==================== design 1
==> design_1/final_clocks.png <==
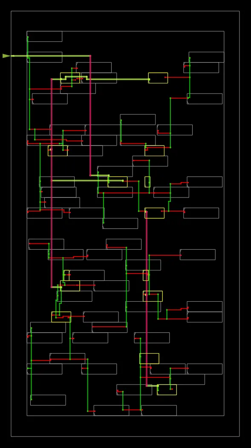

--- config.mk ---
export PLATFORM = sky130hd
export DESIGN_NAME = imem_loader
export DESIGN_NICKNAME = d
export VERILOG_FILES = /design/src/rtl/imem_loader_pkg.sv /design/src/rtl/imem_byte_packer.sv /design/src/rtl/imem_loader.sv
export SDC_FILE = /design/constraint.sdc
export NUM_CORES = 1
export LEC_CHECK = 0
export ABC_AREA = 1
export CAP_MARGIN = 20
export CORE_ASPECT_RATIO = 2
export CORE_MARGIN = 4
export CORE_UTILIZATION = 48
export DETAILED_ROUTE_END_ITERATION = 8
export PLACE_DENSITY_LB_ADDON = 0.1
export SYNTH_ARGS = -nofsm -noshare
export SYNTH_HDL_FRONTEND = slang
export SYNTH_SLANG_ARGS = --single-unit
--- constraint.sdc ---
create_clock -name clk -period 2.6 [get_ports clk]
set_clock_uncertainty 0.1 [all_clocks]
set_input_delay 0.52 -clock clk [delete_from_list [all_inputs] [get_ports clk]]
set_output_delay 0.52 -clock clk [all_outputs]
set_load 0.01 [all_outputs]
--- src/rtl/imem_loader_pkg.sv ---
// Shared types and constants for the instruction-memory loader.
// The checksum option (IMEM_LOADER_CHECKSUM_EN) uses the CHECK state defined here.
package imem_loader_pkg;

  typedef enum logic [2:0] {
    IDLE  = 3'd0,
    LOAD  = 3'd1,
    WRITE = 3'd2,
    DONE  = 3'd3,
    CHECK = 3'd4
  } state_t;

  localparam int BYTES_PER_WORD = 4;
  localparam int BYTE_IDX_W     = $clog2(BYTES_PER_WORD);

endpackage

--- src/rtl/imem_byte_packer.sv ---
// Packs host bytes little-endian into a 32-bit word; word_full flags the
// accept of the final byte of a word.
module imem_byte_packer
  import imem_loader_pkg::*;
(
  input  logic        clk,
  input  logic        reset,
  input  logic        clear,
  input  logic        accept,
  input  logic [7:0]  byte_data,
  output logic [31:0] word,
  output logic        word_full
);

  localparam logic [BYTE_IDX_W-1:0] LAST_IDX = BYTE_IDX_W'(BYTES_PER_WORD - 1);

  logic [BYTE_IDX_W-1:0] byte_idx;

  assign word_full = accept && (byte_idx == LAST_IDX);

  // Shifting in from the top leaves byte 0 in word[7:0] after four accepts.
  always_ff @(posedge clk or posedge reset) begin
    if (reset) begin
      byte_idx <= '0;
      word     <= '0;
    end else if (clear) begin
      byte_idx <= '0;
    end else if (accept) begin
      byte_idx <= byte_idx + 1'b1;
      word     <= {byte_data, word[31:8]};
    end
  end

endmodule

--- src/rtl/imem_loader.sv ---
// Loads the instruction memory from a host byte stream and holds the core in
// reset until the image is complete. Define IMEM_LOADER_CHECKSUM_EN for a trailing checksum byte.
module imem_loader
  import imem_loader_pkg::*;
#(
  parameter int DEPTH  = 64,
  parameter int ADDR_W = 6
) (
  input  logic              clk,
  input  logic              reset,
  input  logic              start,
  input  logic [ADDR_W:0]   word_count,
  input  logic              byte_valid,
  input  logic [7:0]        byte_data,
  output logic              byte_ready,
  output logic              wr_en,
  output logic [ADDR_W-1:0] wr_addr,
  output logic [31:0]       wr_data,
  output logic              busy,
  output logic              done,
  output logic              err,
  output logic              core_hold,
  output logic [2:0]        state_dbg
);

  // Handshake: a byte transfers on a rising clk edge where byte_valid && byte_ready;
  // byte_ready depends only on state, never on byte_valid.

  localparam logic [ADDR_W:0] DEPTH_C = (ADDR_W + 1)'(DEPTH);

  state_t          state, next_state;
  logic [ADDR_W:0] count_q;
  logic [ADDR_W:0] word_idx;
  logic            start_acc;
  logic            accept;
  logic            word_full;
  logic            last_word;

  assign start_acc = start && ((state == IDLE) || (state == DONE));
  assign accept    = byte_valid && (state == LOAD);
  assign last_word = (word_idx + 1'b1) == count_q;
  assign state_dbg = state;

  imem_byte_packer u_packer (
    .clk       (clk),
    .reset     (reset),
    .clear     (start_acc),
    .accept    (accept),
    .byte_data (byte_data),
    .word      (wr_data),
    .word_full (word_full)
  );

  always_ff @(posedge clk or posedge reset) begin
    if (reset) state <= IDLE;
    else       state <= next_state;
  end

  always_comb begin
    next_state = state;
    byte_ready = 1'b0;
    wr_en      = 1'b0;
    case (state)
      IDLE, DONE: begin
        if (start_acc) begin
          if (word_count == '0 || word_count > DEPTH_C) next_state = DONE;
          else                                          next_state = LOAD;
        end
      end
      LOAD: begin
        byte_ready = 1'b1;
        if (word_full) next_state = WRITE;
      end
      WRITE: begin
        wr_en = 1'b1;
        if (last_word) begin
`ifdef IMEM_LOADER_CHECKSUM_EN
          next_state = CHECK;
`else
          next_state = DONE;
`endif
        end else begin
          next_state = LOAD;
        end
      end
      CHECK: begin
        byte_ready = 1'b1;
        if (byte_valid) next_state = DONE;
      end
      default: next_state = IDLE;
    endcase
  end

  assign busy      = (state == LOAD) || (state == WRITE) || (state == CHECK);
  assign done      = (state == DONE);
  assign core_hold = !((state == DONE) && !err);

`ifdef IMEM_LOADER_CHECKSUM_EN
  logic [7:0] sum;
`endif

  always_ff @(posedge clk or posedge reset) begin
    if (reset) begin
      count_q  <= '0;
      word_idx <= '0;
      err      <= 1'b0;
      wr_addr  <= '0;
`ifdef IMEM_LOADER_CHECKSUM_EN
      sum      <= '0;
`endif
    end else begin
      if (start_acc) begin
        count_q  <= word_count;
        word_idx <= '0;
        err      <= (word_count > DEPTH_C);
`ifdef IMEM_LOADER_CHECKSUM_EN
        sum      <= '0;
`endif
      end
      // Address is captured one cycle ahead so it is already valid when wr_en rises.
      if (word_full) wr_addr <= word_idx[ADDR_W-1:0];
      if (state == WRITE) word_idx <= word_idx + 1'b1;
`ifdef IMEM_LOADER_CHECKSUM_EN
      if (accept) sum <= sum + byte_data;
      if (state == CHECK && byte_valid) err <= (byte_data != sum);
`endif
    end
  end

endmodule

==================== design 2
### src/rtl/scan_host_pkg.sv
// Shared types and helpers for the host-side scan port master.
package scan_host_pkg;

   typedef enum logic [1:0] {
      SCAN_IN  = 2'b00,
      LOAD     = 2'b01,
      WRITE    = 2'b10,
      SCAN_OUT = 2'b11
   } scan_mode_t;

   typedef enum logic [1:0] {
      OP_LOAD = 2'b00,
      OP_RUN  = 2'b01,
      OP_NOP  = 2'b10,
      OP_DUMP = 2'b11
   } host_op_t;

   typedef enum logic [2:0] {
      IDLE,
      LD_FILL,
      LD_WRITE,
      RUN,
      RD_ADDR,
      RD_WAIT,
      RD_EMIT
   } state_t;

   // Host words per scan line.
   function automatic int wpl(input int line_w, input int word_w);
      return line_w / word_w;
   endfunction

endpackage

### src/rtl/scan_line_buf.sv
// One scan line of storage with a word-packing shift path, a parallel capture
// path and a word counter; serves both the load and the dump direction.
module scan_line_buf
   import scan_host_pkg::*;
#(
   parameter int LINE_W = 512,
   parameter int WORD_W = 32
) (
   input  logic              clk,
   input  logic              rst_n,
   input  logic              shift_en,
   input  logic [WORD_W-1:0] word_in,
   input  logic              capture_en,
   input  logic [LINE_W-1:0] line_in,
   input  logic              advance,
   output logic [LINE_W-1:0] pack_next,
   output logic [WORD_W-1:0] next_word,
   output logic              last_word,
   output logic              next_last
);

   localparam int WPL   = wpl(LINE_W, WORD_W);
   localparam int CNT_W = (WPL > 1) ? $clog2(WPL) : 1;

   logic [LINE_W-1:0] line;
   logic [CNT_W-1:0]  cnt;
   logic [CNT_W-1:0]  cnt_inc;

   assign cnt_inc   = (cnt == CNT_W'(WPL - 1)) ? '0 : cnt + 1'b1;
   assign last_word = (cnt == CNT_W'(WPL - 1));
   assign next_last = (cnt_inc == CNT_W'(WPL - 1));
   assign next_word = line[int'(cnt_inc) * WORD_W +: WORD_W];

   // Words enter at the top and slide down, so word k ends at bits [k*WORD_W +: WORD_W].
   generate
      if (WPL > 1) begin : g_shift
         assign pack_next = {word_in, line[LINE_W-1:WORD_W]};
      end else begin : g_single
         assign pack_next = word_in;
      end
   endgenerate

   // NOTE: the line buffer is cleared by reset so an aborted partial load can
   // never leak stale words into a later line.
   always_ff @(posedge clk or negedge rst_n) begin
      if (!rst_n) begin
         line <= '0;
         cnt  <= '0;
      end else if (capture_en) begin
         // NOTE: non-blocking updates keep line and cnt consistent with what
         // every reader sampled in the same cycle.
         line <= line_in;
         cnt  <= '0;
      end else if (shift_en) begin
         line <= pack_next;
         cnt  <= cnt_inc;
      end else if (advance) begin
         cnt  <= cnt_inc;
      end
   end

endmodule

### src/rtl/scan_host_ctrl.sv
// Host master for the CIM scan port: packs word streams into SCAN_IN line
// writes, runs compute for N cycles and unpacks SCAN_OUT lines to a word stream.
module scan_host_ctrl
   import scan_host_pkg::*;
#(
   parameter int LINE_W   = 512,
   parameter int WORD_W   = 32,
   parameter int ADDR_W   = 8,
   parameter int READ_LAT = 1
) (
   input  logic              clk,
   input  logic              rst_n,
   input  logic              cmd_valid,
   output logic              cmd_ready,
   input  logic [1:0]        cmd_op,
   input  logic [ADDR_W-1:0] cmd_base,
   input  logic [ADDR_W-1:0] cmd_len,
   input  logic [WORD_W-1:0] in_data,
   input  logic              in_valid,
   output logic              in_ready,
   output logic [WORD_W-1:0] out_data,
   output logic              out_valid,
   input  logic              out_ready,
   output logic              out_last,
   output logic              busy,
   output logic [LINE_W-1:0] scan_in,
   output logic [ADDR_W-1:0] scan_addr,
   output logic [1:0]        scan_mode,
   input  logic [LINE_W-1:0] scan_out
);

   localparam int WPL   = wpl(LINE_W, WORD_W);
   localparam int LAT_W = $clog2(READ_LAT + 1);

   state_t            state;
   logic [ADDR_W-1:0] remaining;
   logic [LAT_W-1:0]  wait_cnt;
   logic              shift_en, capture_en, advance;
   logic              last_word, next_last;
   logic [LINE_W-1:0] pack_next;
   logic [WORD_W-1:0] next_word;

   assign cmd_ready  = (state == IDLE);
   assign in_ready   = (state == LD_FILL);
   assign busy       = (state != IDLE);
   assign shift_en   = (state == LD_FILL) && in_valid;
   assign capture_en = (state == RD_WAIT) && (wait_cnt == LAT_W'(READ_LAT));
   assign advance    = (state == RD_EMIT) && out_ready;

   scan_line_buf #(.LINE_W(LINE_W), .WORD_W(WORD_W)) u_buf (
      .clk        (clk),
      .rst_n      (rst_n),
      .shift_en   (shift_en),
      .word_in    (in_data),
      .capture_en (capture_en),
      .line_in    (scan_out),
      .advance    (advance),
      .pack_next  (pack_next),
      .next_word  (next_word),
      .last_word  (last_word),
      .next_last  (next_last)
   );

   // scan_addr doubles as the working line address; SCAN_OUT is the idle mode
   // because reading the memory has no side effects.
   always_ff @(posedge clk or negedge rst_n) begin
      if (!rst_n) begin
         state     <= IDLE;
         scan_mode <= SCAN_OUT;
         scan_addr <= '0;
         scan_in   <= '0;
         out_data  <= '0;
         out_valid <= 1'b0;
         out_last  <= 1'b0;
         remaining <= '0;
         wait_cnt  <= '0;
      end else begin
         case (state)
            IDLE: if (cmd_valid) begin
               case (host_op_t'(cmd_op))
                  OP_LOAD: begin
                     scan_addr <= cmd_base;
                     remaining <= cmd_len;
                     state     <= LD_FILL;
                  end
                  OP_RUN: begin
                     remaining <= cmd_len;
                     scan_mode <= LOAD;
                     state     <= RUN;
                  end
                  OP_DUMP: begin
                     scan_addr <= cmd_base;
                     remaining <= cmd_len;
                     state     <= RD_ADDR;
                  end
                  default: ;
               endcase
            end
            LD_FILL: if (shift_en && last_word) begin
               scan_in   <= pack_next;
               scan_mode <= SCAN_IN;
               state     <= LD_WRITE;
            end
            LD_WRITE: begin
               scan_mode <= SCAN_OUT;
               if (remaining == '0) begin
                  state <= IDLE;
               end else begin
                  scan_addr <= scan_addr + 1'b1;
                  remaining <= remaining - 1'b1;
                  state     <= LD_FILL;
               end
            end
            RUN: begin
               if (remaining == '0) begin
                  scan_mode <= SCAN_OUT;
                  state     <= IDLE;
               end else begin
                  remaining <= remaining - 1'b1;
               end
            end
            RD_ADDR: begin
               wait_cnt <= LAT_W'(1);
               state    <= RD_WAIT;
            end
            RD_WAIT: begin
               if (capture_en) begin
                  out_data  <= scan_out[WORD_W-1:0];
                  out_valid <= 1'b1;
                  out_last  <= (remaining == '0) && (WPL == 1);
                  state     <= RD_EMIT;
               end else begin
                  wait_cnt <= wait_cnt + 1'b1;
               end
            end
            RD_EMIT: if (advance) begin
               if (last_word) begin
                  out_valid <= 1'b0;
                  out_last  <= 1'b0;
                  if (remaining == '0) begin
                     state <= IDLE;
                  end else begin
                     scan_addr <= scan_addr + 1'b1;
                     remaining <= remaining - 1'b1;
                     state     <= RD_ADDR;
                  end
               end else begin
                  out_data <= next_word;
                  out_last <= (remaining == '0) && next_last;
               end
            end
            default: state <= IDLE;
         endcase
      end
   end

endmodule

### config.mk
export PLATFORM = sky130hd
export DESIGN_NAME = scan_host_ctrl
export DESIGN_NICKNAME = d
export VERILOG_FILES = /design/src/rtl/scan_host_pkg.sv /design/src/rtl/scan_line_buf.sv /design/src/rtl/scan_host_ctrl.sv
export SDC_FILE = /design/constraint.sdc
export NUM_CORES = 2
export LEC_CHECK = 0
export CAP_MARGIN = 20
export CORE_AREA = 2 2 445 447
export DETAILED_ROUTE_END_ITERATION = 16
export DIE_AREA = 0 0 447 449
export PLACE_DENSITY = 0.54
export SLEW_MARGIN = 20
export SYNTH_ARGS = -nofsm -noshare
export SYNTH_HDL_FRONTEND = slang
export SYNTH_SLANG_ARGS = --single-unit
### constraint.sdc
create_clock -name clk -period 3.5 [get_ports clk]
set_input_delay 0.35 -clock clk [delete_from_list [all_inputs] [get_ports clk]]
set_output_delay 0.35 -clock clk [all_outputs]
set_load 0.01 [all_outputs]
==> design_2/registers.png <==
Bar = 100 um.
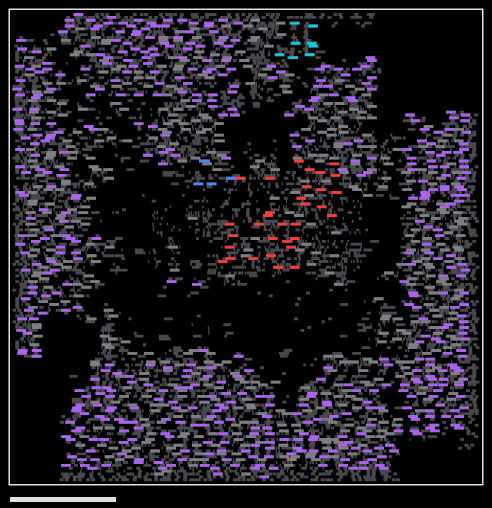
- blue: u_buf.cnt (flops 4)
- cyan: remaining (flops 8)
- red: out_data (flops 32; where middle)
- purple: scan_in (flops 512; where spread over the die)
- not coloured: 528

==> summary.txt, design 2 <==
Implementation results

The flow ran to the end, and the final reports show no timing, DRC or antenna violations. Across the whole layout, storage elements account for 0.0271 mm^2. The wire length on met3 is 19.2 mm. The final route contains 43,912 vias. The maximum VDD drop is 0.000647 V. The wire length reported by the detailed router is 286 mm. The layout net count is 6,415. The area of the synthesized netlist per yosys stat is 0.0492 mm^2. The post-synthesis share of cell area spent on xor and xnor gates is 0.0916%. The endpoint type of the worst setup path is a primary output. The slew of the pin with the lowest slew margin is 1.01 ns. The cell accounting for the most synthesized area is dfrtp_1. In the hold timing report, the worst path depth is 3.

The most frequent logic cell in the layout is nand2_1. The count of routing violations after the opening detailed-route iteration is 4,357. Per the timing report, the most critical flop-to-flop path finishes at out_data[20].

The wire length of the first global-routing pass is 379 mm. The area share of fa/ha/maj cells after synthesis is 0.280%. The critical path ends at in_ready.

In this run the critical register-to-register path is launched from u_buf.cnt[0]. The number of buffers added on ports is 1,125. Yosys mapped a number of flops with a built-in enable equal to 0.

Summed over its instances, the top area cell type makes up 55.1% of the synthesized netlist area. After Yosys synthesis, and, or, nand and nor cells account for 15.2% of the synthesized area. The worst clock skew on the final layout is 0.0541 ns.

The row count is 163. Summed over all layers, the global routing overflow is 0. In the Yosys report, the sequential cells make up 55.2% of the chip area. The post-detailed-placement cell area is 0.0643 mm^2. The final hold violation count recorded for this run is 0.
[design 2: sequential cells by signal, indices dropped and copies added (netlist names), 2 cells and up]
signal	count
scan_in	512
u_buf.line	512
out_data	32
remaining	8
scan_addr	8
u_buf.cnt	4
state	3
scan_mode	2
[design 2: layout make-up]
class | count | share of cell area, %
clock buffers | 190 | 5.75
repair buffers | 1306 | 19.4
clock inverters | 49 | 0.859
multi-input cells | 3294 | 29.6
flip-flops and latches | 1084 | 39.3
well taps | 2640 | 4.79
inverters | 15 | 0.0816
diodes | 58 | 0.210
[design 2: critical path, stage by stage (launching register included)]
cell and delay [ns]:
dfrtp_1 0.61, nand2b_1 0.38, nor2_1 0.44, clkdlybuf4s50_1 0.65
[design 2: report_power, final]
part	switching, mW	internal, mW	total [mW]
clock network	6.09	8.49	14.6
logic	16.7	13.6	30.3
registers	7.99	17.7	25.6
total	30.8	39.7	70.5
[design 2: per-stage QoR]
step	hold WS (ns)	cells	worst slack (ns)
floorplan	0.0544	4760	0.598
CTS	0.0202	8578	0.244
global route	0.0634	8614	0.196
detailed placement	0.416	8338	0.415
global placement	0.407	8338	0.430
finish	0.0927	8636	0.262
==> design_1/wire_density.png <==
Bar = 20 um. The die is cut into 12 by 22 equal tiles; dark blue is low, red is high, scaled to the fullest tile. Values are wire area over tile area, all layers added.
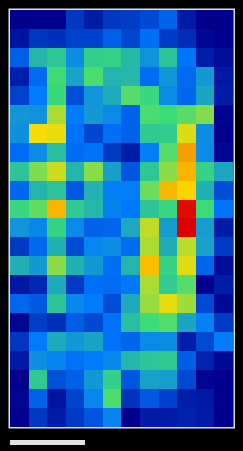
- mean over tiles: 0.14
- densest ninth of the die: right middle
- nearly empty tiles: 7.6%
- tiles over half the peak: 14%
routed via count: 2,049
routed wirelength normalized by instance count: 13.6 um
global router's overall resource usage: 19.0%

About design_1/final_clocks.png:
clk ins delay skew pair: 0.33 ns
number of buffers inserted during clock tree synthesis: 9
count of clock buffers in the final design: 14

==> summary.txt, design 1 <==
Implementation results

The number of levels the H-tree was split into is 3. For reference, the top logic cell family by area is simple AND/OR/NAND/NOR gates. The area share of fa/ha/maj cells after synthesis is 2.93%. The share of synthesized area occupied by flip-flops and latches is 55.6%.

The final design instance area without fill is 0.00346 mm^2. The shortest period the worst path allows is 2.39 ns. The startpoint of the tightest hold check path is u_packer.byte_idx[1].

The die is 59.7 um wide. Relative to the synthesized area, the layout overhead comes to 35.0%. The register bit count reported by yosys is 57. The endpoint of the worst hold-timing path is u_packer.byte_idx[1]. The run finished with clean final reports. The cell that appears most often on the critical path is inv_1. The post-placement setup slack is 0.540 ns. Per STA, the highest per-stage delay on the worst path measures 0.52 ns. The synthesized netlist contains 26 unique library cells.

The endpoint type of the worst setup path is a primary output. The synthesized area divided by synthesized cell count is 9.19 um^2. The leakage power in the latest report is 1.67 nW. The global routing report lists met1 layer usage as 19.0%. The number of maximum-capacitance violations is 0.
design 1: area by class of cell:
type | instances | area (um^2)
repair buffers | 69 | 703
well taps | 58 | 72.6
fillers | 443 | 1720
inverters | 40 | 150
clock buffers | 14 | 163
multi-input cells | 174 | 946
flip-flops and latches | 57 | 1430
design 1: state kept, by name, indices dropped and copies added (netlist names):
name,cells
u_packer.word,32
count_q,7
word_idx,7
wr_addr,6
state_dbg,2
u_packer.byte_idx,2
err,1
design 1: worst max-delay path by stage:
stage / from / slack, ns / endpoint
after floorplan: reset / 0.58 / count_q[0]
after global placement: state_dbg[0] / 0.57 / busy
after detailed placement: state_dbg[0] / 0.54 / busy
after CTS: state_dbg[0] / 0.17 / busy
after global routing: state_dbg[0] / 0.09 / busy
final: state_dbg[0] / 0.21 / busy
design 1: worst reg2reg max path: stages (launching register included):
cell	delay, ns
dfrtp_1	0.43
inv_1	0.07
ha_1	0.35
nand2_1	0.09
nand2_1	0.12
buf_12	0.23
mux2_1	0.37
design 1: metal layers:
metal	vias up	part of all wire [%]
li1	1025	-
met5	-	0
met1	956	36
met2	53	54
met3	15	6.2
met4	0	4.1

==> notes/layouts.md <==
Pictures saved along the way, in no particular order.

Pin map.
panel A
Bar = 20 um. Pins as bars across the die edge, other pins in grey.
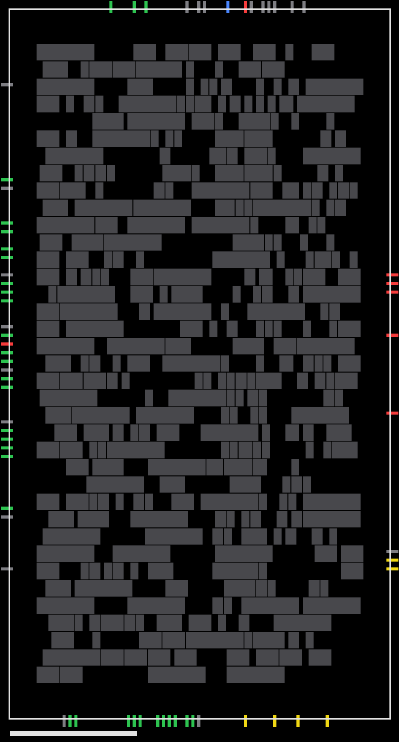
panel B
Bar = 100 um. Pins as bars across the die edge, other pins in grey.
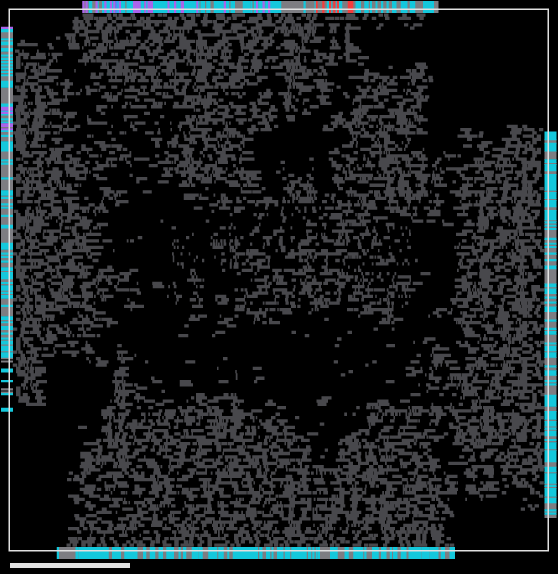
- largest die: panel B
- most pins: panel B
- design 1 = panel A
- design 2 = panel B

Key to panel A:
- green: wr_data (pins 32; direction output; edge 18 left, 11 bottom, 3 top)
- yellow: wr_addr (pins 6; direction output; edge 4 bottom, 2 right)
- red: word_count (pins 7; direction input; edge 5 right, 1 left, 1 top)
- blue: busy (pins 1; direction output; edge top)


==================== design 3
**src/rtl/pi_digit_reader.sv**
```systemverilog
`default_nettype none
// pi_digit_reader: reads base-1000 limbs from the result RAM, MSB limb first, and
// streams them out as decimal symbols (digits 0-9, 4'hA for the decimal point).
module pi_digit_reader #(
    parameter int L        = 47,
    parameter int ADR_BITS = 6,
    parameter int N        = 10,
    parameter int RAMDELAY = 2
) (
    input  logic                clk,
    input  logic                rst,
    input  logic                start,
    output logic [ADR_BITS-1:0] rdadd,
    input  logic [N-1:0]        rdq,
    output logic                sym_valid,
    input  logic                sym_ready,
    output logic [3:0]          sym,
    output logic [7:0]          sym_idx,
    output logic                busy,
    output logic                done,
    output logic                err
);

    typedef enum logic [2:0] {
        IDLE  = 3'd0,
        FETCH = 3'd1,
        CONV  = 3'd2,
        EMIT  = 3'd3,
        DONE  = 3'd4
    } state_t;

    state_t      state, state_nx;
    logic [7:0]  cnt;
    logic [N-1:0] bin;
    logic [11:0] bcd;
    logic [1:0]  pos;

    logic        int_limb, last_sym, xfer, fetch_end, conv_end, over;
    logic [3:0]  tens_adj, ones_adj;
    logic [11:0] bcd_shift;

    assign int_limb  = (rdadd == ADR_BITS'(L - 1));
    assign last_sym  = int_limb ? (pos == 2'd1) : (pos == 2'd2);
    assign xfer      = (state == EMIT) && sym_ready;
    assign fetch_end = (cnt == 8'(RAMDELAY - 1));
    assign conv_end  = (cnt == 8'(N - 1));
    assign over      = (32'(rdq) > 32'd999);

    assign sym_valid = (state == EMIT);
    assign busy      = (state == FETCH) || (state == CONV) || (state == EMIT);
    assign done      = (state == DONE);

    // The hundreds nibble never reaches 5 before the final shift (result <= 999),
    // so only tens and ones need the add-3 correction.
    always_comb begin
        tens_adj  = (bcd[7:4] >= 4'd5) ? bcd[7:4] + 4'd3 : bcd[7:4];
        ones_adj  = (bcd[3:0] >= 4'd5) ? bcd[3:0] + 4'd3 : bcd[3:0];
        bcd_shift = {bcd[10:8], tens_adj, ones_adj, bin[N-1]};
    end

    function automatic logic [3:0] pick(input logic [11:0] b, input logic [1:0] p,
                                        input logic il);
        logic [3:0] d;
        d = b[3:0];
        if (il) begin
            d = (p == 2'd0) ? b[3:0] : 4'hA;
        end else begin
            case (p)
                2'd0:    d = b[11:8];
                2'd1:    d = b[7:4];
                default: d = b[3:0];
            endcase
        end
        return d;
    endfunction

    always_comb begin
        state_nx = state;
        case (state)
            IDLE, DONE: if (start)     state_nx = FETCH;
            FETCH:      if (fetch_end) state_nx = CONV;
            CONV:       if (conv_end)  state_nx = EMIT;
            EMIT: begin
                if (xfer && last_sym) state_nx = (rdadd == '0) ? DONE : FETCH;
            end
            default:    state_nx = IDLE;
        endcase
    end

    always_ff @(posedge clk or negedge rst) begin
        if (!rst) state <= IDLE;
        else      state <= state_nx;
    end

    always_ff @(posedge clk or negedge rst) begin
        if (!rst) begin
            rdadd   <= '0;
            sym     <= 4'd0;
            sym_idx <= 8'd0;
            err     <= 1'b0;
            cnt     <= 8'd0;
            bin     <= '0;
            bcd     <= 12'd0;
            pos     <= 2'd0;
        end else begin
            case (state)
                IDLE, DONE: begin
                    if (start) begin
                        rdadd   <= ADR_BITS'(L - 1);
                        sym_idx <= 8'd0;
                        err     <= 1'b0;
                        cnt     <= 8'd0;
                    end
                end
                FETCH: begin
                    if (fetch_end) begin
                        cnt <= 8'd0;
                        bcd <= 12'd0;
                        if (over) begin
                            bin <= N'(999);
                            err <= 1'b1;
                        end else begin
                            bin <= rdq;
                        end
                    end else begin
                        cnt <= cnt + 8'd1;
                    end
                end
                CONV: begin
                    bcd <= bcd_shift;
                    bin <= {bin[N-2:0], 1'b0};
                    if (conv_end) begin
                        cnt <= 8'd0;
                        pos <= 2'd0;
                        sym <= pick(bcd_shift, 2'd0, int_limb);
                    end else begin
                        cnt <= cnt + 8'd1;
                    end
                end
                EMIT: begin
                    if (sym_ready) begin
                        sym_idx <= sym_idx + 8'd1;
                        if (last_sym) begin
                            pos <= 2'd0;
                            cnt <= 8'd0;
                            if (rdadd != '0) rdadd <= rdadd - 1'b1;
                        end else begin
                            pos <= pos + 2'd1;
                            sym <= pick(bcd, pos + 2'd1, int_limb);
                        end
                    end
                end
                default: ;
            endcase
        end
    end

endmodule
`default_nettype wire

```
**config.mk**
```make
export PLATFORM = sky130hd
export DESIGN_NAME = pi_digit_reader
export DESIGN_NICKNAME = d
export VERILOG_FILES = /design/src/rtl/pi_digit_reader.sv
export SDC_FILE = /design/constraint.sdc
export NUM_CORES = 1
export LEC_CHECK = 0
export CORE_AREA = 2 2 77 116
export DETAILED_ROUTE_END_ITERATION = 10
export DIE_AREA = 0 0 79 118
export PLACE_DENSITY = 0.7
export SLEW_MARGIN = 5
export SYNTH_ARGS = -nofsm -noshare
export SYNTH_HDL_FRONTEND = slang
export SYNTH_SLANG_ARGS = --single-unit
```
**constraint.sdc**
```tcl
create_clock -name clk -period 4 [get_ports clk]
set_input_delay 0.6 -clock clk [delete_from_list [all_inputs] [get_ports clk]]
set_output_delay 0.6 -clock clk [all_outputs]
set_load 0.02 [all_outputs]
```
==================== design 4
==> config.mk <==
export PLATFORM = sky130hd
export DESIGN_NAME = store_buffer
export DESIGN_NICKNAME = d
export VERILOG_FILES = /design/src/rtl/store_buf_pkg.sv /design/src/rtl/store_buf_match.sv /design/src/rtl/store_buffer.sv
export SDC_FILE = /design/constraint.sdc
export NUM_CORES = 1
export LEC_CHECK = 0
export CORE_AREA = 2 2 128 162
export DETAILED_ROUTE_END_ITERATION = 12
export DIE_AREA = 0 0 130 164
export GPL_TIMING_DRIVEN = 1
export PLACE_DENSITY = 0.81
export SLEW_MARGIN = 30
export SYNTH_ARGS = -nofsm -noshare
export SYNTH_HDL_FRONTEND = slang
export SYNTH_SLANG_ARGS = --single-unit
==> constraint.sdc <==
create_clock -name clk -period 3.4 [get_ports clk]
set_input_delay 0.68 -clock clk [delete_from_list [all_inputs] [get_ports clk]]
set_output_delay 0.68 -clock clk [all_outputs]
set_load 0.01 [all_outputs]
==> src/rtl/store_buf_pkg.sv <==
// Shared types and constants for the posted-write store buffer.
// Forwarding is enabled by defining STORE_BUF_FWD_EN.
package store_buf_pkg;

  localparam int DEPTH = 4;
  localparam int XLEN  = 32;
  localparam int PTR_W = $clog2(DEPTH);
  localparam int CNT_W = PTR_W + 1;

  typedef struct packed {
    logic [XLEN-1:0] addr;
    logic [XLEN-1:0] data;
  } entry_t;

  function automatic logic [XLEN-3:0] word_adr(input logic [XLEN-1:0] a);
    return a[XLEN-1:2];
  endfunction

endpackage

==> src/rtl/store_buf_match.sv <==
// Load-address lookup over the live store entries; youngest match wins.
// Only instantiated when STORE_BUF_FWD_EN is defined.
module store_buf_match
  import store_buf_pkg::*;
(
  input  entry_t            i_entries [DEPTH],
  input  logic [PTR_W-1:0]  i_head,
  input  logic [CNT_W-1:0]  i_count,
  input  logic [XLEN-1:0]   i_adr,
  output logic              o_hit,
  output logic [XLEN-1:0]   o_data
);

  always_comb begin
    o_hit  = 1'b0;
    o_data = '0;
    // walk oldest to youngest so a later match overrides an earlier one
    for (int i = 0; i < DEPTH; i++) begin
      if ((CNT_W'(i) < i_count) &&
          (word_adr(i_entries[i_head + PTR_W'(i)].addr) == word_adr(i_adr))) begin
        o_hit  = 1'b1;
        o_data = i_entries[i_head + PTR_W'(i)].data;
      end
    end
  end

endmodule

==> src/rtl/store_buffer.sv <==
// Posted-write FIFO between the core store port and data memory.
// Define STORE_BUF_FWD_EN for store-to-load forwarding; otherwise loads stall until drained.
module store_buffer
  import store_buf_pkg::*;
(
  input  logic            clk,
  input  logic            reset,
  input  logic            MemWrite,
  input  logic [XLEN-1:0] DataAdr,
  input  logic [XLEN-1:0] WriteData,
  input  logic            LoadReq,
  output logic            StoreStall,
  output logic            LoadHit,
  output logic [XLEN-1:0] LoadData,
  output logic            LoadStall,
  output logic            mem_we,
  output logic [XLEN-1:0] mem_addr,
  output logic [XLEN-1:0] mem_wdata,
  input  logic            mem_ready
);

  logic [PTR_W-1:0] r_head;
  logic [PTR_W-1:0] r_tail;
  logic [CNT_W-1:0] r_count;
  entry_t           r_buf [DEPTH];

  logic w_push;
  logic w_pop;

  // full is taken from the registered count so mem_ready never reaches StoreStall
  assign StoreStall = (r_count == CNT_W'(DEPTH));
  assign mem_we     = (r_count != '0);
  assign w_push     = MemWrite && !StoreStall;
  assign w_pop      = mem_we && mem_ready;
  assign mem_addr   = mem_we ? r_buf[r_head].addr : '0;
  assign mem_wdata  = mem_we ? r_buf[r_head].data : '0;

  always_ff @(posedge clk or negedge reset) begin
    if (!reset) begin
      r_head  <= '0;
      r_tail  <= '0;
      r_count <= '0;
    end else begin
      if (w_push) r_tail <= r_tail + PTR_W'(1);
      if (w_pop)  r_head <= r_head + PTR_W'(1);
      case ({w_push, w_pop})
        2'b10:   r_count <= r_count + CNT_W'(1);
        2'b01:   r_count <= r_count - CNT_W'(1);
        default: r_count <= r_count;
      endcase
    end
  end

  always_ff @(posedge clk) begin
    if (w_push) r_buf[r_tail] <= '{addr: DataAdr, data: WriteData};
  end

`ifdef STORE_BUF_FWD_EN
  logic            w_hit;
  logic [XLEN-1:0] w_fwd_data;

  store_buf_match u_match (
    .i_entries (r_buf),
    .i_head    (r_head),
    .i_count   (r_count),
    .i_adr     (DataAdr),
    .o_hit     (w_hit),
    .o_data    (w_fwd_data)
  );

  assign LoadHit   = LoadReq && w_hit;
  assign LoadData  = LoadHit ? w_fwd_data : '0;
  assign LoadStall = 1'b0;
`else
  assign LoadHit   = 1'b0;
  assign LoadData  = '0;
  assign LoadStall = LoadReq && mem_we;
`endif

endmodule


==> notes/layouts.md <==
Pictures saved along the way, in no particular order.

Sequential cells grouped by signal name.
picture 1
Bar = 20 um.
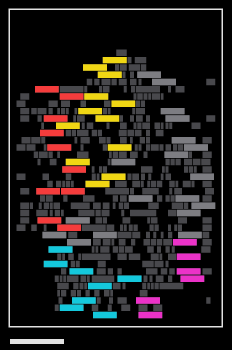
picture 2
Bar = 50 um.
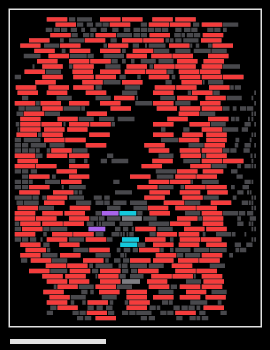
- most sequential cells: picture 2
- largest die: picture 2
Picture 1 is design 3.
Picture 2 is design 4.

Key to picture 2:
- purple: r_tail (flops 2)
- cyan: r_count (flops 3)
- red: r_buf (flops 256; where spread over the die)
- not coloured: 2

==> design_3/pins.png <==
Bar = 20 um. Pins as bars across the die edge, other pins in grey.
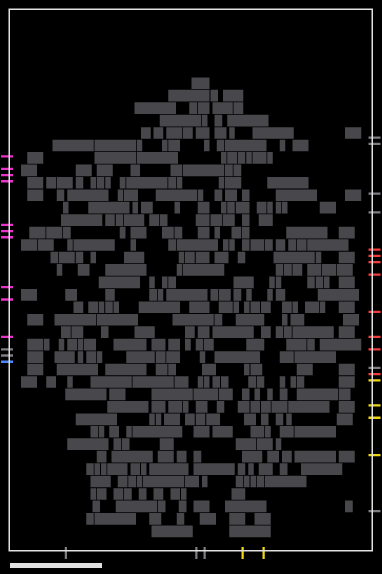
- blue: busy (pins 1; direction output; edge left)
- red: sym_idx (pins 8; direction output; edge right)
- magenta: rdq (pins 10; direction input; edge left)
- yellow: rdadd (pins 6; direction output; edge 4 right, 2 bottom)
- all pins by edge: 18 right, 13 left, 5 bottom

==> summary.txt, design 3 <==
Implementation results

Summed over all failing endpoints, the final setup total negative slack is 0 ns. The row count is 41. TritonCTS reports the number of clock sinks as 54. The report lists the cells along the critical path as nand3b_1, inv_2, clkdlybuf4s50_1.

The flow ran to the end, and the final reports show no timing, DRC or antenna violations. The largest register by flop count is bcd. The per-cell routed wire length is 14.5 um. The clock transition at the register clock pins on the worst setup and hold paths after CTS is 0.07 ns. The largest driver fanout on the critical path is 18. The shortest period the worst path allows is 3.12 ns. After layout, the clock buffer instance count stands at 5.

The normalized max-slew margin is 48.9%. Of the synthesized area, sequential elements account for 41.5%. The floorplan step set the die height to 118 um. The cell family contributing the most delay on the critical path is buffers and inverters. The fraction of registers with async set or reset after synthesis is 100%. The synthesis log from Yosys contains 0 warnings. Following the worst setup path forward leads to its endpoint at sym_valid. The tally of OpenROAD warnings is 31. For this run, the post-layout net count is 406. The count of cells along the worst register-to-register path is 6. The final critical path takes up 78.1% of the cycle. In the placement report, post-DP HPWL is listed as 5.04 mm.

For this configuration, the core starts out at a cell density of 39.2%.
[design 3: cell families (layout without fill, tap and decap cells)]
logic type / Yosys count / in the layout / share of synthesized area (%)
AND-OR/OR-AND: 108 / 108 / 22.4
multiplexers: 8 / 8 / 2.50
XOR/XNOR: 8 / 8 / 2.15
AND/OR/NAND/NOR: 133 / 133 / 22.6
flip-flops: 54 / 54 / 41.5
adder cells (fa/ha/maj): 11 / 11 / 4.22
buffers and inverters: 33 / 60 / 4.68
[design 3: layer usage]
metal	up-vias	global-route usage, %	routed length [um]
li1	1333	-	-
met1	1311	20.6	3220
met2	57	26.3	3490
met3	7	3.14	255
met4	0	6.03	123
met5	-	0	0
[design 3: where the power goes]
part	total [mW]	internal, mW	switching (mW)	leakage, nW
clock	0.506	0.295	0.211	0.0760
sequential	0.912	0.712	0.200	0.695
combinational	1.38	0.575	0.807	0.760
[design 3: worst min-delay path by stage]
stage               startpoint        to  slack, ns  depth (start not counted)
global placement        bin[8]    bin[9]       0.47                          2
floorplan                  rst    bcd[0]       0.30                          0
global route               rst    cnt[6]       0.24                          1
CTS                        rst    cnt[6]       0.23                          1
finish                     rst  rdadd[1]       0.21                          1
detailed placement      bin[5]    bin[6]       0.48                          2
==> design_4/zoom.png <==
Bar = 20 um. Region (40, 90) to (90, 140) um. Cells in grey, sequential cells in the stronger grey; small squares are vias.
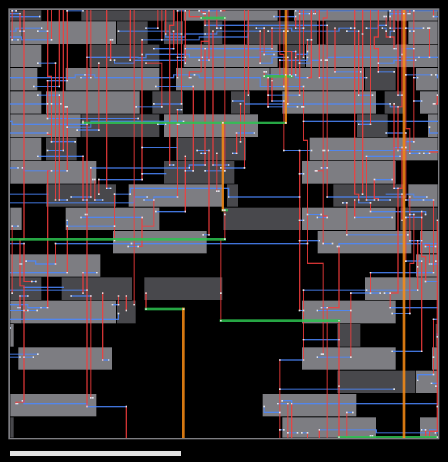
- green: met3
- orange: met4
- blue: met1
- red: met2
- most frequent: edfxtp_1 (27), mux4_2 (9), and2_1 (6)
- sequential cells in the window: 27
- netlist names of flops here include: r_buf (27)
- cells with their middle in the window: 53

==> design_4/pins.png <==
Bar = 50 um. Pins as bars across the die edge, other pins in grey.
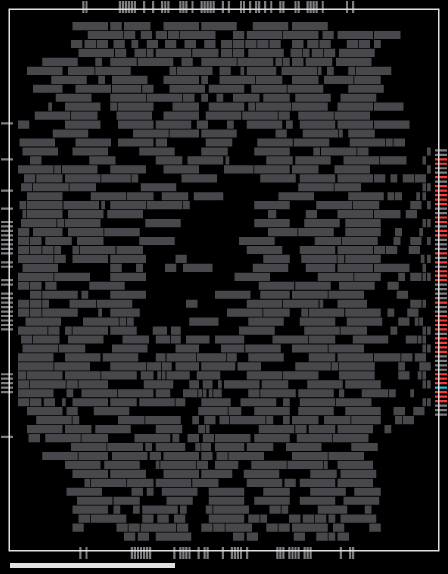
- red: LoadData (pins 32; direction output; edge right)
- cyan: LoadHit (pins 1; direction output; edge right)
y dimension of the die: 164 um
Die Wd: 130 um

==> summary.txt, design 4 <==
Implementation results

The total power is 11.4 mW. The fraction of registers with async set or reset after synthesis is 2.66%. The largest driver fanout on the critical path is 34. The number of levels the H-tree was split into is 1.

TritonRoute output was used to compute an average wire per cell of 20.2 um. The detail route stage leaves a number of antenna-violating nets equal to 0. The flow ran to the end, and the final reports show no timing, DRC or antenna violations.

The nature of the critical path startpoint is a flip-flop. After the last flow step, the layout net total stands at 699. The share of the final layout cell area in sequential cells is 61.9%. The shortest period the worst path allows is 3.14 ns. For this floorplan the total number of well-tap instances is 270. Sequential elements use 76.1% of the synthesized area. The synthesized design spends more area on one cell type than any other, namely edfxtp_1. In this run the tools logged warnings totalling 29. Ranked by flip-flop count, first place goes to r_buf.

The setup total negative slack is 0 ns. The region available for standard cell placement spans 0.0198 mm^2. The final tally of hold violations is 0.
## design 4: layer usage
| metal | share of wire [%] | global-route usage, % |
|---|---|---|
| met5 | 0 | 0 |
| met4 | 1.7 | 4.50 |
| met2 | 54 | 30.9 |
| met3 | 5.4 | 3.16 |
| met1 | 39 | 22.3 |
## design 4: worst max-delay path: cells and delay by family, from the launching register on
| family | cells | cell delay [ns] |
|---|---|---|
| muxes | 1 | 0.55 |
| and+or+nand+nor | 1 | 0.18 |
| buffers and inverters | 2 | 0.76 |
| DFF | 1 | 0.44 |
## design 4: path summary, 6_finish.rpt
check | to | cells after the start | slack (ns) | start
worst max-delay path | mem_wdata[20] | 4 | 0.26 | r_head[0]
worst min-delay path | r_head[1] | 1 | 0.44 | reset
worst max register to register | r_count[2] | 8 | 1.01 | r_count[0]
worst min register to register | r_count[2] | 1 | 0.51 | r_count[2]
max in group asynchronous | r_head[0] | 1 | 2.68 | reset
min in group clk | r_count[2] | 1 | 0.51 | r_count[2]
## design 4: power breakdown
group	switching (mW)	internal [mW]
logic	1.89	2.35
registers	0.165	4.29
clock network	1.09	1.58
total	3.14	8.22

==================== design 5
**config.mk**
```make
export PLATFORM = sky130hd
export DESIGN_NAME = compare_sequencer
export DESIGN_NICKNAME = d
export VERILOG_FILES = /design/src/rtl/capp_pkg.sv /design/src/rtl/capp_next_bit.sv /design/src/rtl/compare_sequencer.sv
export SDC_FILE = /design/constraint.sdc
export NUM_CORES = 1
export LEC_CHECK = 0
export CAP_MARGIN = 20
export CORE_MARGIN = 5
export CORE_UTILIZATION = 30
export CTS_CLUSTER_DIAMETER = 150
export DETAILED_ROUTE_END_ITERATION = 8
export GPL_TIMING_DRIVEN = 0
export PLACE_DENSITY_LB_ADDON = 0.05
export SETUP_SLACK_MARGIN = 0.5
export SLEW_MARGIN = 20
export SYNTH_ARGS = -nofsm -noshare
export SYNTH_HDL_FRONTEND = slang
export SYNTH_SLANG_ARGS = --single-unit
```
**constraint.sdc**
```tcl
create_clock -name CLK -period 3.5 [get_ports CLK]
set_clock_uncertainty 0.1 [all_clocks]
set_input_delay 0.525 -clock CLK [delete_from_list [all_inputs] [get_ports CLK]]
set_output_delay 0.525 -clock CLK [all_outputs]
set_load 0.005 [all_outputs]
```
**src/rtl/capp_pkg.sv**
```systemverilog
// Shared types and helpers for the comparand/mask line sequencer.
package capp_pkg;

  localparam logic MODE_WORD   = 1'b0;
  localparam logic MODE_SERIAL = 1'b1;

  typedef enum logic [1:0] {
    IDLE   = 2'd0,
    DRIVE  = 2'd1,
    SAMPLE = 2'd2,
    DONE   = 2'd3
  } cseq_state_t;

  // Differential pair for one bit: [0] asserts on a stored 0 mismatch, [1] on a stored 1.
  function automatic logic [1:0] line_pair(input logic cmp, input logic en);
    return {~cmp & en, cmp & en};
  endfunction

endpackage

```
**src/rtl/capp_next_bit.sv**
```systemverilog
// Finds the lowest set mask bit at or above a start index; start may equal WIDTH (none found).
module capp_next_bit #(
  parameter int WIDTH = 32,
  parameter int IDX_W = $clog2(WIDTH)
) (
  input  logic [WIDTH-1:0] mask_i,
  input  logic [IDX_W:0]   start_i,
  output logic [IDX_W-1:0] idx_o,
  output logic             found_o
);

  localparam int START_W = IDX_W + 1;

  always_comb begin
    idx_o   = '0;
    found_o = 1'b0;
    // Scan downwards so the last hit is the lowest qualifying bit.
    for (int i = WIDTH - 1; i >= 0; i--) begin
      if (mask_i[i] && (START_W'(i) >= start_i)) begin
        idx_o   = IDX_W'(i);
        found_o = 1'b1;
      end
    end
  end

endmodule

```
**src/rtl/compare_sequencer.sv**
```systemverilog
// Latches a comparand/mask command and drives differential mismatch lines through
// timed settle/sample windows, either as one word search or bit-serially.
//
// state  | meaning
// IDLE   | cmd_ready high, lines off, waiting for a command
// DRIVE  | lines driven, settle down-counter running
// SAMPLE | lines still driven, sample_strobe high for this one cycle
// DONE   | lines off, done pulse, returns to IDLE
module compare_sequencer
  import capp_pkg::*;
#(
  parameter int WIDTH  = 32,
  parameter int SETTLE = 2,
  parameter int IDX_W  = $clog2(WIDTH)
) (
  input  logic               CLK,
  input  logic               RST,
  input  logic               cmd_valid,
  output logic               cmd_ready,
  input  logic               cmd_mode,
  input  logic [WIDTH-1:0]   cmd_comparand,
  input  logic [WIDTH-1:0]   cmd_mask,
  input  logic               abort,
  output logic [2*WIDTH-1:0] mismatch_lines,
  output logic               sample_strobe,
  output logic [IDX_W-1:0]   bit_index,
  output logic               busy,
  output logic               done
);

  localparam int CNT_W = (SETTLE > 1) ? $clog2(SETTLE) : 1;
  localparam logic [CNT_W-1:0] CNT_LOAD = CNT_W'(SETTLE - 1);

  cseq_state_t      state_q;
  logic             mode_q;
  logic [WIDTH-1:0] cmp_q;
  logic [WIDTH-1:0] mask_q;
  logic [WIDTH-1:0] en_q;
  logic [IDX_W-1:0] bit_idx_q;
  logic [CNT_W-1:0] cnt_q;
  logic             ready_q;
  logic             busy_q;
  logic             strobe_q;
  logic             done_q;

  logic [IDX_W-1:0] first_idx;
  logic             first_found;
  logic [IDX_W-1:0] next_idx;
  logic             next_found;
  logic [IDX_W:0]   next_start;

  assign next_start = (IDX_W+1)'(bit_idx_q) + (IDX_W+1)'(1);

  capp_next_bit #(.WIDTH(WIDTH), .IDX_W(IDX_W)) u_first (
    .mask_i  (cmd_mask),
    .start_i ('0),
    .idx_o   (first_idx),
    .found_o (first_found)
  );

  capp_next_bit #(.WIDTH(WIDTH), .IDX_W(IDX_W)) u_next (
    .mask_i  (mask_q),
    .start_i (next_start),
    .idx_o   (next_idx),
    .found_o (next_found)
  );

  always_ff @(posedge CLK) begin
    if (RST) begin
      state_q   <= IDLE;
      mode_q    <= MODE_WORD;
      cmp_q     <= '0;
      mask_q    <= '0;
      en_q      <= '0;
      bit_idx_q <= '0;
      cnt_q     <= '0;
      ready_q   <= 1'b1;
      busy_q    <= 1'b0;
      strobe_q  <= 1'b0;
      done_q    <= 1'b0;
    end else if (abort && (state_q != IDLE)) begin
      state_q   <= IDLE;
      en_q      <= '0;
      bit_idx_q <= '0;
      cnt_q     <= '0;
      ready_q   <= 1'b1;
      busy_q    <= 1'b0;
      strobe_q  <= 1'b0;
      done_q    <= 1'b0;
    end else begin
      case (state_q)
        IDLE: begin
          strobe_q <= 1'b0;
          done_q   <= 1'b0;
          if (cmd_valid) begin
            cmp_q   <= cmd_comparand;
            mask_q  <= cmd_mask;
            mode_q  <= cmd_mode;
            cnt_q   <= CNT_LOAD;
            ready_q <= 1'b0;
            busy_q  <= 1'b1;
            if (!first_found) begin
              state_q   <= DONE;
              en_q      <= '0;
              bit_idx_q <= '0;
              done_q    <= 1'b1;
            end else if (cmd_mode == MODE_WORD) begin
              state_q   <= DRIVE;
              en_q      <= cmd_mask;
              bit_idx_q <= '0;
            end else begin
              state_q   <= DRIVE;
              en_q      <= WIDTH'(1) << first_idx;
              bit_idx_q <= first_idx;
            end
          end
        end
        DRIVE: begin
          if (cnt_q == '0) begin
            state_q  <= SAMPLE;
            strobe_q <= 1'b1;
          end else begin
            cnt_q <= cnt_q - CNT_W'(1);
          end
        end
        SAMPLE: begin
          strobe_q <= 1'b0;
          if ((mode_q == MODE_WORD) || !next_found) begin
            state_q <= DONE;
            en_q    <= '0;
            done_q  <= 1'b1;
          end else begin
            state_q   <= DRIVE;
            en_q      <= WIDTH'(1) << next_idx;
            bit_idx_q <= next_idx;
            cnt_q     <= CNT_LOAD;
          end
        end
        DONE: begin
          state_q   <= IDLE;
          done_q    <= 1'b0;
          ready_q   <= 1'b1;
          busy_q    <= 1'b0;
          bit_idx_q <= '0;
        end
        default: begin
          state_q <= IDLE;
          en_q    <= '0;
          ready_q <= 1'b1;
          busy_q  <= 1'b0;
        end
      endcase
    end
  end

  for (genvar g = 0; g < WIDTH; g++) begin : g_line
    assign mismatch_lines[2*g +: 2] = line_pair(cmp_q[g], en_q[g]);
  end

  assign cmd_ready     = ready_q;
  assign busy          = busy_q;
  assign sample_strobe = strobe_q;
  assign done          = done_q;
  assign bit_index     = bit_idx_q;

endmodule

```
==================== design 6
## src/rtl/typedefs_pkg.sv

```systemverilog
// typedefs_pkg: shared ALU operation select encoding.
package typedefs_pkg;
  typedef enum logic [2:0] {
    ALU_ADD,
    ALU_SUB,
    ALU_AND,
    ALU_OR,
    ALU_XOR,
    ALU_SLL,
    ALU_SRL,
    ALU_SRA
  } aluop_sel_t;
endpackage

```

## src/rtl/alu_op_seq_if.sv

```systemverilog
// alu_op_seq_if: request/response handshake plus register bank and ALU ports of the sequencer.
interface alu_op_seq_if #(
  parameter int AWIDTH = 3,
  parameter int DWIDTH = 32
);
  logic                     req_valid;
  logic                     req_ready;
  typedefs_pkg::aluop_sel_t req_op;
  logic [AWIDTH-1:0]        req_rs1;
  logic [AWIDTH-1:0]        req_rs2;
  logic [AWIDTH-1:0]        req_rd;
  logic                     req_use_imm;
  logic [DWIDTH-1:0]        req_imm;
  logic [AWIDTH-1:0]        rf_raddr1;
  logic [AWIDTH-1:0]        rf_raddr2;
  logic [DWIDTH-1:0]        rf_rdata1;
  logic [DWIDTH-1:0]        rf_rdata2;
  logic [AWIDTH-1:0]        rf_waddr;
  logic [DWIDTH-1:0]        rf_wdata;
  logic                     rf_wen;
  logic [DWIDTH-1:0]        alu_src1;
  logic [DWIDTH-1:0]        alu_src2;
  typedefs_pkg::aluop_sel_t alu_sel;
  logic [DWIDTH-1:0]        alu_res;
  logic                     alu_res_is_0;
  logic                     rsp_valid;
  logic                     rsp_ready;
  logic [DWIDTH-1:0]        rsp_res;
  logic                     rsp_zero;
  logic [AWIDTH-1:0]        rsp_rd;
  modport master (
    input  req_valid, req_op, req_rs1, req_rs2, req_rd, req_use_imm, req_imm,
    input  rf_rdata1, rf_rdata2, alu_res, alu_res_is_0, rsp_ready,
    output req_ready, rf_raddr1, rf_raddr2, rf_waddr, rf_wdata, rf_wen,
    output alu_src1, alu_src2, alu_sel, rsp_valid, rsp_res, rsp_zero, rsp_rd
  );
  modport slave (
    output req_valid, req_op, req_rs1, req_rs2, req_rd, req_use_imm, req_imm,
    output rf_rdata1, rf_rdata2, alu_res, alu_res_is_0, rsp_ready,
    input  req_ready, rf_raddr1, rf_raddr2, rf_waddr, rf_wdata, rf_wen,
    input  alu_src1, alu_src2, alu_sel, rsp_valid, rsp_res, rsp_zero, rsp_rd
  );
endinterface

```

## src/rtl/alu_op_sequencer.sv

```systemverilog
// alu_op_sequencer: read -> execute -> writeback -> respond driver for register_bank and alu.
// Defining ALU_OP_SEQ_FAST_EN merges READ into EXEC (3-cycle latency instead of 4).
module alu_op_sequencer
  import typedefs_pkg::*;
#(
  parameter int AWIDTH = 3,
  parameter int DWIDTH = 32
) (
  input  logic         clk,
  input  logic         rst,
  alu_op_seq_if.master bus
);
  typedef enum logic [2:0] {IDLE, READ, EXEC, WB, RESP} state_t;
`ifdef ALU_OP_SEQ_FAST_EN
  localparam state_t FIRST = EXEC;
`else
  localparam state_t FIRST = READ;
  logic [DWIDTH-1:0] op1, op2;
`endif
  state_t            state, nxt;
  aluop_sel_t        op;
  logic [AWIDTH-1:0] rs1, rs2, rd;
  logic              use_imm, zero;
  logic [DWIDTH-1:0] imm, result, src1, src2;
  logic              in_read, in_exec, in_wb, in_resp;

  always_ff @(posedge clk)
    if (rst) state <= IDLE;
    else state <= nxt;

  always_comb
    nxt = state == IDLE ? (bus.req_valid ? FIRST : IDLE) :
          state == READ ? EXEC :
          state == EXEC ? WB :
          state == WB   ? RESP :
          (state == RESP && !bus.rsp_ready) ? RESP : IDLE;

  always_ff @(posedge clk) begin
    if (rst) begin
      op      <= ALU_ADD;
      rs1     <= '0;
      rs2     <= '0;
      rd      <= '0;
      use_imm <= 1'b0;
      imm     <= '0;
      result  <= '0;
      zero    <= 1'b0;
`ifndef ALU_OP_SEQ_FAST_EN
      op1     <= '0;
      op2     <= '0;
`endif
    end else begin
      if (state == IDLE && bus.req_valid) begin
        op      <= bus.req_op;
        rs1     <= bus.req_rs1;
        rs2     <= bus.req_rs2;
        rd      <= bus.req_rd;
        use_imm <= bus.req_use_imm;
        imm     <= bus.req_imm;
      end
`ifndef ALU_OP_SEQ_FAST_EN
      if (state == READ) begin
        op1 <= bus.rf_rdata1;
        op2 <= use_imm ? imm : bus.rf_rdata2;
      end
`endif
      if (state == EXEC) begin
        result <= bus.alu_res;
        zero   <= bus.alu_res_is_0;
      end
    end
  end

  // Every output is forced low while rst is high, whatever state is held.
  always_comb begin
    in_exec = !rst && state == EXEC;
    in_wb   = !rst && state == WB;
    in_resp = !rst && state == RESP;
`ifdef ALU_OP_SEQ_FAST_EN
    in_read = in_exec;
    src1    = bus.rf_rdata1;
    src2    = use_imm ? imm : bus.rf_rdata2;
`else
    in_read = !rst && state == READ;
    src1    = op1;
    src2    = op2;
`endif
    bus.req_ready = !rst && state == IDLE;
    bus.rf_raddr1 = in_read ? rs1 : '0;
    bus.rf_raddr2 = in_read ? rs2 : '0;
    bus.alu_src1  = in_exec ? src1 : '0;
    bus.alu_src2  = in_exec ? src2 : '0;
    bus.alu_sel   = in_exec ? op : ALU_ADD;
    bus.rf_waddr  = in_wb ? rd : '0;
    bus.rf_wdata  = in_wb ? result : '0;
    bus.rf_wen    = in_wb && rd != '0;
    bus.rsp_valid = in_resp;
    bus.rsp_res   = in_resp ? result : '0;
    bus.rsp_zero  = in_resp && zero;
    bus.rsp_rd    = in_resp ? rd : '0;
  end
endmodule

```

## src/flat_wrapper.sv

```systemverilog
// flat-port wrapper written by rule: the top's interface ports become plain ports
module alu_op_sequencer_flat import typedefs_pkg::*;
#(
  parameter int AWIDTH = 3,
  parameter int DWIDTH = 32
)
  (clk, rst, bus_req_valid, bus_req_op, bus_req_rs1, bus_req_rs2, bus_req_rd, bus_req_use_imm, bus_req_imm, bus_rf_rdata1, bus_rf_rdata2, bus_alu_res, bus_alu_res_is_0, bus_rsp_ready, bus_req_ready, bus_rf_raddr1, bus_rf_raddr2, bus_rf_waddr, bus_rf_wdata, bus_rf_wen, bus_alu_src1, bus_alu_src2, bus_alu_sel, bus_rsp_valid, bus_rsp_res, bus_rsp_zero, bus_rsp_rd);
  alu_op_seq_if #(.AWIDTH(AWIDTH), .DWIDTH(DWIDTH)) bus_i ();
  input  logic clk;
  input  logic rst;
  input wire logic [$bits(bus_i.req_valid)-1:0] bus_req_valid;
  input wire logic [$bits(bus_i.req_op)-1:0] bus_req_op;
  input wire logic [$bits(bus_i.req_rs1)-1:0] bus_req_rs1;
  input wire logic [$bits(bus_i.req_rs2)-1:0] bus_req_rs2;
  input wire logic [$bits(bus_i.req_rd)-1:0] bus_req_rd;
  input wire logic [$bits(bus_i.req_use_imm)-1:0] bus_req_use_imm;
  input wire logic [$bits(bus_i.req_imm)-1:0] bus_req_imm;
  input wire logic [$bits(bus_i.rf_rdata1)-1:0] bus_rf_rdata1;
  input wire logic [$bits(bus_i.rf_rdata2)-1:0] bus_rf_rdata2;
  input wire logic [$bits(bus_i.alu_res)-1:0] bus_alu_res;
  input wire logic [$bits(bus_i.alu_res_is_0)-1:0] bus_alu_res_is_0;
  input wire logic [$bits(bus_i.rsp_ready)-1:0] bus_rsp_ready;
  output wire logic [$bits(bus_i.req_ready)-1:0] bus_req_ready;
  output wire logic [$bits(bus_i.rf_raddr1)-1:0] bus_rf_raddr1;
  output wire logic [$bits(bus_i.rf_raddr2)-1:0] bus_rf_raddr2;
  output wire logic [$bits(bus_i.rf_waddr)-1:0] bus_rf_waddr;
  output wire logic [$bits(bus_i.rf_wdata)-1:0] bus_rf_wdata;
  output wire logic [$bits(bus_i.rf_wen)-1:0] bus_rf_wen;
  output wire logic [$bits(bus_i.alu_src1)-1:0] bus_alu_src1;
  output wire logic [$bits(bus_i.alu_src2)-1:0] bus_alu_src2;
  output wire logic [$bits(bus_i.alu_sel)-1:0] bus_alu_sel;
  output wire logic [$bits(bus_i.rsp_valid)-1:0] bus_rsp_valid;
  output wire logic [$bits(bus_i.rsp_res)-1:0] bus_rsp_res;
  output wire logic [$bits(bus_i.rsp_zero)-1:0] bus_rsp_zero;
  output wire logic [$bits(bus_i.rsp_rd)-1:0] bus_rsp_rd;
  assign bus_i.req_valid = bus_req_valid;
  assign bus_i.req_op = bus_req_op;
  assign bus_i.req_rs1 = bus_req_rs1;
  assign bus_i.req_rs2 = bus_req_rs2;
  assign bus_i.req_rd = bus_req_rd;
  assign bus_i.req_use_imm = bus_req_use_imm;
  assign bus_i.req_imm = bus_req_imm;
  assign bus_i.rf_rdata1 = bus_rf_rdata1;
  assign bus_i.rf_rdata2 = bus_rf_rdata2;
  assign bus_i.alu_res = bus_alu_res;
  assign bus_i.alu_res_is_0 = bus_alu_res_is_0;
  assign bus_i.rsp_ready = bus_rsp_ready;
  assign bus_req_ready = bus_i.req_ready;
  assign bus_rf_raddr1 = bus_i.rf_raddr1;
  assign bus_rf_raddr2 = bus_i.rf_raddr2;
  assign bus_rf_waddr = bus_i.rf_waddr;
  assign bus_rf_wdata = bus_i.rf_wdata;
  assign bus_rf_wen = bus_i.rf_wen;
  assign bus_alu_src1 = bus_i.alu_src1;
  assign bus_alu_src2 = bus_i.alu_src2;
  assign bus_alu_sel = bus_i.alu_sel;
  assign bus_rsp_valid = bus_i.rsp_valid;
  assign bus_rsp_res = bus_i.rsp_res;
  assign bus_rsp_zero = bus_i.rsp_zero;
  assign bus_rsp_rd = bus_i.rsp_rd;
  alu_op_sequencer #(.AWIDTH(AWIDTH), .DWIDTH(DWIDTH)) u_core (.clk(clk), .rst(rst), .bus(bus_i));
endmodule
```

## config.mk

```make
export PLATFORM = sky130hd
export DESIGN_NAME = alu_op_sequencer_flat
export DESIGN_NICKNAME = d
export VERILOG_FILES = /design/src/rtl/typedefs_pkg.sv /design/src/rtl/alu_op_seq_if.sv /design/src/rtl/alu_op_sequencer.sv /design/src/flat_wrapper.sv
export SDC_FILE = /design/constraint.sdc
export NUM_CORES = 1
export LEC_CHECK = 0
export ABC_AREA = 0
export CORE_ASPECT_RATIO = 1.75
export CORE_MARGIN = 2
export CORE_UTILIZATION = 40
export DETAILED_ROUTE_END_ITERATION = 8
export GPL_ROUTABILITY_DRIVEN = 0
export PLACE_DENSITY = 0.75
export SYNTH_ARGS = -nofsm -noshare
export SYNTH_HDL_FRONTEND = slang
export SYNTH_SLANG_ARGS = --single-unit
```

## constraint.sdc

```tcl
create_clock -name clk -period 2.9 [get_ports clk]
set_input_delay 0.58 -clock clk [delete_from_list [all_inputs] [get_ports clk]]
set_output_delay 0.58 -clock clk [all_outputs]
set_load 0.01 [all_outputs]
```

==> design_6/final_clocks.png <==
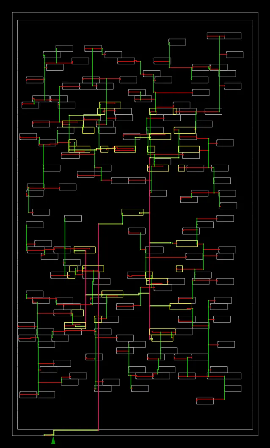
clock-net power: 2.14 mW
clk ins delay skew pair: 0.41 ns
clock tree skew after final layout: 0.00700 ns
number of buffers inserted during clock tree synthesis: 17

==> summary.txt, design 6 <==
Implementation results

The dominant combinational cell family by area after synthesis is simple AND/OR/NAND/NOR gates. The wire length reported by the detailed router is 20.4 mm. The endpoint type of the worst setup path is a primary output. The count of endpoints failing setup in the final report is 0. The wire length of the first global-routing pass is 31.6 mm. The leakage power in the latest report is 4.00 nW. The highest achievable clock rate is 0.356 GHz.

The run finished with clean final reports. The pin count of the biggest net entering global routing is 98. The synthesized design contains 0 enable-type register cells. The sequential cell count is 145.

The post-synthesis share of cell area spent on xor and xnor gates is 0.120%. Per the synthesis report, the AND-OR/OR-AND share of the synthesized area is 11.7%. The final design instance area without fill is 0.0110 mm^2. Dividing the synthesized area by the synthesized cell count gives 9.97 um^2.
-- design 6: metal layers --
layer / vias to the layer above / part of all wire (%)
met5: - / 0
met4: 0 / 2.7
met3: 30 / 4.6
met2: 183 / 55
met1: 2763 / 38
li1: 2985 / -
-- design 6: placed cells by master, fill, tap and decap left out, drive strengths merged, types with 2 or more instances in the layout --
cell / Yosys / routed
clkdlybuf4s50: 0 / 291
nand2b: 154 / 154
dfxtp: 145 / 145
and2: 144 / 144
mux2i: 109 / 109
inv: 33 / 37
a32o: 33 / 33
o32ai: 32 / 32
clkbuf: 40 / 21
buf: 28 / 18
clkinv: 0 / 4
nor4b: 4 / 4
clkinvlp: 0 / 3
diode: 0 / 2
or4b: 2 / 2
-- design 6: sequential cells by signal, summed over array words and instances (netlist names) --
register	count
u_core.imm	32
u_core.op1	32
u_core.op2	32
u_core.result	32
u_core.op	3
u_core.rd	3
u_core.rs1	3
u_core.rs2	3
u_core.state	3
u_core.use_imm	1
u_core.zero	1
-- design 6: critical path: stages (launching register included) --
cell and delay (ns):
dfxtp_2 0.40, nor4b_4 0.29, buf_4 0.19, buf_8 0.24, and2_1 0.16, clkdlybuf4s50_1 0.54
==> design_5/met1.png <==
Bar = 50 um.
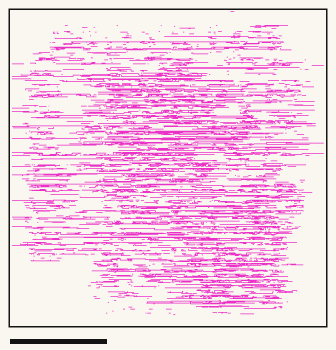
- wire length on this layer: 14,200 um
- longest straight run: 86.0 um

==> design_5/registers.png <==
Bar = 50 um.
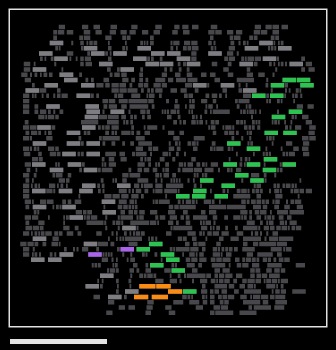
- orange: bit_index (flops 5; where bottom middle)
- purple: state_q (flops 2)
- green: mask_q (flops 32)
- not coloured: 70

==> summary.txt, design 5 <==
Implementation results

The total inserted antenna cells is 1. The run finished with clean final reports. The height of the die is 162 um. At the end of routability-driven placement, the weighted congestion stood at 0.979. The final-layout clock buffer total is 11. The design draws 5.31 mW. The routed layout reports a DRC error count of 0. The largest cell class by area is combinational gates. The final timing report lists a max-slew violation count of 0. The area share of fa/ha/maj cells after synthesis is 0.538%. Detailed placement ended at an HPWL of 24.0 mm.

Counting flops with a built-in enable in the synthesized netlist gives 0. Setup repair after global routing could not meet its margin everywhere. The sequential cell count is 109. After detailed routing, the number of vias per cell comes to 5.48. The global-route usage over all layers is 23.6%. The core area is 0.0228 mm^2.

After synthesis, the most frequently instantiated cells are nand2_1 (181), a21oi_1 (125), dfxtp_1 (109). The area fraction in compound gates after synthesis is 30.4%. Power attributed to combinational cells is 2.75 mW.
## design 5: state kept, by name, summed over array words and instances (netlist names)
| name | flops |
|---|---|
| cnt_q | 1 |
| cmd_ready | 1 |
| done | 1 |
| state_q | 2 |
| sample_strobe | 1 |
| en_q | 32 |
| busy | 1 |
| cmp_q | 32 |
| mask_q | 32 |
| mode_q | 1 |
| bit_index | 5 |
## design 5: timing repair
item | 4_1_cts | 5_1_grt
setup buffers | 51 | 9
gates cloned | 5 | 0
endpoints found under the setup margin | 40 | 40
hold buffers | 0 | 0
pin swaps | 66 | 26
resized | 177 | 29
## design 5: stage by stage
step | instance area (um^2) | cells | setup TNS [ns] | hold WS [ns] | util [%]
floorplan | 7090 | 964 | 0 | 0.332 | -
global placement | 8890 | 1417 | -15.23 | 0.350 | 39.0
detailed placement | 8890 | 1417 | -14.55 | 0.353 | 39.0
CTS | 10300 | 1489 | 0 | 0.362 | 45.3
global route | 10500 | 1498 | -0.145 | 0.378 | 46.2
finish | 10500 | 1499 | 0 | 0.365 | 46.2

==> notes/layouts.md <==
Pictures saved along the way, in no particular order.

Pin map.
image #1
Bar = 20 um. Pins as bars across the die edge, other pins in grey.
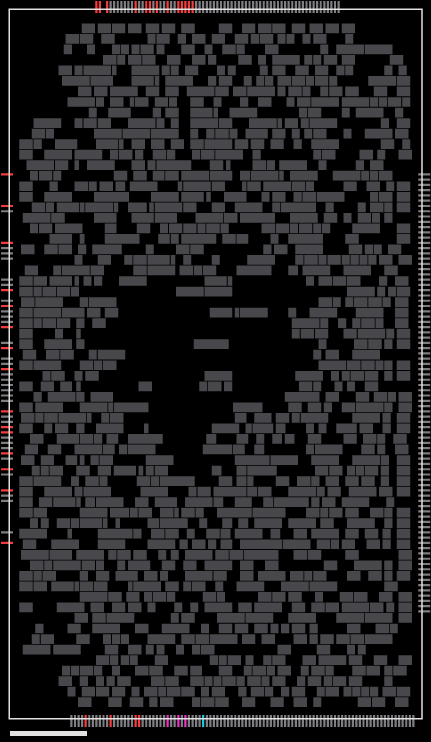
image #2
Bar = 50 um. Pins as bars across the die edge, other pins in grey.
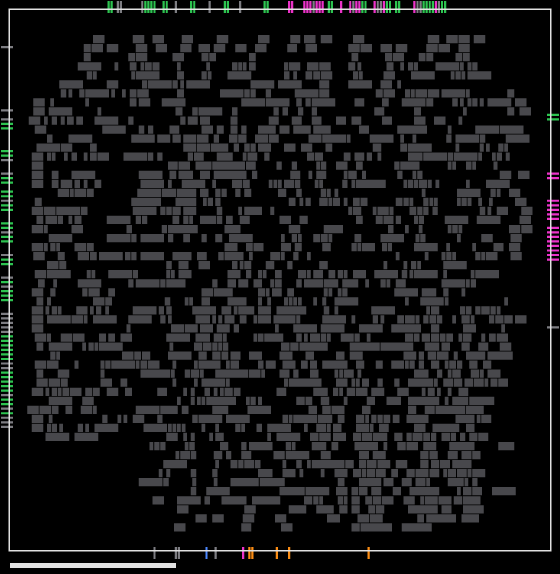
Of these, most pins: image #1
For design 5, see image #2.
For design 6, see image #1.


==================== design 7
==> design_7/zoom.png <==
Bar = 20 um. Region (100, 149) to (150, 199) um. Cells in grey, sequential cells in the stronger grey; small squares are vias.
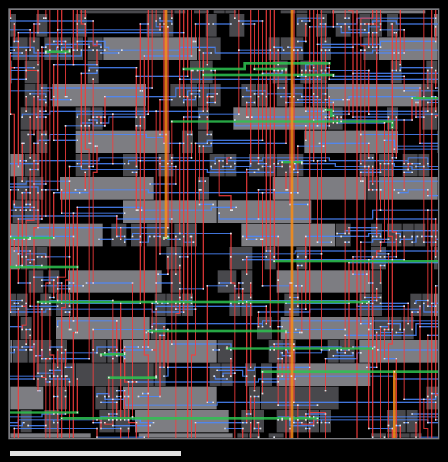

`src/rtl/ooo_pkg.sv`:
```
// ---------------------------------------------------------------------------
// ooo_pkg
//   Shared widths and types for the ALU reservation station.
//   RS_N_ENTRIES : default station depth
//   TAG_W        : ROB tag width (matches the CDB tag)
//   DATA_W       : operand / result width
//   OP_W         : ALU opcode width
//   rs_src_t     : one source operand slot {rdy, tag, val}
//   rs_entry_t   : one station entry {valid, op, dst_tag, s1, s2}
// ---------------------------------------------------------------------------
package ooo_pkg;

  localparam int RS_N_ENTRIES = 4;
  localparam int TAG_W        = 6;
  localparam int DATA_W       = 32;
  localparam int OP_W         = 4;

  typedef struct packed {
    logic              rdy;
    logic [TAG_W-1:0]  tag;
    logic [DATA_W-1:0] val;
  } rs_src_t;

  typedef struct packed {
    logic             valid;
    logic [OP_W-1:0]  op;
    logic [TAG_W-1:0] dst_tag;
    rs_src_t          s1;
    rs_src_t          s2;
  } rs_entry_t;

  // A CDB broadcast matches a waiting operand on an exact tag compare.
  function automatic logic cdb_hit(input logic             bus_valid,
                                   input logic [TAG_W-1:0] bus_tag,
                                   input logic [TAG_W-1:0] src_tag);
    return bus_valid && (bus_tag == src_tag);
  endfunction

endpackage

```
`src/rtl/rs_age_matrix.sv`:
```
// ---------------------------------------------------------------------------
// rs_age_matrix
//   Tracks relative age of station entries and picks the oldest requester.
//   clk, rst_n : clock, synchronous active-low reset
//   i_flush    : clear all age information
//   i_valid    : entry occupancy before this edge
//   i_alloc    : one-hot entry being allocated this edge
//   i_free     : one-hot entry being released this edge
//   i_req      : entries requesting selection
//   o_grant    : one-hot oldest requester (zero when no request)
// ---------------------------------------------------------------------------
module rs_age_matrix #(
  parameter int N = 4
) (
  input  logic         clk,
  input  logic         rst_n,
  input  logic         i_flush,
  input  logic [N-1:0] i_valid,
  input  logic [N-1:0] i_alloc,
  input  logic [N-1:0] i_free,
  input  logic [N-1:0] i_req,
  output logic [N-1:0] o_grant
);

  // r_older[i][j] set means entry j is older than entry i.
  logic [N-1:0] r_older [N];

  // NOTE: sequential state uses non-blocking assignments so every bit sees
  // the pre-edge values of the others, regardless of statement order.
  always_ff @(posedge clk) begin
    if (!rst_n || i_flush) begin
      for (int i = 0; i < N; i++) r_older[i] <= '0;
    end else begin
      for (int i = 0; i < N; i++) begin
        for (int j = 0; j < N; j++) begin
          // A departing entry is older than nobody any more; this also wins
          // over a same-edge allocation that would record it as older.
          if (i_free[j])      r_older[i][j] <= 1'b0;
          else if (i_alloc[i]) r_older[i][j] <= i_valid[j];
        end
      end
    end
  end

  // NOTE: combinational outputs get a full default first so no path can
  // leave a bit unassigned and infer a latch.
  always_comb begin
    o_grant = '0;
    for (int i = 0; i < N; i++) o_grant[i] = i_req[i] & ~|(i_req & r_older[i]);
  end

endmodule

```
`src/rtl/alu_reservation_station.sv`:
```
// ---------------------------------------------------------------------------
// alu_reservation_station
//   Holds dispatched ALU ops until both operands are available, wakes them
//   from the CDB and issues the oldest ready op into a registered issue slot.
//   clk, rst_n       : clock, synchronous active-low reset
//   flush            : squash all entries and the issue slot
//   disp_*           : dispatch request / operands; disp_ready = not full
//   cdb_valid/tag/data : common data bus broadcast snooped for wakeup
//   alu_stall        : ALU cannot take a new op; issue slot holds
//   iss_*            : registered issue to the ALU
// ---------------------------------------------------------------------------
module alu_reservation_station
  import ooo_pkg::*;
#(
  parameter int N_ENTRIES = RS_N_ENTRIES
) (
  input  logic              clk,
  input  logic              rst_n,
  input  logic              flush,
  input  logic              disp_valid,
  output logic              disp_ready,
  input  logic [OP_W-1:0]   disp_op,
  input  logic [TAG_W-1:0]  disp_dst_tag,
  input  logic              disp_s1_rdy,
  input  logic [TAG_W-1:0]  disp_s1_tag,
  input  logic [DATA_W-1:0] disp_s1_val,
  input  logic              disp_s2_rdy,
  input  logic [TAG_W-1:0]  disp_s2_tag,
  input  logic [DATA_W-1:0] disp_s2_val,
  input  logic              cdb_valid,
  input  logic [TAG_W-1:0]  cdb_tag,
  input  logic [DATA_W-1:0] cdb_data,
  input  logic              alu_stall,
  output logic              iss_valid,
  output logic [OP_W-1:0]   iss_op,
  output logic [TAG_W-1:0]  iss_dst_tag,
  output logic [DATA_W-1:0] iss_a,
  output logic [DATA_W-1:0] iss_b
);

  rs_entry_t r_ent [N_ENTRIES];

  logic              r_iss_valid;
  logic [OP_W-1:0]   r_iss_op;
  logic [TAG_W-1:0]  r_iss_dst_tag;
  logic [DATA_W-1:0] r_iss_a;
  logic [DATA_W-1:0] r_iss_b;

  logic [N_ENTRIES-1:0] w_valid, w_eligible, w_grant, w_slot_oh, w_alloc_oh, w_free_oh;
  rs_entry_t            w_sel;
  rs_src_t              w_disp_s1, w_disp_s2;
  logic                 w_advance, w_disp_fire, w_direct;

  always_comb begin
    w_valid    = '0;
    w_eligible = '0;
    w_sel      = '0;
    for (int i = 0; i < N_ENTRIES; i++) begin
      w_valid[i]    = r_ent[i].valid;
      w_eligible[i] = r_ent[i].valid & r_ent[i].s1.rdy & r_ent[i].s2.rdy;
      if (w_grant[i]) w_sel = r_ent[i];
    end
  end

  // Full/empty comes from registered occupancy only, so a slot freed this
  // edge is not offered to dispatch until the next cycle.
  assign disp_ready = ~&w_valid;

  // Isolate the lowest clear bit of the occupancy vector.
  assign w_slot_oh = ~w_valid & (w_valid + {{(N_ENTRIES-1){1'b0}}, 1'b1});

  // Dispatch-time operands, with same-cycle CDB bypass for waiting sources.
  always_comb begin
    w_disp_s1.tag = disp_s1_tag;
    w_disp_s1.rdy = disp_s1_rdy | cdb_hit(cdb_valid, cdb_tag, disp_s1_tag);
    w_disp_s1.val = disp_s1_rdy ? disp_s1_val : cdb_data;
    w_disp_s2.tag = disp_s2_tag;
    w_disp_s2.rdy = disp_s2_rdy | cdb_hit(cdb_valid, cdb_tag, disp_s2_tag);
    w_disp_s2.val = disp_s2_rdy ? disp_s2_val : cdb_data;
  end

  assign w_advance   = !r_iss_valid || !alu_stall;
  assign w_disp_fire = disp_valid && disp_ready && !flush;
  // A fully ready dispatch goes straight to the issue slot when nothing
  // already in the station is eligible; it can never overtake an older op.
  assign w_direct    = w_disp_fire && w_disp_s1.rdy && w_disp_s2.rdy &&
                       w_advance && !(|w_eligible);
  assign w_alloc_oh  = (w_disp_fire && !w_direct) ? w_slot_oh : '0;
  assign w_free_oh   = w_advance ? w_grant : '0;

  rs_age_matrix #(.N(N_ENTRIES)) u_age (
    .clk     (clk),
    .rst_n   (rst_n),
    .i_flush (flush),
    .i_valid (w_valid),
    .i_alloc (w_alloc_oh),
    .i_free  (w_free_oh),
    .i_req   (w_eligible),
    .o_grant (w_grant)
  );

  // NOTE: only the valid bits are reset; payload fields are don't-care
  // while an entry is invalid and are always written on allocation.
  always_ff @(posedge clk) begin
    if (!rst_n || flush) begin
      for (int i = 0; i < N_ENTRIES; i++) r_ent[i].valid <= 1'b0;
    end else begin
      for (int i = 0; i < N_ENTRIES; i++) begin
        if (w_alloc_oh[i]) begin
          r_ent[i] <= '{valid: 1'b1, op: disp_op, dst_tag: disp_dst_tag,
                        s1: w_disp_s1, s2: w_disp_s2};
        end else begin
          if (w_free_oh[i]) r_ent[i].valid <= 1'b0;
          if (r_ent[i].valid && !r_ent[i].s1.rdy &&
              cdb_hit(cdb_valid, cdb_tag, r_ent[i].s1.tag)) begin
            r_ent[i].s1.rdy <= 1'b1;
            r_ent[i].s1.val <= cdb_data;
          end
          if (r_ent[i].valid && !r_ent[i].s2.rdy &&
              cdb_hit(cdb_valid, cdb_tag, r_ent[i].s2.tag)) begin
            r_ent[i].s2.rdy <= 1'b1;
            r_ent[i].s2.val <= cdb_data;
          end
        end
      end
    end
  end

  always_ff @(posedge clk) begin
    if (!rst_n) begin
      r_iss_valid   <= 1'b0;
      r_iss_op      <= '0;
      r_iss_dst_tag <= '0;
      r_iss_a       <= '0;
      r_iss_b       <= '0;
    end else if (flush) begin
      r_iss_valid <= 1'b0;
    end else if (w_advance) begin
      if (|w_grant) begin
        r_iss_valid   <= 1'b1;
        r_iss_op      <= w_sel.op;
        r_iss_dst_tag <= w_sel.dst_tag;
        r_iss_a       <= w_sel.s1.val;
        r_iss_b       <= w_sel.s2.val;
      end else if (w_direct) begin
        r_iss_valid   <= 1'b1;
        r_iss_op      <= disp_op;
        r_iss_dst_tag <= disp_dst_tag;
        r_iss_a       <= w_disp_s1.val;
        r_iss_b       <= w_disp_s2.val;
      end else begin
        r_iss_valid <= 1'b0;
      end
    end
  end

  assign iss_valid   = r_iss_valid;
  assign iss_op      = r_iss_op;
  assign iss_dst_tag = r_iss_dst_tag;
  assign iss_a       = r_iss_a;
  assign iss_b       = r_iss_b;

endmodule

```
`config.mk`:
```
export PLATFORM = sky130hd
export DESIGN_NAME = alu_reservation_station
export DESIGN_NICKNAME = d
export VERILOG_FILES = /design/src/rtl/ooo_pkg.sv /design/src/rtl/rs_age_matrix.sv /design/src/rtl/alu_reservation_station.sv
export SDC_FILE = /design/constraint.sdc
export NUM_CORES = 1
export LEC_CHECK = 0
export ABC_AREA = 1
export CORE_MARGIN = 2
export CORE_UTILIZATION = 40
export DETAILED_ROUTE_END_ITERATION = 10
export PLACE_DENSITY_LB_ADDON = 0.3
export SLEW_MARGIN = 0
export SYNTH_ARGS = -nofsm -noshare
export SYNTH_HDL_FRONTEND = slang
export SYNTH_SLANG_ARGS = --single-unit
```
`constraint.sdc`:
```
create_clock -name clk -period 3.6 [get_ports clk]
set_input_delay 0.36 -clock clk [delete_from_list [all_inputs] [get_ports clk]]
set_output_delay 0.36 -clock clk [all_outputs]
set_load 0.1 [all_outputs]
```
==================== design 8
## src/rtl/tug_match_ctrl.sv

```systemverilog
// Tug of War match controller: turns button presses into movement of a lit
// position, scores points when the light leaves an end, and ends the match.
module tug_match_ctrl #(
  parameter int N_LEDS      = 9,
  parameter int WIN_SCORE   = 7,
  parameter int HOLD_CYCLES = 50_000_000
) (
  input  logic              clk,
  input  logic              reset,
  input  logic              key_l,
  input  logic              key_r,
  input  logic [2:0]        score_l,
  input  logic [2:0]        score_r,
  output logic [N_LEDS-1:0] led,
  output logic              win_l,
  output logic              win_r,
  output logic              match_over,
  output logic [1:0]        winner
);

  localparam int C      = (N_LEDS - 1) / 2;
  localparam int POS_W  = $clog2(N_LEDS);
  localparam int HOLD_W = $clog2(HOLD_CYCLES);

  localparam logic [POS_W-1:0]  POS_C     = POS_W'(C);
  localparam logic [POS_W-1:0]  POS_MAX   = POS_W'(N_LEDS - 1);
  localparam logic [HOLD_W-1:0] HOLD_LOAD = HOLD_W'(HOLD_CYCLES - 1);
  localparam logic [2:0]        SCORE_TGT = 3'(WIN_SCORE);

  typedef enum logic [1:0] {
    PLAY  = 2'd0,
    POINT = 2'd1,
    OVER  = 2'd2
  } state_e;

  function automatic logic [N_LEDS-1:0] onehot(input logic [POS_W-1:0] p);
    return {{(N_LEDS-1){1'b0}}, 1'b1} << p;
  endfunction

  // Winner's half of the playfield; the center LED stays dark.
  function automatic logic [N_LEDS-1:0] half_mask(input logic left);
    logic [N_LEDS-1:0] v;
    for (int i = 0; i < N_LEDS; i++) begin
      v[i] = left ? (i > C) : (i < C);
    end
    return v;
  endfunction

  state_e              state_q, state_d;
  logic [POS_W-1:0]    pos_q, pos_d;
  logic [HOLD_W-1:0]   hold_q, hold_d;
  logic                side_l_q, side_l_d;
  logic                prev_l_q, prev_l_d;
  logic                prev_r_q, prev_r_d;
  logic                press_l_q, press_l_d;
  logic                press_r_q, press_r_d;
  logic [N_LEDS-1:0]   led_q, led_d;
  logic                win_l_q, win_l_d;
  logic                win_r_q, win_r_d;
  logic                over_q, over_d;
  logic [1:0]          winner_q, winner_d;

  always_comb begin
    state_d  = state_q;
    pos_d    = pos_q;
    hold_d   = hold_q;
    side_l_d = side_l_q;
    over_d   = over_q;
    winner_d = winner_q;
    win_l_d  = 1'b0;
    win_r_d  = 1'b0;
    prev_l_d = key_l;
    prev_r_d = key_r;
    // Edges are only captured while playing, so nothing stale survives a point.
    press_l_d = key_l & ~prev_l_q & (state_q == PLAY);
    press_r_d = key_r & ~prev_r_q & (state_q == PLAY);

    case (state_q)
      PLAY: begin
        if (press_l_q && !press_r_q) begin
          if (pos_q != POS_MAX) begin
            pos_d = pos_q + POS_W'(1);
          end else begin
            win_l_d  = 1'b1;
            side_l_d = 1'b1;
            hold_d   = HOLD_LOAD;
            state_d  = POINT;
          end
        end else if (press_r_q && !press_l_q) begin
          if (pos_q != '0) begin
            pos_d = pos_q - POS_W'(1);
          end else begin
            win_r_d  = 1'b1;
            side_l_d = 1'b0;
            hold_d   = HOLD_LOAD;
            state_d  = POINT;
          end
        end
      end
      POINT: begin
        if (hold_q == '0) begin
          // The score counter has already absorbed this point's pulse.
          if ((side_l_q ? score_l : score_r) == SCORE_TGT) begin
            state_d  = OVER;
            over_d   = 1'b1;
            winner_d = side_l_q ? 2'b10 : 2'b01;
          end else begin
            pos_d   = POS_C;
            state_d = PLAY;
          end
        end else begin
          hold_d = hold_q - HOLD_W'(1);
        end
      end
      OVER: begin
      end
      default: state_d = PLAY;
    endcase

    case (state_d)
      PLAY:    led_d = onehot(pos_d);
      OVER:    led_d = half_mask(winner_d[1]);
      default: led_d = '0;
    endcase
  end

  always_ff @(posedge clk) begin
    if (reset) begin
      state_q   <= PLAY;
      pos_q     <= POS_C;
      hold_q    <= '0;
      side_l_q  <= 1'b0;
      prev_l_q  <= key_l;
      prev_r_q  <= key_r;
      press_l_q <= 1'b0;
      press_r_q <= 1'b0;
      led_q     <= onehot(POS_C);
      win_l_q   <= 1'b0;
      win_r_q   <= 1'b0;
      over_q    <= 1'b0;
      winner_q  <= 2'b00;
    end else begin
      state_q   <= state_d;
      pos_q     <= pos_d;
      hold_q    <= hold_d;
      side_l_q  <= side_l_d;
      prev_l_q  <= prev_l_d;
      prev_r_q  <= prev_r_d;
      press_l_q <= press_l_d;
      press_r_q <= press_r_d;
      led_q     <= led_d;
      win_l_q   <= win_l_d;
      win_r_q   <= win_r_d;
      over_q    <= over_d;
      winner_q  <= winner_d;
    end
  end

  assign led        = led_q;
  assign win_l      = win_l_q;
  assign win_r      = win_r_q;
  assign match_over = over_q;
  assign winner     = winner_q;

endmodule

```

## config.mk

```make
export PLATFORM = sky130hd
export DESIGN_NAME = tug_match_ctrl
export DESIGN_NICKNAME = d
export VERILOG_FILES = /design/src/rtl/tug_match_ctrl.sv
export SDC_FILE = /design/constraint.sdc
export NUM_CORES = 1
export LEC_CHECK = 0
export CAP_MARGIN = 10
export CELL_PAD_IN_SITES_DETAIL_PLACEMENT = 0
export CELL_PAD_IN_SITES_GLOBAL_PLACEMENT = 1
export CORE_MARGIN = 8
export CORE_UTILIZATION = 44
export CTS_CLUSTER_SIZE = 8
export DETAILED_ROUTE_END_ITERATION = 12
export HOLD_SLACK_MARGIN = 0.05
export PLACE_DENSITY_LB_ADDON = 0.1
export SYNTH_ARGS = -nofsm -noshare
export SYNTH_HDL_FRONTEND = slang
export SYNTH_SLANG_ARGS = --single-unit
```

## constraint.sdc

```tcl
create_clock -name clk -period 2.65 [get_ports clk]
set_input_delay 0.53 -clock clk [delete_from_list [all_inputs] [get_ports clk]]
set_output_delay 0.53 -clock clk [all_outputs]
set_load 0.01 [all_outputs]
```

==================== design 9
File: config.mk
export PLATFORM = sky130hd
export DESIGN_NAME = laser500_mem_arbiter
export DESIGN_NICKNAME = d
export VERILOG_FILES = /design/src/rtl/laser500_mem_pkg.sv /design/src/rtl/laser500_mem_arbiter.sv
export SDC_FILE = /design/constraint.sdc
export NUM_CORES = 1
export LEC_CHECK = 0
export CAP_MARGIN = 30
export CORE_ASPECT_RATIO = 1.1
export CORE_UTILIZATION = 35
export DETAILED_ROUTE_END_ITERATION = 8
export PLACE_DENSITY_LB_ADDON = 0.08
export SKIP_LAST_GASP = 1
export SLEW_MARGIN = 30
export SYNTH_ARGS = -nofsm -noshare
export SYNTH_HDL_FRONTEND = slang
export SYNTH_SLANG_ARGS = --single-unit
export TNS_END_PERCENT = 1
File: constraint.sdc
create_clock -name F14M -period 1.81 [get_ports F14M]
set_clock_uncertainty 0.15 [all_clocks]
set_input_delay 0.362 -clock F14M [delete_from_list [all_inputs] [get_ports F14M]]
set_output_delay 0.362 -clock F14M [all_outputs]
set_load 0.01 [all_outputs]
File: src/rtl/laser500_mem_pkg.sv
// Shared types and defaults for the Laser 500 SDRAM arbiter.
package laser500_mem_pkg;
  localparam int ADDR_W         = 25;
  localparam int LATENCY_DEF    = 2;
  localparam int STARVE_MAX_DEF = 3;

  typedef enum logic [1:0] {ST_IDLE, ST_ISSUE, ST_WAIT, ST_DONE} arb_state_t;
  typedef enum logic [1:0] {RID_NONE, RID_DIO, RID_VID, RID_CPU} req_id_t;
endpackage

File: src/rtl/laser500_mem_arbiter.sv
// Three-way SDRAM arbiter (download > video > CPU) with CPU anti-starvation
// and a fixed-latency single-access FSM.
module laser500_mem_arbiter
  import laser500_mem_pkg::*;
#(
  parameter int LATENCY    = LATENCY_DEF,
  parameter int STARVE_MAX = STARVE_MAX_DEF
) (
  input  logic              F14M,
  input  logic              RESET_n,
  input  logic              dio_req,
  input  logic [ADDR_W-1:0] dio_addr,
  input  logic [7:0]        dio_data,
  output logic              dio_ack,
  input  logic              vid_req,
  input  logic [ADDR_W-1:0] vid_addr,
  output logic [7:0]        vid_data,
  output logic              vid_ack,
  input  logic              cpu_req,
  input  logic              cpu_we,
  input  logic [ADDR_W-1:0] cpu_addr,
  input  logic [7:0]        cpu_din,
  output logic [7:0]        cpu_dout,
  output logic              cpu_ack,
  output logic              cpu_wait_n,
  output logic [ADDR_W-1:0] sd_addr,
  output logic [7:0]        sd_din,
  output logic              sd_we,
  output logic              sd_oe,
  input  logic [7:0]        sd_dout
);
  localparam logic [2:0] WAIT_LAST  = (LATENCY > 1) ? 3'(LATENCY - 2) : 3'd0;
  localparam logic [1:0] STARVE_LIM = 2'(STARVE_MAX);

  arb_state_t state;
  req_id_t    owner;
  req_id_t    pick;
  logic [2:0] wcnt;
  logic [1:0] starve;
  logic       acc_we;
  logic       bus_end;

  // CPU jumps ahead of video only once video has starved it long enough.
  always_comb begin
    pick = RID_NONE;
    if (dio_req)                                         pick = RID_DIO;
    else if (cpu_req && (!vid_req || starve == STARVE_LIM)) pick = RID_CPU;
    else if (vid_req)                                    pick = RID_VID;
  end

  assign bus_end = (state == ST_ISSUE && LATENCY == 1) ||
                   (state == ST_WAIT && wcnt == WAIT_LAST);

  assign cpu_wait_n = ~(cpu_req & ~cpu_ack);

  always_ff @(posedge F14M or negedge RESET_n) begin
    if (!RESET_n) begin
      state    <= ST_IDLE;
      owner    <= RID_NONE;
      wcnt     <= '0;
      starve   <= '0;
      acc_we   <= 1'b0;
      dio_ack  <= 1'b0;
      vid_ack  <= 1'b0;
      cpu_ack  <= 1'b0;
      vid_data <= '0;
      cpu_dout <= '0;
      sd_addr  <= '0;
      sd_din   <= '0;
      sd_we    <= 1'b0;
      sd_oe    <= 1'b0;
    end else begin
      dio_ack <= 1'b0;
      vid_ack <= 1'b0;
      cpu_ack <= 1'b0;
      if (bus_end) begin
        sd_oe   <= 1'b0;
        sd_we   <= 1'b0;
        sd_addr <= '0;
        sd_din  <= '0;
      end
      case (state)
        ST_IDLE: if (pick != RID_NONE) begin
          state <= ST_ISSUE;
          owner <= pick;
          sd_oe <= 1'b1;
          case (pick)
            RID_DIO: begin
              sd_addr <= dio_addr;
              sd_din  <= dio_data;
              sd_we   <= 1'b1;
              acc_we  <= 1'b1;
            end
            RID_VID: begin
              sd_addr <= vid_addr;
              sd_din  <= '0;
              sd_we   <= 1'b0;
              acc_we  <= 1'b0;
              if (cpu_req && starve != 2'd3) starve <= starve + 2'd1;
            end
            RID_CPU: begin
              sd_addr <= cpu_addr;
              sd_din  <= cpu_din;
              sd_we   <= cpu_we;
              acc_we  <= cpu_we;
              starve  <= '0;
            end
            default: ;
          endcase
        end
        ST_ISSUE: begin
          wcnt  <= '0;
          state <= (LATENCY == 1) ? ST_DONE : ST_WAIT;
        end
        ST_WAIT: begin
          if (wcnt == WAIT_LAST) state <= ST_DONE;
          else                   wcnt  <= wcnt + 3'd1;
        end
        ST_DONE: begin
          state <= ST_IDLE;
          owner <= RID_NONE;
          case (owner)
            RID_DIO: dio_ack <= 1'b1;
            RID_VID: begin
              vid_ack  <= 1'b1;
              vid_data <= sd_dout;
            end
            RID_CPU: begin
              cpu_ack <= 1'b1;
              if (!acc_we) cpu_dout <= sd_dout;
            end
            default: ;
          endcase
        end
        default: state <= ST_IDLE;
      endcase
    end
  end
endmodule

==================== design 10
==> config.mk <==
export PLATFORM = sky130hd
export DESIGN_NAME = hazard_ctrl
export DESIGN_NICKNAME = d
export VERILOG_FILES = /design/src/rtl/mips_pkg.sv /design/src/rtl/hazard_ctrl_md_seq.sv /design/src/rtl/hazard_ctrl.sv
export SDC_FILE = /design/constraint.sdc
export NUM_CORES = 1
export LEC_CHECK = 0
export ABC_AREA = 0
export CORE_MARGIN = 1
export CORE_UTILIZATION = 33
export DETAILED_ROUTE_END_ITERATION = 10
export PLACE_DENSITY = 0.67
export SYNTH_ARGS = -nofsm -noshare
export SYNTH_HDL_FRONTEND = slang
export SYNTH_HIERARCHICAL = 1
export SYNTH_SLANG_ARGS = --single-unit
export TNS_END_PERCENT = 10
==> constraint.sdc <==
create_clock -name clk -period 3.5 [get_ports clk]
set_input_delay 1.05 -clock clk [delete_from_list [all_inputs] [get_ports clk]]
set_output_delay 1.05 -clock clk [all_outputs]
set_load 0.02 [all_outputs]
==> src/rtl/mips_pkg.sv <==
// Shared definitions for the MIPS pipeline control blocks: register field width,
// mult/div sequencer states and the register-dependency helper.
package mips_pkg;

    localparam int unsigned REG_W          = 5;
    localparam int unsigned MD_LATENCY_DEF = 32;

    typedef enum logic [1:0] {
        MD_IDLE = 2'd0,
        MD_BUSY = 2'd1,
        MD_DONE = 2'd2
    } md_state_t;

    // $zero is never a real producer, so a write to it can never create a hazard.
    function automatic logic reg_match(
        input logic [REG_W-1:0] dest,
        input logic [REG_W-1:0] rs,
        input logic [REG_W-1:0] rt,
        input logic             uses_rt
    );
        return (dest != '0) && ((dest == rs) || (uses_rt && (dest == rt)));
    endfunction

endpackage

==> src/rtl/hazard_ctrl_md_seq.sv <==
// Mult/div occupancy sequencer: busy for MD_LATENCY cycles after a start,
// then a one-cycle done pulse.
module md_seq
    import mips_pkg::*;
#(
    parameter int unsigned MD_LATENCY = MD_LATENCY_DEF,
    parameter int unsigned CNT_W      = 8
) (
    input  logic clk,
    input  logic rst,
    input  logic start,
    output logic busy,
    output logic done
);

    md_state_t        state, state_n;
    logic [CNT_W-1:0] cnt, cnt_n;

    always_ff @(posedge clk or negedge rst) begin
        if (!rst) begin
            state <= MD_IDLE;
            cnt   <= '0;
        end else begin
            state <= state_n;
            cnt   <= cnt_n;
        end
    end

    always_comb begin
        state_n = state;
        cnt_n   = cnt;
        busy    = 1'b0;
        done    = 1'b0;
        case (state)
            MD_IDLE: begin
                if (start) begin
                    cnt_n   = CNT_W'(MD_LATENCY - 1);
                    state_n = MD_BUSY;
                end
            end
            // A start seen here is dropped: the ID-stage interlock should make it impossible.
            MD_BUSY: begin
                busy = 1'b1;
                if (cnt == '0) state_n = MD_DONE;
                else           cnt_n   = cnt - CNT_W'(1);
            end
            MD_DONE: begin
                done = 1'b1;
                if (start) begin
                    cnt_n   = CNT_W'(MD_LATENCY - 1);
                    state_n = MD_BUSY;
                end else begin
                    state_n = MD_IDLE;
                end
            end
            default: state_n = MD_IDLE;
        endcase
    end

endmodule

==> src/rtl/hazard_ctrl.sv <==
// Stall/flush controller for the 5-stage pipeline: load-use, branch/jr operand
// hazards and mult/div HI/LO interlock, plus a stalled-cycle counter.
module hazard_ctrl
    import mips_pkg::*;
#(
    parameter int unsigned MD_LATENCY = MD_LATENCY_DEF,
    parameter int unsigned CNT_W      = 8
) (
    input  logic             clk,
    input  logic             rst,
    input  logic [REG_W-1:0] rs_d,
    input  logic [REG_W-1:0] rt_d,
    input  logic             uses_rt_d,
    input  logic             branch_d,
    input  logic             branch_taken_d,
    input  logic             jump_d,
    input  logic             md_op_d,
    input  logic             hilo_rd_d,
    input  logic             regwrite_e,
    input  logic             memtoreg_e,
    input  logic [REG_W-1:0] writereg_e,
    input  logic             md_start_e,
    input  logic             regwrite_m,
    input  logic             memtoreg_m,
    input  logic [REG_W-1:0] writereg_m,
    output logic             pc_wr,
    output logic             if_id_wr,
    output logic             if_id_flush,
    output logic             id_ex_flush,
    output logic             md_busy,
    output logic             md_done,
    output logic [31:0]      stall_cycles
);

    logic lw_stall, br_stall, jr_stall, md_stall, stall;

    md_seq #(
        .MD_LATENCY (MD_LATENCY),
        .CNT_W      (CNT_W)
    ) u_md_seq (
        .clk   (clk),
        .rst   (rst),
        .start (md_start_e),
        .busy  (md_busy),
        .done  (md_done)
    );

    always_comb begin
        lw_stall = memtoreg_e & regwrite_e & reg_match(writereg_e, rs_d, rt_d, uses_rt_d);
        br_stall = branch_d &
                   ((regwrite_e & reg_match(writereg_e, rs_d, rt_d, uses_rt_d)) |
                    (memtoreg_m & regwrite_m & reg_match(writereg_m, rs_d, rt_d, uses_rt_d)));
        // jr only reads rs, so rt is masked out of the comparison.
        jr_stall = ~branch_d & jump_d &
                   ((regwrite_e & reg_match(writereg_e, rs_d, rt_d, 1'b0)) |
                    (memtoreg_m & regwrite_m & reg_match(writereg_m, rs_d, rt_d, 1'b0)));
        md_stall = (hilo_rd_d | md_op_d) & (md_busy | md_start_e);
        stall    = lw_stall | br_stall | jr_stall | md_stall;

        // Reset forces a frozen front end with a bubble into EX.
        pc_wr       = rst & ~stall;
        if_id_wr    = rst & ~stall;
        id_ex_flush = ~rst | stall;
        if_id_flush = rst & ((branch_d & branch_taken_d) | jump_d) & ~stall;
    end

    always_ff @(posedge clk or negedge rst) begin
        if (!rst)       stall_cycles <= '0;
        else if (stall) stall_cycles <= stall_cycles + 32'd1;
    end

endmodule

==> design_10/final_clocks.png <==
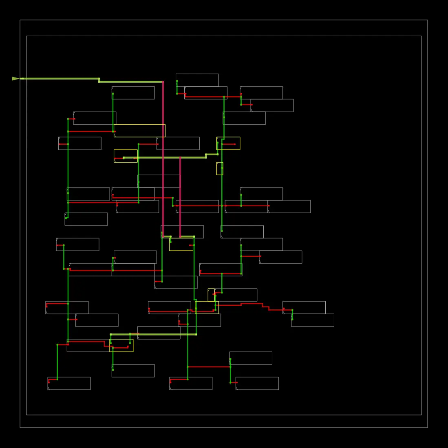
clock-net power: 0.376 mW
number of sinks on the clock net: 42
FFs & Latches: 42
number of buffers inserted during clock tree synthesis: 5
clock tree skew after final layout: 0.00797 ns

==> summary.txt, design 10 <==
Implementation results

In the post-synthesis netlist, the biggest area contributors are dfrtp_1 (43%), xnor2_1 (13%), xor2_1 (5.4%), nand4_1 (4.9%), nand3_1 (3.5%). The run finished, with violations left. By count the netlist is led by dfrtp_1 (42), xnor2_1 (37), nand4_1 (19). The startpoint-to-endpoint class of the critical path is in -> out. In the final design, more cell area goes to combinational gates than to any other class. The area share of fa/ha/maj cells after synthesis is 1.55%. The number of buffers added on ports is 70. The share of synthesized area in the top cell type comes to 43.3%.

The total inserted antenna cells is 0. The detailed router placed 2,111 vias in this run. The checks that failed: setup timing. The largest share of the power goes to sequential cells. The core utilization at floorplan is 35.0%.

The total of hold buffers inserted after clock tree synthesis is 0. The clock tree synthesis step divided the H-tree into 2 levels. After synthesis, the share of cell area in mux cells is 0.464%. The buffer cell driving the clock tree root is clkbuf_8. The final layout report lists a non-clock inverter count of 7. The horizontal die dimension reported for this design is 87.8 um. The detailed placer's ending HPWL is 4.21 mm.

The endpoint of the worst hold-timing path is stall_cycles[31]. The largest individual stage delay along the critical path comes from the cell or3_4. Counting stages on the worst path, the most repeated cell is buf_6. The smallest setup slack after layout is -0.165 ns.

The initial antenna violation count was 0. The finished layout reports a core utilization of 48.9%. The count of endpoints failing setup in the final report is 4. The first-pass iteration count of the detailed router is 4.
## design 10: per-stage QoR
stage / std cells / total power, mW / setup slack, ns / TNS [ns] / instance area, um^2
after detailed placement: 409 / 1.27 / -1.04 / -3.95 / 3310
after global placement: 409 / 1.26 / -1.03 / -3.91 / 3310
after global routing: 417 / 1.73 / -0.198 / -0.749 / 3390
after floorplan: 237 / 1.04 / -0.146 / -0.281 / 2440
final: 417 / 1.63 / -0.165 / -0.619 / 3390
after CTS: 417 / 1.64 / -0.210 / -0.802 / 3370
## design 10: cells in the final DEF (no fill, tap or decap), drive strengths merged, types with 2 or more instances in the layout
cell           netlist  layout
a211oi               2       2
a21oi                8       8
a31oi                2       2
and2                 5       5
and3                12      12
buf                  7      26
clkbuf               2       8
clkdlybuf4s50        0      43
dfrtp               42      42
dlygate4sd2          0      13
dlymetal6s2s         0       2
ha                   3       3
inv                  7       7
nand2               11      11
nand3               17      17
nand4               20      20
nand4b               3       3
nor2                 9       9
nor2b                3       3
nor3                 7       7
nor4                 5       5
o21ai                3       3
or2                  2       2
or3                  2       2
xnor2               37      37
xor2                15      15
## design 10: registers in the layout, summed over array words and instances, names as in the netlist
register and cells:
stall_cycles 32, u_md_seq/cnt 8, u_md_seq/state 2
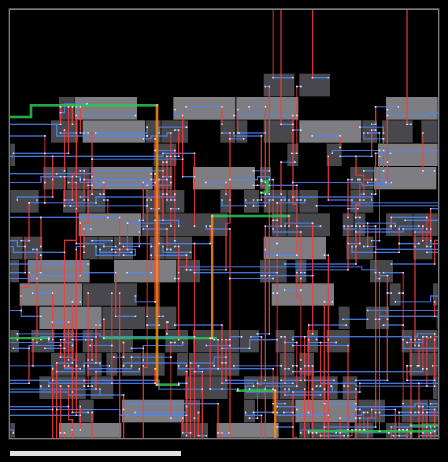
(design_8/zoom.png)
Bar = 20 um. Region (21, 39) to (71, 89) um. Cells in grey, sequential cells in the stronger grey; small squares are vias.
- blue: met1
- red: met2
- green: met3
- orange: met4
- cells with their middle in the window: 122
- sequential cells in the window: 21
- netlist names of flops here include: hold_q (10), led (4), pos_q (2)
- most frequent: dfxtp_1 (21), a21oi_1 (10), nor2_1 (8)

==> design_8/met1.png <==
Bar = 20 um.
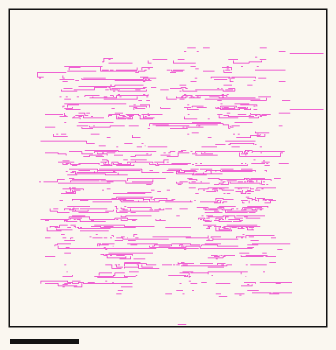
- longest straight run: 28.5 um
- share of all routed wire: 46%
- main direction: horizontal
- nets with wire on the layer: 307
- wire length on this layer: 2,600 um

==> summary.txt, design 8 <==
Implementation results

The final critical path takes up 91.0% of the cycle. The share of synthesized area occupied by flip-flops and latches is 40.0%. The post-placement cell area is 0.00293 mm^2. The critical path data required time is 2.88 ns. Per the Yosys statistics, synthesis produced 280 cells. The flow ran to the end, and the final reports show no timing, DRC or antenna violations. The timing report shows that the slowest cell on the worst path is or4_1.

Once iteration 0 of detailed routing completed, the report listed 109 DRC markers. The synthesized design contains 51 register bits. The height of the die is 92.1 um. The slew of the pin with the lowest slew margin is 0.589 ns.

In the setup report, the worst path falls into the class reg -> reg. The number of distinct library cells after synthesis is 58. The number of levels the H-tree was split into is 2. After synthesis, the mean cell area works out to 9.11 um^2. The post-cts sizing count is 0. TritonCTS built the clock tree. Hold is met by 0.395 ns. The total inserted antenna cells is 0. The met3 track demand over resource in global routing is 3.59%. The launch point of the worst min-delay path is recorded as prev_r_q. The longest individual stage delay on the worst path is 0.46 ns. The first detailed-routing pass ran for 4 iterations.

The most common logic cells in the final layout are dfxtp_1 (51), a21oi_1 (26), clkdlybuf4s50_1 (23), nor2_1 (19), inv_1 (15). Per the synthesis report, the dominant area consumer among library cells is dfxtp_1. Setup total negative slack on the finished layout was measured at 0 ns. The final standard cell utilization of the core is 54.6%.

The largest driver fanout on the critical path is 13. In this run the standard cell core region covers 0.00554 mm^2. The maximum VDD drop is 0.000216 V.
==> design 8: state kept, by name (all words and copies together) (netlist names), 2 cells and up <==
name     count
winner       2
led          9
state_q      2
pos_q        4
hold_q      26
==> design 8: critical path, delay by kind of cell (launching register included) <==
kind | cells | cell delay, ns
simple gates | 3 | 0.90
compound gates | 3 | 0.59
flops | 1 | 0.36
buf+inv | 2 | 0.27
fa+ha+maj | 1 | 0.22
==> design 8: Yosys cell counts, types with 5 or more instances <==
cell	number
nor3_1	6
xor2_1	9
a211oi_1	5
xnor2_1	8
clkbuf_1	11
nand3_1	5
inv_1	15
ha_1	5
nand2b_1	6
a31oi_1	5
or3_1	6
o31ai_1	5
nand2_1	9
o21ai_0	14
a21oi_1	26
o211ai_1	8
dfxtp_1	51
nor2_1	19
==> design 8: power breakdown <==
part / switching, mW / leakage (nW) / internal (mW)
logic: 0.114 / 0.589 / 0.0925
clock network: 0.245 / 0.0470 / 0.205
registers: 0.0146 / 0.413 / 0.785
==> design 8: final cells by class <==
type	count	area [um^2]
clock buffers	6	82.6
clock inverters	1	5.00
fillers	527	2510
inverters	15	56.3
multi-input cells	199	1420
flip-flops and latches	51	1020
well taps	72	90.1
repair buffers	37	348
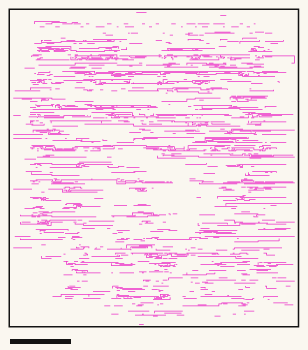
(design_9/met1.png)
Bar = 20 um.
- nets with wire on the layer: 504
- main direction: horizontal
- longest straight run: 45.1 um
- share of all routed wire: 43%
- wire length on this layer: 4,190 um

==> summary.txt, design 9 <==
Implementation results

The run finished with clean final reports. The filler cells instantiated in the layout total 816. Looking at the worst setup and hold paths, the clock pins of their registers show a slew of 0.06 ns.

The ratio of cells with drive above 1 in the final layout is 11.2%. The cell count in the Yosys report is 324. The share of final layout cell area taken by clock buffers and inverters is 3.82%. Of the combinational cells, the family taking the most area is AND-OR/OR-AND gates. The largest driver fanout on the critical path is 4. The fraction of registers with async set or reset after synthesis is 100%. The area fraction in compound gates after synthesis is 22.0%. The floorplan step defined a die boundary enclosing 0.00985 mm^2. The most common cell in the netlist is dfrtp_1. Summing the areas of all xor and xnor instances in the mapped netlist gives 0% of the synthesized area. The synthesized area divided by synthesized cell count is 10.2 um^2. Per report_power, the Combinational row totals 3.84 mW.

The share of total power in combinational logic is 50.5%. The overall die width is 94.7 um. In the setup report, the worst path falls into the class in -> out.

The report lists the number of standard-cell rows as 36. The critical path data required time is 1.30 ns. The wire length of the first global-routing pass is 15.6 mm. The wire length on met3 is 821 um. The top metal layer carrying routed signals is met4. The highest achievable clock rate is 0.562 GHz. The total CTS buffers is 9. Per the final report, the share of cell area in non-clock buffers is 34.1%.
## design 9: metrics by stage
stage	setup slack [ns]	area (um^2)	power (mW)	util [%]
detailed placement	-0.219	5060	6.36	56.1
finish	0.0316	5270	7.59	58.5
global route	-0.0202	5270	8.12	58.5
floorplan	0.130	3310	4.43	-
global placement	-0.205	5060	6.27	56.1
CTS	0.0141	5270	7.68	58.5
## design 9: path summary, 6_finish.rpt
path | startpoint | endpoint | slack [ns] | cells after the start
max in group asynchronous | RESET_n | acc_we | 0.80 | 3
worst min-delay path | acc_we | acc_we | 0.33 | 2
worst min register to register | acc_we | acc_we | 0.33 | 2
min in group asynchronous | RESET_n | vid_ack | 0.41 | 3
worst max register to register | state[0] | state[1] | 0.05 | 5
worst max-delay path | cpu_req | cpu_wait_n | 0.03 | 3
## design 9: registers in the layout, indices dropped and copies added, names as in the netlist
name and flops:
sd_oe 1, dio_ack 1, wcnt 3, vid_data 8
state 2, sd_addr 25, starve 2, acc_we 1
vid_ack 1, sd_we 1, cpu_dout 8, owner 2
cpu_ack 1, sd_din 8
## design 9: what timing repair did
action,in CTS,in global routing
setup endpoints to repair,1,10
gates resized,1,1
hold buffers,1,0
hold endpoints to repair,64,0
==> design_7/final_clocks.png <==
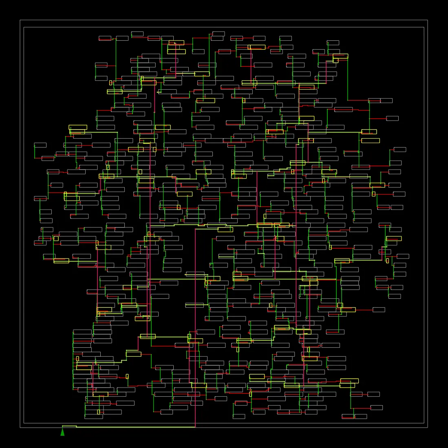
number of sinks on the clock net: 447
clk ins delay skew pair: 0.60 ns
clock-net power: 5.28 mW
number of buffers inserted during clock tree synthesis: 50
clock tree skew after final layout: 0.0151 ns

Notes on design_7/zoom.png above:
- orange: met4
- green: met3
- blue: met1
- red: met2
- netlist names of flops here include: r_ent (23)
- cells with their middle in the window: 184
- sequential cells in the window: 23
- most frequent: nand2_1 (77), nand3_1 (25)

==> summary.txt, design 7 <==
Implementation results

At the end of routability-driven placement, the weighted congestion stood at 0.897. Setup repair after global routing left no endpoint under its margin. In this run the number of H-tree levels came out at 2. The shortest period the worst path allows is 2.89 ns. The hold-critical path depth is 1. Looking at the power breakdown, combinational cells take 11.3% of the total. The sequential cells in the finished layout cover a total of 0.0127 mm^2. In the global route stage, met3 resource usage came out at 2.82%. The count of final max-slew check failures is 0. The run finished with clean final reports. For this run, global-route usage on met1 was measured as 30.8%.

The top flip-flop cell by instance count after synthesis is edfxtp_1. STA classifies the critical path endpoint as a flip-flop. The area growth from synthesis to layout is 18.6%. After clock tree synthesis, the flow added hold-fix buffers numbering 0.

The group that draws the most power in this run is sequential cells. The layout report gives the register share of total cell area as 44.4%. The most critical setup path has its endpoint at r_ent[3][19]. The largest cell class by area is flip-flops and latches.
==> design 7: logic make-up after synthesis <==
family | count (synthesis) | share of synthesized area, %
simple gates | 1713 | 29.1
other cells | 1 | 0.0156
xor+xnor | 24 | 0.874
flops | 447 | 52.7
buf+inv | 579 | 9.95
compound gates | 347 | 7.39
==> design 7: cells in the mapped netlist (all sizes together) (8+ instances only) <==
cell type,number
nand3,239
inv,388
o21ai,331
nor2,201
nand4,11
clkbuf,72
nor3,8
xor2,14
or2,77
dfxtp,75
nand2,1171
buf,119
edfxtp,372
xnor2,10
==> design 7: stage by stage <==
stage / cell area (um^2) / setup slack (ns) / hold WS (ns) / power, mW / instances
6_report: 28500 / 0.709 / 0.447 / 12.4 / 4053
4_1_cts: 28500 / 0.763 / 0.417 / 12.5 / 4053
3_3_place_gp: 26900 / 0.516 / 0.498 / 7.23 / 3959
2_1_floorplan: 24100 / 0.381 / 0.459 / 6.75 / 3114
5_1_grt: 28500 / 0.542 / 0.439 / 12.8 / 4053
3_5_place_dp: 26900 / 0.468 / 0.497 / 7.25 / 3959

==> gallery <==
Pin map.
(a)
Bar = 20 um. Pins as bars across the die edge, other pins in grey.
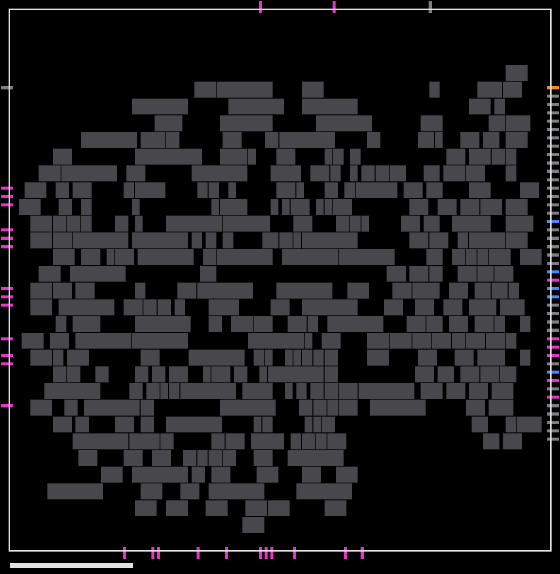
(b)
Bar = 50 um. Pins as bars across the die edge, other pins in grey.
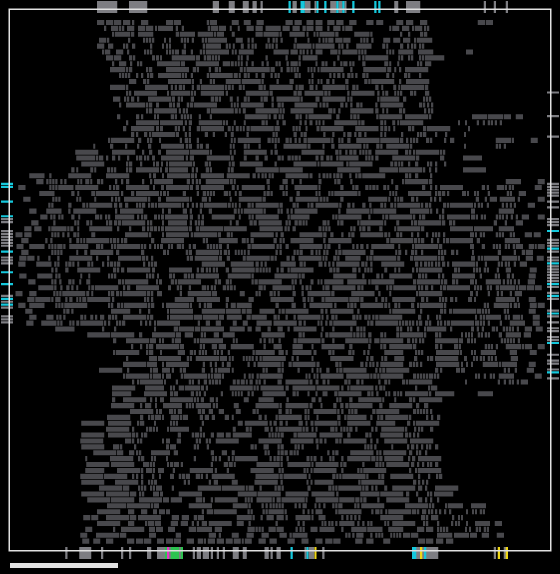
(c)
Bar = 20 um. Pins as bars across the die edge, other pins in grey.
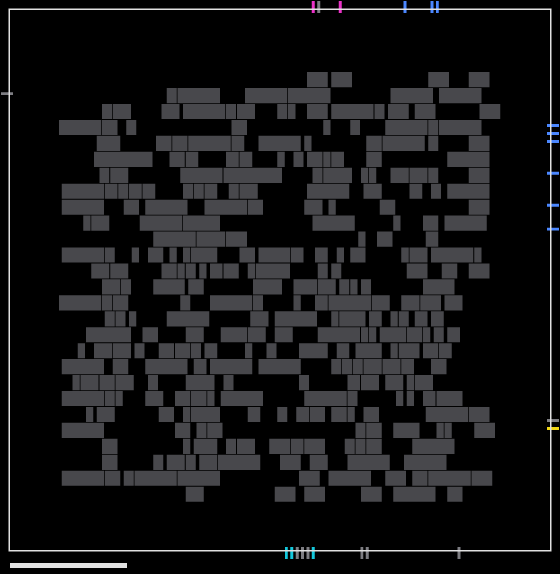
(d)
Bar = 20 um. Pins as bars across the die edge, other pins in grey.
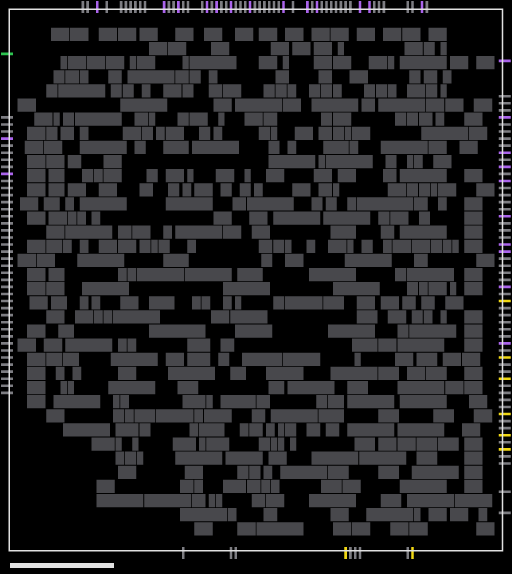
For design 8, see (c).
For design 10, see (a).
For design 7, see (b).
For design 9, see (d).
Of these, fewest pins: (c)
Of these, most pins: (b)


==================== design 11
==> design_11/met1.png <==
Bar = 20 um.
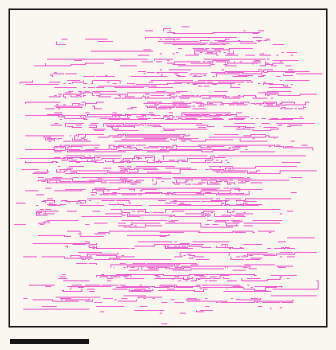

### src/rtl/issue_scoreboard_if.sv
// Decode-to-issue bus for issue_scoreboard: decoded instruction, pipe handshake,
// writeback/completion retire ports and status.
interface issue_scoreboard_if #(
  parameter int unsigned NUM_PIPES = 4
);
  localparam int unsigned PW = (NUM_PIPES > 1) ? $clog2(NUM_PIPES) : 1;

  logic                 dec_val;
  logic                 dec_rdy;
  logic [4:0]           dec_raddr0;
  logic [4:0]           dec_raddr1;
  logic [4:0]           dec_waddr;
  logic                 dec_wen;
  logic [PW-1:0]        dec_pipe;
  logic [NUM_PIPES-1:0] iss_val;
  logic [NUM_PIPES-1:0] iss_rdy;
  logic                 wb_val;
  logic [4:0]           wb_waddr;
  logic                 wb_wen;
  logic [NUM_PIPES-1:0] cmpl_val;
  logic                 stall_raw;
  logic                 stall_struct;
  logic                 busy;

  // Environment side: decoder, execute pipes and writeback.
  modport mst (
    output dec_val, dec_raddr0, dec_raddr1, dec_waddr, dec_wen, dec_pipe,
    output iss_rdy, wb_val, wb_waddr, wb_wen, cmpl_val,
    input  dec_rdy, iss_val, stall_raw, stall_struct, busy
  );

  // Scoreboard side.
  modport slv (
    input  dec_val, dec_raddr0, dec_raddr1, dec_waddr, dec_wen, dec_pipe,
    input  iss_rdy, wb_val, wb_waddr, wb_wen, cmpl_val,
    output dec_rdy, iss_val, stall_raw, stall_struct, busy
  );
endinterface

### src/rtl/issue_scoreboard.sv
// Issue scoreboard: RAW/WAW tracking over 32 registers plus per-pipe in-flight limits.
// Define BLIMP_ISSUE_WB_BYPASS_EN to let a same-cycle writeback clear a hazard.
module issue_scoreboard #(
  parameter int unsigned NUM_PIPES    = 4,
  parameter int unsigned MAX_INFLIGHT = 4
) (
  input logic             clk,
  input logic             rst_n,
  issue_scoreboard_if.slv sb_if
);
  localparam int unsigned CW   = $clog2(MAX_INFLIGHT + 1);
  localparam int unsigned NREG = 32;

  logic [NREG-1:0]      r_pending;
  logic [CW-1:0]        r_cnt [NUM_PIPES];

  logic [NREG-1:0]      w_set_vec;
  logic [NREG-1:0]      w_clr_vec;
  logic [NREG-1:0]      w_pend_eff;
  logic                 w_pipe_ok;
  logic                 w_hz;
  logic                 w_avail;
  logic                 w_fire;
  logic                 w_set;
  logic                 w_clr;
  logic                 w_cnt_nz;
  logic [NUM_PIPES-1:0] w_iss;
  logic [NUM_PIPES-1:0] w_inc;
  logic [NUM_PIPES-1:0] w_dec;

  assign w_pipe_ok = 32'(sb_if.dec_pipe) < NUM_PIPES;

  assign w_clr     = sb_if.wb_val & sb_if.wb_wen & (sb_if.wb_waddr != 5'd0);
  assign w_clr_vec = w_clr ? (NREG'(1) << sb_if.wb_waddr) : '0;

`ifdef BLIMP_ISSUE_WB_BYPASS_EN
  assign w_pend_eff = r_pending & ~w_clr_vec;
`else
  assign w_pend_eff = r_pending;
`endif

  // Bit 0 of r_pending is held at zero, so x0 never creates a dependency.
  assign w_hz = w_pend_eff[sb_if.dec_raddr0] | w_pend_eff[sb_if.dec_raddr1] |
                (sb_if.dec_wen & w_pend_eff[sb_if.dec_waddr]);

  assign w_avail = w_pipe_ok && sb_if.iss_rdy[sb_if.dec_pipe] &&
                   (r_cnt[sb_if.dec_pipe] < CW'(MAX_INFLIGHT));

  assign w_fire    = sb_if.dec_val & ~w_hz & w_avail;
  assign w_iss     = w_fire ? (NUM_PIPES'(1) << sb_if.dec_pipe) : '0;
  assign w_set     = w_fire & sb_if.dec_wen & (sb_if.dec_waddr != 5'd0);
  assign w_set_vec = w_set ? (NREG'(1) << sb_if.dec_waddr) : '0;

  always_comb begin
    w_inc    = '0;
    w_dec    = '0;
    w_cnt_nz = 1'b0;
    for (int p = 0; p < NUM_PIPES; p++) begin
      w_inc[p] = w_iss[p] & sb_if.iss_rdy[p];
      w_dec[p] = sb_if.cmpl_val[p] & (r_cnt[p] != '0);
      w_cnt_nz = w_cnt_nz | (r_cnt[p] != '0);
    end
  end

  // Set wins over clear of the same register.
  always_ff @(posedge clk or negedge rst_n) begin
    if (!rst_n) begin
      r_pending <= '0;
    end else begin
      r_pending <= ((r_pending & ~w_clr_vec) | w_set_vec) & ~NREG'(1);
    end
  end

  always_ff @(posedge clk or negedge rst_n) begin
    if (!rst_n) begin
      for (int p = 0; p < NUM_PIPES; p++) r_cnt[p] <= '0;
    end else begin
      for (int p = 0; p < NUM_PIPES; p++) begin
        if (w_inc[p] && !w_dec[p])      r_cnt[p] <= r_cnt[p] + CW'(1);
        else if (!w_inc[p] && w_dec[p]) r_cnt[p] <= r_cnt[p] - CW'(1);
      end
    end
  end

  // Outputs are forced low while reset is held.
  assign sb_if.dec_rdy      = rst_n & w_fire;
  assign sb_if.iss_val      = rst_n ? w_iss : '0;
  assign sb_if.stall_raw    = rst_n & sb_if.dec_val & w_hz;
  assign sb_if.stall_struct = rst_n & sb_if.dec_val & ~w_hz & ~w_avail;
  assign sb_if.busy         = rst_n & ((|r_pending) | w_cnt_nz);

  a_pipe_legal: assert property (@(posedge clk) disable iff (!rst_n)
    sb_if.dec_val |-> w_pipe_ok);

  for (genvar p = 0; p < NUM_PIPES; p++) begin : g_chk
    a_no_underflow: assert property (@(posedge clk) disable iff (!rst_n)
      sb_if.cmpl_val[p] |-> (r_cnt[p] != '0));
  end
endmodule

### src/flat_wrapper.sv
// flat-port wrapper written by rule: the top's interface ports become plain ports
module issue_scoreboard_flat 
#(
  parameter int unsigned NUM_PIPES    = 4,
  parameter int unsigned MAX_INFLIGHT = 4
)
  (clk, rst_n, sb_if_dec_val, sb_if_dec_raddr0, sb_if_dec_raddr1, sb_if_dec_waddr, sb_if_dec_wen, sb_if_dec_pipe, sb_if_iss_rdy, sb_if_wb_val, sb_if_wb_waddr, sb_if_wb_wen, sb_if_cmpl_val, sb_if_dec_rdy, sb_if_iss_val, sb_if_stall_raw, sb_if_stall_struct, sb_if_busy);
  issue_scoreboard_if #(.NUM_PIPES(NUM_PIPES)) sb_if_i ();
  input logic clk;
  input logic rst_n;
  input wire logic [$bits(sb_if_i.dec_val)-1:0] sb_if_dec_val;
  input wire logic [$bits(sb_if_i.dec_raddr0)-1:0] sb_if_dec_raddr0;
  input wire logic [$bits(sb_if_i.dec_raddr1)-1:0] sb_if_dec_raddr1;
  input wire logic [$bits(sb_if_i.dec_waddr)-1:0] sb_if_dec_waddr;
  input wire logic [$bits(sb_if_i.dec_wen)-1:0] sb_if_dec_wen;
  input wire logic [$bits(sb_if_i.dec_pipe)-1:0] sb_if_dec_pipe;
  input wire logic [$bits(sb_if_i.iss_rdy)-1:0] sb_if_iss_rdy;
  input wire logic [$bits(sb_if_i.wb_val)-1:0] sb_if_wb_val;
  input wire logic [$bits(sb_if_i.wb_waddr)-1:0] sb_if_wb_waddr;
  input wire logic [$bits(sb_if_i.wb_wen)-1:0] sb_if_wb_wen;
  input wire logic [$bits(sb_if_i.cmpl_val)-1:0] sb_if_cmpl_val;
  output wire logic [$bits(sb_if_i.dec_rdy)-1:0] sb_if_dec_rdy;
  output wire logic [$bits(sb_if_i.iss_val)-1:0] sb_if_iss_val;
  output wire logic [$bits(sb_if_i.stall_raw)-1:0] sb_if_stall_raw;
  output wire logic [$bits(sb_if_i.stall_struct)-1:0] sb_if_stall_struct;
  output wire logic [$bits(sb_if_i.busy)-1:0] sb_if_busy;
  assign sb_if_i.dec_val = sb_if_dec_val;
  assign sb_if_i.dec_raddr0 = sb_if_dec_raddr0;
  assign sb_if_i.dec_raddr1 = sb_if_dec_raddr1;
  assign sb_if_i.dec_waddr = sb_if_dec_waddr;
  assign sb_if_i.dec_wen = sb_if_dec_wen;
  assign sb_if_i.dec_pipe = sb_if_dec_pipe;
  assign sb_if_i.iss_rdy = sb_if_iss_rdy;
  assign sb_if_i.wb_val = sb_if_wb_val;
  assign sb_if_i.wb_waddr = sb_if_wb_waddr;
  assign sb_if_i.wb_wen = sb_if_wb_wen;
  assign sb_if_i.cmpl_val = sb_if_cmpl_val;
  assign sb_if_dec_rdy = sb_if_i.dec_rdy;
  assign sb_if_iss_val = sb_if_i.iss_val;
  assign sb_if_stall_raw = sb_if_i.stall_raw;
  assign sb_if_stall_struct = sb_if_i.stall_struct;
  assign sb_if_busy = sb_if_i.busy;
  issue_scoreboard #(.NUM_PIPES(NUM_PIPES), .MAX_INFLIGHT(MAX_INFLIGHT)) u_core (.clk(clk), .rst_n(rst_n), .sb_if(sb_if_i));
endmodule
### config.mk
export PLATFORM = sky130hd
export DESIGN_NAME = issue_scoreboard_flat
export DESIGN_NICKNAME = d
export VERILOG_FILES = /design/src/rtl/issue_scoreboard_if.sv /design/src/rtl/issue_scoreboard.sv /design/src/flat_wrapper.sv
export SDC_FILE = /design/constraint.sdc
export NUM_CORES = 1
export LEC_CHECK = 0
export CAP_MARGIN = 15
export CORE_MARGIN = 2
export CORE_UTILIZATION = 57
export CTS_BUF_LIST = sky130_fd_sc_hd__clkbuf_2
export CTS_CLUSTER_DIAMETER = 40
export CTS_CLUSTER_SIZE = 40
export DETAILED_ROUTE_END_ITERATION = 8
export GPL_TIMING_DRIVEN = 0
export HOLD_SLACK_MARGIN = 0.06
export PLACE_DENSITY_LB_ADDON = 0.3
export SLEW_MARGIN = 20
export SYNTH_ARGS = -nofsm -noshare
export SYNTH_HDL_FRONTEND = slang
export SYNTH_SLANG_ARGS = --single-unit
### constraint.sdc
create_clock -name clk -period 3.9 [get_ports clk]
set_input_delay 0.585 -clock clk [delete_from_list [all_inputs] [get_ports clk]]
set_output_delay 0.585 -clock clk [all_outputs]
set_load 0.02 [all_outputs]
==================== design 12
### config.mk
export PLATFORM = sky130hd
export DESIGN_NAME = axi_gpio_ext
export DESIGN_NICKNAME = d
export VERILOG_FILES = /design/src/rtl/axi_gpio_ext.sv
export SDC_FILE = /design/constraint.sdc
export NUM_CORES = 1
export LEC_CHECK = 0
export ABC_AREA = 1
export CORE_UTILIZATION = 35
export CTS_BUF_LIST = sky130_fd_sc_hd__clkbuf_8
export DETAILED_ROUTE_END_ITERATION = 6
export GPL_TIMING_DRIVEN = 0
export PLACE_DENSITY = 0.78
export SYNTH_ARGS = -nofsm -noshare
export SYNTH_HDL_FRONTEND = slang
export SYNTH_SLANG_ARGS = --single-unit
### constraint.sdc
create_clock -name clk -period 1.6 [get_ports clk]
set_input_delay 0.32 -clock clk [delete_from_list [all_inputs] [get_ports clk]]
set_output_delay 0.32 -clock clk [all_outputs]
set_load 0.02 [all_outputs]
### src/rtl/axi_gpio_ext.sv
// axi_gpio_ext: AXI-lite-style GPIO peripheral with a registered output port,
// synchronised inputs, per-bit rising-edge interrupt capture (W1C status) and
// a write-only print sink. Write (AW/W/B) and read (AR/R) paths run as two
// independent FSMs.

package utils_pkg;

   // Master-to-slave bus request bundle
   typedef struct packed {
      logic [7:0]  awid;
      logic [31:0] awaddr;
      logic        awvalid;
      logic [31:0] wdata;
      logic [3:0]  wstrb;
      logic        wlast;
      logic        wvalid;
      logic        bready;
      logic [7:0]  arid;
      logic [31:0] araddr;
      logic        arvalid;
      logic        rready;
   } s_axi_mosi_t;

   // Slave-to-master bus response bundle
   typedef struct packed {
      logic        awready;
      logic        wready;
      logic [7:0]  bid;
      logic [1:0]  bresp;
      logic        bvalid;
      logic        arready;
      logic [7:0]  rid;
      logic [31:0] rdata;
      logic [1:0]  rresp;
      logic        rlast;
      logic        rvalid;
   } s_axi_miso_t;

endpackage

module axi_gpio_ext
   import utils_pkg::*;
#(
   parameter int              OUT_W       = 8,
   parameter int              IN_W        = 8,
   parameter logic [OUT_W-1:0] OUT_RST    = '0,
   parameter int              SYNC_STAGES = 2
) (
   input  logic              clk,
   input  logic              rst,
   input  s_axi_mosi_t       axi_mosi,
   output s_axi_miso_t       axi_miso,
   input  logic [IN_W-1:0]   gpio_i,
   output logic [OUT_W-1:0]  gpio_o,
   output logic              irq_o
);

   localparam logic [15:0] OFF_DATA_OUT   = 16'h0000;
   localparam logic [15:0] OFF_DATA_IN    = 16'h0004;
   localparam logic [15:0] OFF_PRINT      = 16'h0008;
   localparam logic [15:0] OFF_IRQ_EN     = 16'h000C;
   localparam logic [15:0] OFF_IRQ_STATUS = 16'h0010;

   localparam logic [1:0] RESP_OKAY   = 2'b00;
   localparam logic [1:0] RESP_SLVERR = 2'b10;

   typedef enum logic [1:0] {W_IDLE, W_DATA, W_RESP} w_state_t;
   typedef enum logic       {R_IDLE, R_DATA}         r_state_t;

   w_state_t          w_state, w_state_next;
   r_state_t          r_state, r_state_next;

   logic [15:0]       aw_addr_q;
   logic [7:0]        aw_id_q;
   logic [1:0]        bresp_q;

   logic [7:0]        rid_q;
   logic [31:0]       rdata_q;
   logic [1:0]        rresp_q;

   logic [OUT_W-1:0]  data_out;
   logic [IN_W-1:0]   irq_en;
   logic [IN_W-1:0]   irq_status;
   logic              irq_q;

   logic [IN_W-1:0]   sync_ff [SYNC_STAGES];
   logic [IN_W-1:0]   sync_in;
   logic [IN_W-1:0]   sync_prev;
   logic [IN_W-1:0]   rise;
   logic [IN_W-1:0]   status_clr;

   logic              aw_hs;
   logic              w_hs;
   logic              ar_hs;

   logic              wr_data_out;
   logic              wr_irq_en;
   logic              wr_irq_status;
   logic              wr_mapped;

   logic [31:0]       rd_val;
   logic              rd_mapped;

   logic              unused_bits;

   // Bus bits this block never looks at: upper address bits, byte strobes,
   // wlast (single-beat only) and wdata bits above the register widths.
   assign unused_bits = ^{axi_mosi.awaddr[31:16], axi_mosi.araddr[31:16],
                          axi_mosi.wstrb, axi_mosi.wlast, axi_mosi.wdata};

   assign aw_hs = (w_state == W_IDLE) && axi_mosi.awvalid;
   assign w_hs  = (w_state == W_DATA) && axi_mosi.wvalid;
   assign ar_hs = (r_state == R_IDLE) && axi_mosi.arvalid;

   assign sync_in = sync_ff[SYNC_STAGES-1];
   assign rise    = sync_in & ~sync_prev;

   // State registers for both bus FSMs; reset abandons any open transaction
   always_ff @(posedge clk) begin
      if (!rst) begin
         w_state <= W_IDLE;
         r_state <= R_IDLE;
      end else begin
         w_state <= w_state_next;
         r_state <= r_state_next;
      end
   end

   // Write FSM sequencing: address, then data, then hold the response until taken
   always_comb begin
      w_state_next = w_state;
      case (w_state)
         W_IDLE:  if (axi_mosi.awvalid) w_state_next = W_DATA;
         W_DATA:  if (axi_mosi.wvalid)  w_state_next = W_RESP;
         W_RESP:  if (axi_mosi.bready)  w_state_next = W_IDLE;
         default: w_state_next = W_IDLE;
      endcase
   end

   // Read FSM sequencing: capture on AR, hold R payload until the master takes it
   always_comb begin
      r_state_next = r_state;
      case (r_state)
         R_IDLE:  if (axi_mosi.arvalid) r_state_next = R_DATA;
         R_DATA:  if (axi_mosi.rready)  r_state_next = R_IDLE;
         default: r_state_next = R_IDLE;
      endcase
   end

   // Decode the latched write address; DATA_IN falls through as an error target
   always_comb begin
      wr_data_out   = 1'b0;
      wr_irq_en     = 1'b0;
      wr_irq_status = 1'b0;
      wr_mapped     = 1'b0;
      case (aw_addr_q)
         OFF_DATA_OUT: begin
            wr_mapped   = 1'b1;
            wr_data_out = w_hs;
         end
         OFF_PRINT: begin
            wr_mapped = 1'b1;
         end
         OFF_IRQ_EN: begin
            wr_mapped = 1'b1;
            wr_irq_en = w_hs;
         end
         OFF_IRQ_STATUS: begin
            wr_mapped     = 1'b1;
            wr_irq_status = w_hs;
         end
         default: begin
            wr_mapped = 1'b0;
         end
      endcase
   end

   // Read mux on the live AR address, zero-extending every register to 32 bits
   always_comb begin
      rd_val    = '0;
      rd_mapped = 1'b1;
      case (axi_mosi.araddr[15:0])
         OFF_DATA_OUT:   rd_val[OUT_W-1:0] = data_out;
         OFF_DATA_IN:    rd_val[IN_W-1:0]  = sync_in;
         OFF_PRINT:      rd_val            = '0;
         OFF_IRQ_EN:     rd_val[IN_W-1:0]  = irq_en;
         OFF_IRQ_STATUS: rd_val[IN_W-1:0]  = irq_status;
         default:        rd_mapped         = 1'b0;
      endcase
   end

   // Capture write address/id on AW and the write response on W
   always_ff @(posedge clk) begin
      if (!rst) begin
         aw_addr_q <= '0;
         aw_id_q   <= '0;
         bresp_q   <= RESP_OKAY;
      end else begin
         if (aw_hs) begin
            aw_addr_q <= axi_mosi.awaddr[15:0];
            aw_id_q   <= axi_mosi.awid;
         end
         if (w_hs) begin
            bresp_q <= wr_mapped ? RESP_OKAY : RESP_SLVERR;
         end
      end
   end

   // Snapshot read payload at the AR handshake so it stays stable under back-pressure
   always_ff @(posedge clk) begin
      if (!rst) begin
         rdata_q <= '0;
         rresp_q <= RESP_OKAY;
         rid_q   <= '0;
      end else if (ar_hs) begin
         rdata_q <= rd_val;
         rresp_q <= rd_mapped ? RESP_OKAY : RESP_SLVERR;
         rid_q   <= axi_mosi.arid;
      end
   end

   // Output and enable registers, written at the W handshake
   always_ff @(posedge clk) begin
      if (!rst) begin
         data_out <= OUT_RST;
         irq_en   <= '0;
      end else begin
         if (wr_data_out) data_out <= axi_mosi.wdata[OUT_W-1:0];
         if (wr_irq_en)   irq_en   <= axi_mosi.wdata[IN_W-1:0];
      end
   end

   // Input synchroniser chain plus the previous-sample register for edge detection
   always_ff @(posedge clk) begin
      if (!rst) begin
         for (int i = 0; i < SYNC_STAGES; i++) sync_ff[i] <= '0;
         sync_prev <= '0;
      end else begin
         sync_ff[0] <= gpio_i;
         for (int i = 1; i < SYNC_STAGES; i++) sync_ff[i] <= sync_ff[i-1];
         sync_prev <= sync_in;
      end
   end

   assign status_clr = wr_irq_status ? axi_mosi.wdata[IN_W-1:0] : '0;

   // Sticky edge status: W1C clears, but a same-cycle edge keeps the bit set
   always_ff @(posedge clk) begin
      if (!rst) begin
         irq_status <= '0;
      end else begin
         irq_status <= (irq_status & ~status_clr) | rise;
      end
   end

   // Interrupt line follows the committed status/enable one cycle later
   always_ff @(posedge clk) begin
      if (!rst) begin
         irq_q <= 1'b0;
      end else begin
         irq_q <= |(irq_status & irq_en);
      end
   end

   assign gpio_o = data_out;
   assign irq_o  = irq_q;

   // Bus response fields derived from FSM state and captured payloads
   always_comb begin
      axi_miso         = '0;
      axi_miso.awready = (w_state == W_IDLE);
      axi_miso.wready  = (w_state == W_DATA);
      axi_miso.bvalid  = (w_state == W_RESP);
      axi_miso.bid     = (w_state == W_RESP) ? aw_id_q : '0;
      axi_miso.bresp   = (w_state == W_RESP) ? bresp_q : RESP_OKAY;
      axi_miso.arready = (r_state == R_IDLE);
      axi_miso.rvalid  = (r_state == R_DATA);
      axi_miso.rlast   = (r_state == R_DATA);
      axi_miso.rid     = (r_state == R_DATA) ? rid_q : '0;
      axi_miso.rdata   = (r_state == R_DATA) ? rdata_q : '0;
      axi_miso.rresp   = (r_state == R_DATA) ? rresp_q : RESP_OKAY;
   end

endmodule
==================== design 13
<file path="src/rtl/axi4_mem_pkg.sv">
// Shared constants, state encoding and helpers for the AXI4 memory initiator.
package axi4_mem_pkg;

    localparam logic [1:0] RESP_OKAY   = 2'b00;
    localparam logic [1:0] RESP_EXOKAY = 2'b01;
    localparam logic [1:0] RESP_SLVERR = 2'b10;
    localparam logic [1:0] RESP_DECERR = 2'b11;

    localparam logic [1:0] BURST_INCR = 2'b01;
    localparam logic [2:0] SIZE_4B    = 3'b010;

    localparam int unsigned MEM_BYTES = 4096;

    typedef enum logic [2:0] {
        StIdle,
        StChk,
        StAw,
        StW,
        StB,
        StAr,
        StR,
        StDone
    } state_e;

    // Worst-of two responses; the AXI encodings are ordered by severity.
    function automatic logic [1:0] resp_max(input logic [1:0] a, input logic [1:0] b);
        return (a > b) ? a : b;
    endfunction

endpackage

</file>
<file path="src/rtl/axi4_mem_burst_cnt.sv">
// Loadable beat counter with a last-beat flag, shared by the write and read data paths.
module axi4_mem_burst_cnt (
    input  logic       clk,
    input  logic       rst_n,
    input  logic       load,
    input  logic       inc,
    input  logic [7:0] len,
    output logic       last
);

    // Nine bits so a 256-beat burst can step past beat 255 without wrapping.
    logic [8:0] count_q;
    logic [7:0] len_q;

    // Clear and capture the burst length on load, count accepted beats otherwise.
    always_ff @(posedge clk or negedge rst_n) begin
        if (!rst_n) begin
            count_q <= '0;
            len_q   <= '0;
        end else if (load) begin
            count_q <= '0;
            len_q   <= len;
        end else if (inc) begin
            count_q <= count_q + 9'd1;
        end
    end

    assign last = (count_q == {1'b0, len_q});

endmodule

</file>
<file path="src/rtl/axi4_mem_master.sv">
// Single-outstanding AXI4 initiator: turns one client burst command into AW/W/B or AR/R traffic.
module axi4_mem_master #(
    parameter int unsigned DATA_WIDTH = 32,
    parameter int unsigned ADDR_WIDTH = 16,
    parameter int unsigned MEM_BYTES  = 4096
) (
    input  logic                      ACLK,
    input  logic                      ARESETn,
    // Client command
    input  logic                      cmd_valid,
    output logic                      cmd_ready,
    input  logic                      cmd_write,
    input  logic [ADDR_WIDTH-1:0]     cmd_addr,
    input  logic [7:0]                cmd_len,
    // Client write-data stream
    input  logic [DATA_WIDTH-1:0]     wr_data,
    input  logic                      wr_valid,
    output logic                      wr_ready,
    // Client read-data stream
    output logic [DATA_WIDTH-1:0]     rd_data,
    output logic                      rd_valid,
    input  logic                      rd_ready,
    output logic                      rd_last,
    // Completion
    output logic                      done,
    output logic [1:0]                done_resp,
    // AW channel
    output logic [ADDR_WIDTH-1:0]     AWADDR,
    output logic [7:0]                AWLEN,
    output logic [2:0]                AWSIZE,
    output logic [1:0]                AWBURST,
    output logic                      AWVALID,
    input  logic                      AWREADY,
    // W channel
    output logic [DATA_WIDTH-1:0]     WDATA,
    output logic [DATA_WIDTH/8-1:0]   WSTRB,
    output logic                      WLAST,
    output logic                      WVALID,
    input  logic                      WREADY,
    // B channel
    input  logic [1:0]                BRESP,
    input  logic                      BVALID,
    output logic                      BREADY,
    // AR channel
    output logic [ADDR_WIDTH-1:0]     ARADDR,
    output logic [7:0]                ARLEN,
    output logic [2:0]                ARSIZE,
    output logic [1:0]                ARBURST,
    output logic                      ARVALID,
    input  logic                      ARREADY,
    // R channel
    input  logic [DATA_WIDTH-1:0]     RDATA,
    input  logic [1:0]                RRESP,
    input  logic                      RLAST,
    input  logic                      RVALID,
    output logic                      RREADY
);

    import axi4_mem_pkg::*;

    localparam int unsigned OFF_W = $clog2(MEM_BYTES);

    state_e                state_q, state_d;
    logic                  cmd_ready_q;
    logic                  write_q;
    logic [ADDR_WIDTH-1:0] addr_q;
    logic [7:0]            len_q;
    logic [1:0]            acc_q, acc_d;
    logic                  rlast_err_q, rlast_err_d;
    logic [1:0]            done_resp_q, done_resp_d;

    logic                  cnt_load, cnt_inc, cnt_last;
    logic                  cmd_fire, w_fire, r_fire;
    logic [OFF_W+1:0]      span_end;
    logic                  reject;

    // cmd_ready_q is only ever high while sitting in idle, so it alone qualifies acceptance.
    assign cmd_fire = cmd_valid && cmd_ready_q;
    assign w_fire   = (state_q == StW) && wr_valid && WREADY;
    assign r_fire   = (state_q == StR) && RVALID && rd_ready;

    // End of the burst within the aperture; anything past MEM_BYTES crosses the 4KB boundary.
    assign span_end = (OFF_W+2)'(addr_q[OFF_W-1:0]) + (OFF_W+2)'({len_q, 2'b00})
                    + (OFF_W+2)'(4);
    assign reject   = (addr_q[1:0] != 2'b00) || (span_end > (OFF_W+2)'(MEM_BYTES));

    axi4_mem_burst_cnt u_burst_cnt (
        .clk   (ACLK),
        .rst_n (ARESETn),
        .load  (cnt_load),
        .inc   (cnt_inc),
        .len   (len_q),
        .last  (cnt_last)
    );

    // Next-state, beat counting and response accumulation.
    always_comb begin
        state_d     = state_q;
        acc_d       = acc_q;
        rlast_err_d = rlast_err_q;
        done_resp_d = done_resp_q;
        cnt_load    = 1'b0;
        cnt_inc     = 1'b0;
        unique case (state_q)
            StIdle: begin
                if (cmd_fire) begin
                    state_d = StChk;
                end
            end
            StChk: begin
                acc_d       = RESP_OKAY;
                rlast_err_d = 1'b0;
                cnt_load    = 1'b1;
                if (reject) begin
                    done_resp_d = RESP_SLVERR;
                    state_d     = StDone;
                end else begin
                    state_d = write_q ? StAw : StAr;
                end
            end
            StAw: begin
                if (AWREADY) begin
                    state_d = StW;
                end
            end
            StW: begin
                if (w_fire) begin
                    cnt_inc = 1'b1;
                    if (cnt_last) begin
                        state_d = StB;
                    end
                end
            end
            StB: begin
                if (BVALID) begin
                    done_resp_d = BRESP;
                    state_d     = StDone;
                end
            end
            StAr: begin
                if (ARREADY) begin
                    state_d = StR;
                end
            end
            StR: begin
                if (r_fire) begin
                    cnt_inc     = 1'b1;
                    acc_d       = resp_max(acc_q, RRESP);
                    // A slave RLAST out of step with our own count poisons the whole burst.
                    rlast_err_d = rlast_err_q || (RLAST != cnt_last);
                    if (cnt_last) begin
                        done_resp_d = rlast_err_d ? RESP_SLVERR : acc_d;
                        state_d     = StDone;
                    end
                end
            end
            StDone: begin
                state_d = StIdle;
            end
            default: begin
                state_d = StIdle;
            end
        endcase
    end

    // State, handshake and response registers.
    always_ff @(posedge ACLK or negedge ARESETn) begin
        if (!ARESETn) begin
            state_q     <= StIdle;
            cmd_ready_q <= 1'b0;
            acc_q       <= RESP_OKAY;
            rlast_err_q <= 1'b0;
            done_resp_q <= RESP_OKAY;
        end else begin
            state_q     <= state_d;
            cmd_ready_q <= (state_d == StIdle);
            acc_q       <= acc_d;
            rlast_err_q <= rlast_err_d;
            done_resp_q <= done_resp_d;
        end
    end

    // Command capture on acceptance; held stable for the whole transaction.
    always_ff @(posedge ACLK or negedge ARESETn) begin
        if (!ARESETn) begin
            write_q <= 1'b0;
            addr_q  <= '0;
            len_q   <= '0;
        end else if (cmd_fire) begin
            write_q <= cmd_write;
            addr_q  <= cmd_addr;
            len_q   <= cmd_len;
        end
    end

    assign cmd_ready = cmd_ready_q;
    assign done      = (state_q == StDone);
    assign done_resp = done_resp_q;

    assign AWADDR  = addr_q;
    assign AWLEN   = len_q;
    assign AWSIZE  = SIZE_4B;
    assign AWBURST = BURST_INCR;
    assign AWVALID = (state_q == StAw);

    // Write data passes straight through; only the beat count is registered.
    assign WDATA    = (state_q == StW) ? wr_data : '0;
    assign WSTRB    = '1;
    assign WLAST    = (state_q == StW) && cnt_last;
    assign WVALID   = (state_q == StW) && wr_valid;
    assign wr_ready = (state_q == StW) && WREADY;

    assign BREADY = (state_q == StB);

    assign ARADDR  = addr_q;
    assign ARLEN   = len_q;
    assign ARSIZE  = SIZE_4B;
    assign ARBURST = BURST_INCR;
    assign ARVALID = (state_q == StAr);

    assign RREADY   = (state_q == StR) && rd_ready;
    assign rd_valid = (state_q == StR) && RVALID;
    assign rd_data  = (state_q == StR) ? RDATA : '0;
    assign rd_last  = (state_q == StR) && cnt_last;

endmodule
</file>
<file path="config.mk">
export PLATFORM = sky130hd
export DESIGN_NAME = axi4_mem_master
export DESIGN_NICKNAME = d
export VERILOG_FILES = /design/src/rtl/axi4_mem_pkg.sv /design/src/rtl/axi4_mem_burst_cnt.sv /design/src/rtl/axi4_mem_master.sv
export SDC_FILE = /design/constraint.sdc
export NUM_CORES = 1
export LEC_CHECK = 0
export ABC_CLOCK_PERIOD_IN_PS = 7960
export CORE_MARGIN = 2
export CORE_UTILIZATION = 40
export CTS_CLUSTER_DIAMETER = 200
export DETAILED_ROUTE_END_ITERATION = 10
export PLACE_DENSITY_LB_ADDON = 0.15
export SETUP_SLACK_MARGIN = 0.02
export SLEW_MARGIN = 5
export SYNTH_ARGS = -nofsm -noshare
export SYNTH_HDL_FRONTEND = slang
export SYNTH_SLANG_ARGS = --single-unit
</file>
<file path="constraint.sdc">
create_clock -name ACLK -period 7.96 [get_ports ACLK]
set_clock_uncertainty 0.15 [all_clocks]
set_input_delay 1.592 -clock ACLK [delete_from_list [all_inputs] [get_ports ACLK]]
set_output_delay 1.592 -clock ACLK [all_outputs]
set_load 0.02 [all_outputs]
</file>
==> design_12/registers.png <==
Bar = 20 um.
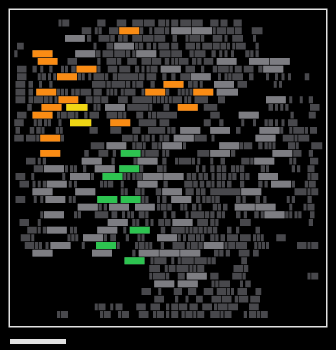
- orange: aw_addr_q (flops 16; where top left)
- yellow: w_state (flops 2)
- green: sync_prev (flops 8)

==> summary.txt, design 12 <==
Implementation results

Derived from the worst setup path, the maximum achievable clock frequency is 0.591 GHz. The synthesized area divided by synthesized cell count is 7.43 um^2. The CTS tree is done.

The height of the die is 112 um. met1 track demand over resource after global routing is 21.6%. Yosys reported that registers with async set or reset make up 0%. In this design, the largest share of critical-path delay is due to buffers and inverters. Looking at the critical path, the single cell with the biggest stage delay is dfxtp_2. In this run the number of H-tree levels came out at 3. The DRC violation total left in the routed layout is recorded as 8.

The number of warnings reported in the yosys synthesis log is 0. The smallest setup slack after layout is -0.0926 ns. Setup violations remaining at the end of the flow were counted as 7.

The checks that failed: DRC, setup timing. The run finished, with violations left.
[design 12: registers in the layout (all words and copies together) (netlist names)]
signal      count
aw_addr_q      16
aw_id_q         8
bresp_q         1
gpio_o          8
irq_en          8
irq_o           1
irq_status      8
r_state         1
rdata_q         8
rid_q           8
rresp_q         1
sync_ff        16
sync_prev       8
w_state         2
[design 12: worst min-delay path, cell delays in order (launching register included)]
cell and delay [ns]:
dfxtp_1 0.31, nand2_1 0.04, inv_1 0.04
[design 12: area by class of cell]
cell class	instances	area [um^2]	area share, %
Timing Repair inverter	1	8.76	0.147
Multi-Input combinational cell	373	1890	31.6
Timing Repair Buffer	123	1170	19.6
Tap cell	143	179	2.99
Buffer	50	345	5.78
Inverter	79	303	5.07
Sequential cell	94	1890	31.6
Clock buffer	9	124	2.07
Clock inverter	7	66.3	1.11
[design 12: report_power, final]
group	total, mW	switching, mW	internal, mW	leakage, nW
Sequential	2.52	0.0658	2.46	0.772
Combinational	0.801	0.433	0.368	2.03
Clock	1.54	0.826	0.715	0.0982
[design 12: cells by family (layout without fill, tap and decap cells)]
logic type,after synthesis,after routing
AND-OR/OR-AND,93,93
buffers and inverters,129,269
flip-flops,94,94
other,1,26
AND/OR/NAND/NOR,254,254
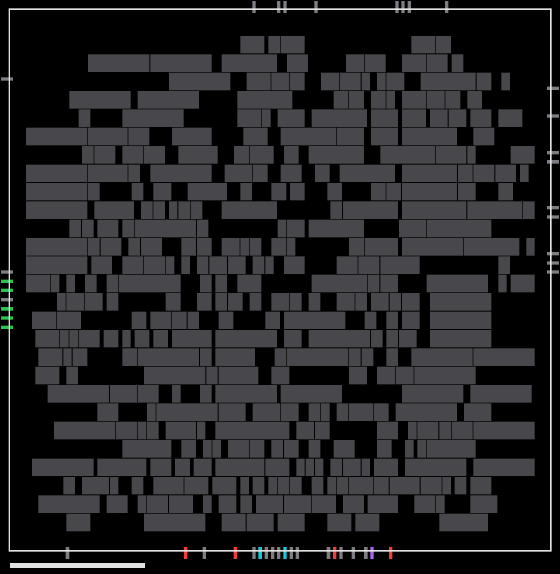
(design_11/pins.png)
Bar = 20 um. Pins as bars across the die edge, other pins in grey.
- purple: sb_if_stall_raw (pins 1; direction output; edge bottom)
- red: sb_if_cmpl_val (pins 4; direction input; edge bottom)
- green: sb_if_wb_waddr (pins 5; direction input; edge left)
- cyan: sb_if_dec_pipe (pins 2; direction input; edge bottom)
- all pins by edge: 19 bottom, 9 right, 8 left, 8 top

About design_11/met1.png:
- wire length on this layer: 3,850 um
- share of all routed wire: 44%
- nets with wire on the layer: 367
GR Util met1: 44.8%
routed wire length: 8.74 mm

==> summary.txt, design 11 <==
Implementation results

The launch point of the worst min-delay path is recorded as u_core.r_cnt[11]. The flow ran to the end, and the final reports show no timing, DRC or antenna violations. Sequential cells burn 45.0% of the power.

In the final run the clock tree shows a worst skew of 0.0264 ns. The well tap count is 72. The number of filler instances in the final layout is 423. The violation tally recorded at the end of detailed-routing iteration 0 is 258.

Per the detailed placement report, the placed cell area equals 0.00372 mm^2. In the final report, the number of endpoints failing setup comes to 0. The report puts the hold buffer count at CTS at 1. The cell family contributing the most delay on the critical path is buffers and inverters.

For the combinational group, total power comes out at 0.570 mW. STA classifies the critical path startpoint as an input pin. The minimum setup slack among reg-to-reg paths is 0.35 ns. The logic area is 0.00208 mm^2. The global-route usage over all layers is 30.0%. The tightest hold margin is 0.519 ns.
[design 11: flip-flops by register name, summed over array words and instances (netlist names)]
name	count
u_core.r_pending	31
u_core.r_cnt	12
[design 11: synthesized netlist by cell type, types with 8 or more instances]
cell       n  area (um^2)
o31ai_1   14          105
mux4_2    17          383
nand2b_1  13         81.3
nand3_1    8         40.0
clkbuf_1  13         48.8
dfrtp_1   43         1080
nor2_1    10         37.5
mux2_2     9          101
o21ai_0   31          155
o41ai_2    9          146
inv_1      9         33.8
o41ai_1   12          105
nand2_1   17         63.8
nor3_1    12         60.1
[design 11: logic make-up after synthesis]
group,share of synthesized area (%)
fa+ha+maj,3.96
compound gates,19.9
mux,17.9
flops,32.7
buf+inv,4.00
simple gates,18.4
xor+xnor,3.20
[design 11: path summary, 6_finish.rpt]
path / to / cells after the start
hold reg to reg: u_core.r_cnt[11] / 1
setup reg to reg: u_core.r_cnt[11] / 13
min in group asynchronous: u_core.r_cnt[10] / 2
max in group asynchronous: u_core.r_pending[12] / 3
setup / recovery: sb_if_stall_raw / 10
hold / removal: u_core.r_cnt[11] / 1
==> design_13/zoom.png <==
Bar = 20 um. Region (25, 45) to (75, 95) um. Cells in grey, sequential cells in the stronger grey; small squares are vias.
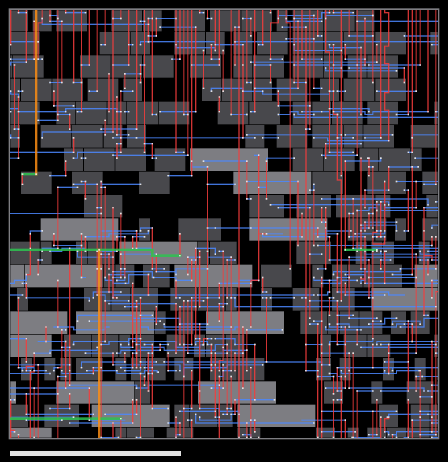
- orange: met4
- green: met3
- blue: met1
- red: met2
- sequential cells in the window: 16
- most frequent: clkdlybuf4s50_1 (56), and2_1 (26)
- cells with their middle in the window: 186
- netlist names of flops here include: u_burst_cnt.count_q (8), u_burst_cnt.len_q (3), acc_q (2)

==> summary.txt, design 13 <==
Implementation results

The startpoint-to-endpoint class of the critical path is in -> out. For met2 alone, demand over resource in global routing was 36.5%. The area growth from synthesis to layout is 60.8%. The area of the synthesized netlist per yosys stat is 0.00366 mm^2. The buffering stage count on the worst path with inverters included is 2. The slew of the pin with the lowest slew margin is 0.907 ns. The global-route usage over all layers is 20.7%. The logic depth of the worst setup path including buffers is 3. The flow ran to the end, and the final reports show no timing, DRC or antenna violations. The most frequent logic cell in the layout is clkdlybuf4s50_1. Power spread over the standard cell area amounts to 363 mW/mm^2.

The minimum setup slack among reg-to-reg paths is 4.54 ns. 243 I/O pins were placed. Yosys stat counts 400 cells in the synthesized netlist. The repair_antennas step left the layout with diodes totalling 0.

The report shows a maximum critical-path fanout of 3. The startpoint of the most critical setup path is RVALID. The floorplan has 34 rows. The total setup buffers inserted after CTS is 0. After synthesis, the share of flip-flops with an asynchronous set or reset is 100%. The number of hold buffers added after CTS was 0.

The core area is 0.00881 mm^2. The synthesis report lists the most area-consuming cells as dfrtp_1 (35%), and2_1 (12%), mux2_2 (8.0%), buf_4 (7.8%), ha_1 (6.8%). The shortest period the worst path allows is 4.60 ns.

met1 track demand over resource after global routing is 26.5%. The share of the final layout cell area in sequential cells is 21.7%.
[design 13: power by group]
group          switching (mW)  leakage [nW]  total [mW]  internal (mW)
clock network          0.0833        0.0470       0.152         0.0684
registers               0.127         0.637       0.493          0.366
logic                   0.759          1.89        1.49          0.731
total                   0.969          2.57        2.13           1.17
[design 13: through the flow]
step | cell area, um^2 | cells
floorplan | 3700 | 412
global placement | 5800 | 698
detailed placement | 5800 | 698
CTS | 5890 | 705
global route | 5890 | 705
finish | 5890 | 705
[design 13: per-layer routing]
metal	share of wire, %	up-vias
li1	-	1679
met1	41	1569
met2	51	138
met3	6.7	10
met4	0.84	0
met5	0	-
[design 13: state kept, by name, summed over array words and instances, names as in the netlist]
signal	cells
ARADDR	16
ARLEN	8
acc_q	2
cmd_ready	1
done_resp	2
rlast_err_q	1
state_q	3
u_burst_cnt.count_q	9
u_burst_cnt.len_q	8
write_q	1
[design 13: cells by family (layout without fill, tap and decap cells)]
logic type	Yosys count	in the layout	synth area share, %
adders and majority gates	21	21	7.38
other	2	14	0.205
muxes	29	29	8.89
and+or+nand+nor	164	164	24.7
xor gates and xnor gates	16	16	3.83
buffers and inverters	69	254	11.1
AOI/OAI and AO/OA	48	48	9.06
DFF	51	51	34.9

==================== design 14
==> design_14/wire_density.png <==
Bar = 20 um. The die is cut into 12 by 14 equal tiles; dark blue is low, red is high, scaled to the fullest tile. Values are wire area over tile area, all layers added.
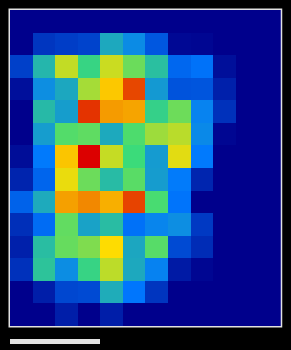

$ cat src/rtl/bounce_gen.sv
// Switch-bounce emulator: turns a clean level request into a paced contact-bounce
// burst on sw_o, followed by a settle interval and a one-cycle done pulse.
module bounce_gen #(
  parameter int          ClkRate     = 10_000_000,
  parameter int          Baud        = 1_000_000,
  parameter int          PairBits    = 3,
  parameter int          RandEn      = 1,
  parameter int          FixedPairs  = 3,
  parameter int          SettleTicks = 4,
  parameter logic [15:0] LfsrSeed    = 16'hACE1
) (
  input  logic clk_i,
  input  logic rst_i,
  input  logic level_i,
  output logic sw_o,
  output logic busy_o,
  output logic done_o
);

  localparam int Div  = ClkRate / Baud;
  localparam int CntW = (Div > 2) ? $clog2(Div) : 1;
  localparam int PW   = PairBits + 1;
  localparam int TogW = PairBits + 2;
  localparam int SetW = (SettleTicks > 1) ? $clog2(SettleTicks + 1) : 1;

  if (Div < 2) begin : g_div_chk
    $error("bounce_gen: ClkRate/Baud must be at least 2");
  end
  if (SettleTicks < 1) begin : g_settle_chk
    $error("bounce_gen: SettleTicks must be at least 1");
  end
  if (RandEn == 0 && (FixedPairs < 1 || FixedPairs > (1 << PairBits))) begin : g_pairs_chk
    $error("bounce_gen: FixedPairs out of range");
  end
  if (LfsrSeed == 16'h0000) begin : g_seed_chk
    $error("bounce_gen: LfsrSeed must be nonzero");
  end

  typedef enum logic [1:0] {IDLE, BOUNCE, SETTLE} state_t;

  state_t            state_q, state_d;
  logic [CntW-1:0]   cnt_q;
  logic              tick;
  logic [15:0]       lfsr_q;
  logic [PW-1:0]     pairs;
  logic              sw_q, sw_d;
  logic              busy_q, busy_d;
  logic              done_q, done_d;
  logic              stable_q, stable_d;
  logic              target_q, target_d;
  logic [TogW-1:0]   tog_q, tog_d;
  logic [SetW-1:0]   settle_q, settle_d;

  // Free-running tick divider; never realigned to a request.
  assign tick = (cnt_q == CntW'(Div - 1));

  always_ff @(posedge clk_i or negedge rst_i) begin
    if (!rst_i) begin
      cnt_q  <= '0;
      lfsr_q <= LfsrSeed;
    end else begin
      cnt_q  <= tick ? '0 : cnt_q + 1'b1;
      lfsr_q <= {lfsr_q[14:0], lfsr_q[15] ^ lfsr_q[13] ^ lfsr_q[12] ^ lfsr_q[10]};
    end
  end

  always_comb begin
    if (RandEn != 0) pairs = {1'b0, lfsr_q[PairBits-1:0]} + 1'b1;
    else             pairs = PW'(FixedPairs);
  end

  always_ff @(posedge clk_i or negedge rst_i) begin
    if (!rst_i) begin
      state_q  <= IDLE;
      sw_q     <= 1'b0;
      busy_q   <= 1'b0;
      done_q   <= 1'b0;
      stable_q <= 1'b0;
      target_q <= 1'b0;
      tog_q    <= '0;
      settle_q <= '0;
    end else begin
      state_q  <= state_d;
      sw_q     <= sw_d;
      busy_q   <= busy_d;
      done_q   <= done_d;
      stable_q <= stable_d;
      target_q <= target_d;
      tog_q    <= tog_d;
      settle_q <= settle_d;
    end
  end

  always_comb begin
    state_d  = state_q;
    sw_d     = sw_q;
    busy_d   = busy_q;
    done_d   = 1'b0;
    stable_d = stable_q;
    target_d = target_q;
    tog_d    = tog_q;
    settle_d = settle_q;
    case (state_q)
      IDLE: begin
        sw_d   = stable_q;
        busy_d = 1'b0;
        if (level_i != stable_q) begin
          target_d = level_i;
          tog_d    = {pairs, 1'b0};
          sw_d     = level_i;
          busy_d   = 1'b1;
          state_d  = BOUNCE;
        end
      end
      BOUNCE: begin
        // An even number of toggles always lands back on the target level.
        if (tick) begin
          sw_d  = ~sw_q;
          tog_d = tog_q - 1'b1;
          if (tog_q == TogW'(1)) begin
            settle_d = SetW'(SettleTicks);
            state_d  = SETTLE;
          end
        end
      end
      SETTLE: begin
        sw_d = target_q;
        if (tick) begin
          settle_d = settle_q - 1'b1;
          if (settle_q == SetW'(1)) begin
            done_d   = 1'b1;
            stable_d = target_q;
            busy_d   = 1'b0;
            state_d  = IDLE;
          end
        end
      end
      default: state_d = IDLE;
    endcase
  end

  assign sw_o   = sw_q;
  assign busy_o = busy_q;
  assign done_o = done_q;

endmodule
$ cat config.mk
export PLATFORM = sky130hd
export DESIGN_NAME = bounce_gen
export DESIGN_NICKNAME = d
export VERILOG_FILES = /design/src/rtl/bounce_gen.sv
export SDC_FILE = /design/constraint.sdc
export NUM_CORES = 1
export LEC_CHECK = 0
export CORE_ASPECT_RATIO = 1.2
export CORE_MARGIN = 5
export CORE_UTILIZATION = 54
export DETAILED_ROUTE_END_ITERATION = 16
export PLACE_DENSITY = 0.81
export SKIP_LAST_GASP = 1
export SLEW_MARGIN = 40
export SYNTH_ARGS = -nofsm -noshare
export SYNTH_HDL_FRONTEND = slang
export SYNTH_SLANG_ARGS = --single-unit
$ cat constraint.sdc
create_clock -name clk_i -period 5.2 [get_ports clk_i]
set_input_delay 1.04 -clock clk_i [delete_from_list [all_inputs] [get_ports clk_i]]
set_output_delay 1.04 -clock clk_i [all_outputs]
set_load 0.1 [all_outputs]
==================== design 15
===== src/rtl/fifo_drain_fsm_if.sv =====
// FIFO read-side bundle for fifo_drain_fsm: FIFO status/data in, read request and
// delivered-word outputs out. master = drain controller, slave = FIFO/consumer side.
interface fifo_drain_fsm_if;
    logic [3:0]  fifo_words;
    logic        fifo_empty;
    logic [7:0]  fifo_rdata;
    logic        rd_en;
    logic [7:0]  data_out;
    logic        data_valid;
    logic [15:0] word_count;
    logic [7:0]  err_count;
    logic        mismatch;

    modport master (
        input  fifo_words, fifo_empty, fifo_rdata,
        output rd_en, data_out, data_valid, word_count, err_count, mismatch
    );

    modport slave (
        output fifo_words, fifo_empty, fifo_rdata,
        input  rd_en, data_out, data_valid, word_count, err_count, mismatch
    );
endinterface


===== src/rtl/fifo_drain_fsm.sv =====
// Hysteresis read controller for the shared 8-bit FIFO: drains from HIGH_MARK down to LOW_MARK.
// Define FIFO_DRAIN_CHECK_EN to add the EXPECTED-pattern checker (err_count / mismatch).
module fifo_drain_fsm #(
    parameter int unsigned HIGH_MARK = 5,
    parameter int unsigned LOW_MARK  = 2,
    parameter logic [7:0]  EXPECTED  = 8'hAA
) (
    input  logic             clk,
    input  logic             rst_n,
    fifo_drain_fsm_if.master bus
);

    typedef enum logic [1:0] {
        IDLE      = 2'b00,
        WAIT_FILL = 2'b01,
        DRAIN     = 2'b10
    } state_t;

    localparam logic [3:0] HIGH_W = 4'(HIGH_MARK);
    localparam logic [3:0] LOW_W  = 4'(LOW_MARK);

    state_t state;
    logic   rd_pend;
    logic   above_low;

    assign above_low = bus.fifo_words > LOW_W;

    // NOTE: rd_en is a pure function of state and inputs, so a continuous assign cannot infer a latch.
    // The fifo_empty term keeps reads off an empty FIFO even when words/empty disagree.
    assign bus.rd_en = (state == DRAIN) && above_low && !bus.fifo_empty;

    // NOTE: all state here is updated with non-blocking assignments so every register samples pre-edge values.
    always_ff @(posedge clk or negedge rst_n) begin
        if (!rst_n) begin
            state <= IDLE;
        end else begin
            case (state)
                IDLE:      state <= WAIT_FILL;
                WAIT_FILL: if (bus.fifo_words >= HIGH_W) state <= DRAIN;
                DRAIN:     if (!above_low) state <= WAIT_FILL;
                default:   state <= IDLE;
            endcase
        end
    end

    // Read data returns one cycle after rd_en; rd_pend marks that cycle for capture.
    always_ff @(posedge clk or negedge rst_n) begin
        if (!rst_n) begin
            rd_pend        <= 1'b0;
            bus.data_valid <= 1'b0;
            bus.data_out   <= 8'h00;
            bus.word_count <= 16'h0000;
        end else begin
            rd_pend        <= bus.rd_en;
            bus.data_valid <= rd_pend;
            if (rd_pend) begin
                bus.data_out   <= bus.fifo_rdata;
                bus.word_count <= bus.word_count + 16'd1;
            end
        end
    end

`ifdef FIFO_DRAIN_CHECK_EN
    always_ff @(posedge clk or negedge rst_n) begin
        if (!rst_n) begin
            bus.err_count <= 8'h00;
            bus.mismatch  <= 1'b0;
        end else if (rd_pend && (bus.fifo_rdata != EXPECTED)) begin
            bus.mismatch <= 1'b1;
            if (bus.err_count != 8'hFF) bus.err_count <= bus.err_count + 8'd1;
        end
    end
`else
    logic unused_expected;

    assign unused_expected = ^EXPECTED;
    assign bus.err_count   = 8'h00;
    assign bus.mismatch    = 1'b0;
`endif

endmodule

===== src/flat_wrapper.sv =====
// flat-port wrapper written by rule: the top's interface ports become plain ports
module fifo_drain_fsm_flat 
#(
    parameter int unsigned HIGH_MARK = 5,
    parameter int unsigned LOW_MARK  = 2,
    parameter logic [7:0]  EXPECTED  = 8'hAA
)
  (clk, rst_n, bus_fifo_words, bus_fifo_empty, bus_fifo_rdata, bus_rd_en, bus_data_out, bus_data_valid, bus_word_count, bus_err_count, bus_mismatch);
  fifo_drain_fsm_if bus_i ();
  input  logic clk;
  input  logic rst_n;
  input wire logic [$bits(bus_i.fifo_words)-1:0] bus_fifo_words;
  input wire logic [$bits(bus_i.fifo_empty)-1:0] bus_fifo_empty;
  input wire logic [$bits(bus_i.fifo_rdata)-1:0] bus_fifo_rdata;
  output wire logic [$bits(bus_i.rd_en)-1:0] bus_rd_en;
  output wire logic [$bits(bus_i.data_out)-1:0] bus_data_out;
  output wire logic [$bits(bus_i.data_valid)-1:0] bus_data_valid;
  output wire logic [$bits(bus_i.word_count)-1:0] bus_word_count;
  output wire logic [$bits(bus_i.err_count)-1:0] bus_err_count;
  output wire logic [$bits(bus_i.mismatch)-1:0] bus_mismatch;
  assign bus_i.fifo_words = bus_fifo_words;
  assign bus_i.fifo_empty = bus_fifo_empty;
  assign bus_i.fifo_rdata = bus_fifo_rdata;
  assign bus_rd_en = bus_i.rd_en;
  assign bus_data_out = bus_i.data_out;
  assign bus_data_valid = bus_i.data_valid;
  assign bus_word_count = bus_i.word_count;
  assign bus_err_count = bus_i.err_count;
  assign bus_mismatch = bus_i.mismatch;
  fifo_drain_fsm #(.HIGH_MARK(HIGH_MARK), .LOW_MARK(LOW_MARK), .EXPECTED(EXPECTED)) u_core (.clk(clk), .rst_n(rst_n), .bus(bus_i));
endmodule

===== config.mk =====
export PLATFORM = sky130hd
export DESIGN_NAME = fifo_drain_fsm_flat
export DESIGN_NICKNAME = d
export VERILOG_FILES = /design/src/rtl/fifo_drain_fsm_if.sv /design/src/rtl/fifo_drain_fsm.sv /design/src/flat_wrapper.sv
export SDC_FILE = /design/constraint.sdc
export NUM_CORES = 1
export LEC_CHECK = 0
export CAP_MARGIN = 20
export CORE_MARGIN = 4
export CORE_UTILIZATION = 40
export CTS_CLUSTER_DIAMETER = 150
export DETAILED_ROUTE_END_ITERATION = 16
export GPL_ROUTABILITY_DRIVEN = 0
export PLACE_DENSITY = 0.77
export SLEW_MARGIN = 20
export SYNTH_ARGS = -nofsm -noshare
export SYNTH_HDL_FRONTEND = slang
export SYNTH_SLANG_ARGS = --single-unit

===== constraint.sdc =====
create_clock -name clk -period 1.65 [get_ports clk]
set_clock_uncertainty 0.2 [all_clocks]
set_input_delay 0.495 -clock clk [delete_from_list [all_inputs] [get_ports clk]]
set_output_delay 0.495 -clock clk [all_outputs]
set_load 0.1 [all_outputs]

==================== design 16
### src/rtl/dot_prod_lanes_if.sv
// dot_prod_lanes_if: frame start, valid/ready beat and result bundle
// for the multi-lane dot-product engine.
interface dot_prod_lanes_if #(
  parameter int XLEN_PIXEL = 8,
  parameter int LANES      = 4,
  parameter int ACC_W      = 32
);
  logic                        start;
  logic                        in_valid;
  logic                        in_ready;
  logic [LANES*XLEN_PIXEL-1:0] x_test;
  logic [LANES*XLEN_PIXEL-1:0] x_sv;
  logic                        busy;
  logic [ACC_W-1:0]            mac_out;
  logic                        out_valid;
  logic                        overflow;

  modport master (
    output start,
    output in_valid,
    output x_test,
    output x_sv,
    input  in_ready,
    input  busy,
    input  mac_out,
    input  out_valid,
    input  overflow
  );

  modport slave (
    input  start,
    input  in_valid,
    input  x_test,
    input  x_sv,
    output in_ready,
    output busy,
    output mac_out,
    output out_valid,
    output overflow
  );
endinterface

### src/rtl/dot_prod_lanes.sv
// dot_prod_lanes: LANES-wide unsigned dot product over NUM_OF_PIXELS.
// Define DOT_PROD_SATURATE_EN to clamp the accumulator on overflow.
module dot_prod_lanes #(
  parameter int XLEN_PIXEL    = 8,
  parameter int NUM_OF_PIXELS = 900,
  parameter int LANES         = 4,
  parameter int ACC_W         = 32
) (
  input  logic               clk,
  input  logic               rst,
  dot_prod_lanes_if.slave    bus
);
  localparam int BEATS  =
    (NUM_OF_PIXELS + LANES - 1) / LANES;
  localparam int CNT_W  = $clog2(BEATS + 1);
  localparam int PROD_W = 2 * XLEN_PIXEL;
  localparam int TREE_W =
    PROD_W + $clog2(LANES + 1);
  localparam int WIDE_W =
    (ACC_W > TREE_W) ? ACC_W : TREE_W;
  localparam int SUM_W  = WIDE_W + 1;
  // lanes carrying real pixels on the final beat
  localparam int LAST_VALID =
    NUM_OF_PIXELS - (BEATS - 1) * LANES;

  typedef enum logic [1:0] {
    IDLE,
    ACCUM,
    DRAIN,
    DONE
  } state_e;

  state_e                         state_q;
  state_e                         state_d;
  logic [CNT_W-1:0]               cnt_q;
  logic [LANES-1:0][PROD_W-1:0]   prod_q;
  logic [LANES-1:0][PROD_W-1:0]   prod_d;
  logic                           s1_vld_q;
  logic [ACC_W-1:0]               acc_q;
  logic [ACC_W-1:0]               acc_d;
  logic                           ov_q;
  logic [ACC_W-1:0]               mac_q;
  logic                           outv_q;

  logic                           in_ready;
  logic                           clr;
  logic                           accept;
  logic                           last_beat;
  logic [TREE_W-1:0]              tree;
  logic [SUM_W-1:0]               sum;
  logic                           carry;

  assign last_beat =
    (cnt_q == CNT_W'(BEATS - 1));

  always_comb begin
    state_d  = state_q;
    in_ready = 1'b0;
    clr      = 1'b0;
    accept   = 1'b0;
    unique case (state_q)
      IDLE: begin
        if (bus.start) begin
          clr     = 1'b1;
          state_d = ACCUM;
        end
      end
      ACCUM: begin
        in_ready = 1'b1;
        accept   = bus.in_valid;
        if (accept && last_beat)
          state_d = DRAIN;
      end
      DRAIN: state_d = DONE;
      DONE:  state_d = IDLE;
      default: state_d = IDLE;
    endcase
  end

  always_comb begin
    prod_d = '0;
    for (int l = 0; l < LANES; l++) begin
      prod_d[l] =
        PROD_W'(bus.x_test[l*XLEN_PIXEL +: XLEN_PIXEL])
        * PROD_W'(bus.x_sv[l*XLEN_PIXEL +: XLEN_PIXEL]);
      if (last_beat && (l >= LAST_VALID))
        prod_d[l] = '0;
    end
  end

  always_comb begin
    tree = '0;
    for (int l = 0; l < LANES; l++)
      tree = tree + TREE_W'(prod_q[l]);
  end

  // carry is anything that lands above the ACC_W bits
  assign sum   = SUM_W'(acc_q) + SUM_W'(tree);
  assign carry = |sum[SUM_W-1:ACC_W];

  always_comb begin
`ifdef DOT_PROD_SATURATE_EN
    if (carry || ov_q)
      acc_d = '1;
    else
      acc_d = sum[ACC_W-1:0];
`else
    acc_d = sum[ACC_W-1:0];
`endif
  end

  always_ff @(posedge clk) begin
    if (rst) begin
      state_q  <= IDLE;
      cnt_q    <= '0;
      prod_q   <= '0;
      s1_vld_q <= 1'b0;
      acc_q    <= '0;
      ov_q     <= 1'b0;
      mac_q    <= '0;
      outv_q   <= 1'b0;
    end else begin
      state_q <= state_d;
      if (clr) begin
        cnt_q    <= '0;
        acc_q    <= '0;
        ov_q     <= 1'b0;
        s1_vld_q <= 1'b0;
      end else begin
        if (accept) begin
          cnt_q  <= cnt_q + CNT_W'(1);
          prod_q <= prod_d;
        end
        s1_vld_q <= accept;
        if (s1_vld_q) begin
          acc_q <= acc_d;
          ov_q  <= ov_q | carry;
        end
      end
      outv_q <= (state_q == DONE);
      if (state_q == DONE)
        mac_q <= acc_q;
    end
  end

  assign bus.in_ready  = in_ready;
  assign bus.busy      = (state_q != IDLE);
  assign bus.mac_out   = mac_q;
  assign bus.out_valid = outv_q;
  assign bus.overflow  = ov_q;
endmodule

### src/flat_wrapper.sv
// flat-port wrapper written by rule: the top's interface ports become plain ports
module dot_prod_lanes_flat 
#(
  parameter int XLEN_PIXEL    = 8,
  parameter int NUM_OF_PIXELS = 900,
  parameter int LANES         = 4,
  parameter int ACC_W         = 32
)
  (clk, rst, bus_start, bus_in_valid, bus_x_test, bus_x_sv, bus_in_ready, bus_busy, bus_mac_out, bus_out_valid, bus_overflow);
  dot_prod_lanes_if #(.XLEN_PIXEL(XLEN_PIXEL), .LANES(LANES), .ACC_W(ACC_W)) bus_i ();
  input  logic clk;
  input  logic rst;
  input wire logic [$bits(bus_i.start)-1:0] bus_start;
  input wire logic [$bits(bus_i.in_valid)-1:0] bus_in_valid;
  input wire logic [$bits(bus_i.x_test)-1:0] bus_x_test;
  input wire logic [$bits(bus_i.x_sv)-1:0] bus_x_sv;
  output wire logic [$bits(bus_i.in_ready)-1:0] bus_in_ready;
  output wire logic [$bits(bus_i.busy)-1:0] bus_busy;
  output wire logic [$bits(bus_i.mac_out)-1:0] bus_mac_out;
  output wire logic [$bits(bus_i.out_valid)-1:0] bus_out_valid;
  output wire logic [$bits(bus_i.overflow)-1:0] bus_overflow;
  assign bus_i.start = bus_start;
  assign bus_i.in_valid = bus_in_valid;
  assign bus_i.x_test = bus_x_test;
  assign bus_i.x_sv = bus_x_sv;
  assign bus_in_ready = bus_i.in_ready;
  assign bus_busy = bus_i.busy;
  assign bus_mac_out = bus_i.mac_out;
  assign bus_out_valid = bus_i.out_valid;
  assign bus_overflow = bus_i.overflow;
  dot_prod_lanes #(.XLEN_PIXEL(XLEN_PIXEL), .NUM_OF_PIXELS(NUM_OF_PIXELS), .LANES(LANES), .ACC_W(ACC_W)) u_core (.clk(clk), .rst(rst), .bus(bus_i));
endmodule
### config.mk
export PLATFORM = sky130hd
export DESIGN_NAME = dot_prod_lanes_flat
export DESIGN_NICKNAME = d
export VERILOG_FILES = /design/src/rtl/dot_prod_lanes_if.sv /design/src/rtl/dot_prod_lanes.sv /design/src/flat_wrapper.sv
export SDC_FILE = /design/constraint.sdc
export NUM_CORES = 1
export LEC_CHECK = 0
export ABC_AREA = 1
export CAP_MARGIN = 5
export CORE_MARGIN = 2
export CORE_UTILIZATION = 25
export DETAILED_ROUTE_END_ITERATION = 10
export HOLD_SLACK_MARGIN = 0.05
export SYNTH_ARGS = -nofsm -noshare
export SYNTH_HDL_FRONTEND = slang
export SYNTH_SLANG_ARGS = --single-unit
### constraint.sdc
create_clock -name clk -period 7.1 [get_ports clk]
set_clock_uncertainty 0.1 [all_clocks]
set_input_delay 1.065 -clock clk [delete_from_list [all_inputs] [get_ports clk]]
set_output_delay 1.065 -clock clk [all_outputs]
set_load 0.1 [all_outputs]
==================== design 17
`config.mk`:
```
export PLATFORM = sky130hd
export DESIGN_NAME = song_sequencer
export DESIGN_NICKNAME = d
export VERILOG_FILES = /design/src/rtl/song_sequencer.sv
export SDC_FILE = /design/constraint.sdc
export NUM_CORES = 1
export LEC_CHECK = 0
export CORE_UTILIZATION = 50
export DETAILED_ROUTE_END_ITERATION = 10
export PLACE_DENSITY = 0.68
export SLEW_MARGIN = 15
export SYNTH_ARGS = -nofsm -noshare
export SYNTH_HDL_FRONTEND = slang
export SYNTH_SLANG_ARGS = --single-unit
```
`constraint.sdc`:
```
create_clock -name clk -period 6.1 [get_ports clk]
set_clock_uncertainty 0.05 [all_clocks]
set_input_delay 0.61 -clock clk [delete_from_list [all_inputs] [get_ports clk]]
set_output_delay 0.61 -clock clk [all_outputs]
set_load 0.02 [all_outputs]
```
`src/rtl/song_sequencer.sv`:
```
`default_nettype none
// ============================================================================
//  Module   : song_sequencer
//  Purpose  : Note sequencer for the buzzer/LED/display datapath. Free mode
//             passes the user note straight through; auto mode plays a
//             16-entry note memory with per-note length, inter-note gap,
//             pause/resume and a terminal DONE state.
//  Revision : 1.0 - initial release
// ============================================================================
module song_sequencer #(
  parameter int unsigned BEAT_CYCLES = 25_000_000,
  parameter int unsigned GAP_CYCLES  = 5_000_000
) (
  input  logic       clk,
  input  logic       rst,
  input  logic       mode_sel,
  input  logic       start,
  input  logic       pause,
  input  logic [3:0] user_input,
  input  logic       higher_8,
  input  logic       wr_en,
  input  logic [3:0] wr_addr,
  input  logic [7:0] wr_data,
  output logic [3:0] key,
  output logic       key_on,
  output logic       higher_8_out,
  output logic [3:0] step_index,
  output logic       playing,
  output logic       done
);

  // Counter must hold the longest note (7 beats) or the gap, whichever is larger.
  localparam int unsigned C_NOTE_MAX = 7 * BEAT_CYCLES;
  localparam int unsigned C_CNT_MAX  = (C_NOTE_MAX > GAP_CYCLES) ? C_NOTE_MAX : GAP_CYCLES;
  localparam int          CNT_W      = $clog2(C_CNT_MAX + 1);

  localparam logic [CNT_W-1:0] C_BEAT = CNT_W'(BEAT_CYCLES);
  localparam logic [CNT_W-1:0] C_GAP  = CNT_W'(GAP_CYCLES);
  localparam logic [CNT_W-1:0] C_ONE  = CNT_W'(1);

  localparam logic [2:0] S_IDLE   = 3'd0;
  localparam logic [2:0] S_NOTE   = 3'd1;
  localparam logic [2:0] S_GAP    = 3'd2;
  localparam logic [2:0] S_PAUSED = 3'd3;
  localparam logic [2:0] S_DONE   = 3'd4;

  logic [2:0]       state_q, state_d;
  logic [CNT_W-1:0] rem_q, rem_d;       // cycles still to play in the current phase
  logic             ret_gap_q, ret_gap_d; // phase to resume after PAUSED (1 = GAP)
  logic [3:0]       step_q, step_d;
  logic [3:0]       key_q, key_d;
  logic             hi_q, hi_d;
  logic             key_on_q, key_on_d;
  logic             playing_q, playing_d;
  logic             done_q, done_d;
  logic [7:0]       mem_q [16];
  logic [7:0]       mem_d [16];

  logic             finish;       // current phase has run its full length
  logic             finish_gap;   // the phase that finished was a GAP
  logic             do_fetch;
  logic [3:0]       fetch_addr;
  logic [7:0]       fetch_data;

  // State, counters, memory and registered outputs.
  always_ff @(posedge clk) begin
    if (rst) begin
      state_q   <= S_IDLE;
      rem_q     <= '0;
      ret_gap_q <= 1'b0;
      step_q    <= 4'd0;
      key_q     <= 4'd0;
      hi_q      <= 1'b0;
      key_on_q  <= 1'b0;
      playing_q <= 1'b0;
      done_q    <= 1'b0;
      for (int i = 0; i < 16; i++) mem_q[i] <= 8'h00;
    end else begin
      state_q   <= state_d;
      rem_q     <= rem_d;
      ret_gap_q <= ret_gap_d;
      step_q    <= step_d;
      key_q     <= key_d;
      hi_q      <= hi_d;
      key_on_q  <= key_on_d;
      playing_q <= playing_d;
      done_q    <= done_d;
      for (int i = 0; i < 16; i++) mem_q[i] <= mem_d[i];
    end
  end

  // Next state: phase sequencing, pause bookkeeping and note fetch.
  // The fetch reads mem_q, so a same-cycle write to that address is not seen.
  always_comb begin
    state_d    = state_q;
    rem_d      = rem_q;
    ret_gap_d  = ret_gap_q;
    step_d     = step_q;
    key_d      = key_q;
    hi_d       = hi_q;
    mem_d      = mem_q;
    finish     = 1'b0;
    finish_gap = 1'b0;
    do_fetch   = 1'b0;
    fetch_addr = 4'd0;
    fetch_data = 8'h00;

    if (wr_en) mem_d[wr_addr] = wr_data;

    if (!mode_sel) begin
      state_d   = S_IDLE;
      rem_d     = '0;
      ret_gap_d = 1'b0;
      step_d    = 4'd0;
      key_d     = user_input;
      hi_d      = higher_8;
    end else begin
      case (state_q)
        S_IDLE, S_DONE: begin
          if (start) do_fetch = 1'b1;
        end
        S_NOTE, S_GAP: begin
          // The pause cycle still counts as played time, so the count
          // advances on the pausing edge as well; it may reach zero.
          if (pause) begin
            state_d   = S_PAUSED;
            ret_gap_d = (state_q == S_GAP);
            rem_d     = rem_q - C_ONE;
          end else if (rem_q == C_ONE) begin
            finish     = 1'b1;
            finish_gap = (state_q == S_GAP);
          end else begin
            rem_d = rem_q - C_ONE;
          end
        end
        S_PAUSED: begin
          if (pause) begin
            if (rem_q == '0) begin
              finish     = 1'b1;
              finish_gap = ret_gap_q;
            end else begin
              state_d = ret_gap_q ? S_GAP : S_NOTE;
            end
          end
        end
        default: state_d = S_IDLE;
      endcase
    end

    if (finish) begin
      if (!finish_gap && (GAP_CYCLES != 0)) begin
        state_d = S_GAP;
        rem_d   = C_GAP;
      end else if (step_q == 4'd15) begin
        state_d = S_DONE;
        rem_d   = '0;
      end else begin
        do_fetch   = 1'b1;
        fetch_addr = step_q + 4'd1;
      end
    end

    if (do_fetch) begin
      fetch_data = mem_q[fetch_addr];
      step_d     = fetch_addr;
      if (fetch_data[7:5] == 3'd0) begin
        state_d = S_DONE;
        rem_d   = '0;
      end else begin
        state_d = S_NOTE;
        rem_d   = CNT_W'(fetch_data[7:5]) * C_BEAT;
        key_d   = fetch_data[3:0];
        hi_d    = fetch_data[4];
      end
    end
  end

  // Output decode from the next state so every output leaves a flop.
  always_comb begin
    key_on_d  = !mode_sel || ((state_d == S_NOTE) && (key_d != 4'd0));
    playing_d = (state_d == S_NOTE) || (state_d == S_GAP) || (state_d == S_PAUSED);
    done_d    = (state_d == S_DONE);
  end

  assign key          = key_q;
  assign key_on       = key_on_q;
  assign higher_8_out = hi_q;
  assign step_index   = step_q;
  assign playing      = playing_q;
  assign done         = done_q;

endmodule
`default_nettype wire
```
==> design_15/met1.png <==
Bar = 20 um.
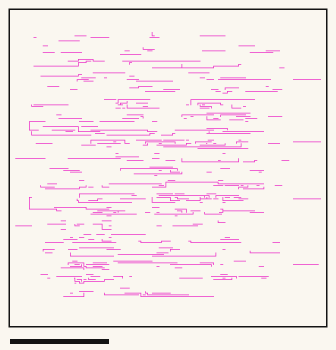
- longest straight run: 15.6 um
- share of all routed wire: 38%

==> summary.txt, design 15 <==
Implementation results

The flow ran to the end, but the final reports show violations. The checks that failed: setup timing. The number of multi-input combinational cells is 68. The share of total power in combinational logic is 63.6%. For this run, design rule violations remaining after detail routing come to 0. For reference, the top cells by area after synthesis are dfrtp_1 (56%), mux2_2 (8.1%), xor2_1 (6.3%), buf_4 (5.4%), xnor2_1 (4.2%). Per the TritonCTS log, the buffer count is 3. The smallest setup slack after layout is -0.397 ns. Net switching is 49.8% of the power.

Per the CTS log, the buffer count on the longest clock path is 2. Setup repair after global routing could not meet its margin everywhere. 0 antenna diodes ended up in the layout. Of all nets on the critical path, the largest fanout is 2. The clock network fraction of total power is 8.6%. Cells with a size suffix above 1 make up 55.8% of the layout. The commonest cells after synthesis are dfrtp_1 (28), buf_4 (9), mux2_2 (9), xor2_1 (9).

For this run, the register share of the synthesized area comes to 56.1%. The synthesized netlist devotes 1.00% of its cell area to adder and majority cells. The aggregate global routing overflow is 0.

CTS built an H-tree with a depth of 1. The cell family contributing the most delay on the critical path is buffers and inverters. Entering global routing, the biggest net connects 29 pins. The core area is 0.00303 mm^2. The number of global-route vias before repair was 1,111. Looking at the power breakdown, sequential logic takes 27.9% of the total.

The final report lists the setup-violating endpoint count as 16.
## design 15: worst reg2reg max path, delay by kind of cell (launching register included)
kind | cells | cell delay (ns)
flip-flops | 1 | 0.46
buffers and inverters | 1 | 0.13
adder cells (fa/ha/maj) | 1 | 0.15
AND/OR/NAND/NOR | 3 | 0.59
## design 15: repair_timing
action	4_1_cts	5_1_grt
pin swaps	2	6
endpoints found under the hold margin	0	0
hold buffers	0	0
gates resized	7	7
buffers inserted	19	1
endpoints found under the setup margin	25	33
## design 15: routing by layer
metal  share of wire, %  track usage (%)
met3                7.6             4.75
met1                 38             19.6
met2                 51             27.5
met4                3.1             7.55
met5                  0                0
## design 15: worst max-delay path by stage
stage                      endpoint  slack [ns]  cells past startpoint
after floorplan           bus_rd_en       -0.71                      2
after global placement    bus_rd_en       -0.70                      4
after detailed placement  bus_rd_en       -0.71                      4
after CTS                 bus_rd_en       -0.43                      2
after global routing      bus_rd_en       -0.46                      2
final                     bus_rd_en       -0.40                      4
## design 15: sequential cells by signal, summed over array words and instances (netlist names)
name                   cells
u_core.rd_pend             1
u_core.bus.word_count     16
u_core.state               2
u_core.bus.data_out        8
u_core.bus.data_valid      1
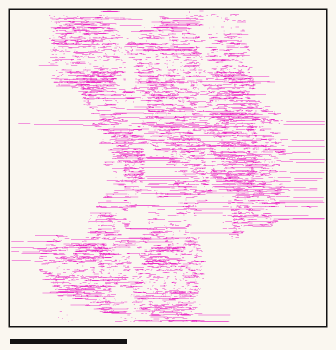
(design_16/met1.png)
Bar = 100 um.
- wire length on this layer: 19,900 um
- longest straight run: 58.2 um
- main direction: horizontal
- nets with wire on the layer: 2,881
- share of all routed wire: 45%
routed wire length: 44.7 mm
GR Util met1: 15.2%
routed via count: 15,187

==> summary.txt, design 16 <==
Implementation results

Looking at the clock tree report, the maximum root-to-sink buffer count equals 2. The detailed placer's ending HPWL is 36.8 mm. The post-placement cell area is 0.0195 mm^2. Per the detail_route report, routed wire per instance is 12.5 um. The count of routing violations after the opening detailed-route iteration is 676. The cell family contributing the most delay on the critical path is adder cells. The post-placement setup slack is 1.57 ns. The startpoint of the most critical setup path is u_core.prod_q[16]. The final RePlAce weighted congestion is 0.891.

The number of enable-type register cells in the synthesized netlist is 0. The setup total negative slack is 0 ns. In the final layout, flip-flops and latches take up 14.0% of the cell area.

The total of hold buffers inserted after clock tree synthesis is 0. After floorplanning, the die was sized to cover 0.0727 mm^2. The layout has 7,780 filler cells. For the worst setup path, the data arrival time is 5.37 ns. In the synthesized netlist, the cells that appear most often are inv_1 (608), nand2_1 (603), ha_1 (202). The well tap count is 940. The flow ran to the end, and the final reports show no timing, DRC or antenna violations. Per the post-synthesis stats, the area per cell is 6.82 um^2. The final tally of hold violations is 0. At the pin with the least slew margin, the transition time is 1.04 ns.
design 16: placed cells by master, fill, tap and decap left out, types with 17 or more instances in the layout:
master           instances
nand2_1                603
clkbuf_16               17
fa_1                   163
dfxtp_1                141
ha_1                   202
nor3_1                  18
clkdlybuf4s50_1        102
nand3_1                113
xor2_1                  40
o21ai_0                112
a21oi_1                156
inv_1                  607
nand4_1                 26
nor2_1                 162
design 16: per-stage QoR:
step	instances	hold slack (ns)	power (mW)
6_report	3563	0.381	5.60
3_5_place_dp	3531	0.373	4.62
4_1_cts	3563	0.386	5.68
3_3_place_gp	3531	0.372	4.61
5_1_grt	3563	0.397	6.22
2_1_floorplan	2585	0.348	3.76
design 16: metal layers:
layer | global-route usage, % | routed length, um
met1 | 15.2 | 19900
met2 | 23.8 | 23300
met3 | 1.38 | 928
met4 | 2.50 | 548
met5 | 0 | 0
design 16: power by group:
group	internal (mW)	switching [mW]
clock network	0.642	0.385
registers	0.922	0.0789
logic	1.21	2.36
design 16: logic make-up after synthesis:
kind of cell | count (synthesis)
AND-OR/OR-AND | 328
flip-flops | 141
adder cells (fa/ha/maj) | 365
AND/OR/NAND/NOR | 969
XOR/XNOR | 54
buffers and inverters | 728
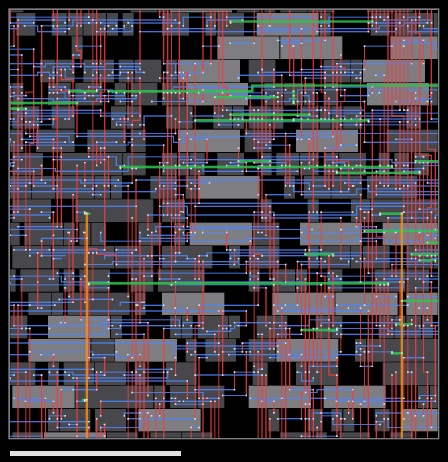
(design_17/zoom.png)
Bar = 20 um. Region (43, 70) to (93, 120) um. Cells in grey, sequential cells in the stronger grey; small squares are vias.
- green: met3
- red: met2
- blue: met1
- orange: met4
- cells with their middle in the window: 190
- netlist names of flops here include: mem_q (14), rem_q (10), key (3)
- sequential cells in the window: 27
- most frequent: nor2_1 (29), dfxtp_1 (27), nand2_1 (17)

==> design_17/pins.png <==
Bar = 50 um. Pins as bars across the die edge, other pins in grey.
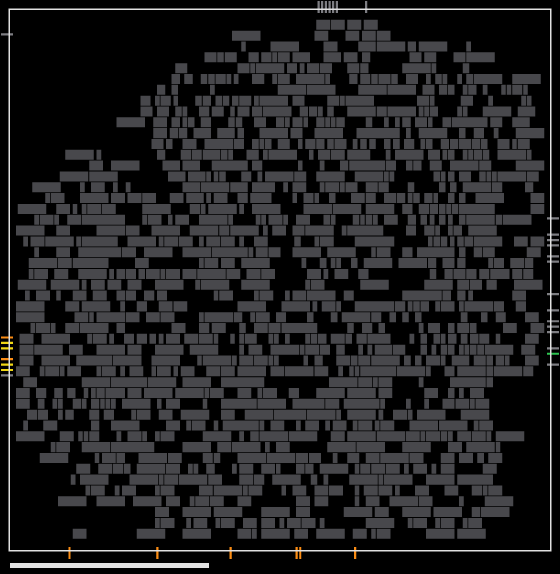
- green: mode_sel (pins 1; direction input; edge right)
- orange: wr_data (pins 8; direction input; edge 6 bottom, 2 left)
- yellow: wr_addr (pins 4; direction input; edge left)
- all pins by edge: 14 right, 8 left, 7 top, 6 bottom
y dimension of the die: 136 um
tally of buffers added on design ports: 34
Die Wd: 136 um

==> summary.txt, design 17 <==
Implementation results

The run finished with clean final reports. The most used routing layer in global routing is met2. The startpoint-to-endpoint class of the critical path is in -> reg.

The wire length of the first global-routing pass is 36.9 mm. The met1 capacity usage during global routing is 37.3%. The number of maximum-capacitance violations is 0. Yosys mapped a number of flops with a built-in enable equal to 0. For the worst flop-to-flop path, the logic depth is 21. The synthesized-area fraction occupied by and/or/nand/nor cells is 18.2%. The top metal layer carrying routed signals is met4. On the worst path, the slowest cell contributes a delay of 0.67 ns. The aggregate global routing overflow is 0. Of the cells placed in the final design, the portion with a size suffix greater than 1 is 8.02%. The total nets after synthesis is 1,034.

Looking at the hold checks, the worst path lands on mem_q[112]. The tightest hold margin is 0.440 ns. The sequential fraction of design power is 45.7%. The number of distinct library cells after synthesis is 74. The non-clock buffer total of the final layout is 58. The synthesized design devotes to its leading area cell type 38.6% of total area. For reference, the post-synthesis area per instance comes to 8.98 um^2. The detailed placer's ending HPWL is 15.9 mm. Per the layout report, the design carries 18 clock buffers.

Across all register-to-register paths, the minimum setup slack is 0.41 ns.
==> design 17: cells in the final DEF (no fill, tap or decap), types with 5 or more instances in the layout <==
cell type        instances
nor2_1                 193
mux2i_1                186
dfxtp_1                172
nand2_1                 48
a21oi_1                 37
clkdlybuf4s50_1         33
nand3_1                 29
buf_4                   23
o21ai_0                 19
a211oi_1                19
inv_1                   18
xnor2_1                 18
xor2_1                  17
clkbuf_16               17
nor3_1                  14
ha_1                    13
nor2b_1                 12
a31oi_1                  9
nor4_1                   8
a22oi_1                  8
and3_1                   7
nand2b_1                 7
or3_1                    7
nand4_1                  6
nand3b_1                 6
o22ai_1                  5
bufinv_16                5
==> design 17: sequential cells by signal (all words and copies together) (netlist names) <==
register,cells
done,1
higher_8_out,1
key,4
key_on,1
mem_q,128
playing,1
rem_q,28
ret_gap_q,1
state_q,3
step_index,4
==> design 17: critical path, delay by kind of cell <==
kind | cells | cell delay, ns
buffers and inverters | 4 | 0.88
adders and majority gates | 3 | 1.27
and+or+nand+nor | 5 | 1.39
AOI/OAI and AO/OA | 6 | 1.25
muxes | 3 | 0.50
==> design_14/met1.png <==
Bar = 20 um.
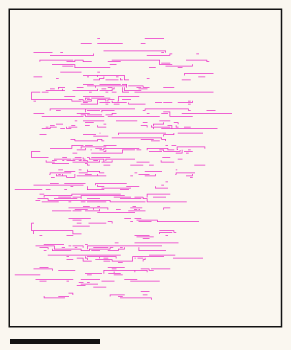
- wire length on this layer: 1,210 um
- share of all routed wire: 44%
- longest straight run: 18.9 um
- main direction: horizontal
- nets with wire on the layer: 144

==> design_14/registers.png <==
Bar = 20 um.
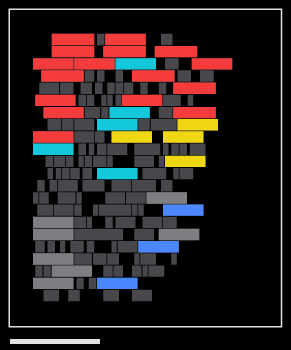
- blue: settle_q (flops 3)
- red: lfsr_q (flops 16)
- yellow: cnt_q (flops 4)
- cyan: tog_q (flops 5)
- not coloured: 7

## Picture notes: design_14/wire_density.png
- nearly empty tiles: 39%
- fullest tile: 0.42
- mean over tiles: 0.10
- emptiest ninth of the die: bottom right
routed via count: 1,036
global router's overall resource usage: 16.0%
routed wire length: 2.75 mm
routed wirelength normalized by instance count: 14.9 um

==> summary.txt, design 14 <==
Implementation results

The tightest hold margin is 0.364 ns. The number of clock sinks is 35. The clock network consumes a total of 0.195 mW.

The run finished with clean final reports. The layout net count is 164. The ratio of cells with drive above 1 in the final layout is 20.1%. In the synthesized netlist, the cells that appear most often are dfrtp_1 (27), ha_1 (13), inv_1 (12). The total power density per cell area is 528 mW/mm^2. The wire length on met3 is 87 um. The synthesized design spends more area on one cell type than any other, namely dfrtp_1.

The maximum VDD drop is 0.000393 V. The aggregate global routing overflow is 0. The script logs the ratio of routed vias to standard cells as 5.60. The number of warnings reported in the yosys synthesis log is 0. The startpoint-to-endpoint class of the critical path is in -> reg. The met1 capacity usage during global routing is 20.1%. The flow reports power dissipated in combinational cells as 0.404 mW. Per the timing report, the biggest fanout along the worst path comes to 6. The cell family contributing the most delay on the critical path is AND-OR/OR-AND gates.
[design 14: worst paths after layout]
check | cells after the start | startpoint | endpoint
max | 6 | level_i | tog_q[2]
min | 0 | lfsr_q[8] | lfsr_q[9]
max reg2reg | 5 | state_q[1] | state_q[0]
min reg2reg | 0 | lfsr_q[8] | lfsr_q[9]
max in group asynchronous | 2 | rst_i | lfsr_q[11]
min in group asynchronous | 2 | rst_i | done_o
[design 14: logic make-up after synthesis]
group	synth area share [%]
muxes	6.31
adders and majority gates	9.88
and+or+nand+nor	12.1
buffers and inverters	3.19
AOI/OAI and AO/OA	12.1
xor gates and xnor gates	2.66
DFF	53.8
[design 14: per-stage QoR]
stage                     std cells  instance area [um^2]  setup WS (ns)  util, %
after floorplan                 137                  1650           3.04        -
after global placement          177                  1740           2.50     58.0
after detailed placement        177                  1730           2.40     57.5
after CTS                       185                  1810           2.77     60.3
after global routing            185                  1810           2.64     60.3
final                           185                  1810           2.74     60.3
[design 14: final cells by class]
type	count	area, um^2	area share, %
clock inverters	3	43.8	2.42
inverters	12	45.0	2.49
multi-input cells	88	708	39.2
well taps	36	45.0	2.49
flip-flops and latches	35	886	49.0
clock buffers	5	37.5	2.08
repair buffers	6	42.5	2.35

==> layout pictures side by side <==
Clock wiring as the flow saved it.
shot_01.png
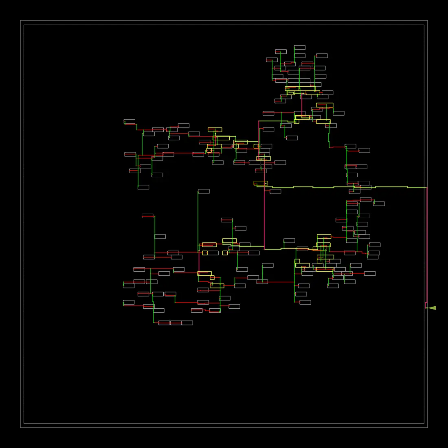
shot_02.png
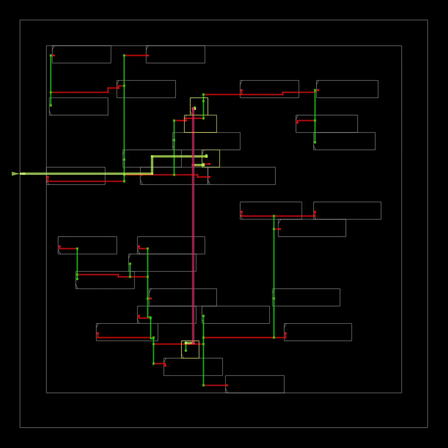
shot_03.png
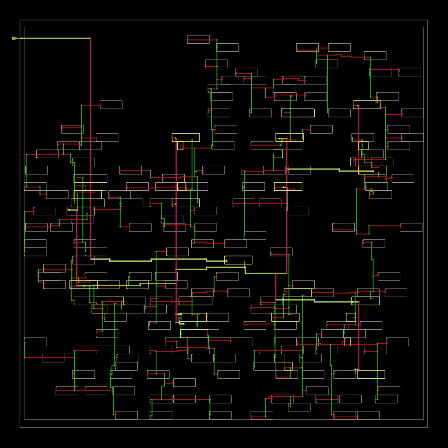
shot_04.png
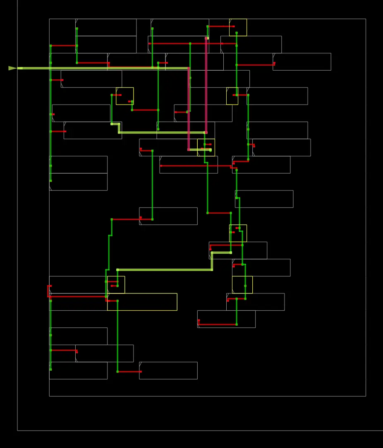
shot_02.png is design 15.
shot_03.png is design 17.
shot_04.png is design 14.
shot_01.png is design 16.
The one with the fewest sequential cells is shot_02.png.
The one with the most sequential cells is shot_03.png.



==> gallery <==
M1 wires.
Plate I
Bar = 100 um.
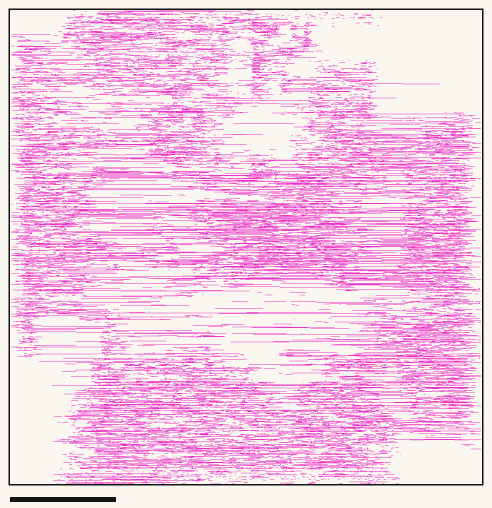
Plate II
Bar = 50 um.
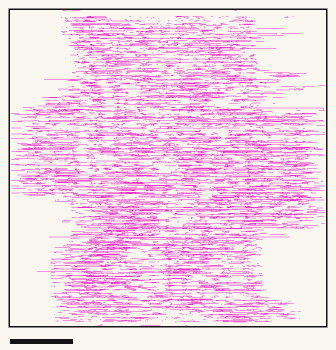
Plate III
Bar = 50 um.
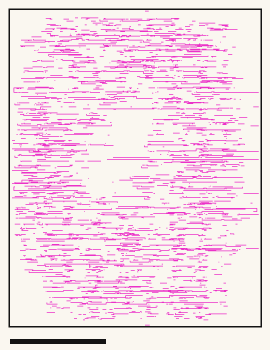
Plate IV
Bar = 50 um.
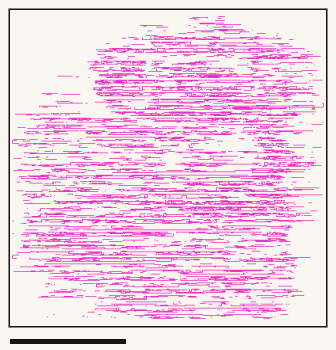
Plate V
Bar = 20 um.
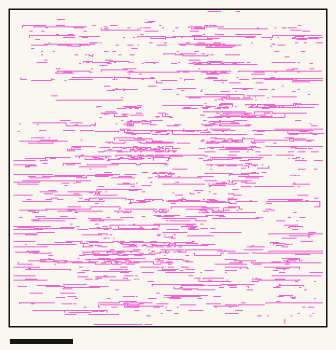
Plate VI
Bar = 20 um.
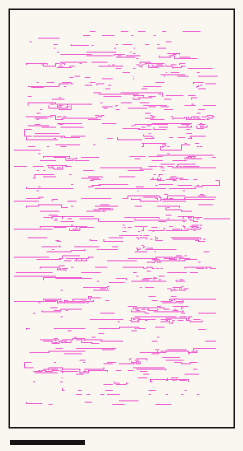
Plate I comes from design 2.
Plate VI comes from design 1.
Plate V comes from design 13.
Plate II comes from design 7.
Plate IV comes from design 17.
Plate III comes from design 4.


==> screenshots <==
Pin map.
panel A
Bar = 20 um. Pins as bars across the die edge, other pins in grey.
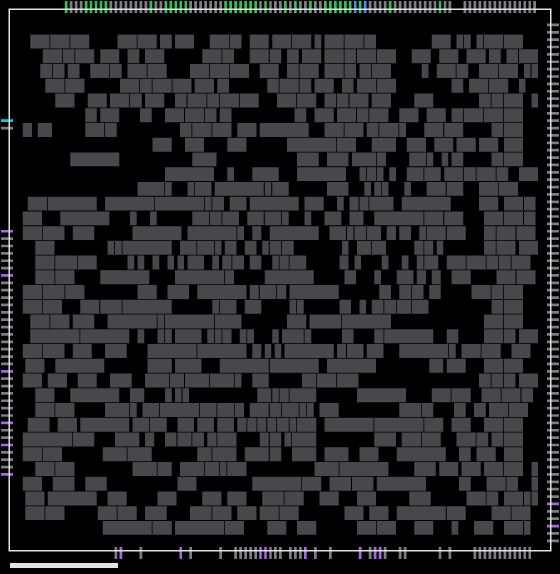
panel B
Bar = 20 um. Pins as bars across the die edge, other pins in grey.
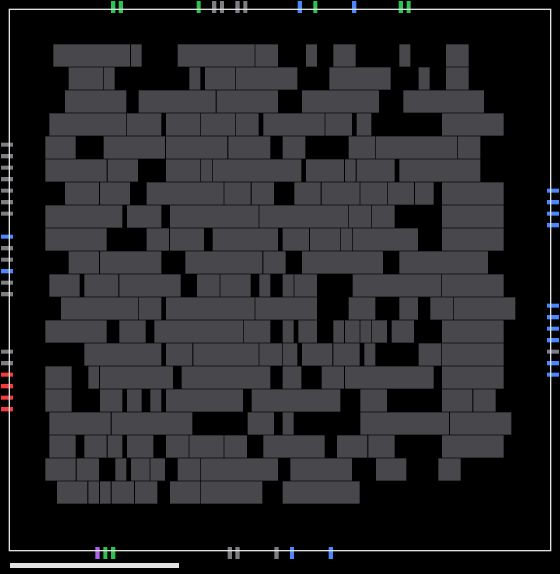
panel C
Bar = 100 um. Pins as bars across the die edge, other pins in grey.
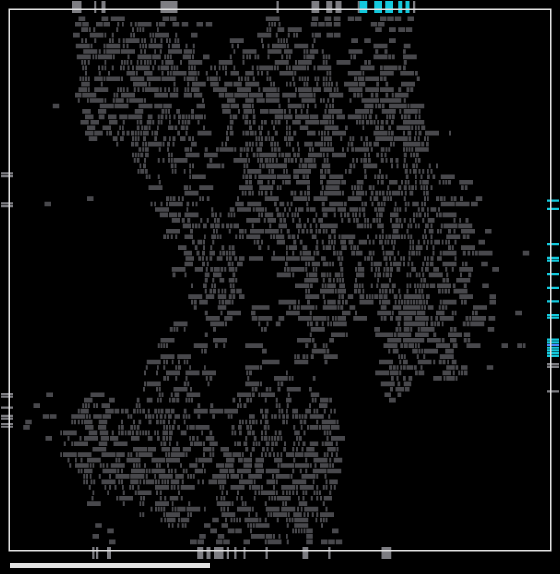
panel D
Bar = 20 um. Pins as bars across the die edge, other pins in grey.
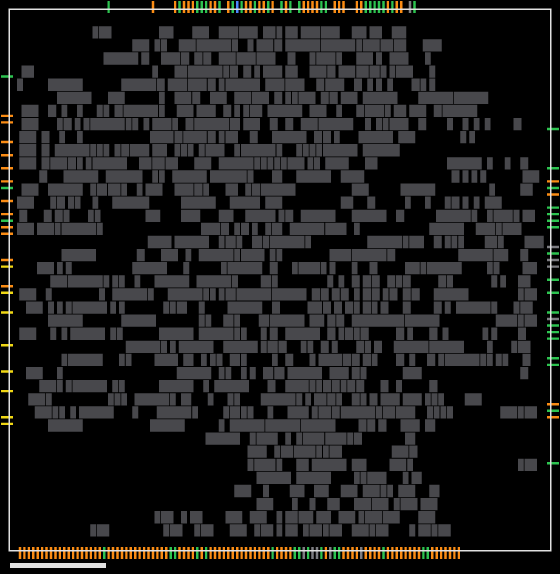
The one with the most pins is panel A.
The one with the largest die is panel C.
Panel A comes from design 13.
Panel C comes from design 16.
Panel D comes from design 12.
Panel B comes from design 15.

Power is estimated from default activity; no workload was simulated.
